# design 1

### Placement by cell class, design 1

The bar under the picture is 20 um long. Fill, decap, tap and diode cells in grey.
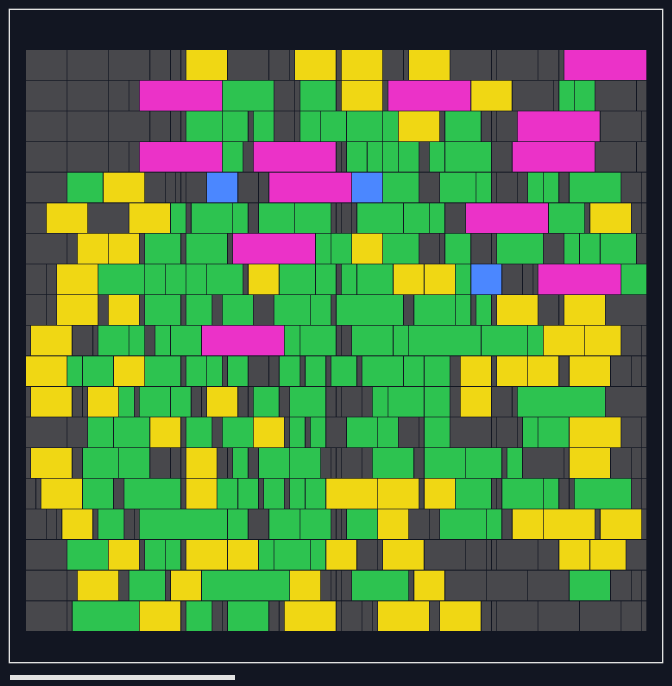

File: src/rtl/micro_sequencer.sv
// Next-state engine of the microprogrammed control unit: owns the control-state
// register, dispatches on the instruction register and supervises MOC waits.
module micro_sequencer #(
    parameter int                 STATE_W       = 7,
    parameter logic [STATE_W-1:0] RESET_STATE   = 7'd0,
    parameter logic [STATE_W-1:0] FETCH_STATE   = 7'd1,
    parameter logic [STATE_W-1:0] ILLEGAL_STATE = 7'd5,
    parameter int                 MOC_TIMEOUT   = 15
) (
    input  logic               clk,
    input  logic               reset,
    input  logic [2:0]         next_sel,
    input  logic [1:0]         cond_sel,
    input  logic               cond_inv,
    input  logic [STATE_W-1:0] cr_target,
    input  logic [31:0]        ir,
    input  logic               moc,
    input  logic               alu_zero,
    input  logic               alu_neg,
    output logic [STATE_W-1:0] state,
    output logic               mem_timeout
);

    localparam int CNT_BITS = $clog2(MOC_TIMEOUT + 1);
    localparam int CNT_W    = (CNT_BITS < 4) ? 4 : CNT_BITS;

    localparam logic [2:0] SEL_DISPATCH = 3'b000;
    localparam logic [2:0] SEL_FETCH    = 3'b001;
    localparam logic [2:0] SEL_JUMP     = 3'b010;
    localparam logic [2:0] SEL_NEXT     = 3'b011;
    localparam logic [2:0] SEL_BRANCH   = 3'b100;
    localparam logic [2:0] SEL_WAIT     = 3'b101;
    localparam logic [2:0] SEL_HOLD     = 3'b110;

    localparam logic [5:0] OP_RTYPE = 6'h00;
    localparam logic [5:0] OP_J     = 6'h02;
    localparam logic [5:0] OP_BEQ   = 6'h04;
    localparam logic [5:0] OP_ADDIU = 6'h09;
    localparam logic [5:0] OP_ANDI  = 6'h0C;
    localparam logic [5:0] OP_ORI   = 6'h0D;
    localparam logic [5:0] OP_LUI   = 6'h0F;
    localparam logic [5:0] OP_LW    = 6'h23;
    localparam logic [5:0] OP_SW    = 6'h2B;

    localparam logic [5:0] FN_JR    = 6'h08;
    localparam logic [5:0] FN_ADDU  = 6'h21;
    localparam logic [5:0] FN_SUBU  = 6'h23;
    localparam logic [5:0] FN_AND   = 6'h24;
    localparam logic [5:0] FN_OR    = 6'h25;
    localparam logic [5:0] FN_SLT   = 6'h2A;

    logic [STATE_W-1:0] state_q, state_d;
    logic [CNT_W-1:0]   wait_cnt_q, wait_cnt_d;
    logic               mem_timeout_q, mem_timeout_d;
    logic [STATE_W-1:0] state_inc;
    logic               cond_raw;
    logic               cond;
    logic [STATE_W-1:0] dispatch_state;
    logic               ir_unused;

    // Only opcode and funct take part in dispatch; the register fields are ignored.
    assign ir_unused = ^ir[25:6];

    function automatic logic [STATE_W-1:0] decode(input logic [5:0] opcode,
                                                  input logic [5:0] funct);
        logic [STATE_W-1:0] tgt;
        tgt = ILLEGAL_STATE;
        case (opcode)
            OP_RTYPE: begin
                case (funct)
                    FN_ADDU: tgt = STATE_W'(6);
                    FN_SUBU: tgt = STATE_W'(16);
                    FN_AND:  tgt = STATE_W'(19);
                    FN_OR:   tgt = STATE_W'(20);
                    FN_SLT:  tgt = STATE_W'(21);
                    FN_JR:   tgt = STATE_W'(12);
                    default: tgt = ILLEGAL_STATE;
                endcase
            end
            OP_ADDIU: tgt = STATE_W'(17);
            OP_ANDI:  tgt = STATE_W'(23);
            OP_ORI:   tgt = STATE_W'(25);
            OP_LUI:   tgt = STATE_W'(22);
            OP_LW:    tgt = STATE_W'(7);
            OP_SW:    tgt = STATE_W'(13);
            OP_BEQ:   tgt = STATE_W'(11);
            OP_J:     tgt = STATE_W'(24);
            default:  tgt = ILLEGAL_STATE;
        endcase
        return tgt;
    endfunction

    always_comb begin
        dispatch_state = decode(ir[31:26], ir[5:0]);
        state_inc      = state_q + STATE_W'(1);

        cond_raw = 1'b1;
        case (cond_sel)
            2'b00:   cond_raw = moc;
            2'b01:   cond_raw = alu_zero;
            2'b10:   cond_raw = alu_neg;
            default: cond_raw = 1'b1;
        endcase
        cond = cond_raw ^ cond_inv;
    end

    // The wait counter only survives consecutive unsatisfied waits; every other select clears it.
    always_comb begin
        state_d       = state_q;
        wait_cnt_d    = '0;
        mem_timeout_d = mem_timeout_q;
        case (next_sel)
            SEL_DISPATCH: state_d = dispatch_state;
            SEL_FETCH:    state_d = FETCH_STATE;
            SEL_JUMP:     state_d = cr_target;
            SEL_NEXT:     state_d = state_inc;
            SEL_BRANCH:   state_d = cond ? cr_target : state_inc;
            SEL_WAIT: begin
                if (cond) begin
                    state_d = state_inc;
                end else if (wait_cnt_q == CNT_W'(MOC_TIMEOUT)) begin
                    state_d       = ILLEGAL_STATE;
                    mem_timeout_d = 1'b1;
                end else begin
                    wait_cnt_d = wait_cnt_q + CNT_W'(1);
                end
            end
            SEL_HOLD:     state_d = state_q;
            default:      state_d = RESET_STATE;
        endcase
    end

    always_ff @(posedge clk) begin
        if (reset) begin
            state_q       <= RESET_STATE;
            wait_cnt_q    <= '0;
            mem_timeout_q <= 1'b0;
        end else begin
            state_q       <= state_d;
            wait_cnt_q    <= wait_cnt_d;
            mem_timeout_q <= mem_timeout_d;
        end
    end

    assign state       = state_q;
    assign mem_timeout = mem_timeout_q;

endmodule

File: config.mk
export PLATFORM = sky130hd
export DESIGN_NAME = micro_sequencer
export DESIGN_NICKNAME = d
export VERILOG_FILES = /design/src/rtl/micro_sequencer.sv
export SDC_FILE = /design/constraint.sdc
export NUM_CORES = 1
export LEC_CHECK = 0
export CAP_MARGIN = 20
export CORE_UTILIZATION = 42
export DETAILED_ROUTE_END_ITERATION = 8
export PLACE_DENSITY = 0.8
export SETUP_SLACK_MARGIN = 0.1
export SYNTH_ARGS = -nofsm -noshare
export SYNTH_HDL_FRONTEND = slang
export SYNTH_SLANG_ARGS = --single-unit
File: constraint.sdc
create_clock -name clk -period 2.5 [get_ports clk]
set_clock_uncertainty 0.15 [all_clocks]
set_input_delay 0.5 -clock clk [delete_from_list [all_inputs] [get_ports clk]]
set_output_delay 0.5 -clock clk [all_outputs]
set_load 0.005 [all_outputs]
# design 2

**config.mk**
```make
export PLATFORM = sky130hd
export DESIGN_NAME = sd_pattern_tx
export DESIGN_NICKNAME = d
export VERILOG_FILES = /design/src/rtl/sd_pattern_tx_pkg.sv /design/src/rtl/sd_pat_shreg.sv /design/src/rtl/sd_pattern_tx.sv
export SDC_FILE = /design/constraint.sdc
export NUM_CORES = 1
export LEC_CHECK = 0
export ABC_CLOCK_PERIOD_IN_PS = 2800
export CORE_UTILIZATION = 54
export CTS_CLUSTER_DIAMETER = 40
export DETAILED_ROUTE_END_ITERATION = 7
export GPL_ROUTABILITY_DRIVEN = 0
export GPL_TIMING_DRIVEN = 0
export PLACE_DENSITY = 0.86
export SYNTH_ARGS = -nofsm -noshare
export SYNTH_HDL_FRONTEND = slang
export SYNTH_HIERARCHICAL = 1
export SYNTH_SLANG_ARGS = --single-unit
```
**constraint.sdc**
```tcl
create_clock -name clk -period 2.8 [get_ports clk]
set_input_delay 0.56 -clock clk [delete_from_list [all_inputs] [get_ports clk]]
set_output_delay 0.56 -clock clk [all_outputs]
set_load 0.1 [all_outputs]
```
**src/rtl/sd_pattern_tx_pkg.sv**
```systemverilog
// Shared definitions for the sequence-detector pattern transmitter.
package sd_pattern_tx_pkg;

  typedef enum logic [1:0] {
    ST_IDLE = 2'd0,
    ST_SEND = 2'd1,
    ST_GAP  = 2'd2
  } state_t;

  // Width of a counter that indexes w items (at least one bit).
  function automatic int idx_width(input int w);
    return (w > 1) ? $clog2(w) : 1;
  endfunction

endpackage

```
**src/rtl/sd_pat_shreg.sv**
```systemverilog
// Loadable left-shift register for the pattern; next_bit is the bit after the one
// currently on the line, first_bit restarts the captured pattern.
module sd_pat_shreg #(
  parameter int PAT_W = 3
) (
  input  logic             clk,
  input  logic             rst,
  input  logic             load,
  input  logic             reload,
  input  logic             shift,
  input  logic [PAT_W-1:0] pat,
  output logic             first_bit,
  output logic             next_bit
);

  logic [PAT_W-1:0] cap;
  logic [PAT_W-1:0] sh;

  // The MSB goes out straight from the load, so the shifter holds the remainder.
  always_ff @(posedge clk or posedge rst) begin
    if (rst) begin
      cap <= '0;
      sh  <= '0;
    end else if (load) begin
      cap <= pat;
      sh  <= {pat[PAT_W-2:0], 1'b0};
    end else if (reload) begin
      sh  <= {cap[PAT_W-2:0], 1'b0};
    end else if (shift) begin
      sh  <= {sh[PAT_W-2:0], 1'b0};
    end
  end

  assign first_bit = cap[PAT_W-1];
  assign next_bit  = sh[PAT_W-1];

endmodule

```
**src/rtl/sd_pattern_tx.sv**
```systemverilog
// Serial pattern transmitter: shifts a captured pattern out MSB-first, with
// optional repetitions separated by idle zero gaps.
module sd_pattern_tx
  import sd_pattern_tx_pkg::*;
#(
  parameter int PAT_W = 3,
  parameter int REP_W = 4,
  parameter int GAP_W = 4
) (
  input  logic             clk,
  input  logic             rst,
  input  logic             load_valid,
  output logic             load_ready,
  input  logic [PAT_W-1:0] load_pat,
  input  logic [REP_W-1:0] load_reps,
  input  logic [GAP_W-1:0] load_gap,
  input  logic             abort,
  output logic             dout,
  output logic             dout_valid,
  output logic             busy,
  output logic             done
);

  localparam int BIT_W = idx_width(PAT_W);
  localparam logic [BIT_W-1:0] LAST_IDX = BIT_W'(PAT_W - 1);

  state_t           state;
  logic [BIT_W-1:0] bit_idx;
  logic [REP_W-1:0] reps_left;
  logic [GAP_W-1:0] gap_len;
  logic [GAP_W-1:0] gap_cnt;
  logic             accept;
  logic             sh_shift;
  logic             sh_reload;
  logic             first_bit;
  logic             next_bit;

  assign load_ready = (state == ST_IDLE);
  assign accept     = load_valid && load_ready;

  sd_pat_shreg #(.PAT_W(PAT_W)) u_shreg (
    .clk       (clk),
    .rst       (rst),
    .load      (accept),
    .reload    (sh_reload),
    .shift     (sh_shift),
    .pat       (load_pat),
    .first_bit (first_bit),
    .next_bit  (next_bit)
  );

  // Shifter steering mirrors the FSM branches that put a new bit on dout.
  always_comb begin
    sh_shift  = 1'b0;
    sh_reload = 1'b0;
    if (state == ST_SEND && !abort) begin
      if (bit_idx != LAST_IDX) begin
        sh_shift = 1'b1;
      end else if (reps_left != '0 && gap_len == '0) begin
        sh_reload = 1'b1;
      end else begin
        sh_reload = 1'b0;
      end
    end else if (state == ST_GAP && !abort && gap_cnt == '0) begin
      sh_reload = 1'b1;
    end else begin
      sh_shift = 1'b0;
    end
  end

  // Burst FSM; the output registers describe the cycle after each edge.
  always_ff @(posedge clk or posedge rst) begin
    if (rst) begin
      state      <= ST_IDLE;
      bit_idx    <= '0;
      reps_left  <= '0;
      gap_len    <= '0;
      gap_cnt    <= '0;
      dout       <= 1'b0;
      dout_valid <= 1'b0;
      busy       <= 1'b0;
      done       <= 1'b0;
    end else begin
      done <= 1'b0;
      case (state)
        ST_IDLE: begin
          if (accept) begin
            state      <= ST_SEND;
            bit_idx    <= '0;
            reps_left  <= load_reps;
            gap_len    <= load_gap;
            dout       <= load_pat[PAT_W-1];
            dout_valid <= 1'b1;
            busy       <= 1'b1;
          end else begin
            dout       <= 1'b0;
            dout_valid <= 1'b0;
            busy       <= 1'b0;
          end
        end
        ST_SEND: begin
          if (abort) begin
            state      <= ST_IDLE;
            dout       <= 1'b0;
            dout_valid <= 1'b0;
            busy       <= 1'b0;
          end else if (bit_idx != LAST_IDX) begin
            bit_idx    <= bit_idx + BIT_W'(1);
            dout       <= next_bit;
            dout_valid <= 1'b1;
          end else if (reps_left == '0) begin
            state      <= ST_IDLE;
            dout       <= 1'b0;
            dout_valid <= 1'b0;
            busy       <= 1'b0;
            done       <= 1'b1;
          end else if (gap_len == '0) begin
            bit_idx    <= '0;
            reps_left  <= reps_left - REP_W'(1);
            dout       <= first_bit;
            dout_valid <= 1'b1;
          end else begin
            state      <= ST_GAP;
            reps_left  <= reps_left - REP_W'(1);
            gap_cnt    <= gap_len - GAP_W'(1);
            dout       <= 1'b0;
            dout_valid <= 1'b0;
          end
        end
        ST_GAP: begin
          if (abort) begin
            state      <= ST_IDLE;
            dout       <= 1'b0;
            dout_valid <= 1'b0;
            busy       <= 1'b0;
          end else if (gap_cnt == '0) begin
            state      <= ST_SEND;
            bit_idx    <= '0;
            dout       <= first_bit;
            dout_valid <= 1'b1;
          end else begin
            gap_cnt    <= gap_cnt - GAP_W'(1);
          end
        end
        default: begin
          state      <= ST_IDLE;
          dout       <= 1'b0;
          dout_valid <= 1'b0;
          busy       <= 1'b0;
        end
      endcase
    end
  end

endmodule

```
# design 3

**src/rtl/img_row_fetch_if.sv**
```systemverilog
`default_nettype none
// ============================================================
// img_row_fetch_if : start/SRAM-read/row-handshake bundle
// Rev 1.0
// ============================================================
interface img_row_fetch_if #(
  parameter int ROW = 28,
  parameter int DW  = 8,
  parameter int AW  = 10
);
  localparam int RW = (ROW > 1) ? $clog2(ROW) : 1;

  logic                start;
  logic [AW-1:0]       base_addr;
  logic                mem_rd_en;
  logic [AW-1:0]       mem_addr;
  logic [DW-1:0]       mem_rd_data;
  logic                row_valid;
  logic                row_ready;
  logic [ROW*DW-1:0]   row_data;
  logic [RW-1:0]       row_idx;
  logic                busy;
  logic                fetch_done;

  // Controller / SRAM / consumer side
  modport master (
    output start, base_addr, mem_rd_data, row_ready,
    input  mem_rd_en, mem_addr, row_valid, row_data, row_idx, busy, fetch_done
  );

  // Fetch engine side
  modport slave (
    input  start, base_addr, mem_rd_data, row_ready,
    output mem_rd_en, mem_addr, row_valid, row_data, row_idx, busy, fetch_done
  );
endinterface
`default_nettype wire

```
**src/rtl/img_row_fetch.sv**
```systemverilog
`default_nettype none
// ============================================================
// img_row_fetch : streams a ROWxROW image from SRAM row by row,
//                 double-buffered behind a valid/ready handshake
// Rev 1.0
// ============================================================
module img_row_fetch #(
  parameter int ROW = 28,
  parameter int DW  = 8,
  parameter int AW  = 10
) (
  input  logic           clk,
  input  logic           rst,
  img_row_fetch_if.slave bus
);
  localparam int              RW       = (ROW > 1) ? $clog2(ROW) : 1;
  localparam logic [RW-1:0]   LAST_IDX = RW'(ROW - 1);

  localparam logic [2:0] S_IDLE  = 3'd0;
  localparam logic [2:0] S_FETCH = 3'd1;
  localparam logic [2:0] S_DRAIN = 3'd2;
  localparam logic [2:0] S_PUSH  = 3'd3;
  localparam logic [2:0] S_LAST  = 3'd4;

  logic [2:0]        state_q,      state_d;
  logic [AW-1:0]     addr_q,       addr_d;
  logic [RW-1:0]     col_q,        col_d;
  logic [RW-1:0]     col_dly_q,    col_dly_d;
  logic              rd_pend_q,    rd_pend_d;
  logic [RW-1:0]     row_cnt_q,    row_cnt_d;
  logic [ROW*DW-1:0] fill_q,       fill_d;
  logic [ROW*DW-1:0] row_data_q,   row_data_d;
  logic [RW-1:0]     row_idx_q,    row_idx_d;
  logic              row_valid_q,  row_valid_d;
  logic              fetch_done_q, fetch_done_d;

  logic consume;
  logic push_xfer;

  always_comb begin
    state_d      = state_q;
    addr_d       = addr_q;
    col_d        = col_q;
    row_cnt_d    = row_cnt_q;
    fill_d       = fill_q;
    row_data_d   = row_data_q;
    row_idx_d    = row_idx_q;
    row_valid_d  = row_valid_q;
    fetch_done_d = 1'b0;

    // Read data lands one cycle after issue, tagged with the delayed column
    rd_pend_d = (state_q == S_FETCH);
    col_dly_d = col_q;

    consume   = row_valid_q & bus.row_ready;
    push_xfer = (state_q == S_PUSH) & (~row_valid_q | consume);

    if (rd_pend_q) begin
      fill_d[int'(col_dly_q) * DW +: DW] = bus.mem_rd_data;
    end

    if (consume) begin
      row_valid_d = 1'b0;
    end

    case (state_q)
      S_IDLE: begin
        if (bus.start) begin
          addr_d    = bus.base_addr;
          col_d     = '0;
          row_cnt_d = '0;
          state_d   = S_FETCH;
        end
      end
      S_FETCH: begin
        addr_d = addr_q + AW'(1);
        if (col_q == LAST_IDX) begin
          col_d   = '0;
          state_d = S_DRAIN;
        end else begin
          col_d = col_q + RW'(1);
        end
      end
      S_DRAIN: begin
        state_d = S_PUSH;
      end
      S_PUSH: begin
        // A push in the same cycle as a consume keeps row_valid high
        if (push_xfer) begin
          row_data_d  = fill_q;
          row_idx_d   = row_cnt_q;
          row_valid_d = 1'b1;
          if (row_cnt_q == LAST_IDX) begin
            state_d = S_LAST;
          end else begin
            row_cnt_d = row_cnt_q + RW'(1);
            state_d   = S_FETCH;
          end
        end
      end
      S_LAST: begin
        if (consume) begin
          fetch_done_d = 1'b1;
          state_d      = S_IDLE;
        end
      end
      default: begin
        state_d = S_IDLE;
      end
    endcase
  end

  always_ff @(posedge clk or posedge rst) begin
    if (rst) begin
      state_q      <= S_IDLE;
      addr_q       <= '0;
      col_q        <= '0;
      col_dly_q    <= '0;
      rd_pend_q    <= 1'b0;
      row_cnt_q    <= '0;
      fill_q       <= '0;
      row_data_q   <= '0;
      row_idx_q    <= '0;
      row_valid_q  <= 1'b0;
      fetch_done_q <= 1'b0;
    end else begin
      state_q      <= state_d;
      addr_q       <= addr_d;
      col_q        <= col_d;
      col_dly_q    <= col_dly_d;
      rd_pend_q    <= rd_pend_d;
      row_cnt_q    <= row_cnt_d;
      fill_q       <= fill_d;
      row_data_q   <= row_data_d;
      row_idx_q    <= row_idx_d;
      row_valid_q  <= row_valid_d;
      fetch_done_q <= fetch_done_d;
    end
  end

  assign bus.mem_rd_en  = (state_q == S_FETCH);
  assign bus.mem_addr   = addr_q;
  assign bus.row_valid  = row_valid_q;
  assign bus.row_data   = row_data_q;
  assign bus.row_idx    = row_idx_q;
  assign bus.busy       = (state_q != S_IDLE) | row_valid_q;
  assign bus.fetch_done = fetch_done_q;

endmodule
`default_nettype wire

```
**src/flat_wrapper.sv**
```systemverilog
// flat-port wrapper written by rule: the top's interface ports become plain ports
module img_row_fetch_flat 
#(
  parameter int ROW = 28,
  parameter int DW  = 8,
  parameter int AW  = 10
)
  (clk, rst, bus_start, bus_base_addr, bus_mem_rd_data, bus_row_ready, bus_mem_rd_en, bus_mem_addr, bus_row_valid, bus_row_data, bus_row_idx, bus_busy, bus_fetch_done);
  img_row_fetch_if #(.ROW(ROW), .DW(DW), .AW(AW)) bus_i ();
  input  logic clk;
  input  logic rst;
  input wire logic [$bits(bus_i.start)-1:0] bus_start;
  input wire logic [$bits(bus_i.base_addr)-1:0] bus_base_addr;
  input wire logic [$bits(bus_i.mem_rd_data)-1:0] bus_mem_rd_data;
  input wire logic [$bits(bus_i.row_ready)-1:0] bus_row_ready;
  output wire logic [$bits(bus_i.mem_rd_en)-1:0] bus_mem_rd_en;
  output wire logic [$bits(bus_i.mem_addr)-1:0] bus_mem_addr;
  output wire logic [$bits(bus_i.row_valid)-1:0] bus_row_valid;
  output wire logic [$bits(bus_i.row_data)-1:0] bus_row_data;
  output wire logic [$bits(bus_i.row_idx)-1:0] bus_row_idx;
  output wire logic [$bits(bus_i.busy)-1:0] bus_busy;
  output wire logic [$bits(bus_i.fetch_done)-1:0] bus_fetch_done;
  assign bus_i.start = bus_start;
  assign bus_i.base_addr = bus_base_addr;
  assign bus_i.mem_rd_data = bus_mem_rd_data;
  assign bus_i.row_ready = bus_row_ready;
  assign bus_mem_rd_en = bus_i.mem_rd_en;
  assign bus_mem_addr = bus_i.mem_addr;
  assign bus_row_valid = bus_i.row_valid;
  assign bus_row_data = bus_i.row_data;
  assign bus_row_idx = bus_i.row_idx;
  assign bus_busy = bus_i.busy;
  assign bus_fetch_done = bus_i.fetch_done;
  img_row_fetch #(.ROW(ROW), .DW(DW), .AW(AW)) u_core (.clk(clk), .rst(rst), .bus(bus_i));
endmodule
```
**config.mk**
```make
export PLATFORM = sky130hd
export DESIGN_NAME = img_row_fetch_flat
export DESIGN_NICKNAME = d
export VERILOG_FILES = /design/src/rtl/img_row_fetch_if.sv /design/src/rtl/img_row_fetch.sv /design/src/flat_wrapper.sv
export SDC_FILE = /design/constraint.sdc
export NUM_CORES = 1
export LEC_CHECK = 0
export ABC_AREA = 1
export CAP_MARGIN = 20
export CORE_MARGIN = 2
export CORE_UTILIZATION = 51
export CTS_BUF_LIST = sky130_fd_sc_hd__clkbuf_4
export CTS_CLUSTER_DIAMETER = 100
export CTS_CLUSTER_SIZE = 14
export DETAILED_ROUTE_END_ITERATION = 7
export GPL_ROUTABILITY_DRIVEN = 1
export PLACE_DENSITY = 0.8
export SETUP_SLACK_MARGIN = 0.3
export SYNTH_ARGS = -nofsm -noshare
export SYNTH_HDL_FRONTEND = slang
export SYNTH_SLANG_ARGS = --single-unit
```
**constraint.sdc**
```tcl
create_clock -name clk -period 23 [get_ports clk]
set_input_delay 6.9 -clock clk [delete_from_list [all_inputs] [get_ports clk]]
set_output_delay 6.9 -clock clk [all_outputs]
set_load 0.05 [all_outputs]
```
# design 4

[src/rtl/alu_pkg.sv]
// Shared definitions for the pipelined ALU: opcodes, flag bit positions and FSM states.
package alu_pkg;

   localparam logic [3:0] OP_XOR = 4'd1;
   localparam logic [3:0] OP_AND = 4'd2;
   localparam logic [3:0] OP_OR  = 4'd3;
   localparam logic [3:0] OP_ADD = 4'd4;
   localparam logic [3:0] OP_SUB = 4'd5;
   localparam logic [3:0] OP_SRL = 4'd6;
   localparam logic [3:0] OP_SLL = 4'd7;
   localparam logic [3:0] OP_MUL = 4'd8;
   localparam logic [3:0] OP_SRA = 4'd9;

   localparam int F_N = 3;
   localparam int F_Z = 2;
   localparam int F_C = 1;
   localparam int F_V = 0;

   typedef enum logic [0:0] {
      ST_IDLE    = 1'b0,
      ST_MUL_RUN = 1'b1
   } state_e;

   function automatic logic op_is_legal(input logic [3:0] op);
      return (op >= OP_XOR) && (op <= OP_SRA);
   endfunction

endpackage

[src/rtl/alu_pipe_booth.sv]
// Sequential radix-2 Booth multiplier: one iteration per cycle, W cycles per product.
// done/prod are valid combinationally during the final iteration so the caller can register them.
module booth_seq_mul
   import alu_pkg::*;
#(
   parameter int W = 32
) (
   input  logic           clk,
   input  logic           rst_n,
   input  logic           start,
   input  logic [W-1:0]   a,
   input  logic [W-1:0]   b,
   output logic           busy,
   output logic           done,
   output logic [2*W-1:0] prod
);

   localparam int CW = $clog2(W + 1);

   logic [W-1:0]  m_q, m_d;
   logic [W:0]    acc_q, acc_d;
   logic [W-1:0]  q_q, q_d;
   logic          qm1_q, qm1_d;
   logic [CW-1:0] cnt_q, cnt_d;
   logic          busy_q, busy_d;

   logic [W:0]    sum_s;
   logic [W:0]    acc_sh_s;
   logic [W-1:0]  q_sh_s;

   // Booth step on a W+1 bit accumulator so -(-2^(W-1)) cannot overflow.
   always_comb begin
      case ({q_q[0], qm1_q})
         2'b01:   sum_s = acc_q + {m_q[W-1], m_q};
         2'b10:   sum_s = acc_q - {m_q[W-1], m_q};
         default: sum_s = acc_q;
      endcase
      acc_sh_s = {sum_s[W], sum_s[W:1]};
      q_sh_s   = {sum_s[0], q_q[W-1:1]};
   end

   always_comb begin
      m_d    = m_q;
      acc_d  = acc_q;
      q_d    = q_q;
      qm1_d  = qm1_q;
      cnt_d  = cnt_q;
      busy_d = busy_q;
      if (start) begin
         m_d    = a;
         acc_d  = {(W+1){1'b0}};
         q_d    = b;
         qm1_d  = 1'b0;
         cnt_d  = CW'(W);
         busy_d = 1'b1;
      end else if (busy_q) begin
         acc_d  = acc_sh_s;
         q_d    = q_sh_s;
         qm1_d  = q_q[0];
         cnt_d  = cnt_q - CW'(1);
         busy_d = (cnt_q != CW'(1));
      end else begin
         busy_d = 1'b0;
      end
   end

   always_ff @(posedge clk) begin
      if (!rst_n) begin
         m_q    <= {W{1'b0}};
         acc_q  <= {(W+1){1'b0}};
         q_q    <= {W{1'b0}};
         qm1_q  <= 1'b0;
         cnt_q  <= {CW{1'b0}};
         busy_q <= 1'b0;
      end else begin
         m_q    <= m_d;
         acc_q  <= acc_d;
         q_q    <= q_d;
         qm1_q  <= qm1_d;
         cnt_q  <= cnt_d;
         busy_q <= busy_d;
      end
   end

   assign busy = busy_q;
   assign done = busy_q && (cnt_q == CW'(1));
   assign prod = {acc_sh_s[W-1:0], q_sh_s};

endmodule

[src/rtl/alu_pipe.sv]
// Width-generic valid/ready ALU with a registered output slot, status flags and a
// sequential Booth multiplier; one operation in flight at a time.
module alu_pipe
   import alu_pkg::*;
#(
   parameter  int W   = 32,
   localparam int SHW = $clog2(W)
) (
   input  logic         clk,
   input  logic         rst_n,
   input  logic         in_valid,
   output logic         in_ready,
   input  logic [3:0]   op,
   input  logic [W-1:0] a,
   input  logic [W-1:0] b,
   output logic         out_valid,
   input  logic         out_ready,
   output logic [W-1:0] result,
   output logic [W-1:0] result_hi,
   output logic [3:0]   flags,
   output logic         op_err
);

   state_e         state_q, state_d;
   logic           out_valid_q, out_valid_d;
   logic [W-1:0]   result_q, result_d;
   logic [W-1:0]   result_hi_q, result_hi_d;
   logic [3:0]     flags_q, flags_d;
   logic           op_err_q, op_err_d;

   logic           in_ready_s, accept_s, is_mul_s, start_s;
   logic           mul_busy_s, mul_done_s;
   logic [2*W-1:0] prod_s;
   logic [SHW-1:0] shamt_s;
   logic [W:0]     add_s, sub_s;
   logic [W-1:0]   alu_res_s;
   logic           alu_c_s, alu_v_s, alu_err_s;
   logic           mul_v_s;

   assign in_ready_s = rst_n && (state_q == ST_IDLE) && !mul_busy_s && (!out_valid_q || out_ready);
   assign accept_s   = in_valid && in_ready_s;
   assign is_mul_s   = (op == OP_MUL);
   assign start_s    = accept_s && is_mul_s;
   assign shamt_s    = b[SHW-1:0];
   assign add_s      = {1'b0, a} + {1'b0, b};
   assign sub_s      = {1'b0, a} - {1'b0, b};
   // Product fits in W signed bits only if the top W+1 bits are all equal.
   assign mul_v_s    = !((&prod_s[2*W-1:W-1]) || !(|prod_s[2*W-1:W-1]));

   booth_seq_mul #(.W(W)) u_mul (
      .clk   (clk),
      .rst_n (rst_n),
      .start (start_s),
      .a     (a),
      .b     (b),
      .busy  (mul_busy_s),
      .done  (mul_done_s),
      .prod  (prod_s)
   );

   always_comb begin
      alu_res_s = {W{1'b0}};
      alu_c_s   = 1'b0;
      alu_v_s   = 1'b0;
      alu_err_s = !op_is_legal(op);
      case (op)
         OP_XOR: alu_res_s = a ^ b;
         OP_AND: alu_res_s = a & b;
         OP_OR:  alu_res_s = a | b;
         OP_ADD: begin
            alu_res_s = add_s[W-1:0];
            alu_c_s   = add_s[W];
            alu_v_s   = (a[W-1] == b[W-1]) && (add_s[W-1] != a[W-1]);
         end
         OP_SUB: begin
            alu_res_s = sub_s[W-1:0];
            alu_c_s   = !sub_s[W];
            alu_v_s   = (a[W-1] != b[W-1]) && (sub_s[W-1] != a[W-1]);
         end
         OP_SRL:  alu_res_s = a >> shamt_s;
         OP_SLL:  alu_res_s = a << shamt_s;
         OP_SRA:  alu_res_s = $signed(a) >>> shamt_s;
         default: alu_res_s = {W{1'b0}};
      endcase
   end

   always_comb begin
      state_d     = state_q;
      out_valid_d = out_valid_q;
      result_d    = result_q;
      result_hi_d = result_hi_q;
      flags_d     = flags_q;
      op_err_d    = op_err_q;

      if (accept_s && !is_mul_s) begin
         out_valid_d = 1'b1;
         result_d    = alu_res_s;
         result_hi_d = {W{1'b0}};
         op_err_d    = alu_err_s;
         flags_d     = 4'b0000;
         if (!alu_err_s) begin
            flags_d[F_N] = alu_res_s[W-1];
            flags_d[F_Z] = (alu_res_s == {W{1'b0}});
            flags_d[F_C] = alu_c_s;
            flags_d[F_V] = alu_v_s;
         end else begin
            flags_d = 4'b0000;
         end
      end else if (mul_done_s) begin
         out_valid_d  = 1'b1;
         result_d     = prod_s[W-1:0];
         result_hi_d  = prod_s[2*W-1:W];
         op_err_d     = 1'b0;
         flags_d      = 4'b0000;
         flags_d[F_N] = prod_s[W-1];
         flags_d[F_Z] = (prod_s == {(2*W){1'b0}});
         flags_d[F_V] = mul_v_s;
      end else if (out_ready) begin
         out_valid_d = 1'b0;
      end else begin
         out_valid_d = out_valid_q;
      end

      case (state_q)
         ST_IDLE:    state_d = start_s ? ST_MUL_RUN : ST_IDLE;
         ST_MUL_RUN: state_d = mul_done_s ? ST_IDLE : ST_MUL_RUN;
         default:    state_d = ST_IDLE;
      endcase
   end

   always_ff @(posedge clk) begin
      if (!rst_n) begin
         state_q     <= ST_IDLE;
         out_valid_q <= 1'b0;
         result_q    <= {W{1'b0}};
         result_hi_q <= {W{1'b0}};
         flags_q     <= 4'b0000;
         op_err_q    <= 1'b0;
      end else begin
         state_q     <= state_d;
         out_valid_q <= out_valid_d;
         result_q    <= result_d;
         result_hi_q <= result_hi_d;
         flags_q     <= flags_d;
         op_err_q    <= op_err_d;
      end
   end

   assign in_ready  = in_ready_s;
   assign out_valid = out_valid_q;
   assign result    = result_q;
   assign result_hi = result_hi_q;
   assign flags     = flags_q;
   assign op_err    = op_err_q;

endmodule

[config.mk]
export PLATFORM = sky130hd
export DESIGN_NAME = alu_pipe
export DESIGN_NICKNAME = d
export VERILOG_FILES = /design/src/rtl/alu_pkg.sv /design/src/rtl/alu_pipe_booth.sv /design/src/rtl/alu_pipe.sv
export SDC_FILE = /design/constraint.sdc
export NUM_CORES = 1
export LEC_CHECK = 0
export CAP_MARGIN = 10
export CELL_PAD_IN_SITES_DETAIL_PLACEMENT = 1
export CELL_PAD_IN_SITES_GLOBAL_PLACEMENT = 2
export CORE_AREA = 10 10 183 314
export CTS_BUF_LIST = sky130_fd_sc_hd__clkbuf_16
export DETAILED_ROUTE_END_ITERATION = 8
export DIE_AREA = 0 0 193 324
export PLACE_DENSITY_LB_ADDON = 0.25
export SYNTH_ARGS = -nofsm -noshare
export SYNTH_HDL_FRONTEND = slang
export SYNTH_SLANG_ARGS = --single-unit
[constraint.sdc]
create_clock -name clk -period 9.6 [get_ports clk]
set_input_delay 1.44 -clock clk [delete_from_list [all_inputs] [get_ports clk]]
set_output_delay 1.44 -clock clk [all_outputs]
set_load 0.03 [all_outputs]

==> notes/layouts.md <==
Pictures saved along the way, in no particular order.

Placed standard cells.
(a)
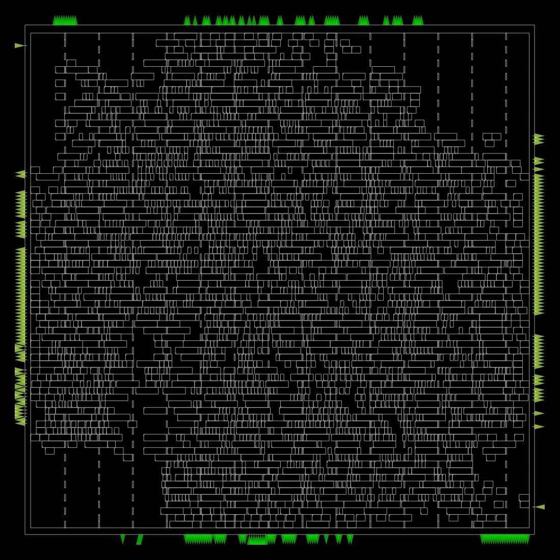
(b)
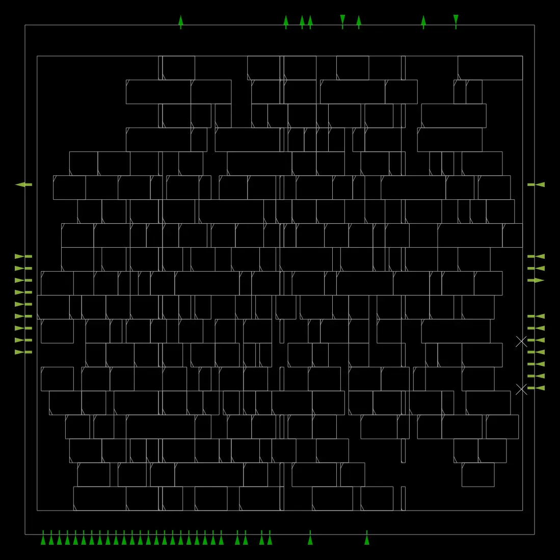
(c)
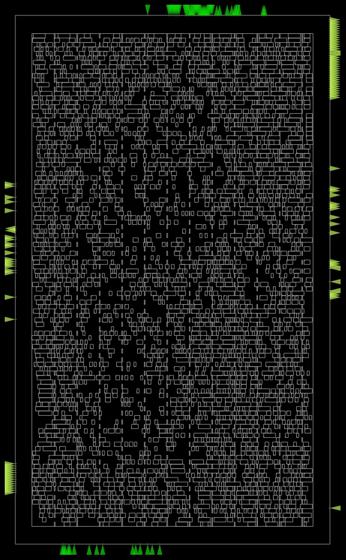
(d)
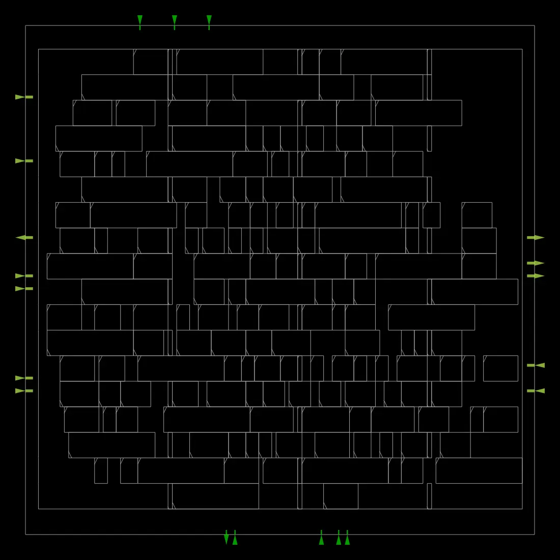
(d) -> design 2
(c) -> design 4
(a) -> design 3
(b) -> design 1
Of these, fewest sequential cells: (b)
Of these, most sequential cells: (a)

### Floorplan with the power grid, design 3

Pins as bars on the die edge. Tap cells in grey.
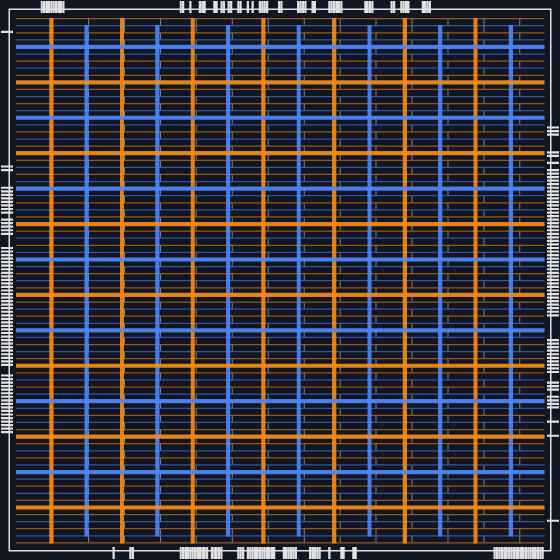
[VDD] blue
[VSS] orange
met4 straps: 14
tap cells: 532
met5 straps: 14
rows: 74
met1 rails: 75

==> results.cfg, design 3 <==
; synthesis and place-and-route metrics
[finish]
inv_count = 54
logic_gates = 1883
n_all_buffers = 281
regArea_um2 = 12100
syn2layout_area_growth_pct = 14.7

[yosys]
mux_area_share_pct = 0
ys.flops = 484
compound_area_share_pct = 2.13
yosys_area_um2 = 21100
yosys-stat-cells = 2573
most_common_cell = nand2_1
top_cell_area_share_pct = 57.5

[drt]
final_antenna_net_count = 0

[place]
gp_congestion = 0.908

[outcome]
status = finished, final reports clean

[worst_setup_path]
reg2reg_from = u_core.col_dly_q[0]
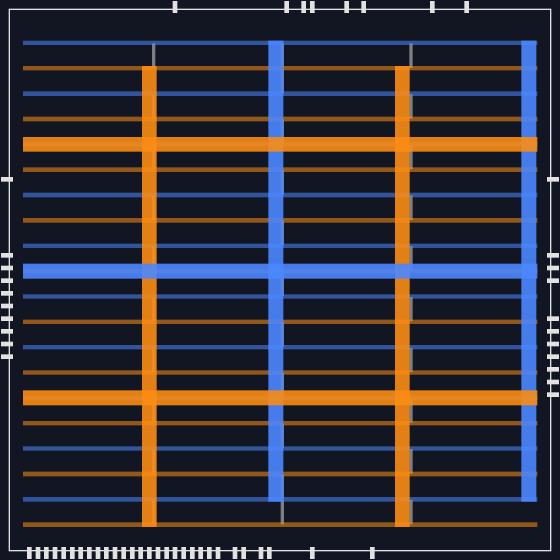
*Floorplan with the power grid, design 1*
Pins as bars on the die edge. Tap cells in grey.
[VDD] blue
[VSS] orange
rows: 19
met5 straps: 3
tap cells: 31
met4 straps: 4
signal pins: 58
Die Wd: 57.9 um
Core Area: 2850 um^2

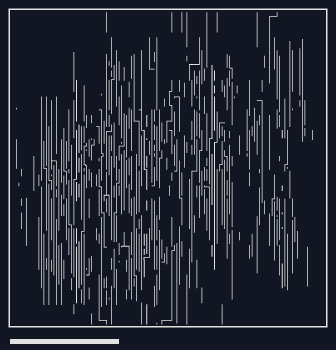
*M2 wires, design 1*
The bar under the picture is 20 um long.
nets with wire on the layer: 233
main direction: vertical
share of all routed wire: 52%

## Picture notes: 'Placement by cell class' of design 1
[combinational and other logic] green | cells: 149
[flops] magenta | cells: 12
[other buffers and delay cells] yellow | cells: 66
[clock drivers] blue | cells: 3

==> results.cfg, design 1 <==
; synthesis and place-and-route metrics
[outcome]
status = finished with violations
violations = design-rule violations

[drt]
remaining_drc_errors = 2
routed.top_layer = met4
final_antenna_net_count = 0
vias_per_cell = 5.99
vias = 1563

[finish]
fin_util_pct = 69.3
comb_share_pct = 53.2
regArea_um2 = 240
largest_reg_flops = 7
n_antenna_cell = 0
seq_cells = 12
area_share_clock_buf_inv_pct = 1.14
final_common_cell = clkdlybuf4s50_1
logic_gates = 142

[yosys]
yosys_area_um2 = 1310
ys.flops = 12
async_flop_share_pct = 0
yosys-stat-cells = 170
yosysTopAreaCell = dfxtp_1
xor_area_share_pct = 7.33
synth-simple-area-share_pct = 30.9

[timing]
period_used_pct = 93.3
final.min_clock_period_ns = 2.33

[global_routing]
use_met1_pct = 25.8
grt_pass1_wl_um = 6430
grt_max_degree = 13

[worst_setup_path]
startpoint = ir[31]

[clock_tree]
clock_path_buffers = 2
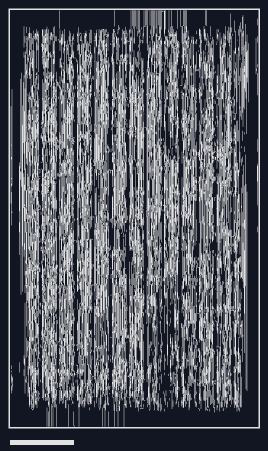
*M2 wires, design 4*
The bar under the picture is 50 um long.
share of all routed wire: 50%
main direction: vertical
wire length on this layer: 58.4 mm
longest straight run: 159 um
nets with wire on the layer: 2597

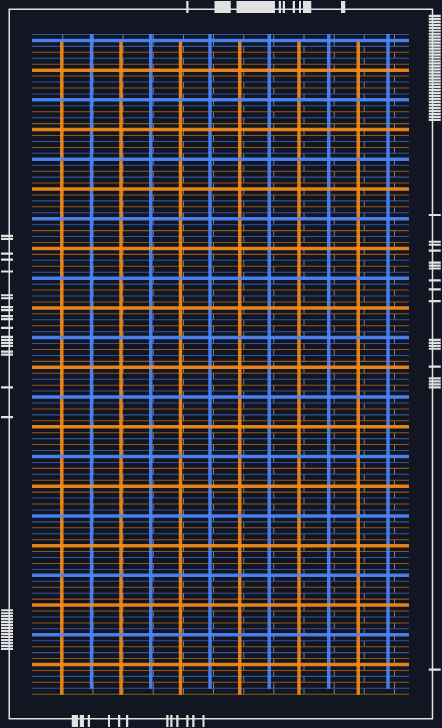
*Floorplan with the power grid, design 4*
Pins as bars on the die edge. Tap cells in grey.
[VDD] blue
[VSS] orange
met5 straps: 22
signal pins: 143

==> results.cfg, design 4 <==
; synthesis and place-and-route metrics
[yosys]
syn_avg_cell_area_um2 = 7.16
edf_count = 0
ys.flops = 175
synthTopCellsByArea = dfxtp_1, ha_1, nand2_1
yosys.area_share.adder_pct = 8.78
synth_area_um2 = 19600
async_flop_share_pct = 0
most_common_cell = nand2_1
top_cell_area_share_pct = 17.8

[finish]
combGateArea_um2 = 14900
buf_share_pct = 8.45
fin_nets = 2971
seq_share_pct = 15.8
inv_count = 140

[clock_tree]
cts-root-buf = clkbuf_16

[global_routing]
use_met1_pct = 36.2
grt_pass1_wl_um = 166000
grt-ovfl-total = 0
met2_usage_pct = 64.3

[floorplanning]
n_tap_cell = 678

[place]
place_hpwl_um = 93400

[timing]
hold_violations = 0
holdWs_ns = 0.471

[worst_setup_path]
r2r_cells = 19

[outcome]
status = finished, final reports clean

[min_path]
whs_path_depth = 2

[drt]
drtIter0Drc = 1655
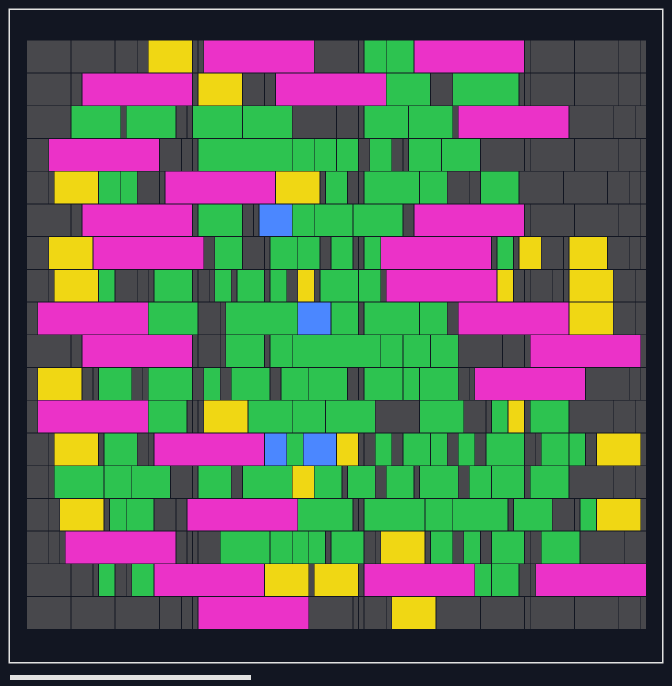
*Placement by cell class, design 2*
The bar under the picture is 20 um long. Fill, decap, tap and diode cells in grey.
[clock drivers and dummy loads] blue | cells: 4
[combinational and other logic] green | cells: 109
[flops] magenta | cells: 25
[other buffers and delay cells] yellow | cells: 25
Final Cell Area: 1730 um^2
site row count: 18

==> results.cfg, design 2 <==
; synthesis and place-and-route metrics
[outcome]
status = finished, final reports clean

[global_routing]
antenna_found_initial = 0
busiest_layer = met2

[yosys]
ys_top_logic_family = simple AND/OR/NAND/NOR gates
xor_area_share_pct = 0
synth-simple-area-share_pct = 23.6

[drt]
routed.top_layer = met4
met3_length_um = 116

[place]
dp_slack_ns = 0.235

[worst_setup_path]
reg2reg_from = state[1]
cpPeakStageDelay_ns = 0.86
path_cells = buf_2 > clkbuf_1 > nor2_1 > dlygate4sd2_1

[run]
warnings = 26

[timing]
tns_ns = 0
clock_skew_ns = 0.00541

[finish]
nFillCells = 203
combGateArea_um2 = 797
layout_top_cells = dfrtp_1, clkdlybuf4s50_1, nor2_1, nor3_1

[floorplanning]
fp_util_pct = 58.3

# design 5

==> src/rtl/weight_addr_gen_if.sv <==
// Handshake bundle for weight_addr_gen: layer control inputs and
// address/index outputs, with modports for the generator and its consumer.
interface weight_addr_gen_if #(
    parameter int ADDR_W = 10,
    parameter int CNT_W  = 4
);
    logic              i_start;
    logic              i_clear;
    logic              i_rd_en;
    logic [ADDR_W-1:0] i_base_addr;
    logic [ADDR_W-1:0] o_weight_addr;
    logic [CNT_W-1:0]  o_tap_cnt;
    logic [CNT_W-1:0]  o_ch_cnt;
    logic [CNT_W-1:0]  o_out_cnt;
    logic              o_busy;
    logic              o_last_tap;
    logic              o_done;

    modport slave (
        input  i_start, i_clear, i_rd_en, i_base_addr,
        output o_weight_addr, o_tap_cnt, o_ch_cnt, o_out_cnt,
               o_busy, o_last_tap, o_done
    );

    modport master (
        output i_start, i_clear, i_rd_en, i_base_addr,
        input  o_weight_addr, o_tap_cnt, o_ch_cnt, o_out_cnt,
               o_busy, o_last_tap, o_done
    );
endinterface

==> src/rtl/weight_addr_gen.sv <==
// Convolution weight address generator: walks tap/channel/filter indices and
// a running address per rd_en. Define WEIGHT_ADDR_GEN_LOOP_EN for continuous mode.
module weight_addr_gen #(
    parameter int KERNEL_SIZE = 9,
    parameter int IN_CH       = 4,
    parameter int OUT_CH      = 14,
    parameter int ADDR_W      = 10,
    parameter int CNT_W       = 4
) (
    input  logic            clk,
    input  logic            rst_n,
    weight_addr_gen_if.slave bus
);
    typedef enum logic {
        S_IDLE,
        S_RUN
    } state_t;

    localparam logic [CNT_W-1:0] TAP_MAX = CNT_W'(KERNEL_SIZE - 1);
    localparam logic [CNT_W-1:0] CH_MAX  = CNT_W'(IN_CH - 1);
    localparam logic [CNT_W-1:0] OUT_MAX = CNT_W'(OUT_CH - 1);

    state_t            r_state;
    logic [ADDR_W-1:0] r_base;
    logic [ADDR_W-1:0] r_addr;
    logic [CNT_W-1:0]  r_tap;
    logic [CNT_W-1:0]  r_ch;
    logic [CNT_W-1:0]  r_out;
    logic              r_done;

    logic w_tap_wrap;
    logic w_ch_wrap;
    logic w_out_wrap;
    logic w_final;

    assign w_tap_wrap = (r_tap == TAP_MAX);
    assign w_ch_wrap  = (r_ch == CH_MAX);
    assign w_out_wrap = (r_out == OUT_MAX);
    assign w_final    = w_tap_wrap && w_ch_wrap && w_out_wrap;

    always_ff @(posedge clk or negedge rst_n) begin
        if (!rst_n) begin
            r_state <= S_IDLE;
            r_base  <= '0;
            r_addr  <= '0;
            r_tap   <= '0;
            r_ch    <= '0;
            r_out   <= '0;
            r_done  <= 1'b0;
        end else begin
            // NOTE: non-blocking everywhere here so every register samples pre-edge values; the default below makes done a single-cycle pulse.
            r_done <= 1'b0;
            if (bus.i_clear) begin
                r_state <= S_IDLE;
                r_addr  <= '0;
                r_tap   <= '0;
                r_ch    <= '0;
                r_out   <= '0;
            end else begin
                case (r_state)
                    S_IDLE: begin
                        if (bus.i_start) begin
                            r_state <= S_RUN;
                            r_base  <= bus.i_base_addr;
                            r_addr  <= bus.i_base_addr;
                            r_tap   <= '0;
                            r_ch    <= '0;
                            r_out   <= '0;
                        end
                    end
                    S_RUN: begin
                        if (bus.i_rd_en) begin
                            // Running address replaces the (out*IN_CH+ch)*KERNEL_SIZE+tap product.
                            if (w_final) begin
                                r_done <= 1'b1;
                                r_addr <= r_base;
`ifdef WEIGHT_ADDR_GEN_LOOP_EN
                                r_state <= S_RUN;
`else
                                r_state <= S_IDLE;
`endif
                            end else begin
                                r_addr <= r_addr + ADDR_W'(1);
                            end

                            if (w_tap_wrap) begin
                                r_tap <= '0;
                                if (w_ch_wrap) begin
                                    r_ch  <= '0;
                                    r_out <= w_out_wrap ? '0 : r_out + CNT_W'(1);
                                end else begin
                                    r_ch <= r_ch + CNT_W'(1);
                                end
                            end else begin
                                r_tap <= r_tap + CNT_W'(1);
                            end
                        end
                    end
                    default: r_state <= S_IDLE;
                endcase
            end
        end
    end

    assign bus.o_weight_addr = r_addr;
    assign bus.o_tap_cnt     = r_tap;
    assign bus.o_ch_cnt      = r_ch;
    assign bus.o_out_cnt     = r_out;
    assign bus.o_busy        = (r_state == S_RUN);
    assign bus.o_done        = r_done;
    assign bus.o_last_tap    = (r_state == S_RUN) && w_tap_wrap;
endmodule

==> src/flat_wrapper.sv <==
// flat-port wrapper written by rule: the top's interface ports become plain ports
module weight_addr_gen_flat 
#(
    parameter int KERNEL_SIZE = 9,
    parameter int IN_CH       = 4,
    parameter int OUT_CH      = 14,
    parameter int ADDR_W      = 10,
    parameter int CNT_W       = 4
)
  (clk, rst_n, bus_i_start, bus_i_clear, bus_i_rd_en, bus_i_base_addr, bus_o_weight_addr, bus_o_tap_cnt, bus_o_ch_cnt, bus_o_out_cnt, bus_o_busy, bus_o_last_tap, bus_o_done);
  weight_addr_gen_if #(.ADDR_W(ADDR_W), .CNT_W(CNT_W)) bus_i ();
  input  logic clk;
  input  logic rst_n;
  input wire logic [$bits(bus_i.i_start)-1:0] bus_i_start;
  input wire logic [$bits(bus_i.i_clear)-1:0] bus_i_clear;
  input wire logic [$bits(bus_i.i_rd_en)-1:0] bus_i_rd_en;
  input wire logic [$bits(bus_i.i_base_addr)-1:0] bus_i_base_addr;
  output wire logic [$bits(bus_i.o_weight_addr)-1:0] bus_o_weight_addr;
  output wire logic [$bits(bus_i.o_tap_cnt)-1:0] bus_o_tap_cnt;
  output wire logic [$bits(bus_i.o_ch_cnt)-1:0] bus_o_ch_cnt;
  output wire logic [$bits(bus_i.o_out_cnt)-1:0] bus_o_out_cnt;
  output wire logic [$bits(bus_i.o_busy)-1:0] bus_o_busy;
  output wire logic [$bits(bus_i.o_last_tap)-1:0] bus_o_last_tap;
  output wire logic [$bits(bus_i.o_done)-1:0] bus_o_done;
  assign bus_i.i_start = bus_i_start;
  assign bus_i.i_clear = bus_i_clear;
  assign bus_i.i_rd_en = bus_i_rd_en;
  assign bus_i.i_base_addr = bus_i_base_addr;
  assign bus_o_weight_addr = bus_i.o_weight_addr;
  assign bus_o_tap_cnt = bus_i.o_tap_cnt;
  assign bus_o_ch_cnt = bus_i.o_ch_cnt;
  assign bus_o_out_cnt = bus_i.o_out_cnt;
  assign bus_o_busy = bus_i.o_busy;
  assign bus_o_last_tap = bus_i.o_last_tap;
  assign bus_o_done = bus_i.o_done;
  weight_addr_gen #(.KERNEL_SIZE(KERNEL_SIZE), .IN_CH(IN_CH), .OUT_CH(OUT_CH), .ADDR_W(ADDR_W), .CNT_W(CNT_W)) u_core (.clk(clk), .rst_n(rst_n), .bus(bus_i));
endmodule
==> config.mk <==
export PLATFORM = sky130hd
export DESIGN_NAME = weight_addr_gen_flat
export DESIGN_NICKNAME = d
export VERILOG_FILES = /design/src/rtl/weight_addr_gen_if.sv /design/src/rtl/weight_addr_gen.sv /design/src/flat_wrapper.sv
export SDC_FILE = /design/constraint.sdc
export NUM_CORES = 1
export LEC_CHECK = 0
export CAP_MARGIN = 10
export CORE_UTILIZATION = 45
export DETAILED_ROUTE_END_ITERATION = 8
export GPL_TIMING_DRIVEN = 0
export PLACE_DENSITY = 0.75
export SETUP_SLACK_MARGIN = 0.5
export SYNTH_ARGS = -nofsm -noshare
export SYNTH_HDL_FRONTEND = slang
export SYNTH_SLANG_ARGS = --single-unit
==> constraint.sdc <==
create_clock -name clk -period 1.7 [get_ports clk]
set_input_delay 0.255 -clock clk [delete_from_list [all_inputs] [get_ports clk]]
set_output_delay 0.255 -clock clk [all_outputs]
set_load 0.005 [all_outputs]
# design 6

--- src/rtl/regfile_wb_ctrl_if.sv ---
// ----------------------------------------------------------------------------
// regfile_wb_ctrl_if
// Bundle of the signals between the register-file writeback controller and
// its neighbours: ALU writeback, load return handshake, load issue, decode
// hazard check, scoreboard/FIFO status and the register file write port.
//   slave  modport : the controller side (regfile_wb_ctrl)
//   master modport : the pipeline / register-file side driving requests
// ----------------------------------------------------------------------------
interface regfile_wb_ctrl_if #(
    parameter int DATA_WIDTH    = 32,
    parameter int ADDRESS_WIDTH = 5,
    parameter int NUM_REGS      = 32,
    parameter int LD_FIFO_DEPTH = 2
);
    localparam int CNT_W = $clog2(LD_FIFO_DEPTH) + 1;

    // ALU writeback (no backpressure)
    logic                     alu_wb_valid;
    logic [ADDRESS_WIDTH-1:0] alu_wb_rd;
    logic [DATA_WIDTH-1:0]    alu_wb_data;
    // Load return handshake
    logic                     ld_wb_valid;
    logic                     ld_wb_ready;
    logic [ADDRESS_WIDTH-1:0] ld_wb_rd;
    logic [DATA_WIDTH-1:0]    ld_wb_data;
    // Load issue (scoreboard set)
    logic                     issue_ld_valid;
    logic [ADDRESS_WIDTH-1:0] issue_ld_rd;
    // Decode hazard check
    logic [ADDRESS_WIDTH-1:0] chk_addr1;
    logic [ADDRESS_WIDTH-1:0] chk_addr2;
    logic                     chk_busy;
    // Status
    logic [NUM_REGS-1:0]      sb_busy;
    logic [CNT_W-1:0]         fifo_count;
    // Register file write port
    logic                     rg_wrt_en;
    logic [ADDRESS_WIDTH-1:0] rg_wrt_dest;
    logic [DATA_WIDTH-1:0]    rg_wrt_data;

    modport slave (
        input  alu_wb_valid, alu_wb_rd, alu_wb_data,
        input  ld_wb_valid, ld_wb_rd, ld_wb_data,
        output ld_wb_ready,
        input  issue_ld_valid, issue_ld_rd,
        input  chk_addr1, chk_addr2,
        output chk_busy, sb_busy, fifo_count,
        output rg_wrt_en, rg_wrt_dest, rg_wrt_data
    );

    modport master (
        output alu_wb_valid, alu_wb_rd, alu_wb_data,
        output ld_wb_valid, ld_wb_rd, ld_wb_data,
        input  ld_wb_ready,
        output issue_ld_valid, issue_ld_rd,
        output chk_addr1, chk_addr2,
        input  chk_busy, sb_busy, fifo_count,
        input  rg_wrt_en, rg_wrt_dest, rg_wrt_data
    );
endinterface

--- src/rtl/regfile_wb_ctrl.sv ---
// ----------------------------------------------------------------------------
// regfile_wb_ctrl
// Owns the single write port of the core register file. Merges single-cycle
// ALU writebacks with load returns (buffered in a small skid FIFO), ALU
// first. Keeps a busy-register scoreboard of outstanding loads for decode
// RAW-hazard stalls.
// Ports:
//   clk  - clock, all state on posedge
//   rst  - synchronous active-high reset
//   bus  - regfile_wb_ctrl_if.slave: ALU/load writeback inputs, load
//          handshake, load issue, hazard check, status and write port
// ----------------------------------------------------------------------------
module regfile_wb_ctrl #(
    parameter int DATA_WIDTH    = 32,
    parameter int ADDRESS_WIDTH = 5,
    parameter int NUM_REGS      = 32,
    parameter int LD_FIFO_DEPTH = 2
) (
    input  logic              clk,
    input  logic              rst,
    regfile_wb_ctrl_if.slave  bus
);
    localparam int PTR_W = $clog2(LD_FIFO_DEPTH);
    localparam int CNT_W = $clog2(LD_FIFO_DEPTH) + 1;
    localparam logic [CNT_W-1:0] DEPTH_C = CNT_W'(LD_FIFO_DEPTH);
    // Register 0 is hardwired; its scoreboard bit is always masked off.
    localparam logic [NUM_REGS-1:0] SB_MASK = {{(NUM_REGS-1){1'b1}}, 1'b0};

    function automatic logic [NUM_REGS-1:0] onehot(input logic [ADDRESS_WIDTH-1:0] idx);
        logic [NUM_REGS-1:0] v;
        v      = '0;
        v[idx] = 1'b1;
        return v;
    endfunction

    // Load-return skid FIFO
    logic [ADDRESS_WIDTH-1:0] r_fifo_rd   [LD_FIFO_DEPTH];
    logic [DATA_WIDTH-1:0]    r_fifo_data [LD_FIFO_DEPTH];
    logic [PTR_W-1:0]         r_wptr;
    logic [PTR_W-1:0]         r_rptr;
    logic [CNT_W-1:0]         r_count;

    logic [NUM_REGS-1:0]      r_sb;

    // Registered write port
    logic                     r_vld_p1;
    logic [ADDRESS_WIDTH-1:0] r_dest_p1;
    logic [DATA_WIDTH-1:0]    r_data_p1;

    logic                     w_ready;
    logic                     w_push;
    logic                     w_pop;
    logic                     w_nonempty;
    logic [ADDRESS_WIDTH-1:0] w_head_rd;
    logic [DATA_WIDTH-1:0]    w_head_data;
    logic                     w_vld_p0;
    logic [ADDRESS_WIDTH-1:0] w_dest_p0;
    logic [DATA_WIDTH-1:0]    w_data_p0;
    logic [NUM_REGS-1:0]      w_sb_set;
    logic [NUM_REGS-1:0]      w_sb_clr;

    // Ready comes only from registered occupancy, so a pop in a full cycle
    // re-opens the FIFO one cycle later.
    assign w_ready     = !rst && (r_count < DEPTH_C);
    assign w_push      = bus.ld_wb_valid && w_ready;
    assign w_nonempty  = (r_count != '0);
    assign w_pop       = !bus.alu_wb_valid && w_nonempty;
    assign w_head_rd   = r_fifo_rd[r_rptr];
    assign w_head_data = r_fifo_data[r_rptr];

    always_ff @(posedge clk) begin
        if (w_push) begin
            r_fifo_rd[r_wptr]   <= bus.ld_wb_rd;
            r_fifo_data[r_wptr] <= bus.ld_wb_data;
        end
    end

    // Depth is a power of two, so the pointers wrap naturally.
    always_ff @(posedge clk) begin
        if (rst) begin
            r_wptr  <= '0;
            r_rptr  <= '0;
            r_count <= '0;
        end else begin
            if (w_push) r_wptr <= r_wptr + 1'b1;
            if (w_pop)  r_rptr <= r_rptr + 1'b1;
            r_count <= r_count + CNT_W'(w_push) - CNT_W'(w_pop);
        end
    end

    // ---- p0: arbitration, ALU over FIFO head; rd==0 consumes but never writes
    always_comb begin
        w_vld_p0  = 1'b0;
        w_dest_p0 = '0;
        w_data_p0 = '0;
        if (bus.alu_wb_valid) begin
            w_vld_p0  = (bus.alu_wb_rd != '0);
            w_dest_p0 = bus.alu_wb_rd;
            w_data_p0 = bus.alu_wb_data;
        end else if (w_nonempty) begin
            w_vld_p0  = (w_head_rd != '0);
            w_dest_p0 = w_head_rd;
            w_data_p0 = w_head_data;
        end
    end

    // ---- p1: registered write port to the register file
    always_ff @(posedge clk) begin
        if (rst) begin
            r_vld_p1  <= 1'b0;
            r_dest_p1 <= '0;
            r_data_p1 <= '0;
        end else begin
            r_vld_p1  <= w_vld_p0;
            r_dest_p1 <= w_dest_p0;
            r_data_p1 <= w_data_p0;
        end
    end

    // Scoreboard: the clear lands on the same edge that raises the write,
    // and a simultaneous set of the same index wins.
    always_comb begin
        w_sb_set = '0;
        w_sb_clr = '0;
        if (bus.issue_ld_valid && (bus.issue_ld_rd != '0)) w_sb_set = onehot(bus.issue_ld_rd);
        if (w_pop) w_sb_clr = onehot(w_head_rd);
    end

    always_ff @(posedge clk) begin
        if (rst) r_sb <= '0;
        else     r_sb <= ((r_sb & ~w_sb_clr) | w_sb_set) & SB_MASK;
    end

    assign bus.ld_wb_ready = w_ready;
    assign bus.fifo_count  = r_count;
    assign bus.sb_busy     = r_sb;
    assign bus.chk_busy    = (r_sb[bus.chk_addr1] && (bus.chk_addr1 != '0)) ||
                             (r_sb[bus.chk_addr2] && (bus.chk_addr2 != '0));
    assign bus.rg_wrt_en   = r_vld_p1;
    assign bus.rg_wrt_dest = r_dest_p1;
    assign bus.rg_wrt_data = r_data_p1;

endmodule

--- src/flat_wrapper.sv ---
// flat-port wrapper written by rule: the top's interface ports become plain ports
module regfile_wb_ctrl_flat 
#(
    parameter int DATA_WIDTH    = 32,
    parameter int ADDRESS_WIDTH = 5,
    parameter int NUM_REGS      = 32,
    parameter int LD_FIFO_DEPTH = 2
)
  (clk, rst, bus_alu_wb_valid, bus_alu_wb_rd, bus_alu_wb_data, bus_ld_wb_valid, bus_ld_wb_rd, bus_ld_wb_data, bus_ld_wb_ready, bus_issue_ld_valid, bus_issue_ld_rd, bus_chk_addr1, bus_chk_addr2, bus_chk_busy, bus_sb_busy, bus_fifo_count, bus_rg_wrt_en, bus_rg_wrt_dest, bus_rg_wrt_data);
  regfile_wb_ctrl_if #(.DATA_WIDTH(DATA_WIDTH), .ADDRESS_WIDTH(ADDRESS_WIDTH), .NUM_REGS(NUM_REGS), .LD_FIFO_DEPTH(LD_FIFO_DEPTH)) bus_i ();
  input  logic clk;
  input  logic rst;
  input wire logic [$bits(bus_i.alu_wb_valid)-1:0] bus_alu_wb_valid;
  input wire logic [$bits(bus_i.alu_wb_rd)-1:0] bus_alu_wb_rd;
  input wire logic [$bits(bus_i.alu_wb_data)-1:0] bus_alu_wb_data;
  input wire logic [$bits(bus_i.ld_wb_valid)-1:0] bus_ld_wb_valid;
  input wire logic [$bits(bus_i.ld_wb_rd)-1:0] bus_ld_wb_rd;
  input wire logic [$bits(bus_i.ld_wb_data)-1:0] bus_ld_wb_data;
  output wire logic [$bits(bus_i.ld_wb_ready)-1:0] bus_ld_wb_ready;
  input wire logic [$bits(bus_i.issue_ld_valid)-1:0] bus_issue_ld_valid;
  input wire logic [$bits(bus_i.issue_ld_rd)-1:0] bus_issue_ld_rd;
  input wire logic [$bits(bus_i.chk_addr1)-1:0] bus_chk_addr1;
  input wire logic [$bits(bus_i.chk_addr2)-1:0] bus_chk_addr2;
  output wire logic [$bits(bus_i.chk_busy)-1:0] bus_chk_busy;
  output wire logic [$bits(bus_i.sb_busy)-1:0] bus_sb_busy;
  output wire logic [$bits(bus_i.fifo_count)-1:0] bus_fifo_count;
  output wire logic [$bits(bus_i.rg_wrt_en)-1:0] bus_rg_wrt_en;
  output wire logic [$bits(bus_i.rg_wrt_dest)-1:0] bus_rg_wrt_dest;
  output wire logic [$bits(bus_i.rg_wrt_data)-1:0] bus_rg_wrt_data;
  assign bus_i.alu_wb_valid = bus_alu_wb_valid;
  assign bus_i.alu_wb_rd = bus_alu_wb_rd;
  assign bus_i.alu_wb_data = bus_alu_wb_data;
  assign bus_i.ld_wb_valid = bus_ld_wb_valid;
  assign bus_i.ld_wb_rd = bus_ld_wb_rd;
  assign bus_i.ld_wb_data = bus_ld_wb_data;
  assign bus_ld_wb_ready = bus_i.ld_wb_ready;
  assign bus_i.issue_ld_valid = bus_issue_ld_valid;
  assign bus_i.issue_ld_rd = bus_issue_ld_rd;
  assign bus_i.chk_addr1 = bus_chk_addr1;
  assign bus_i.chk_addr2 = bus_chk_addr2;
  assign bus_chk_busy = bus_i.chk_busy;
  assign bus_sb_busy = bus_i.sb_busy;
  assign bus_fifo_count = bus_i.fifo_count;
  assign bus_rg_wrt_en = bus_i.rg_wrt_en;
  assign bus_rg_wrt_dest = bus_i.rg_wrt_dest;
  assign bus_rg_wrt_data = bus_i.rg_wrt_data;
  regfile_wb_ctrl #(.DATA_WIDTH(DATA_WIDTH), .ADDRESS_WIDTH(ADDRESS_WIDTH), .NUM_REGS(NUM_REGS), .LD_FIFO_DEPTH(LD_FIFO_DEPTH)) u_core (.clk(clk), .rst(rst), .bus(bus_i));
endmodule
--- config.mk ---
export PLATFORM = sky130hd
export DESIGN_NAME = regfile_wb_ctrl_flat
export DESIGN_NICKNAME = d
export VERILOG_FILES = /design/src/rtl/regfile_wb_ctrl_if.sv /design/src/rtl/regfile_wb_ctrl.sv /design/src/flat_wrapper.sv
export SDC_FILE = /design/constraint.sdc
export NUM_CORES = 1
export LEC_CHECK = 0
export CAP_MARGIN = 20
export CORE_MARGIN = 10
export CORE_UTILIZATION = 30
export DETAILED_ROUTE_END_ITERATION = 16
export MAX_ROUTING_LAYER = met4
export SKIP_LAST_GASP = 1
export SYNTH_ARGS = -nofsm -noshare
export SYNTH_HDL_FRONTEND = slang
export SYNTH_SLANG_ARGS = --single-unit
--- constraint.sdc ---
create_clock -name clk -period 8.2 [get_ports clk]
set_clock_uncertainty 0.2 [all_clocks]
set_input_delay 1.64 -clock clk [delete_from_list [all_inputs] [get_ports clk]]
set_output_delay 1.64 -clock clk [all_outputs]
set_load 0.005 [all_outputs]
# design 7

**config.mk**
```make
export PLATFORM = sky130hd
export DESIGN_NAME = ysyx_22041412_seq_ctrl
export DESIGN_NICKNAME = d
export VERILOG_FILES = /design/src/rtl/ysyx_22041412_seq_ctrl.sv
export SDC_FILE = /design/constraint.sdc
export NUM_CORES = 1
export LEC_CHECK = 0
export CORE_ASPECT_RATIO = 1.1
export CORE_UTILIZATION = 40
export CTS_CLUSTER_DIAMETER = 200
export CTS_CLUSTER_SIZE = 20
export DETAILED_ROUTE_END_ITERATION = 12
export PLACE_DENSITY = 0.63
export SYNTH_ARGS = -nofsm -noshare
export SYNTH_HDL_FRONTEND = slang
export SYNTH_SLANG_ARGS = --single-unit
```
**constraint.sdc**
```tcl
create_clock -name clk -period 7.6 [get_ports clk]
set_input_delay 1.52 -clock clk [delete_from_list [all_inputs] [get_ports clk]]
set_output_delay 1.52 -clock clk [all_outputs]
set_load 0.005 [all_outputs]
```
**src/rtl/ysyx_22041412_seq_ctrl.sv**
```systemverilog
// ysyx_22041412_seq_ctrl: handshaked multi-cycle sequencer for the RV64 core.
// Owns the PC and the latched instruction, resolves branches/jumps, and emits
// the register-write and commit strobes for the external datapath.
// Optional feature: define YSYX_22041412_FETCH_TIMEOUT_EN to halt with err
// when a fetch is not answered within TIMEOUT cycles.
module ysyx_22041412_seq_ctrl #(
    parameter int unsigned     XLEN     = 64,
    parameter logic [XLEN-1:0] RESET_PC = XLEN'(64'h0000_0000_8000_0000),
    parameter int unsigned     TIMEOUT  = 255
) (
    input  logic            clk,
    input  logic            rst_n,
    output logic            if_req,
    output logic [XLEN-1:0] if_addr,
    input  logic            if_valid,
    input  logic [31:0]     if_inst,
    output logic [31:0]     inst_q,
    input  logic [2:0]      inst_cls,
    input  logic [2:0]      func3,
    input  logic [XLEN-1:0] imm,
    input  logic [XLEN-1:0] rs1_val,
    input  logic [XLEN-1:0] rs2_val,
    output logic            lsu_req,
    input  logic            lsu_done,
    output logic            reg_wen,
    output logic [1:0]      wb_sel,
    output logic [XLEN-1:0] pc,
    output logic [XLEN-1:0] npc,
    output logic            commit,
    output logic            halted,
    output logic            err
);

    localparam logic [2:0] S_IDLE   = 3'd0;
    localparam logic [2:0] S_FETCH  = 3'd1;
    localparam logic [2:0] S_DECODE = 3'd2;
    localparam logic [2:0] S_EXEC   = 3'd3;
    localparam logic [2:0] S_MEM    = 3'd4;
    localparam logic [2:0] S_WB     = 3'd5;
    localparam logic [2:0] S_HALT   = 3'd6;

    localparam logic [2:0] C_ALU    = 3'd0;
    localparam logic [2:0] C_LOAD   = 3'd1;
    localparam logic [2:0] C_STORE  = 3'd2;
    localparam logic [2:0] C_BRANCH = 3'd3;
    localparam logic [2:0] C_JAL    = 3'd4;
    localparam logic [2:0] C_JALR   = 3'd5;
    localparam logic [2:0] C_EBREAK = 3'd6;
    localparam logic [2:0] C_ILL    = 3'd7;

    logic [2:0]      state_q, state_d;
    logic [XLEN-1:0] pc_q, pc_d;
    logic [XLEN-1:0] target_q, target_d;
    logic [31:0]     inst_d;
    logic            taken_q, taken_d;
    logic            wen_q, wen_d;
    logic [1:0]      wb_sel_q, wb_sel_d;
    logic            halted_q, halted_d;
    logic            err_q, err_d;

    logic            br_cond;
    logic            exec_taken;
    logic [XLEN-1:0] jalr_sum;
    logic [XLEN-1:0] exec_target;
    logic            fetch_timeout;

    // Branch condition, jump target and taken decision for the EXEC cycle.
    always_comb begin
        br_cond = 1'b0;
        case (func3)
            3'b000:  br_cond = (rs1_val == rs2_val);
            3'b001:  br_cond = (rs1_val != rs2_val);
            3'b100:  br_cond = ($signed(rs1_val) <  $signed(rs2_val));
            3'b101:  br_cond = ($signed(rs1_val) >= $signed(rs2_val));
            3'b110:  br_cond = (rs1_val <  rs2_val);
            3'b111:  br_cond = (rs1_val >= rs2_val);
            default: br_cond = 1'b0;
        endcase
        jalr_sum    = rs1_val + imm;
        exec_target = (inst_cls == C_JALR) ? {jalr_sum[XLEN-1:1], 1'b0} : pc_q + imm;
        exec_taken  = ((inst_cls == C_BRANCH) && br_cond) ||
                      (inst_cls == C_JAL) || (inst_cls == C_JALR);
    end

`ifdef YSYX_22041412_FETCH_TIMEOUT_EN
    localparam int unsigned TO_W = $clog2(TIMEOUT + 1);
    logic [TO_W-1:0] to_cnt_q, to_cnt_d;

    // Fetch wait counter: held at zero outside FETCH so every entry starts fresh.
    always_comb begin
        to_cnt_d      = '0;
        if (state_q == S_FETCH) to_cnt_d = to_cnt_q + 1'b1;
        fetch_timeout = (state_q == S_FETCH) && (to_cnt_q == TO_W'(TIMEOUT - 1));
    end

    // Fetch wait counter register.
    always_ff @(posedge clk or negedge rst_n) begin
        if (!rst_n) to_cnt_q <= '0;
        else        to_cnt_q <= to_cnt_d;
    end
`else
    assign fetch_timeout = 1'b0;
`endif

    // Sequencer next-state and registered control decisions.
    always_comb begin
        state_d  = state_q;
        pc_d     = pc_q;
        target_d = target_q;
        inst_d   = inst_q;
        taken_d  = taken_q;
        wen_d    = wen_q;
        wb_sel_d = wb_sel_q;
        halted_d = halted_q;
        err_d    = err_q;
        case (state_q)
            S_IDLE:   state_d = S_FETCH;
            S_FETCH: begin
                if (if_valid) begin
                    inst_d  = if_inst;
                    state_d = S_DECODE;
                end else if (fetch_timeout) begin
                    err_d   = 1'b1;
                    state_d = S_HALT;
                end
            end
            S_DECODE: state_d = S_EXEC;
            S_EXEC: begin
                taken_d  = exec_taken;
                target_d = exec_target;
                wen_d    = (inst_cls == C_ALU) || (inst_cls == C_LOAD) ||
                           (inst_cls == C_JAL) || (inst_cls == C_JALR);
                case (inst_cls)
                    C_LOAD:         wb_sel_d = 2'b01;
                    C_JAL, C_JALR:  wb_sel_d = 2'b10;
                    default:        wb_sel_d = 2'b00;
                endcase
                if (inst_cls == C_ILL) begin
                    err_d   = 1'b1;
                    state_d = S_HALT;
                end else if (inst_cls == C_EBREAK) begin
                    halted_d = 1'b1;
                    state_d  = S_HALT;
                end else if (exec_taken && (exec_target[1:0] != 2'b00)) begin
                    err_d   = 1'b1;
                    state_d = S_HALT;
                end else if ((inst_cls == C_LOAD) || (inst_cls == C_STORE)) begin
                    state_d = S_MEM;
                end else begin
                    state_d = S_WB;
                end
            end
            S_MEM:    if (lsu_done) state_d = S_WB;
            S_WB: begin
                pc_d    = npc;
                state_d = S_FETCH;
            end
            S_HALT:   state_d = S_HALT;
            default:  state_d = S_HALT;
        endcase
    end

    // Sequencer state registers.
    always_ff @(posedge clk or negedge rst_n) begin
        if (!rst_n) begin
            state_q  <= S_IDLE;
            pc_q     <= RESET_PC;
            target_q <= '0;
            inst_q   <= '0;
            taken_q  <= 1'b0;
            wen_q    <= 1'b0;
            wb_sel_q <= 2'b00;
            halted_q <= 1'b0;
            err_q    <= 1'b0;
        end else begin
            state_q  <= state_d;
            pc_q     <= pc_d;
            target_q <= target_d;
            inst_q   <= inst_d;
            taken_q  <= taken_d;
            wen_q    <= wen_d;
            wb_sel_q <= wb_sel_d;
            halted_q <= halted_d;
            err_q    <= err_d;
        end
    end

    assign npc     = taken_q ? target_q : pc_q + XLEN'(4);
    assign pc      = pc_q;
    assign if_addr = pc_q;
    assign if_req  = (state_q == S_FETCH);
    assign lsu_req = (state_q == S_MEM);
    assign commit  = (state_q == S_WB);
    assign reg_wen = (state_q == S_WB) && wen_q;
    assign wb_sel  = wb_sel_q;
    assign halted  = halted_q;
    assign err     = err_q;

endmodule

```

==> layout pictures side by side <==
M2 wires.
image #1
The bar under the picture is 20 um long.
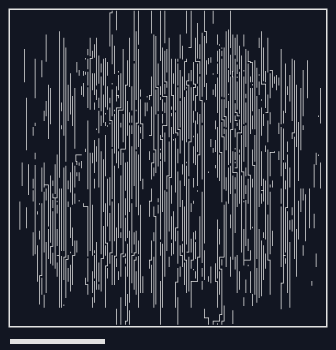
image #2
The bar under the picture is 50 um long.
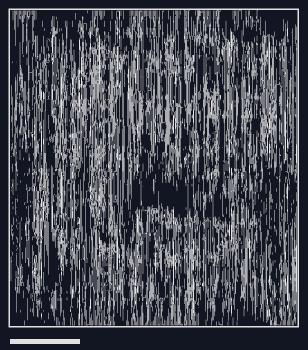
image #3
The bar under the picture is 50 um long.
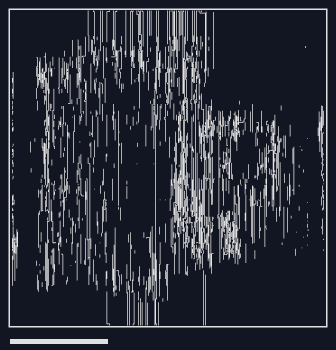
Of these, largest die: image #2
Of these, smallest die: image #1
Image #2 comes from design 7.
Image #1 comes from design 5.
Image #3 comes from design 6.

Key to image #1:
main direction: vertical
share of all routed wire: 50%
longest straight run: 34.0 um

### Placed standard cells, design 7

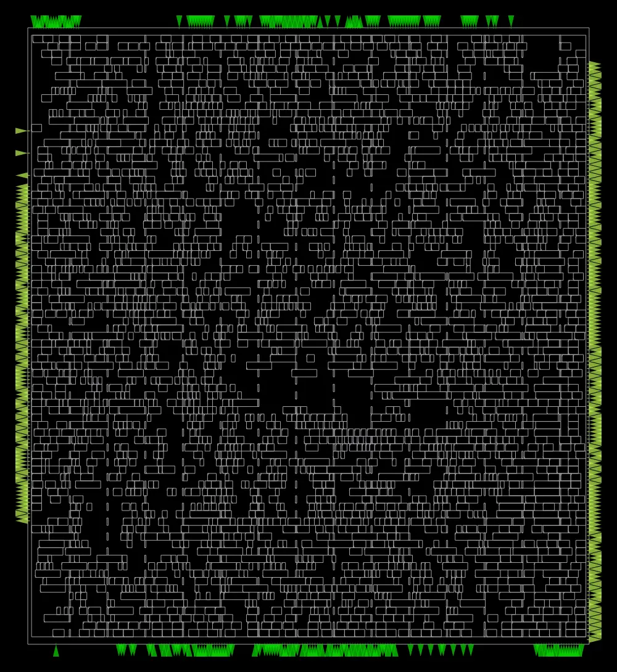
final cell count without fillers: 3326
Core Area: 44700 um^2
tap cells: 581

==> results.cfg, design 7 <==
; synthesis and place-and-route metrics
[worst_setup_path]
critPathBufInv = 2
r2r-end = target_q[63]
slowest_stage = o21ai_0
startpoint = if_addr[4]
crit_arrival_ns = 4.39
crit_cells = 11
cp.required_ns = 6.08
worst_setup_path_start_kind = register
setup.worst_path.end = npc[49]

[finish]
regArea_um2 = 4230
n_antenna_cell = 1
seq_cells = 169
n_all_buffers = 482
buf_share_pct = 20.4

[yosys]
top_cell_area_share_pct = 23.1
ys.flops = 169
compound_area_share_pct = 24.2
synthTopCellsByArea = dfrtp_1, ha_1, nand2_1
synth_area_um2 = 18200
most_common_cell = nand2_1

[place]
gp_congestion = 0.970

[outcome]
status = finished, final reports clean

[clock_tree]
path_clk_slew_ns = 0.08
clock_path_buffers = 2
cts-root-buf = clkbuf_16

[power]
power.leakage_nw = 10.1
p_comb_mw = 4.74
power_top_consumer = combinational logic

[timing]
hold_violations = 0
final.min_clock_period_ns = 5.91
fmax_mhz = 169
grt_setup_unrepaired = no

[drt]
vias_per_cell = 5.73
met3_length_um = 4810

[run]
warnings = 26

[min_path]
hold_path_startpoint = target_q[1]
hold_path.class = register to register

[floorplanning]
fp_util_pct = 40.7
dieHeight_um = 226

[global_routing]
met2_usage_pct = 53.9
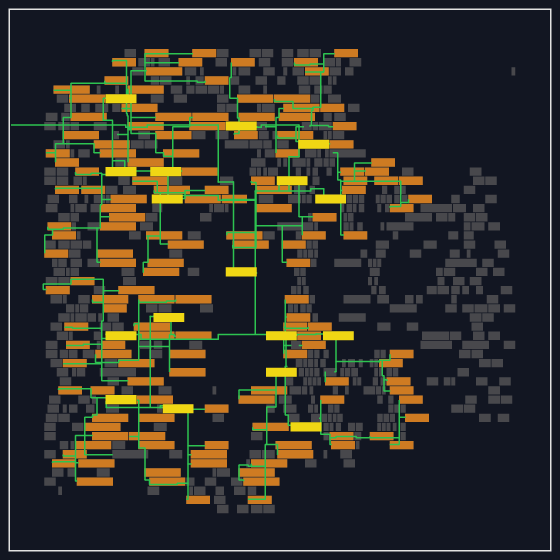
*Clock wires, drivers and flops, design 6*
[clock drivers] yellow | count: 17
[clock wires] green | length: 1750 um
[flip-flops] orange | count: 148
routed clock nets: 18

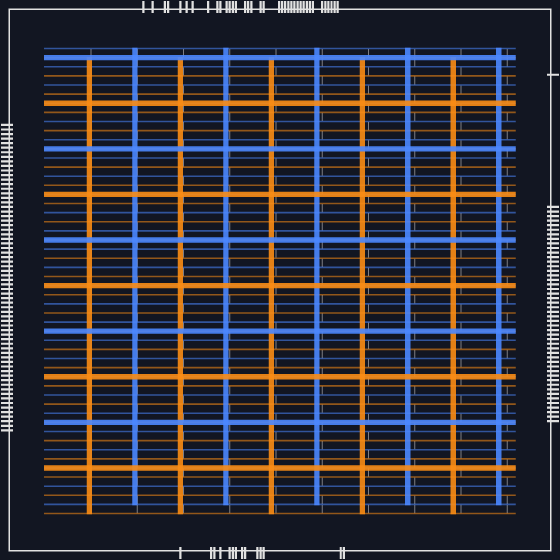
*Floorplan with the power grid, design 6*
Pins as bars on the die edge. Tap cells in grey.
[VDD] blue
[VSS] orange
met4 straps: 10
met5 straps: 10
met1 rails: 52
signal pins: 168
tap cells: 265
VDD IR-drop max: 0.130 mV
Die Wd: 161 um

==> results.cfg, design 6 <==
; synthesis and place-and-route metrics
[outcome]
status = finished, final reports clean

[worst_setup_path]
reg2reg_slack_ns = 5.38
crit_family = buffers and inverters
crit_fanout = 11

[finish]
regArea_um2 = 3700
syn2layout_area_growth_pct = 42.4

[yosys]
yosys.area_share.adder_pct = 0.419
ys_top_logic_family = multiplexers

[timing]
period_used_pct = 73.4

[min_path]
whs_path_depth = 2

[power]
switching_share_pct = 25.2
power.leakage_nw = 2.91

[place]
numPortBuffers = 166

[clock_tree]
path_clk_slew_ns = 0.06
cts_tree = done

[floorplanning]
rows = 51

[drt]
routed_wirelength_um = 18600
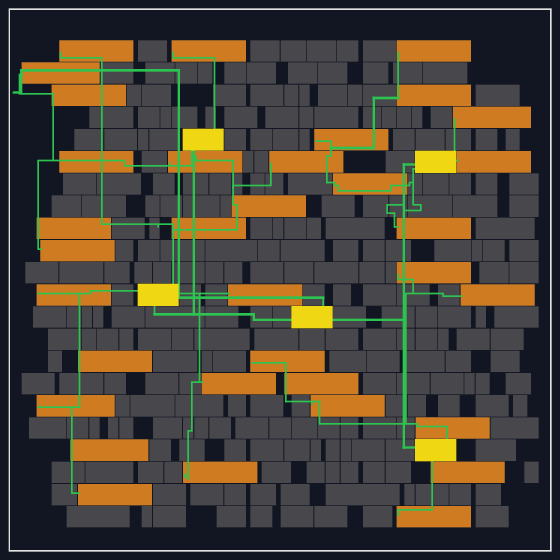
*Clock wires, drivers and flops, design 5*
[clock drivers] yellow | count: 5
[clock wires] green | length: 541 um
[flip-flops] orange | count: 34
flops lie: all over the die
routed clock nets: 6

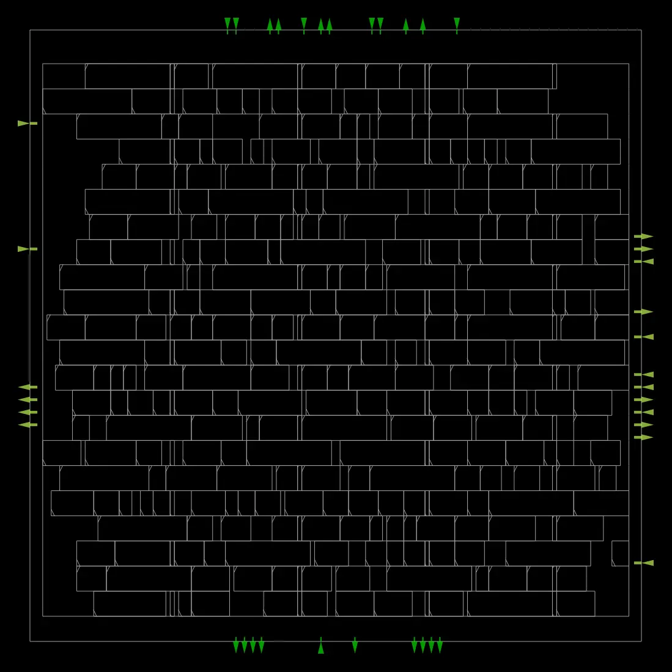
*Placed standard cells, design 5*
site row count: 22
flop share of the area: 26.4%
Core Area: 3800 um^2

==> results.cfg, design 5 <==
; synthesis and place-and-route metrics
[finish]
combGateArea_um2 = 1150
comb_share_pct = 35.5

[worst_setup_path]
endpoint_kind = register
crit_family = AND-OR/OR-AND gates
crit_fanout = 4
critPathBufInv = 2

[outcome]
violations = negative setup slack
status = finished with violations

[floorplanning]
ios = 40

[global_routing]
grt_pass1_wl_um = 9520

[power]
power.density_nw_per_um2 = 702
p_switching_uw = 672

[timing]
finalWorstSetupSlack_ns = -0.0929
tns_ns = -0.586
setup_viol = 13

[drt]
final_antenna_net_count = 0
vias_per_cell = 6.41

[yosys]
syn_nets = 201

[clock_tree]
post_cts_buffers = 48

# design 8

### Placement by cell class, design 8

The bar under the picture is 20 um long. Fill, decap, tap and diode cells in grey.
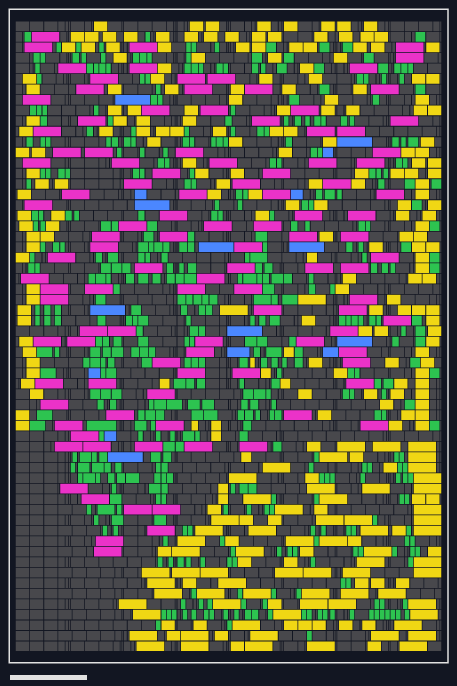

[src/rtl/ifetch_dmem_arbiter.sv]
// ----------------------------------------------------------------------------
// ifetch_dmem_arbiter
//
// Shares the core's single memory port between the instruction fetch path and
// the load/store unit. At most one memory transaction is outstanding at a time.
//
// Arbitration takes place only while idle:
//   - Data accesses win.
//   - A fairness counter forces one fetch grant after MAX_DATA_BURST
//     consecutive data grants made while a fetch was waiting.
//
// Flush handling:
//   - A fetch flushed before its ack parks in DRAIN. The memory request stays
//     up until the ack arrives, and that ack is then swallowed.
//
// Watchdog:
//   - Aborts any transaction that waits too long for its ack.
//   - A fetch abort returns NOP_INSTR.
//   - A data abort returns an error response.
//   - A drain abort returns nothing.
//   - bus_err_o pulses in the cycle after the abort.
//
// Ports:
//   clk, rst_n                  clock, synchronous active-low reset
//   if_req_i / if_addr_i        fetch request (level) and address
//   if_flush_i                  discard outstanding or pending fetch
//   if_rsp_o / if_rdata_o       fetch response pulse and instruction word
//   d_rd_i / d_wr_i             load / store request (level)
//   d_addr_i, d_wdata_i,
//   d_wstrb_i                   data address, store data, store byte enables
//   d_rsp_o / d_rdata_o /
//   d_err_o                     data response pulse, load data, abort flag
//   m_req_o, m_we_o, m_addr_o,
//   m_wdata_o, m_wstrb_o        registered memory request
//   m_ack_i / m_rdata_i         memory ack with same-cycle read data
//   bus_err_o                   watchdog abort pulse
// ----------------------------------------------------------------------------
module ifetch_dmem_arbiter #(
    parameter int unsigned MAX_DATA_BURST = 4,
    parameter int unsigned TIMEOUT_CYCLES = 256,
    parameter logic [31:0] NOP_INSTR      = 32'h0000_0013
) (
    input  logic        clk,
    input  logic        rst_n,
    input  logic        if_req_i,
    input  logic [31:0] if_addr_i,
    input  logic        if_flush_i,
    output logic        if_rsp_o,
    output logic [31:0] if_rdata_o,
    input  logic        d_rd_i,
    input  logic        d_wr_i,
    input  logic [31:0] d_addr_i,
    input  logic [31:0] d_wdata_i,
    input  logic [3:0]  d_wstrb_i,
    output logic        d_rsp_o,
    output logic [31:0] d_rdata_o,
    output logic        d_err_o,
    output logic        m_req_o,
    output logic        m_we_o,
    output logic [31:0] m_addr_o,
    output logic [31:0] m_wdata_o,
    output logic [3:0]  m_wstrb_o,
    input  logic        m_ack_i,
    input  logic [31:0] m_rdata_i,
    output logic        bus_err_o
);

    typedef enum logic [1:0] {
        ST_IDLE  = 2'd0,
        ST_FETCH = 2'd1,
        ST_DATA  = 2'd2,
        ST_DRAIN = 2'd3
    } state_t;

    localparam logic [3:0]  BURST_MAX = MAX_DATA_BURST[3:0];
    localparam logic        WD_EN     = (TIMEOUT_CYCLES != 32'd0);
    // The abort fires in the last permitted cycle. That makes the total time
    // spent in the waiting state exactly TIMEOUT_CYCLES cycles.
    localparam logic [31:0] WD_LAST   = (TIMEOUT_CYCLES == 32'd0) ? 32'd0
                                                                  : TIMEOUT_CYCLES - 32'd1;

    state_t      state_r;
    state_t      state_s;
    logic        m_req_r;
    logic        m_we_r;
    logic [31:0] m_addr_r;
    logic [31:0] m_wdata_r;
    logic [3:0]  m_wstrb_r;
    logic [3:0]  burst_r;
    logic [3:0]  burst_s;
    logic [31:0] wd_r;
    logic        bus_err_r;

    logic        fetch_want_s;
    logic        data_want_s;
    logic        grant_data_s;
    logic        grant_fetch_s;
    logic        wd_expire_s;

    logic        if_rsp_s;
    logic [31:0] if_rdata_s;
    logic        d_rsp_s;
    logic        d_err_s;
    logic [31:0] d_rdata_s;

    // Fetches are always word aligned, so the low address bits are dropped.
    logic        if_addr_unused_s;
    assign if_addr_unused_s = ^if_addr_i[1:0];

    // Arbitration, next-state selection and watchdog expiry
    always_comb begin
        fetch_want_s  = if_req_i & ~if_flush_i;
        data_want_s   = d_rd_i | d_wr_i;
        grant_data_s  = 1'b0;
        grant_fetch_s = 1'b0;
        wd_expire_s   = 1'b0;
        state_s       = state_r;

        // An ack in the expiry cycle still counts as a normal completion.
        if (WD_EN && (state_r != ST_IDLE) && (wd_r == WD_LAST) && !m_ack_i) begin
            wd_expire_s = 1'b1;
        end else begin
            wd_expire_s = 1'b0;
        end

        case (state_r)
            ST_IDLE: begin
                if (data_want_s && !((burst_r == BURST_MAX) && fetch_want_s)) begin
                    grant_data_s = 1'b1;
                    state_s      = ST_DATA;
                end else if (fetch_want_s) begin
                    grant_fetch_s = 1'b1;
                    state_s       = ST_FETCH;
                end else begin
                    state_s = ST_IDLE;
                end
            end
            ST_FETCH: begin
                if (m_ack_i || wd_expire_s) begin
                    state_s = ST_IDLE;
                end else if (if_flush_i) begin
                    state_s = ST_DRAIN;
                end else begin
                    state_s = ST_FETCH;
                end
            end
            ST_DATA: begin
                if (m_ack_i || wd_expire_s) begin
                    state_s = ST_IDLE;
                end else begin
                    state_s = ST_DATA;
                end
            end
            ST_DRAIN: begin
                if (m_ack_i || wd_expire_s) begin
                    state_s = ST_IDLE;
                end else begin
                    state_s = ST_DRAIN;
                end
            end
            default: begin
                state_s = ST_IDLE;
            end
        endcase
    end

    // Fairness counter: counts data grants that overtook a waiting fetch
    always_comb begin
        burst_s = burst_r;
        if (!if_req_i) begin
            burst_s = 4'd0;
        end else if (grant_fetch_s) begin
            burst_s = 4'd0;
        end else if (grant_data_s && fetch_want_s && (burst_r != BURST_MAX)) begin
            burst_s = burst_r + 4'd1;
        end else begin
            burst_s = burst_r;
        end
    end

    // Response generation, combinational in the ack or abort cycle
    always_comb begin
        if_rsp_s   = 1'b0;
        if_rdata_s = 32'd0;
        d_rsp_s    = 1'b0;
        d_err_s    = 1'b0;
        d_rdata_s  = 32'd0;
        case (state_r)
            ST_FETCH: begin
                // A flush in the completion cycle discards the fetch result.
                if (if_flush_i) begin
                    if_rsp_s = 1'b0;
                end else if (m_ack_i) begin
                    if_rsp_s   = 1'b1;
                    if_rdata_s = m_rdata_i;
                end else if (wd_expire_s) begin
                    if_rsp_s   = 1'b1;
                    if_rdata_s = NOP_INSTR;
                end else begin
                    if_rsp_s = 1'b0;
                end
            end
            ST_DATA: begin
                if (m_ack_i) begin
                    d_rsp_s   = 1'b1;
                    d_rdata_s = m_we_r ? 32'd0 : m_rdata_i;
                end else if (wd_expire_s) begin
                    d_rsp_s = 1'b1;
                    d_err_s = 1'b1;
                end else begin
                    d_rsp_s = 1'b0;
                end
            end
            default: begin
                if_rsp_s = 1'b0;
                d_rsp_s  = 1'b0;
            end
        endcase
    end

    // State, memory request registers, fairness counter, watchdog and error pulse
    always_ff @(posedge clk) begin
        if (!rst_n) begin
            state_r   <= ST_IDLE;
            m_req_r   <= 1'b0;
            m_we_r    <= 1'b0;
            m_addr_r  <= 32'd0;
            m_wdata_r <= 32'd0;
            m_wstrb_r <= 4'd0;
            burst_r   <= 4'd0;
            wd_r      <= 32'd0;
            bus_err_r <= 1'b0;
        end else begin
            state_r   <= state_s;
            burst_r   <= burst_s;
            bus_err_r <= wd_expire_s;

            // The watchdog restarts on every state entry and idles at zero.
            if (state_s != state_r) begin
                wd_r <= 32'd0;
            end else if (WD_EN && (state_r != ST_IDLE)) begin
                wd_r <= wd_r + 32'd1;
            end else begin
                wd_r <= 32'd0;
            end

            if (grant_data_s) begin
                m_req_r   <= 1'b1;
                m_we_r    <= d_wr_i;
                m_addr_r  <= d_addr_i;
                m_wdata_r <= d_wdata_i;
                m_wstrb_r <= d_wr_i ? d_wstrb_i : 4'hF;
            end else if (grant_fetch_s) begin
                m_req_r   <= 1'b1;
                m_we_r    <= 1'b0;
                m_addr_r  <= {if_addr_i[31:2], 2'b00};
                m_wstrb_r <= 4'hF;
            end else if (state_s == ST_IDLE) begin
                m_req_r <= 1'b0;
            end else begin
                m_req_r <= m_req_r;
            end
        end
    end

    assign m_req_o    = m_req_r;
    assign m_we_o     = m_we_r;
    assign m_addr_o   = m_addr_r;
    assign m_wdata_o  = m_wdata_r;
    assign m_wstrb_o  = m_wstrb_r;
    assign bus_err_o  = bus_err_r;
    assign if_rsp_o   = if_rsp_s;
    assign if_rdata_o = if_rdata_s;
    assign d_rsp_o    = d_rsp_s;
    assign d_rdata_o  = d_rdata_s;
    assign d_err_o    = d_err_s;

endmodule
[config.mk]
export PLATFORM = sky130hd
export DESIGN_NAME = ifetch_dmem_arbiter
export DESIGN_NICKNAME = d
export VERILOG_FILES = /design/src/rtl/ifetch_dmem_arbiter.sv
export SDC_FILE = /design/constraint.sdc
export NUM_CORES = 1
export LEC_CHECK = 0
export CELL_PAD_IN_SITES_DETAIL_PLACEMENT = 0
export CELL_PAD_IN_SITES_GLOBAL_PLACEMENT = 1
export CORE_ASPECT_RATIO = 1.5
export CORE_UTILIZATION = 26
export CTS_CLUSTER_DIAMETER = 80
export CTS_CLUSTER_SIZE = 12
export DETAILED_ROUTE_END_ITERATION = 7
export PLACE_DENSITY_LB_ADDON = 0.1
export RECOVER_POWER = 50
export SYNTH_ARGS = -nofsm -noshare
export SYNTH_HDL_FRONTEND = slang
export SYNTH_SLANG_ARGS = --single-unit
[constraint.sdc]
create_clock -name clk -period 2.62 [get_ports clk]
set_input_delay 0.393 -clock clk [delete_from_list [all_inputs] [get_ports clk]]
set_output_delay 0.393 -clock clk [all_outputs]
set_load 0.05 [all_outputs]
# design 9

### src/rtl/cargador_br.sv
// Run-time loader for the 32x32 register bank: packs a little-endian byte stream
// into 32-bit words and writes them to consecutive registers starting at address 0.
module cargador_br #(
    parameter int NUM_REGS = 32
) (
    input  logic        clk,
    input  logic        rst_n,
    input  logic        start,
    input  logic        abort,
    input  logic [7:0]  byte_in,
    input  logic        byte_valid,
    output logic        byte_ready,
    output logic [4:0]  Dir,
    output logic [31:0] Di,
    output logic        RegEn,
    output logic        busy,
    output logic        done,
    output logic [5:0]  count
);

    typedef enum logic [1:0] {IDLE, RECV, WRITE, DONE} state_t;

    localparam logic [4:0] LAST = 5'(NUM_REGS - 1);

    state_t      state, state_nxt;
    logic [4:0]  addr;
    logic [1:0]  byte_idx;
    logic [23:0] word;
    logic        accept;
    logic        load_start;

    assign byte_ready = (state == RECV);
    assign busy       = (state == RECV) || (state == WRITE);
    assign done       = (state == DONE);
    assign accept     = byte_ready && byte_valid;
    assign load_start = start && ((state == IDLE) || (state == DONE));

    always_ff @(posedge clk or negedge rst_n) begin
        if (!rst_n) state <= IDLE;
        else        state <= state_nxt;
    end

    always_comb begin
        state_nxt = state;
        if (abort) begin
            state_nxt = IDLE;
        end else begin
            case (state)
                IDLE, DONE: if (start) state_nxt = RECV;
                RECV:       if (accept && byte_idx == 2'd3) state_nxt = WRITE;
                WRITE:      state_nxt = (addr == LAST) ? DONE : RECV;
                default:    state_nxt = IDLE;
            endcase
        end
    end

    // Bank-facing outputs are registered on the edge that enters WRITE, so they
    // are stable and glitch-free for the whole write cycle.
    always_ff @(posedge clk or negedge rst_n) begin
        if (!rst_n) begin
            addr     <= '0;
            byte_idx <= '0;
            word     <= '0;
            count    <= '0;
            Dir      <= '0;
            Di       <= '0;
            RegEn    <= 1'b0;
        end else begin
            RegEn <= (state_nxt == WRITE);
            if (abort) begin
                byte_idx <= '0;
            end else if (load_start) begin
                addr     <= '0;
                byte_idx <= '0;
                count    <= '0;
            end else if (accept) begin
                byte_idx <= byte_idx + 2'd1;
                case (byte_idx)
                    2'd0: word[7:0]   <= byte_in;
                    2'd1: word[15:8]  <= byte_in;
                    2'd2: word[23:16] <= byte_in;
                    default: begin
                        Dir <= addr;
                        Di  <= {byte_in, word};
                    end
                endcase
            end
            // A write presented this cycle always completes, even under abort.
            if (state == WRITE) begin
                count <= count + 6'd1;
                if (!abort && addr != LAST) addr <= addr + 5'd1;
            end
        end
    end

endmodule

### config.mk
export PLATFORM = sky130hd
export DESIGN_NAME = cargador_br
export DESIGN_NICKNAME = d
export VERILOG_FILES = /design/src/rtl/cargador_br.sv
export SDC_FILE = /design/constraint.sdc
export NUM_CORES = 1
export LEC_CHECK = 0
export CAP_MARGIN = 25
export CORE_ASPECT_RATIO = 0.9
export CORE_MARGIN = 10
export CORE_UTILIZATION = 40
export DETAILED_ROUTE_END_ITERATION = 6
export HOLD_SLACK_MARGIN = 0.1
export PLACE_DENSITY = 0.63
export SLEW_MARGIN = 20
export SYNTH_ARGS = -nofsm -noshare
export SYNTH_HDL_FRONTEND = slang
export SYNTH_SLANG_ARGS = --single-unit
### constraint.sdc
create_clock -name clk -period 5.05 [get_ports clk]
set_clock_uncertainty 0.1 [all_clocks]
set_input_delay 1.01 -clock clk [delete_from_list [all_inputs] [get_ports clk]]
set_output_delay 1.01 -clock clk [all_outputs]
set_load 0.02 [all_outputs]
### Placed standard cells, design 9

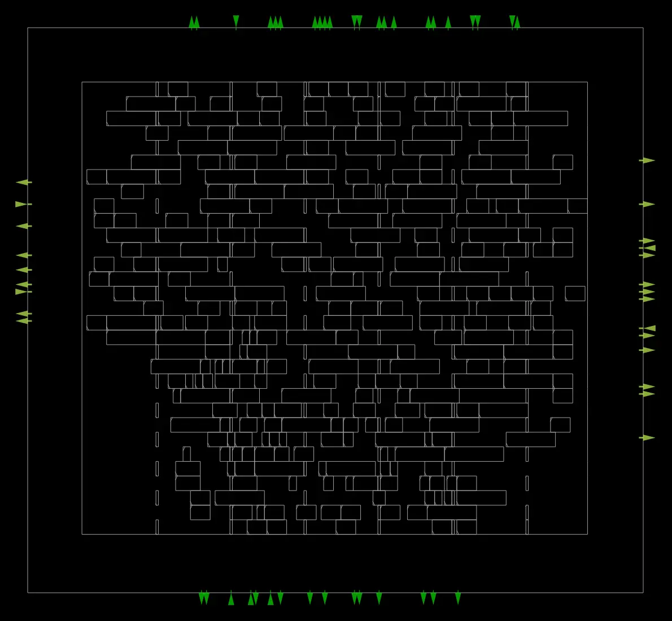
Core Area: 7950 um^2
Layout fillers: 649
Flops: 77
final cell count without fillers: 392

==> results.cfg, design 9 <==
; synthesis and place-and-route metrics
[drt]
met3_length_um = 391
final_antenna_net_count = 0
vias = 1931
drtIter0Drc = 60

[global_routing]
met3_usage_pct = 3.80
grt_pass1_wl_um = 10300
grt-ovfl-total = 0

[power]
pg_seq_uw = 670

[finish]
fin_nets = 313

[worst_setup_path]
r2r-end = Di[2]

[clock_tree]
cts-resized-gates = 0

[outcome]
status = finished, final reports clean

[timing]
hold_violations = 0

[place]
numPortBuffers = 59
gp_congestion = 0.756
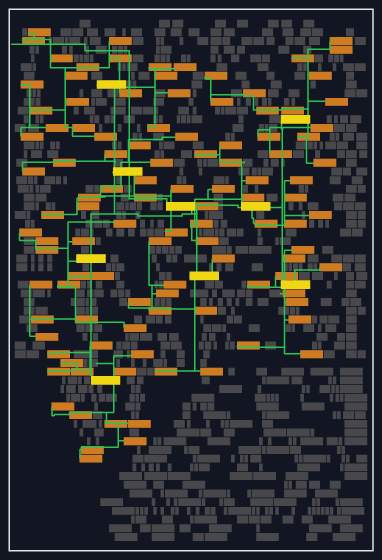
*Clock wires, drivers and flops, design 8*
[clock drivers] yellow | count: 9
[flip-flops] orange | count: 109
[clock wires] green | length: 1390 um
routed clock nets: 10
Late-Pin Clk Latency: 0.36 ns
clk pwr: 1.34 mW
Worst Skew: 0.0102 ns

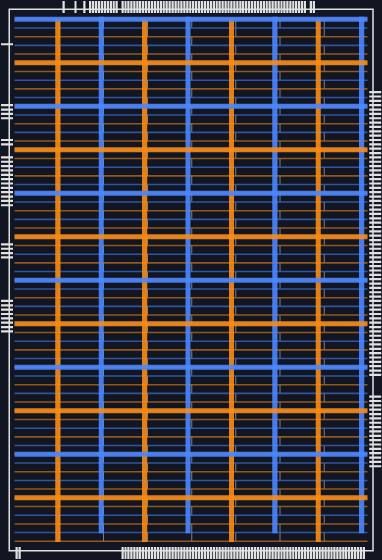
*Floorplan with the power grid, design 8*
Pins as bars on the die edge. Tap cells in grey.
[VSS] orange
[VDD] blue
met1 rails: 61
met4 straps: 8
met5 straps: 12
die height: 169 um
Die Wd: 113 um
Core Area: 18000 um^2
VDD IR-drop max: 0.312 mV

Notes on 'Placement by cell class' of design 8 above:
[flops] magenta | cells: 109
[combinational and other logic] green | cells: 481
[clock drivers and dummy loads] blue | cells: 16
[other buffers and delay cells] yellow | cells: 288

==> results.cfg, design 8 <==
; synthesis and place-and-route metrics
[outcome]
status = finished, final reports clean

[timing]
slew_violations = 0
final.min_clock_period_ns = 2.45
tns_ns = 0

[worst_setup_path]
critPathBufInv = 2
slowest_stage = dfxtp_1
r2r-end = m_addr_o[23]
cpPeakStageDelay_ns = 0.36
crit_family = simple AND/OR/NAND/NOR gates
crit_arrival_ns = 2.06

[drt]
wl_per_cell_um = 15.6
drtIter0Drc = 241
routed_wirelength_um = 17300

[yosys]
synth-seq-area-share_pct = 45.2
edf_count = 0
top_cell_area_share_pct = 45.2
synth_cell_type_count = 41
syn_inst = 635

[power]
power_frac_comb_pct = 29.0
p_comb_mw = 1.29
pwr-share-seq_pct = 40.7

[finish]
seq_share_pct = 24.9
inv_count = 9
area_share_clock_buf_inv_pct = 3.37
fin_nets = 1031
clkbuf_count = 9
fin_area_um2 = 8770
instances_no_fill = 1112

[place]
gp_congestion = 0.808

[clock_tree]
htreeDepth = 3

[min_path]
whs_path_depth = 2

[floorplanning]
dieArea_um2 = 19100

# design 10

### Clock wires, drivers and flops, design 10

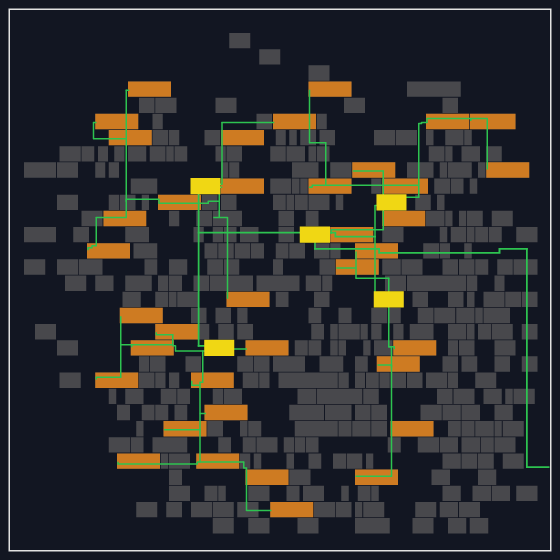

--- src/rtl/pipe_hazard_ctrl.sv ---
// Stall/flush sequencer for the 5-stage pipeline: load-use, taken branch,
// data-memory wait and fixed-latency MUL/DIV, plus a saturating stall counter.
module pipe_hazard_ctrl #(
    parameter int MD_LAT = 4,
    parameter int CNT_W  = 32
) (
    input  logic             clk,
    input  logic             rstn,
    input  logic [4:0]       rs1_ID,
    input  logic [4:0]       rs2_ID,
    input  logic             rs1_used_ID,
    input  logic             rs2_used_ID,
    input  logic [4:0]       rd_EX,
    input  logic             MemRead_EX,
    input  logic             branch_taken_EX,
    input  logic             md_op_EX,
    input  logic             mem_req_MEM,
    input  logic             mem_ready_MEM,
    output logic             PC_EN,
    output logic             IFID_EN,
    output logic             IDEX_EN,
    output logic             EXMEM_EN,
    output logic             MEMWB_EN,
    output logic             IFID_FLUSH,
    output logic             IDEX_FLUSH,
    output logic             EXMEM_FLUSH,
    output logic             MEMWB_FLUSH,
    output logic             md_start,
    output logic             md_busy,
    output logic [CNT_W-1:0] stall_cycles
);

    typedef enum logic {RUN, MD_WAIT} state_t;

    localparam logic [3:0] MD_LOAD = 4'(MD_LAT - 1);

    state_t     state, state_nxt;
    logic [3:0] md_cnt, md_cnt_nxt;
    logic       mem_stall, load_use;

    assign mem_stall = mem_req_MEM & ~mem_ready_MEM;
    assign load_use  = MemRead_EX & (rd_EX != 5'd0) &
                       ((rs1_used_ID & (rs1_ID == rd_EX)) |
                        (rs2_used_ID & (rs2_ID == rd_EX)));

    always_comb begin
        PC_EN       = 1'b1;
        IFID_EN     = 1'b1;
        IDEX_EN     = 1'b1;
        EXMEM_EN    = 1'b1;
        MEMWB_EN    = 1'b1;
        IFID_FLUSH  = 1'b0;
        IDEX_FLUSH  = 1'b0;
        EXMEM_FLUSH = 1'b0;
        MEMWB_FLUSH = 1'b0;
        md_start    = 1'b0;
        state_nxt   = state;
        md_cnt_nxt  = md_cnt;
        if (!rstn) begin
            {PC_EN, IFID_EN, IDEX_EN, EXMEM_EN, MEMWB_EN} = 5'b00000;
            {IFID_FLUSH, IDEX_FLUSH, EXMEM_FLUSH, MEMWB_FLUSH} = 4'b1111;
            state_nxt  = RUN;
            md_cnt_nxt = 4'd0;
        end else if (mem_stall) begin
            // MUL/DIV keeps counting under a memory stall; release waits for MEM
            {PC_EN, IFID_EN, IDEX_EN, EXMEM_EN} = 4'b0000;
            MEMWB_FLUSH = 1'b1;
            if (state == MD_WAIT && md_cnt != 4'd0)
                md_cnt_nxt = md_cnt - 4'd1;
        end else if (state == MD_WAIT) begin
            if (md_cnt != 4'd0) begin
                {PC_EN, IFID_EN, IDEX_EN} = 3'b000;
                EXMEM_FLUSH = 1'b1;
                md_cnt_nxt  = md_cnt - 4'd1;
            end else begin
                state_nxt = RUN;
            end
        end else if (md_op_EX) begin
            md_start = 1'b1;
            {PC_EN, IFID_EN, IDEX_EN} = 3'b000;
            EXMEM_FLUSH = 1'b1;
            md_cnt_nxt  = MD_LOAD;
            state_nxt   = MD_WAIT;
        end else if (branch_taken_EX) begin
            IFID_FLUSH = 1'b1;
            IDEX_FLUSH = 1'b1;
        end else if (load_use) begin
            PC_EN      = 1'b0;
            IFID_EN    = 1'b0;
            IDEX_FLUSH = 1'b1;
        end
    end

    assign md_busy = rstn & (state == MD_WAIT);

    always_ff @(posedge clk) begin
        if (!rstn) begin
            state        <= RUN;
            md_cnt       <= 4'd0;
            stall_cycles <= '0;
        end else begin
            state  <= state_nxt;
            md_cnt <= md_cnt_nxt;
            if (!PC_EN && stall_cycles != {CNT_W{1'b1}})
                stall_cycles <= stall_cycles + 1'b1;
        end
    end

endmodule
--- config.mk ---
export PLATFORM = sky130hd
export DESIGN_NAME = pipe_hazard_ctrl
export DESIGN_NICKNAME = d
export VERILOG_FILES = /design/src/rtl/pipe_hazard_ctrl.sv
export SDC_FILE = /design/constraint.sdc
export NUM_CORES = 1
export LEC_CHECK = 0
export CAP_MARGIN = 20
export CELL_PAD_IN_SITES_DETAIL_PLACEMENT = 0
export CELL_PAD_IN_SITES_GLOBAL_PLACEMENT = 1
export CORE_MARGIN = 2
export CORE_UTILIZATION = 30
export DETAILED_ROUTE_END_ITERATION = 12
export PLACE_DENSITY = 0.81
export SLEW_MARGIN = 10
export SYNTH_ARGS = -nofsm -noshare
export SYNTH_HDL_FRONTEND = slang
export SYNTH_SLANG_ARGS = --single-unit
--- constraint.sdc ---
create_clock -name clk -period 2.2 [get_ports clk]
set_input_delay 0.22 -clock clk [delete_from_list [all_inputs] [get_ports clk]]
set_output_delay 0.22 -clock clk [all_outputs]
set_load 0.03 [all_outputs]
# design 11

File: src/rtl/phy_conf_seq.sv
// PHY configuration sequencer: writes a {reg, data} table to one PHY through an
// MDIO master handshake, optionally reading each entry back and retrying on mismatch.
module phy_conf_seq #(
    parameter int unsigned            NUM_REGS    = 4,
    parameter int unsigned            IDXW        = 4,
    parameter logic [4:0]             PHY_ADDR    = 5'h0F,
    parameter logic [21*NUM_REGS-1:0] CFG_TABLE   = {5'h00, 16'h1300, 5'h09, 16'h0000,
                                                     5'h04, 16'h01E1, 5'h00, 16'h1100},
    parameter bit                     VERIFY      = 1'b1,
    parameter logic [15:0]            VERIFY_MASK = 16'h7DFF,
    parameter int unsigned            MAX_RETRY   = 3,
    parameter int unsigned            TIMEOUT     = 1023
) (
    input  logic            clk,
    input  logic            rst,
    input  logic            start_conf,
    input  logic            busy,
    input  logic [15:0]     rd_data,
    input  logic            rd_valid,
    output logic [4:0]      phy_add_o,
    output logic [4:0]      reg_add,
    output logic [15:0]     wr_data,
    output logic            wren,
    output logic            rden,
    output logic            active,
    output logic            conf_done,
    output logic            conf_err,
    output logic [IDXW-1:0] err_idx
);
    localparam int unsigned EW = 21;
    localparam int unsigned TW = $clog2(TIMEOUT + 1);
    localparam int unsigned RW = (MAX_RETRY > 0) ? $clog2(MAX_RETRY + 1) : 1;

    typedef enum logic [3:0] {
        S_IDLE, S_WR_REQ, S_WR_ACK, S_WR_DONE, S_RD_REQ, S_RD_ACK,
        S_RD_DONE, S_CHECK, S_NEXT, S_DONE, S_ERROR
    } state_t;

    state_t          state_q, state_d;
    logic [IDXW-1:0] idx_q, idx_d;
    logic [RW-1:0]   retry_q, retry_d;
    logic [TW-1:0]   timer_q, timer_d;
    logic [4:0]      phy_q, phy_d;
    logic [4:0]      reg_q, reg_d;
    logic [15:0]     wdat_q, wdat_d;
    logic            wren_q, wren_d;
    logic            rden_q, rden_d;
    logic            active_q, active_d;
    logic            done_q, done_d;
    logic            err_q, err_d;
    logic [IDXW-1:0] eidx_q, eidx_d;
    logic [15:0]     rdat_q, rdat_d;
    logic            rseen_q, rseen_d;
    logic            to_err;

    logic [EW-1:0]   entry_c;
    logic            timeout_c;
    logic            last_c;
    logic            retry_ok_c;
    logic            pass_c;

    // Table lookup for the current entry; index values past NUM_REGS read as zero.
    always_comb begin
        entry_c = '0;
        for (int i = 0; i < int'(NUM_REGS); i++) begin
            if (idx_q == IDXW'(i)) entry_c = CFG_TABLE[i*EW +: EW];
        end
    end

    assign timeout_c  = (timer_q == TW'(TIMEOUT - 1));
    assign last_c     = (idx_q == IDXW'(NUM_REGS - 1));
    assign retry_ok_c = (retry_q < RW'(MAX_RETRY));
    assign pass_c     = rseen_q && ((rdat_q & VERIFY_MASK) == (entry_c[15:0] & VERIFY_MASK));

    always_comb begin
        state_d  = state_q;
        idx_d    = idx_q;
        retry_d  = retry_q;
        phy_d    = phy_q;
        reg_d    = reg_q;
        wdat_d   = wdat_q;
        wren_d   = 1'b0;
        rden_d   = 1'b0;
        active_d = active_q;
        done_d   = done_q;
        err_d    = err_q;
        eidx_d   = eidx_q;
        rdat_d   = rdat_q;
        rseen_d  = rseen_q;
        to_err   = 1'b0;

        case (state_q)
            S_IDLE: begin
                if (start_conf) begin
                    done_d   = 1'b0;
                    err_d    = 1'b0;
                    eidx_d   = '0;
                    active_d = 1'b1;
                    idx_d    = '0;
                    retry_d  = '0;
                    state_d  = S_WR_REQ;
                end
            end
            S_WR_REQ: begin
                if (!busy) begin
                    wren_d  = 1'b1;
                    phy_d   = PHY_ADDR;
                    reg_d   = entry_c[20:16];
                    wdat_d  = entry_c[15:0];
                    state_d = S_WR_ACK;
                end
            end
            S_WR_ACK: begin
                if (busy)           state_d = S_WR_DONE;
                else if (timeout_c) to_err  = 1'b1;
            end
            S_WR_DONE: begin
                if (!busy)          state_d = VERIFY ? S_RD_REQ : S_NEXT;
                else if (timeout_c) to_err  = 1'b1;
            end
            S_RD_REQ: begin
                if (!busy) begin
                    rden_d  = 1'b1;
                    rseen_d = 1'b0;
                    phy_d   = PHY_ADDR;
                    reg_d   = entry_c[20:16];
                    state_d = S_RD_ACK;
                end
            end
            S_RD_ACK: begin
                if (busy)           state_d = S_RD_DONE;
                else if (timeout_c) to_err  = 1'b1;
            end
            S_RD_DONE: begin
                if (!busy)          state_d = S_CHECK;
                else if (timeout_c) to_err  = 1'b1;
            end
            S_CHECK: begin
                if (pass_c) begin
                    state_d = S_NEXT;
                end else if (retry_ok_c) begin
                    retry_d = retry_q + RW'(1);
                    state_d = S_WR_REQ;
                end else begin
                    to_err = 1'b1;
                end
            end
            S_NEXT: begin
                retry_d = '0;
                if (last_c) begin
                    done_d   = 1'b1;
                    active_d = 1'b0;
                    state_d  = S_DONE;
                end else begin
                    idx_d   = idx_q + IDXW'(1);
                    state_d = S_WR_REQ;
                end
            end
            S_DONE, S_ERROR: begin
                if (!start_conf) state_d = S_IDLE;
            end
            default: state_d = S_IDLE;
        endcase

        // Abort path shared by every timeout and by exhausted retries.
        if (to_err) begin
            err_d    = 1'b1;
            eidx_d   = idx_q;
            active_d = 1'b0;
            state_d  = S_ERROR;
        end

        // Read data may arrive any time during the read's busy window.
        if ((state_q == S_RD_ACK || state_q == S_RD_DONE) && rd_valid) begin
            rdat_d  = rd_data;
            rseen_d = 1'b1;
        end

        timer_d = (state_d != state_q) ? '0 : timer_q + TW'(1);
    end

    always_ff @(posedge clk or posedge rst) begin
        if (rst) begin
            state_q  <= S_IDLE;
            idx_q    <= '0;
            retry_q  <= '0;
            timer_q  <= '0;
            phy_q    <= '0;
            reg_q    <= '0;
            wdat_q   <= '0;
            wren_q   <= 1'b0;
            rden_q   <= 1'b0;
            active_q <= 1'b0;
            done_q   <= 1'b0;
            err_q    <= 1'b0;
            eidx_q   <= '0;
            rdat_q   <= '0;
            rseen_q  <= 1'b0;
        end else begin
            state_q  <= state_d;
            idx_q    <= idx_d;
            retry_q  <= retry_d;
            timer_q  <= timer_d;
            phy_q    <= phy_d;
            reg_q    <= reg_d;
            wdat_q   <= wdat_d;
            wren_q   <= wren_d;
            rden_q   <= rden_d;
            active_q <= active_d;
            done_q   <= done_d;
            err_q    <= err_d;
            eidx_q   <= eidx_d;
            rdat_q   <= rdat_d;
            rseen_q  <= rseen_d;
        end
    end

    assign phy_add_o = phy_q;
    assign reg_add   = reg_q;
    assign wr_data   = wdat_q;
    assign wren      = wren_q;
    assign rden      = rden_q;
    assign active    = active_q;
    assign conf_done = done_q;
    assign conf_err  = err_q;
    assign err_idx   = eidx_q;

endmodule

File: config.mk
export PLATFORM = sky130hd
export DESIGN_NAME = phy_conf_seq
export DESIGN_NICKNAME = d
export VERILOG_FILES = /design/src/rtl/phy_conf_seq.sv
export SDC_FILE = /design/constraint.sdc
export NUM_CORES = 1
export LEC_CHECK = 0
export CORE_UTILIZATION = 47
export CTS_CLUSTER_DIAMETER = 80
export CTS_CLUSTER_SIZE = 40
export DETAILED_ROUTE_END_ITERATION = 8
export GPL_ROUTABILITY_DRIVEN = 1
export PLACE_DENSITY = 0.76
export SLEW_MARGIN = 30
export SYNTH_ARGS = -nofsm -noshare
export SYNTH_HDL_FRONTEND = slang
export SYNTH_SLANG_ARGS = --single-unit
File: constraint.sdc
create_clock -name clk -period 2.5 [get_ports clk]
set_clock_uncertainty 0.05 [all_clocks]
set_input_delay 0.625 -clock clk [delete_from_list [all_inputs] [get_ports clk]]
set_output_delay 0.625 -clock clk [all_outputs]
set_load 0.02 [all_outputs]
# design 12

### src/rtl/row_matrix_reader.sv
// row_matrix_reader: credit-flow read sequencer for a row_matrix, re-emitting rows as a valid/ready stream.
// A read is issued only when a FIFO slot is guaranteed free, because the memory cannot stall.
module row_matrix_reader #(
  parameter int NUM_ROWS = 3,
  parameter int NUM_COLS = 5,
  parameter int SCALAR_BITS = 32,
  parameter int MEMORY_LATENCY = 2,
  parameter int FIFO_DEPTH = 4,
  localparam int ROW_ADDR_WIDTH = $clog2(NUM_ROWS),
  localparam int ROW_SIZE = NUM_COLS * SCALAR_BITS
) (
  input  logic                      clk,
  input  logic                      rst,
  input  logic                      start,
  input  logic [ROW_ADDR_WIDTH-1:0] start_row,
  input  logic [ROW_ADDR_WIDTH-1:0] end_row,
  output logic                      busy,
  output logic                      done,
  output logic                      range_err,
  output logic [ROW_ADDR_WIDTH-1:0] mem_row_addr,
  output logic                      mem_row_addr_ready,
  input  logic                      mem_row_valid,
  input  logic [ROW_SIZE-1:0]       mem_row_in,
  output logic                      out_valid,
  input  logic                      out_ready,
  output logic [ROW_SIZE-1:0]       out_data,
  output logic [ROW_ADDR_WIDTH-1:0] out_row_idx,
  output logic                      out_last
);
  localparam int CW = $clog2(FIFO_DEPTH + 1);
  localparam int PW = FIFO_DEPTH > 1 ? $clog2(FIFO_DEPTH) : 1;
  localparam logic [1:0] IDLE = 2'd0, ISSUE = 2'd1, DRAIN = 2'd2;

  if (FIFO_DEPTH < MEMORY_LATENCY + 1) begin : g_depth_check
    $error("row_matrix_reader: FIFO_DEPTH must be >= MEMORY_LATENCY+1");
  end

  logic [1:0]                state;
  logic [ROW_ADDR_WIDTH-1:0] last_row, next_addr, out_idx;
  logic [CW-1:0]             occ, inflight;
  logic [PW-1:0]             wr_ptr, rd_ptr;
  logic [ROW_SIZE-1:0]       fifo [FIFO_DEPTH];
  logic                      idle, start_ok, issue, wr, pop;

  function automatic logic [PW-1:0] inc_ptr(input logic [PW-1:0] p);
    return p == PW'(FIFO_DEPTH - 1) ? '0 : p + 1'b1;
  endfunction

  assign idle      = state == IDLE;
  assign start_ok  = start && idle && start_row <= end_row && 32'(end_row) < NUM_ROWS;
  assign out_valid = occ != '0;
  assign pop       = out_valid && out_ready;
  // occupancy + in-flight is the committed slot count; a pop this cycle frees one immediately
  assign issue     = state == ISSUE &&
                     (({1'b0, occ} + {1'b0, inflight} < (CW + 1)'(FIFO_DEPTH)) || pop);
  // responses with nothing outstanding are leftovers from before a reset
  assign wr        = mem_row_valid && inflight != '0;

  assign busy               = !idle;
  assign mem_row_addr       = next_addr;
  assign mem_row_addr_ready = issue;
  assign out_data           = out_valid ? fifo[rd_ptr] : '0;
  assign out_row_idx        = out_idx;
  assign out_last           = out_valid && out_idx == last_row;

  always_ff @(posedge clk or negedge rst) begin
    if (!rst) begin
      state     <= IDLE;
      last_row  <= '0;
      next_addr <= '0;
      out_idx   <= '0;
      occ       <= '0;
      inflight  <= '0;
      wr_ptr    <= '0;
      rd_ptr    <= '0;
      done      <= 1'b0;
      range_err <= 1'b0;
    end else begin
      done      <= pop && out_last;
      range_err <= start && idle && !start_ok;
      if (start_ok) begin
        state     <= ISSUE;
        last_row  <= end_row;
        next_addr <= start_row;
        out_idx   <= start_row;
      end else if (issue && next_addr == last_row) begin
        state <= DRAIN;
      end else if (pop && out_last) begin
        state <= IDLE;
      end
      if (issue && next_addr != last_row) next_addr <= next_addr + 1'b1;
      if (pop) begin
        out_idx <= out_idx + 1'b1;
        rd_ptr  <= inc_ptr(rd_ptr);
      end
      if (wr) wr_ptr <= inc_ptr(wr_ptr);
      occ      <= occ + CW'(wr) - CW'(pop);
      inflight <= inflight + CW'(issue) - CW'(wr);
    end
  end

  always_ff @(posedge clk) begin
    if (wr) fifo[wr_ptr] <= mem_row_in;
  end
endmodule

### config.mk
export PLATFORM = sky130hd
export DESIGN_NAME = row_matrix_reader
export DESIGN_NICKNAME = d
export VERILOG_FILES = /design/src/rtl/row_matrix_reader.sv
export SDC_FILE = /design/constraint.sdc
export NUM_CORES = 1
export LEC_CHECK = 0
export CORE_ASPECT_RATIO = 0.8
export CORE_UTILIZATION = 50
export DETAILED_ROUTE_END_ITERATION = 8
export HOLD_SLACK_MARGIN = 0.12
export PLACE_DENSITY = 0.74
export SYNTH_ARGS = -nofsm -noshare
export SYNTH_HDL_FRONTEND = slang
export SYNTH_SLANG_ARGS = --single-unit
### constraint.sdc
create_clock -name clk -period 5.85 [get_ports clk]
set_input_delay 1.17 -clock clk [delete_from_list [all_inputs] [get_ports clk]]
set_output_delay 1.17 -clock clk [all_outputs]
set_load 0.01 [all_outputs]
# design 13

## config.mk

```make
export PLATFORM = sky130hd
export DESIGN_NAME = cdb_arbiter_flat
export DESIGN_NICKNAME = d
export VERILOG_FILES = /design/src/rtl/cdb_arbiter_pkg.sv /design/src/rtl/cdb_arbiter_if.sv /design/src/rtl/cdb_arbiter_rr_grant.sv /design/src/rtl/cdb_arbiter.sv /design/src/flat_wrapper.sv
export SDC_FILE = /design/constraint.sdc
export NUM_CORES = 1
export LEC_CHECK = 0
export ABC_AREA = 0
export CORE_MARGIN = 3
export CORE_UTILIZATION = 38
export CTS_CLUSTER_SIZE = 8
export DETAILED_ROUTE_END_ITERATION = 10
export MAX_ROUTING_LAYER = met4
export PLACE_DENSITY = 0.81
export SYNTH_ARGS = -nofsm -noshare
export SYNTH_HDL_FRONTEND = slang
export SYNTH_SLANG_ARGS = --single-unit
```

## constraint.sdc

```tcl
create_clock -name clk -period 3.8 [get_ports clk]
set_clock_uncertainty 0.05 [all_clocks]
set_input_delay 0.38 -clock clk [delete_from_list [all_inputs] [get_ports clk]]
set_output_delay 0.38 -clock clk [all_outputs]
set_load 0.02 [all_outputs]
```

## src/rtl/cdb_arbiter_pkg.sv

```systemverilog
`default_nettype none
// ============================================================================
//  Module   : cdb_arbiter_pkg
//  Brief    : Shared CDB widths, tag codes and requester indices.
//  Revision : 1.0
// ============================================================================
package cdb_arbiter_pkg;

    localparam int TAG_W  = 4;
    localparam int DATA_W = 64;

    typedef enum logic [3:0] {
        NOTAG  = 4'd0,
        ADD_1  = 4'd1,
        ADD_2  = 4'd2,
        ADD_3  = 4'd3,
        MULT_1 = 4'd4,
        MULT_2 = 4'd5,
        LD_1   = 4'd6,
        LD_2   = 4'd7,
        LD_3   = 4'd8,
        ST_1   = 4'd9,
        ST_2   = 4'd10
    } tag_e;

    localparam int REQ_ADD  = 0;
    localparam int REQ_MULT = 1;
    localparam int REQ_LD   = 2;

    // Index after idx in a ring of n entries.
    function automatic int next_idx(input int idx, input int n);
        return (idx + 1 >= n) ? 0 : idx + 1;
    endfunction

endpackage
`default_nettype wire

```

## src/rtl/cdb_arbiter_if.sv

```systemverilog
`default_nettype none
// ============================================================================
//  Module   : cdb_arbiter_if
//  Brief    : Requester handshake and CDB broadcast bundle.
//  Revision : 1.0
// ============================================================================
interface cdb_arbiter_if #(
    parameter int N_REQ  = 3,
    parameter int TAG_W  = cdb_arbiter_pkg::TAG_W,
    parameter int DATA_W = cdb_arbiter_pkg::DATA_W
);
    logic [N_REQ-1:0]        req_valid;
    logic [N_REQ*TAG_W-1:0]  req_tag;
    logic [N_REQ*DATA_W-1:0] req_data;
    logic [N_REQ-1:0]        req_ready;
    logic                    cdb_valid;
    logic [TAG_W-1:0]        cdb_tag;
    logic [DATA_W-1:0]       cdb_data;

    modport master (
        output req_valid, req_tag, req_data,
        input  req_ready, cdb_valid, cdb_tag, cdb_data
    );

    modport slave (
        input  req_valid, req_tag, req_data,
        output req_ready, cdb_valid, cdb_tag, cdb_data
    );
endinterface
`default_nettype wire

```

## src/rtl/cdb_arbiter_rr_grant.sv

```systemverilog
`default_nettype none
// ============================================================================
//  Module   : cdb_arbiter_rr_grant
//  Brief    : Combinational rotating-priority one-hot grant with granted index.
//  Revision : 1.0
// ============================================================================
module cdb_arbiter_rr_grant #(
    parameter int N_REQ = 3,
    parameter int PTR_W = 2
) (
    input  wire logic [N_REQ-1:0] i_req,
    input  wire logic [PTR_W-1:0] i_ptr,
    output logic      [N_REQ-1:0] o_grant,
    output logic      [PTR_W-1:0] o_idx,
    output logic                  o_any
);
    int w_pos;

    // Walk upward from the pointer; the first valid requester wins.
    always_comb begin
        o_grant = '0;
        o_idx   = '0;
        o_any   = 1'b0;
        w_pos   = 0;
        for (int off = 0; off < N_REQ; off++) begin
            w_pos = (int'(i_ptr) + off) % N_REQ;
            if (!o_any && i_req[w_pos]) begin
                o_grant[w_pos] = 1'b1;
                o_idx          = PTR_W'(w_pos);
                o_any          = 1'b1;
            end
        end
    end
endmodule
`default_nettype wire

```

## src/rtl/cdb_arbiter.sv

```systemverilog
`default_nettype none
// ============================================================================
//  Module   : cdb_arbiter
//  Brief    : Round-robin CDB arbiter with a registered one-cycle broadcast.
//  Revision : 1.0
// ============================================================================
module cdb_arbiter #(
    parameter int N_REQ  = 3,
    parameter int TAG_W  = cdb_arbiter_pkg::TAG_W,
    parameter int DATA_W = cdb_arbiter_pkg::DATA_W,
    parameter int CNT_W  = 16
) (
    input  wire logic       clk,
    input  wire logic       rst_n,
    input  wire logic       flush,
    cdb_arbiter_if.slave    bus,
    output logic            tag_err,
    output logic [CNT_W-1:0] bcast_cnt
);
    import cdb_arbiter_pkg::*;

    localparam int PTR_W = (N_REQ > 1) ? $clog2(N_REQ) : 1;

    logic [N_REQ-1:0]  w_req;
    logic [N_REQ-1:0]  w_grant;
    logic [PTR_W-1:0]  w_idx;
    logic              w_any;
    logic [TAG_W-1:0]  w_tag;
    logic [DATA_W-1:0] w_data;
    logic              w_notag;
    logic              w_bcast;

    logic [PTR_W-1:0]  r_rr_ptr;
    logic              r_cdb_valid;
    logic [TAG_W-1:0]  r_cdb_tag;
    logic [DATA_W-1:0] r_cdb_data;
    logic              r_tag_err;
    logic [CNT_W-1:0]  r_bcast_cnt;

    // Masking requests with flush suppresses the grant and keeps rr_ptr still.
    assign w_req = bus.req_valid & {N_REQ{~flush}};

    cdb_arbiter_rr_grant #(
        .N_REQ (N_REQ),
        .PTR_W (PTR_W)
    ) u_rr_grant (
        .i_req   (w_req),
        .i_ptr   (r_rr_ptr),
        .o_grant (w_grant),
        .o_idx   (w_idx),
        .o_any   (w_any)
    );

    assign w_tag   = bus.req_tag[w_idx*TAG_W +: TAG_W];
    assign w_data  = bus.req_data[w_idx*DATA_W +: DATA_W];
    assign w_notag = (w_tag == TAG_W'(NOTAG));
    assign w_bcast = w_any & ~w_notag;

    always_ff @(posedge clk or negedge rst_n) begin
        if (!rst_n) begin
            r_rr_ptr    <= '0;
            r_cdb_valid <= 1'b0;
            r_cdb_tag   <= '0;
            r_cdb_data  <= '0;
            r_tag_err   <= 1'b0;
            r_bcast_cnt <= '0;
        end else begin
            r_cdb_valid <= w_bcast;
            r_cdb_tag   <= w_bcast ? w_tag  : '0;
            r_cdb_data  <= w_bcast ? w_data : '0;
            if (w_any) begin
                r_rr_ptr <= PTR_W'(next_idx(int'(w_idx), N_REQ));
                if (w_notag) begin
                    r_tag_err <= 1'b1;
                end
            end
            if (w_bcast) begin
                r_bcast_cnt <= r_bcast_cnt + 1'b1;
            end
        end
    end

    assign bus.req_ready = w_grant;
    assign bus.cdb_valid = r_cdb_valid;
    assign bus.cdb_tag   = r_cdb_tag;
    assign bus.cdb_data  = r_cdb_data;
    assign tag_err       = r_tag_err;
    assign bcast_cnt     = r_bcast_cnt;
endmodule
`default_nettype wire
```

## src/flat_wrapper.sv

```systemverilog
// flat-port wrapper written by rule: the top's interface ports become plain ports
module cdb_arbiter_flat import cdb_arbiter_pkg::*;
#(
    parameter int N_REQ  = 3,
    parameter int TAG_W  = cdb_arbiter_pkg::TAG_W,
    parameter int DATA_W = cdb_arbiter_pkg::DATA_W,
    parameter int CNT_W  = 16
)
  (clk, rst_n, flush, tag_err, bcast_cnt, bus_req_valid, bus_req_tag, bus_req_data, bus_req_ready, bus_cdb_valid, bus_cdb_tag, bus_cdb_data);
  cdb_arbiter_if #(.N_REQ(N_REQ), .TAG_W(TAG_W), .DATA_W(DATA_W)) bus_i ();
  input  wire logic clk;
  input  wire logic rst_n;
  input  wire logic flush;
  output logic tag_err;
  output logic [CNT_W-1:0] bcast_cnt;
  input wire logic [$bits(bus_i.req_valid)-1:0] bus_req_valid;
  input wire logic [$bits(bus_i.req_tag)-1:0] bus_req_tag;
  input wire logic [$bits(bus_i.req_data)-1:0] bus_req_data;
  output wire logic [$bits(bus_i.req_ready)-1:0] bus_req_ready;
  output wire logic [$bits(bus_i.cdb_valid)-1:0] bus_cdb_valid;
  output wire logic [$bits(bus_i.cdb_tag)-1:0] bus_cdb_tag;
  output wire logic [$bits(bus_i.cdb_data)-1:0] bus_cdb_data;
  assign bus_i.req_valid = bus_req_valid;
  assign bus_i.req_tag = bus_req_tag;
  assign bus_i.req_data = bus_req_data;
  assign bus_req_ready = bus_i.req_ready;
  assign bus_cdb_valid = bus_i.cdb_valid;
  assign bus_cdb_tag = bus_i.cdb_tag;
  assign bus_cdb_data = bus_i.cdb_data;
  cdb_arbiter #(.N_REQ(N_REQ), .TAG_W(TAG_W), .DATA_W(DATA_W), .CNT_W(CNT_W)) u_core (.clk(clk), .rst_n(rst_n), .flush(flush), .bus(bus_i), .tag_err(tag_err), .bcast_cnt(bcast_cnt));
endmodule
```

### Floorplan with the power grid, design 11

Pins as bars on the die edge. Tap cells in grey.
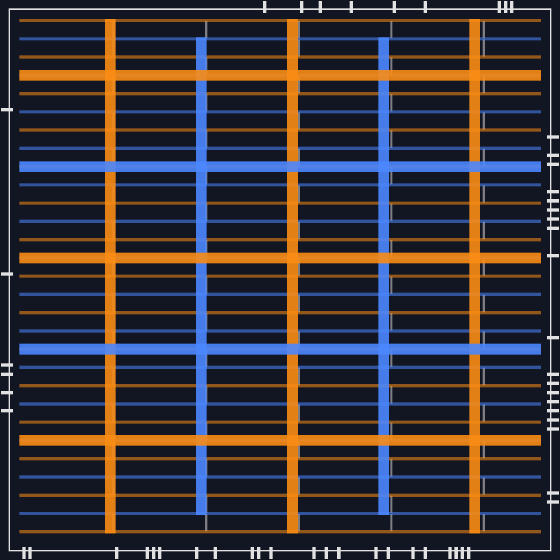
[VSS] orange
[VDD] blue
rows: 28
signal pins: 56
met4 straps: 5
met1 rails: 29
Die Wd: 80.5 um
die height: 80.5 um

==> results.cfg, design 11 <==
; synthesis and place-and-route metrics
[drt]
remaining_drc_errors = 0
met1_length_um = 2820
wl_per_cell_um = 14.7
final_antenna_net_count = 0
routed.top_layer = met4

[timing]
grt_setup_unrepaired = yes
tns_ns = -0.00691
finalWorstSetupSlack_ns = -0.00691
setup_viol = 1

[worst_setup_path]
crit_cells = 8
endpoint_kind = register
path_cells = buf_4 > ha_2 > or4_4 > a2111oi_4 > a21oi_2 > a21o_1 > buf_6 > a21o_2
crit_family = AND-OR/OR-AND gates
critPathBufInv = 2
startpoint = idx_q[1]

[finish]
combGateArea_um2 = 1510
n_all_buffers = 76
syn2layout_area_growth_pct = 28.6
final_common_cell = dfrtp_1

[min_path]
hold_path_startpoint = wr_data[12]

[global_routing]
grt_max_degree = 21

[clock_tree]
htreeDepth = 2
cts-resized-gates = 19

[outcome]
status = finished with violations
violations = negative setup slack

[yosys]
mux_area_share_pct = 7.96
yosys_area_um2 = 2890

[power]
pg_clk_uw = 471
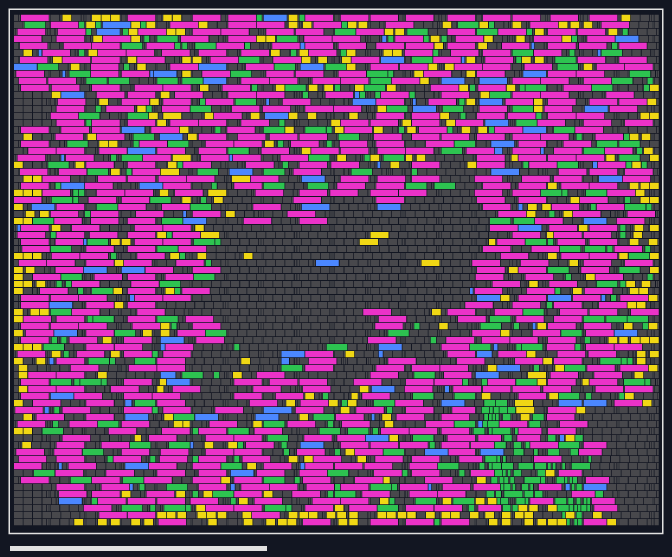
*Placement by cell class, design 12*
The bar under the picture is 100 um long. Fill, decap, tap and diode cells in grey.
[other buffers and delay cells] yellow | cells: 361
[combinational and other logic] green | cells: 413
[flops] magenta | cells: 660
[clock drivers and dummy loads] blue | cells: 113
flop share of the area: 62.5%
site row count: 73
utilization after layout: 63.4%
Core Area: 49800 um^2
Final Cell Area: 31600 um^2

==> results.cfg, design 12 <==
; synthesis and place-and-route metrics
[worst_setup_path]
crit_family = flip-flops
cp.required_ns = 4.68
crit_fanout = 43
critPathBufInv = 2
reg2reg_from = occ[1]
slowest_stage = dfrtp_4

[clock_tree]
hold_buffers = 0
htreeDepth = 2

[finish]
clkbuf_count = 74
top_register = fifo
layout_top_cells = edfxtp_1, clkdlybuf4s50_1, mux4_2, and2_1, clkbuf_16
area_share_clock_buf_inv_pct = 6.23
inv_count = 16
regArea_um2 = 19700
combGateArea_um2 = 5240
n_antenna_cell = 7

[yosys]
async_flop_share_pct = 3.03
synthFlopType = edfxtp_1
ys.flops = 660
edf_count = 640
yosys.area_share.adder_pct = 0.803
yosysTopAreaCell = edfxtp_1

[power]
power.leakage_nw = 10.3
p_total_mw = 16.6
power_top_consumer = sequential cells
pg_seq_mw = 6.63

[place]
placed_cell_area_um2 = 29600

[min_path]
hold_path.class = register to register
holdPathEnd = state[0]

[global_routing]
grt_use_total_pct = 20.1

[timing]
clock_skew_ns = 0.0423
holdWs_ns = 0.541

[outcome]
status = finished, final reports clean

[drt]
remaining_drc_errors = 0
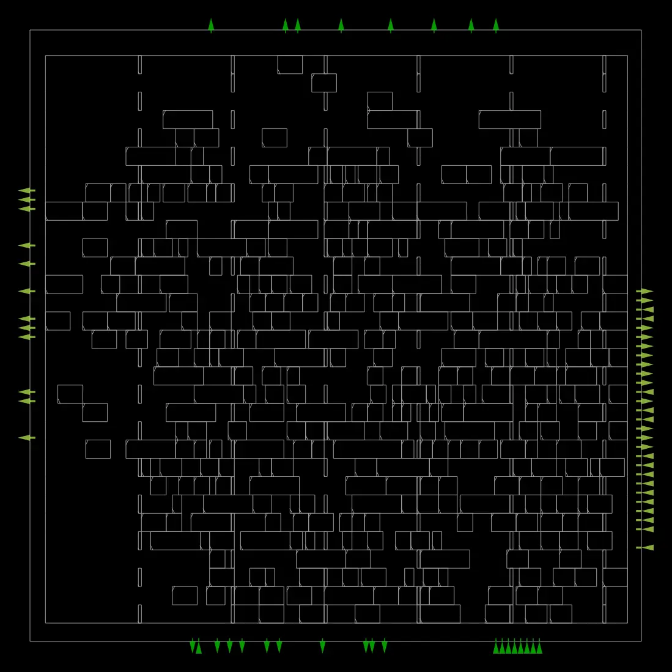
*Placed standard cells, design 10*
tap cells: 99
Layout fillers: 737
flop share of the area: 21.5%
Flops: 37
site row count: 31

About 'Clock wires, drivers and flops' of design 10:
[clock drivers] yellow | count: 5
[clock wires] green | length: 525 um
[flip-flops] orange | count: 37
routed clock nets: 6
clock share of power: 31.7%
clk pwr: 506 uW
Late-Pin Clk Latency: 0.29 ns

==> results.cfg, design 10 <==
; synthesis and place-and-route metrics
[outcome]
status = finished with violations
violations = negative setup slack

[drt]
final_antenna_net_count = 0
met3_length_um = 259
wl_met2_um = 3180
met1_length_um = 3050
drt-pass1-iter-count = 5

[timing]
finalWorstSetupSlack_ns = -0.0637
setup_viol = 8
tns_ns = -0.290
holdWs_ns = 0.500
period_used_pct = 103

[yosys]
edf_count = 0
compound_area_share_pct = 16.6
synth_area_um2 = 2260
syn_inst = 271
ys.flops = 37
mux_area_share_pct = 4.42
yosys_area_um2 = 2260

[clock_tree]
cts-resized-gates = 19
cts-buffers-inserted = 5

[worst_setup_path]
cpPeakStageDelay_ns = 0.40
crit_fanout = 4
reg2reg_from = md_cnt[0]
cp.required_ns = 1.98
startpoint = md_cnt[0]
r2r_cells = 11
r2r-end = stall_cycles[22]
reg2reg_slack_ns = -0.05

[min_path]
hold_path_startpoint = stall_cycles[21]

[finish]
fin_util_pct = 47.5
syn2layout_area_growth_pct = 53.1
inv_count = 7
fin_area_um2 = 3460

[global_routing]
met3_usage_pct = 2.84

[place]
dp_slack_ns = -0.294
numPortBuffers = 66

[floorplanning]
dieArea_um2 = 8250

[power]
p_switching_uw = 456
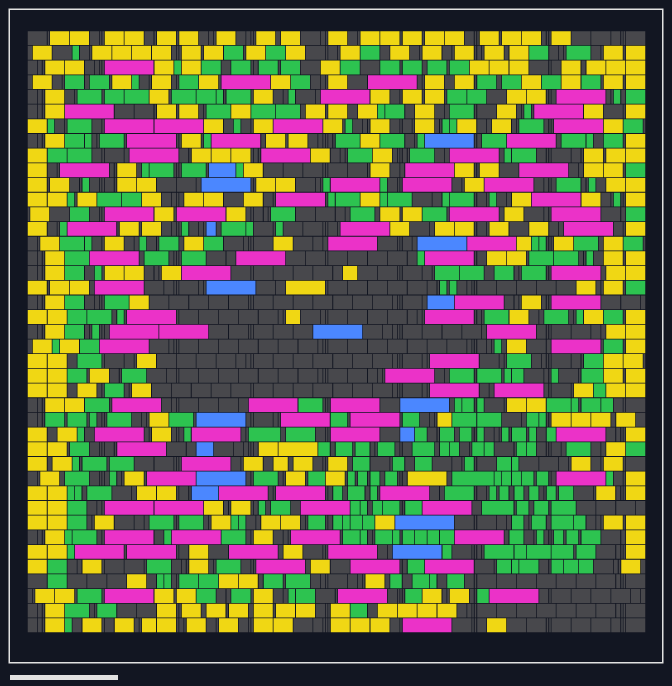
*Placement by cell class, design 13*
The bar under the picture is 20 um long. Fill, decap, tap and diode cells in grey.
[other buffers and delay cells] yellow | cells: 306
[clock drivers and dummy loads] blue | cells: 16
[combinational and other logic] green | cells: 318
[flops] magenta | cells: 88

==> results.cfg, design 13 <==
; synthesis and place-and-route metrics
[outcome]
status = finished, final reports clean

[yosys]
edf_count = 0
most_common_cell = dfrtp_1
synth-simple-area-share_pct = 12.6
synthTopCellsByArea = dfrtp_1, a211oi_2, mux2i_1

[floorplanning]
dieArea_um2 = 14600

[finish]
seq_cells = 88
dominant_cells = non-clock buffers
clkbuf_count = 12
comb_share_pct = 30.8

[clock_tree]
cts-resized-gates = 0
htreeDepth = 3

[timing]
hold_violations = 0

[power]
ir_worst_vdd_mv = 0.309
pg_seq_mw = 1.48

[place]
numPortBuffers = 298

[global_routing]
grt_use_total_pct = 22.6
use_met1_pct = 26.2

[worst_setup_path]
worst_setup_path_start_kind = register
crit_arrival_ns = 2.88

[drt]
vias_per_cell = 5.04


==> gallery <==
Placement by cell class.
picture 1
The bar under the picture is 20 um long. Fill, decap, tap and diode cells in grey.
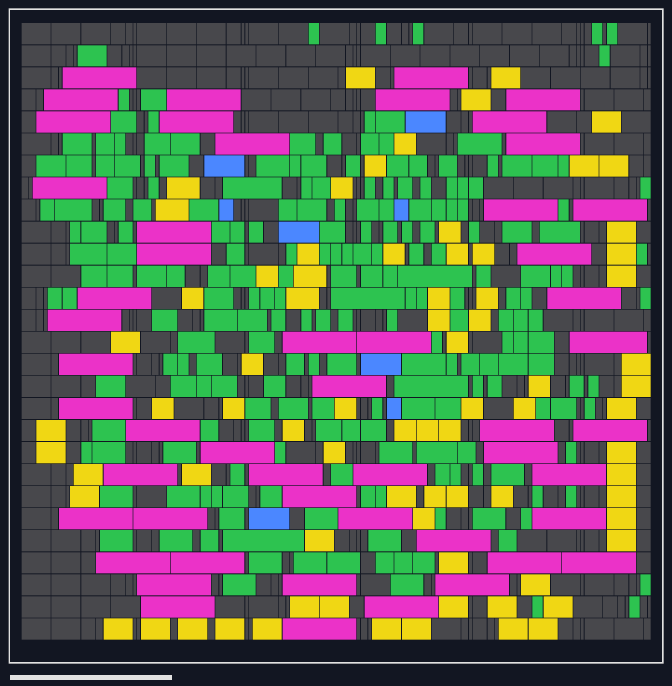
picture 2
The bar under the picture is 50 um long. Fill, decap, tap and diode cells in grey.
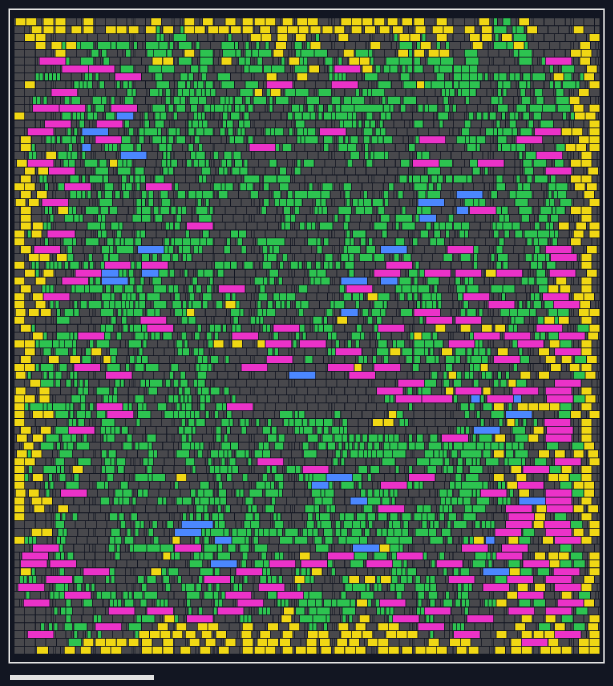
picture 3
The bar under the picture is 50 um long. Fill, decap, tap and diode cells in grey.
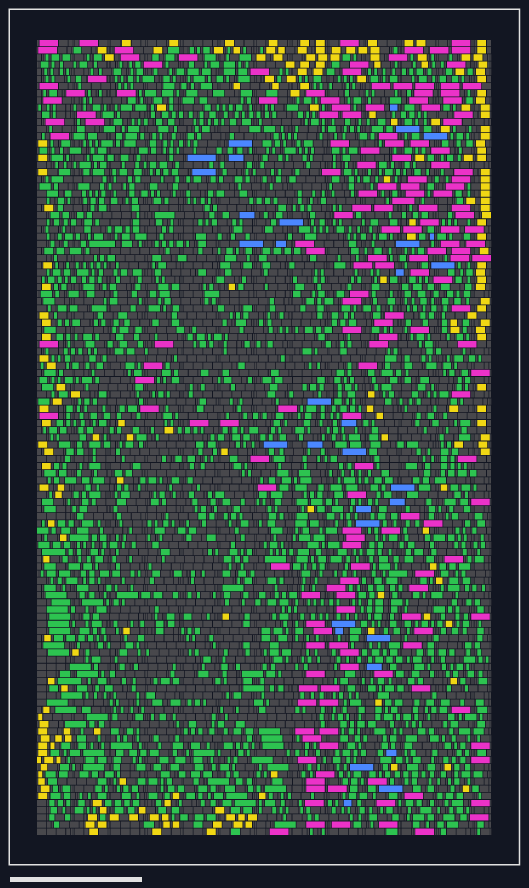
picture 4
The bar under the picture is 50 um long. Fill, decap, tap and diode cells in grey.
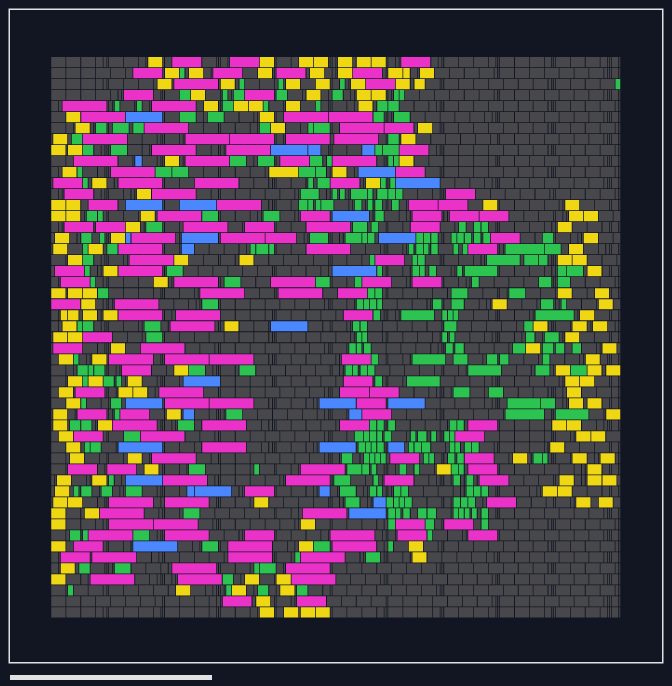
picture 5
The bar under the picture is 20 um long. Fill, decap, tap and diode cells in grey.
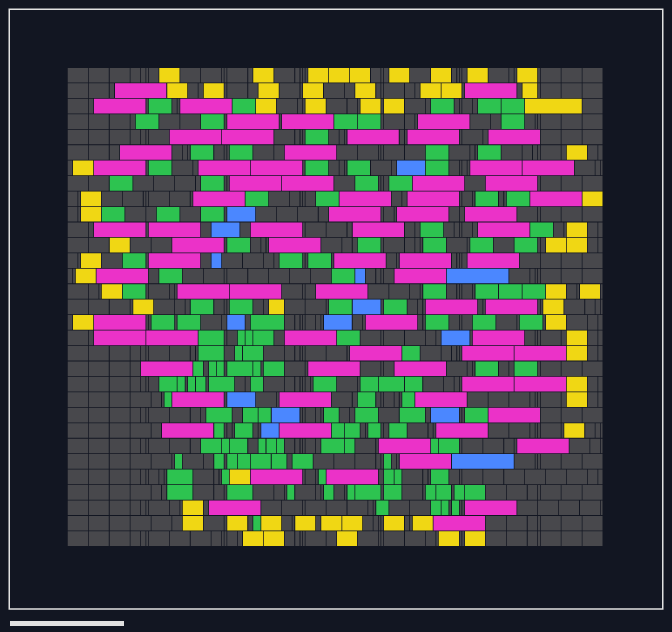
picture 6
The bar under the picture is 20 um long. Fill, decap, tap and diode cells in grey.
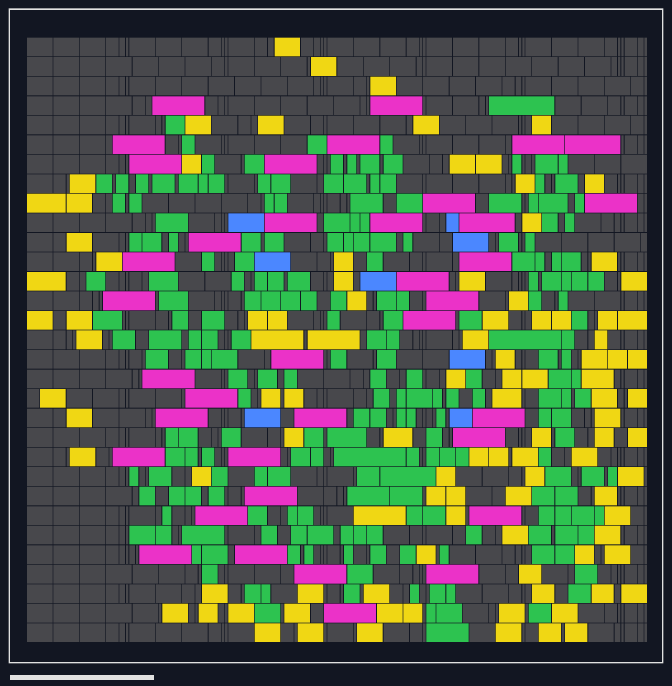
| from | picture |
|---|---|
| design 4 | picture 3 |
| design 11 | picture 1 |
| design 6 | picture 4 |
| design 7 | picture 2 |
| design 10 | picture 6 |
| design 9 | picture 5 |
Of these, highest utilization: picture 1
Of these, smallest die: picture 1

Key to picture 5:
[other buffers and delay cells] yellow | cells: 61
[flops] magenta | cells: 77
[combinational and other logic] green | cells: 140
[clock drivers and dummy loads] blue | cells: 15


==> layout pictures side by side <==
Placed standard cells.
panel A
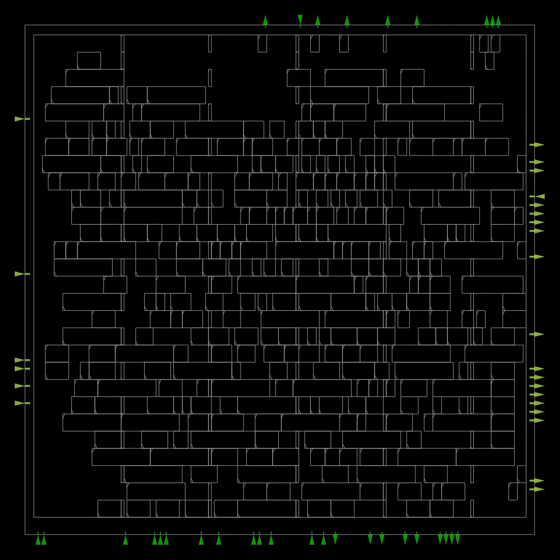
panel B
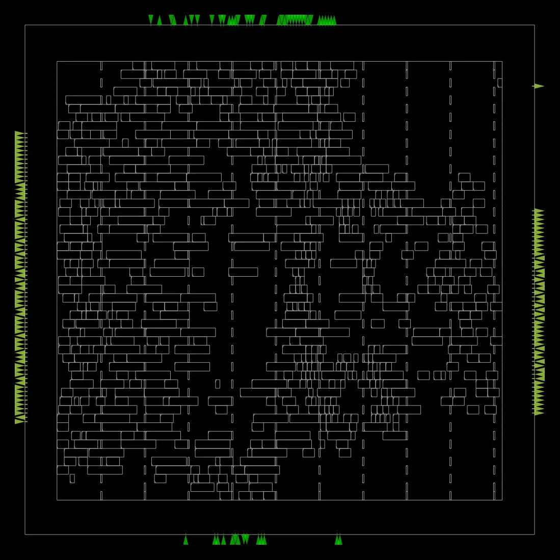
panel C
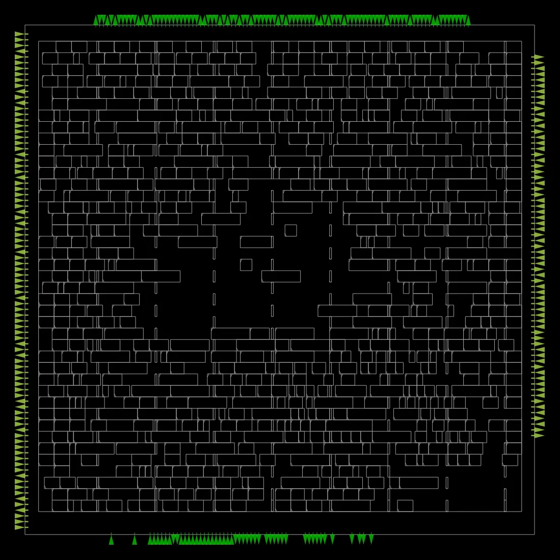
panel D
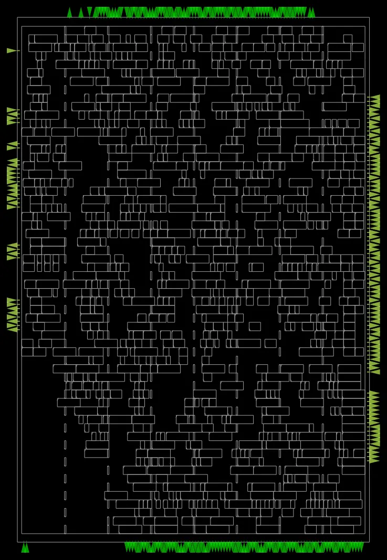
panel E
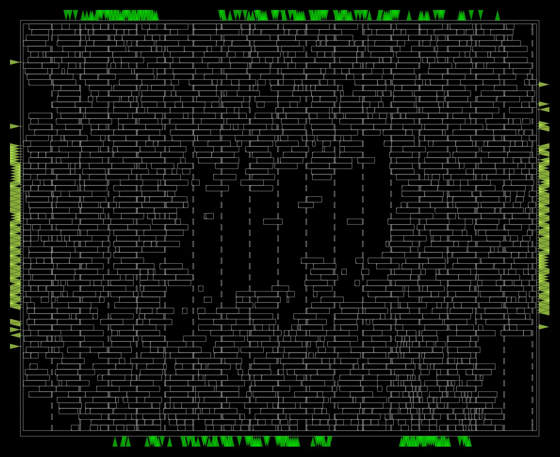
design 13 -> panel C
design 12 -> panel E
design 6 -> panel B
design 11 -> panel A
design 8 -> panel D
The one with the fewest cells is panel A.
The one with the most sequential cells is panel E.

Power and IR drop assume default switching activity.
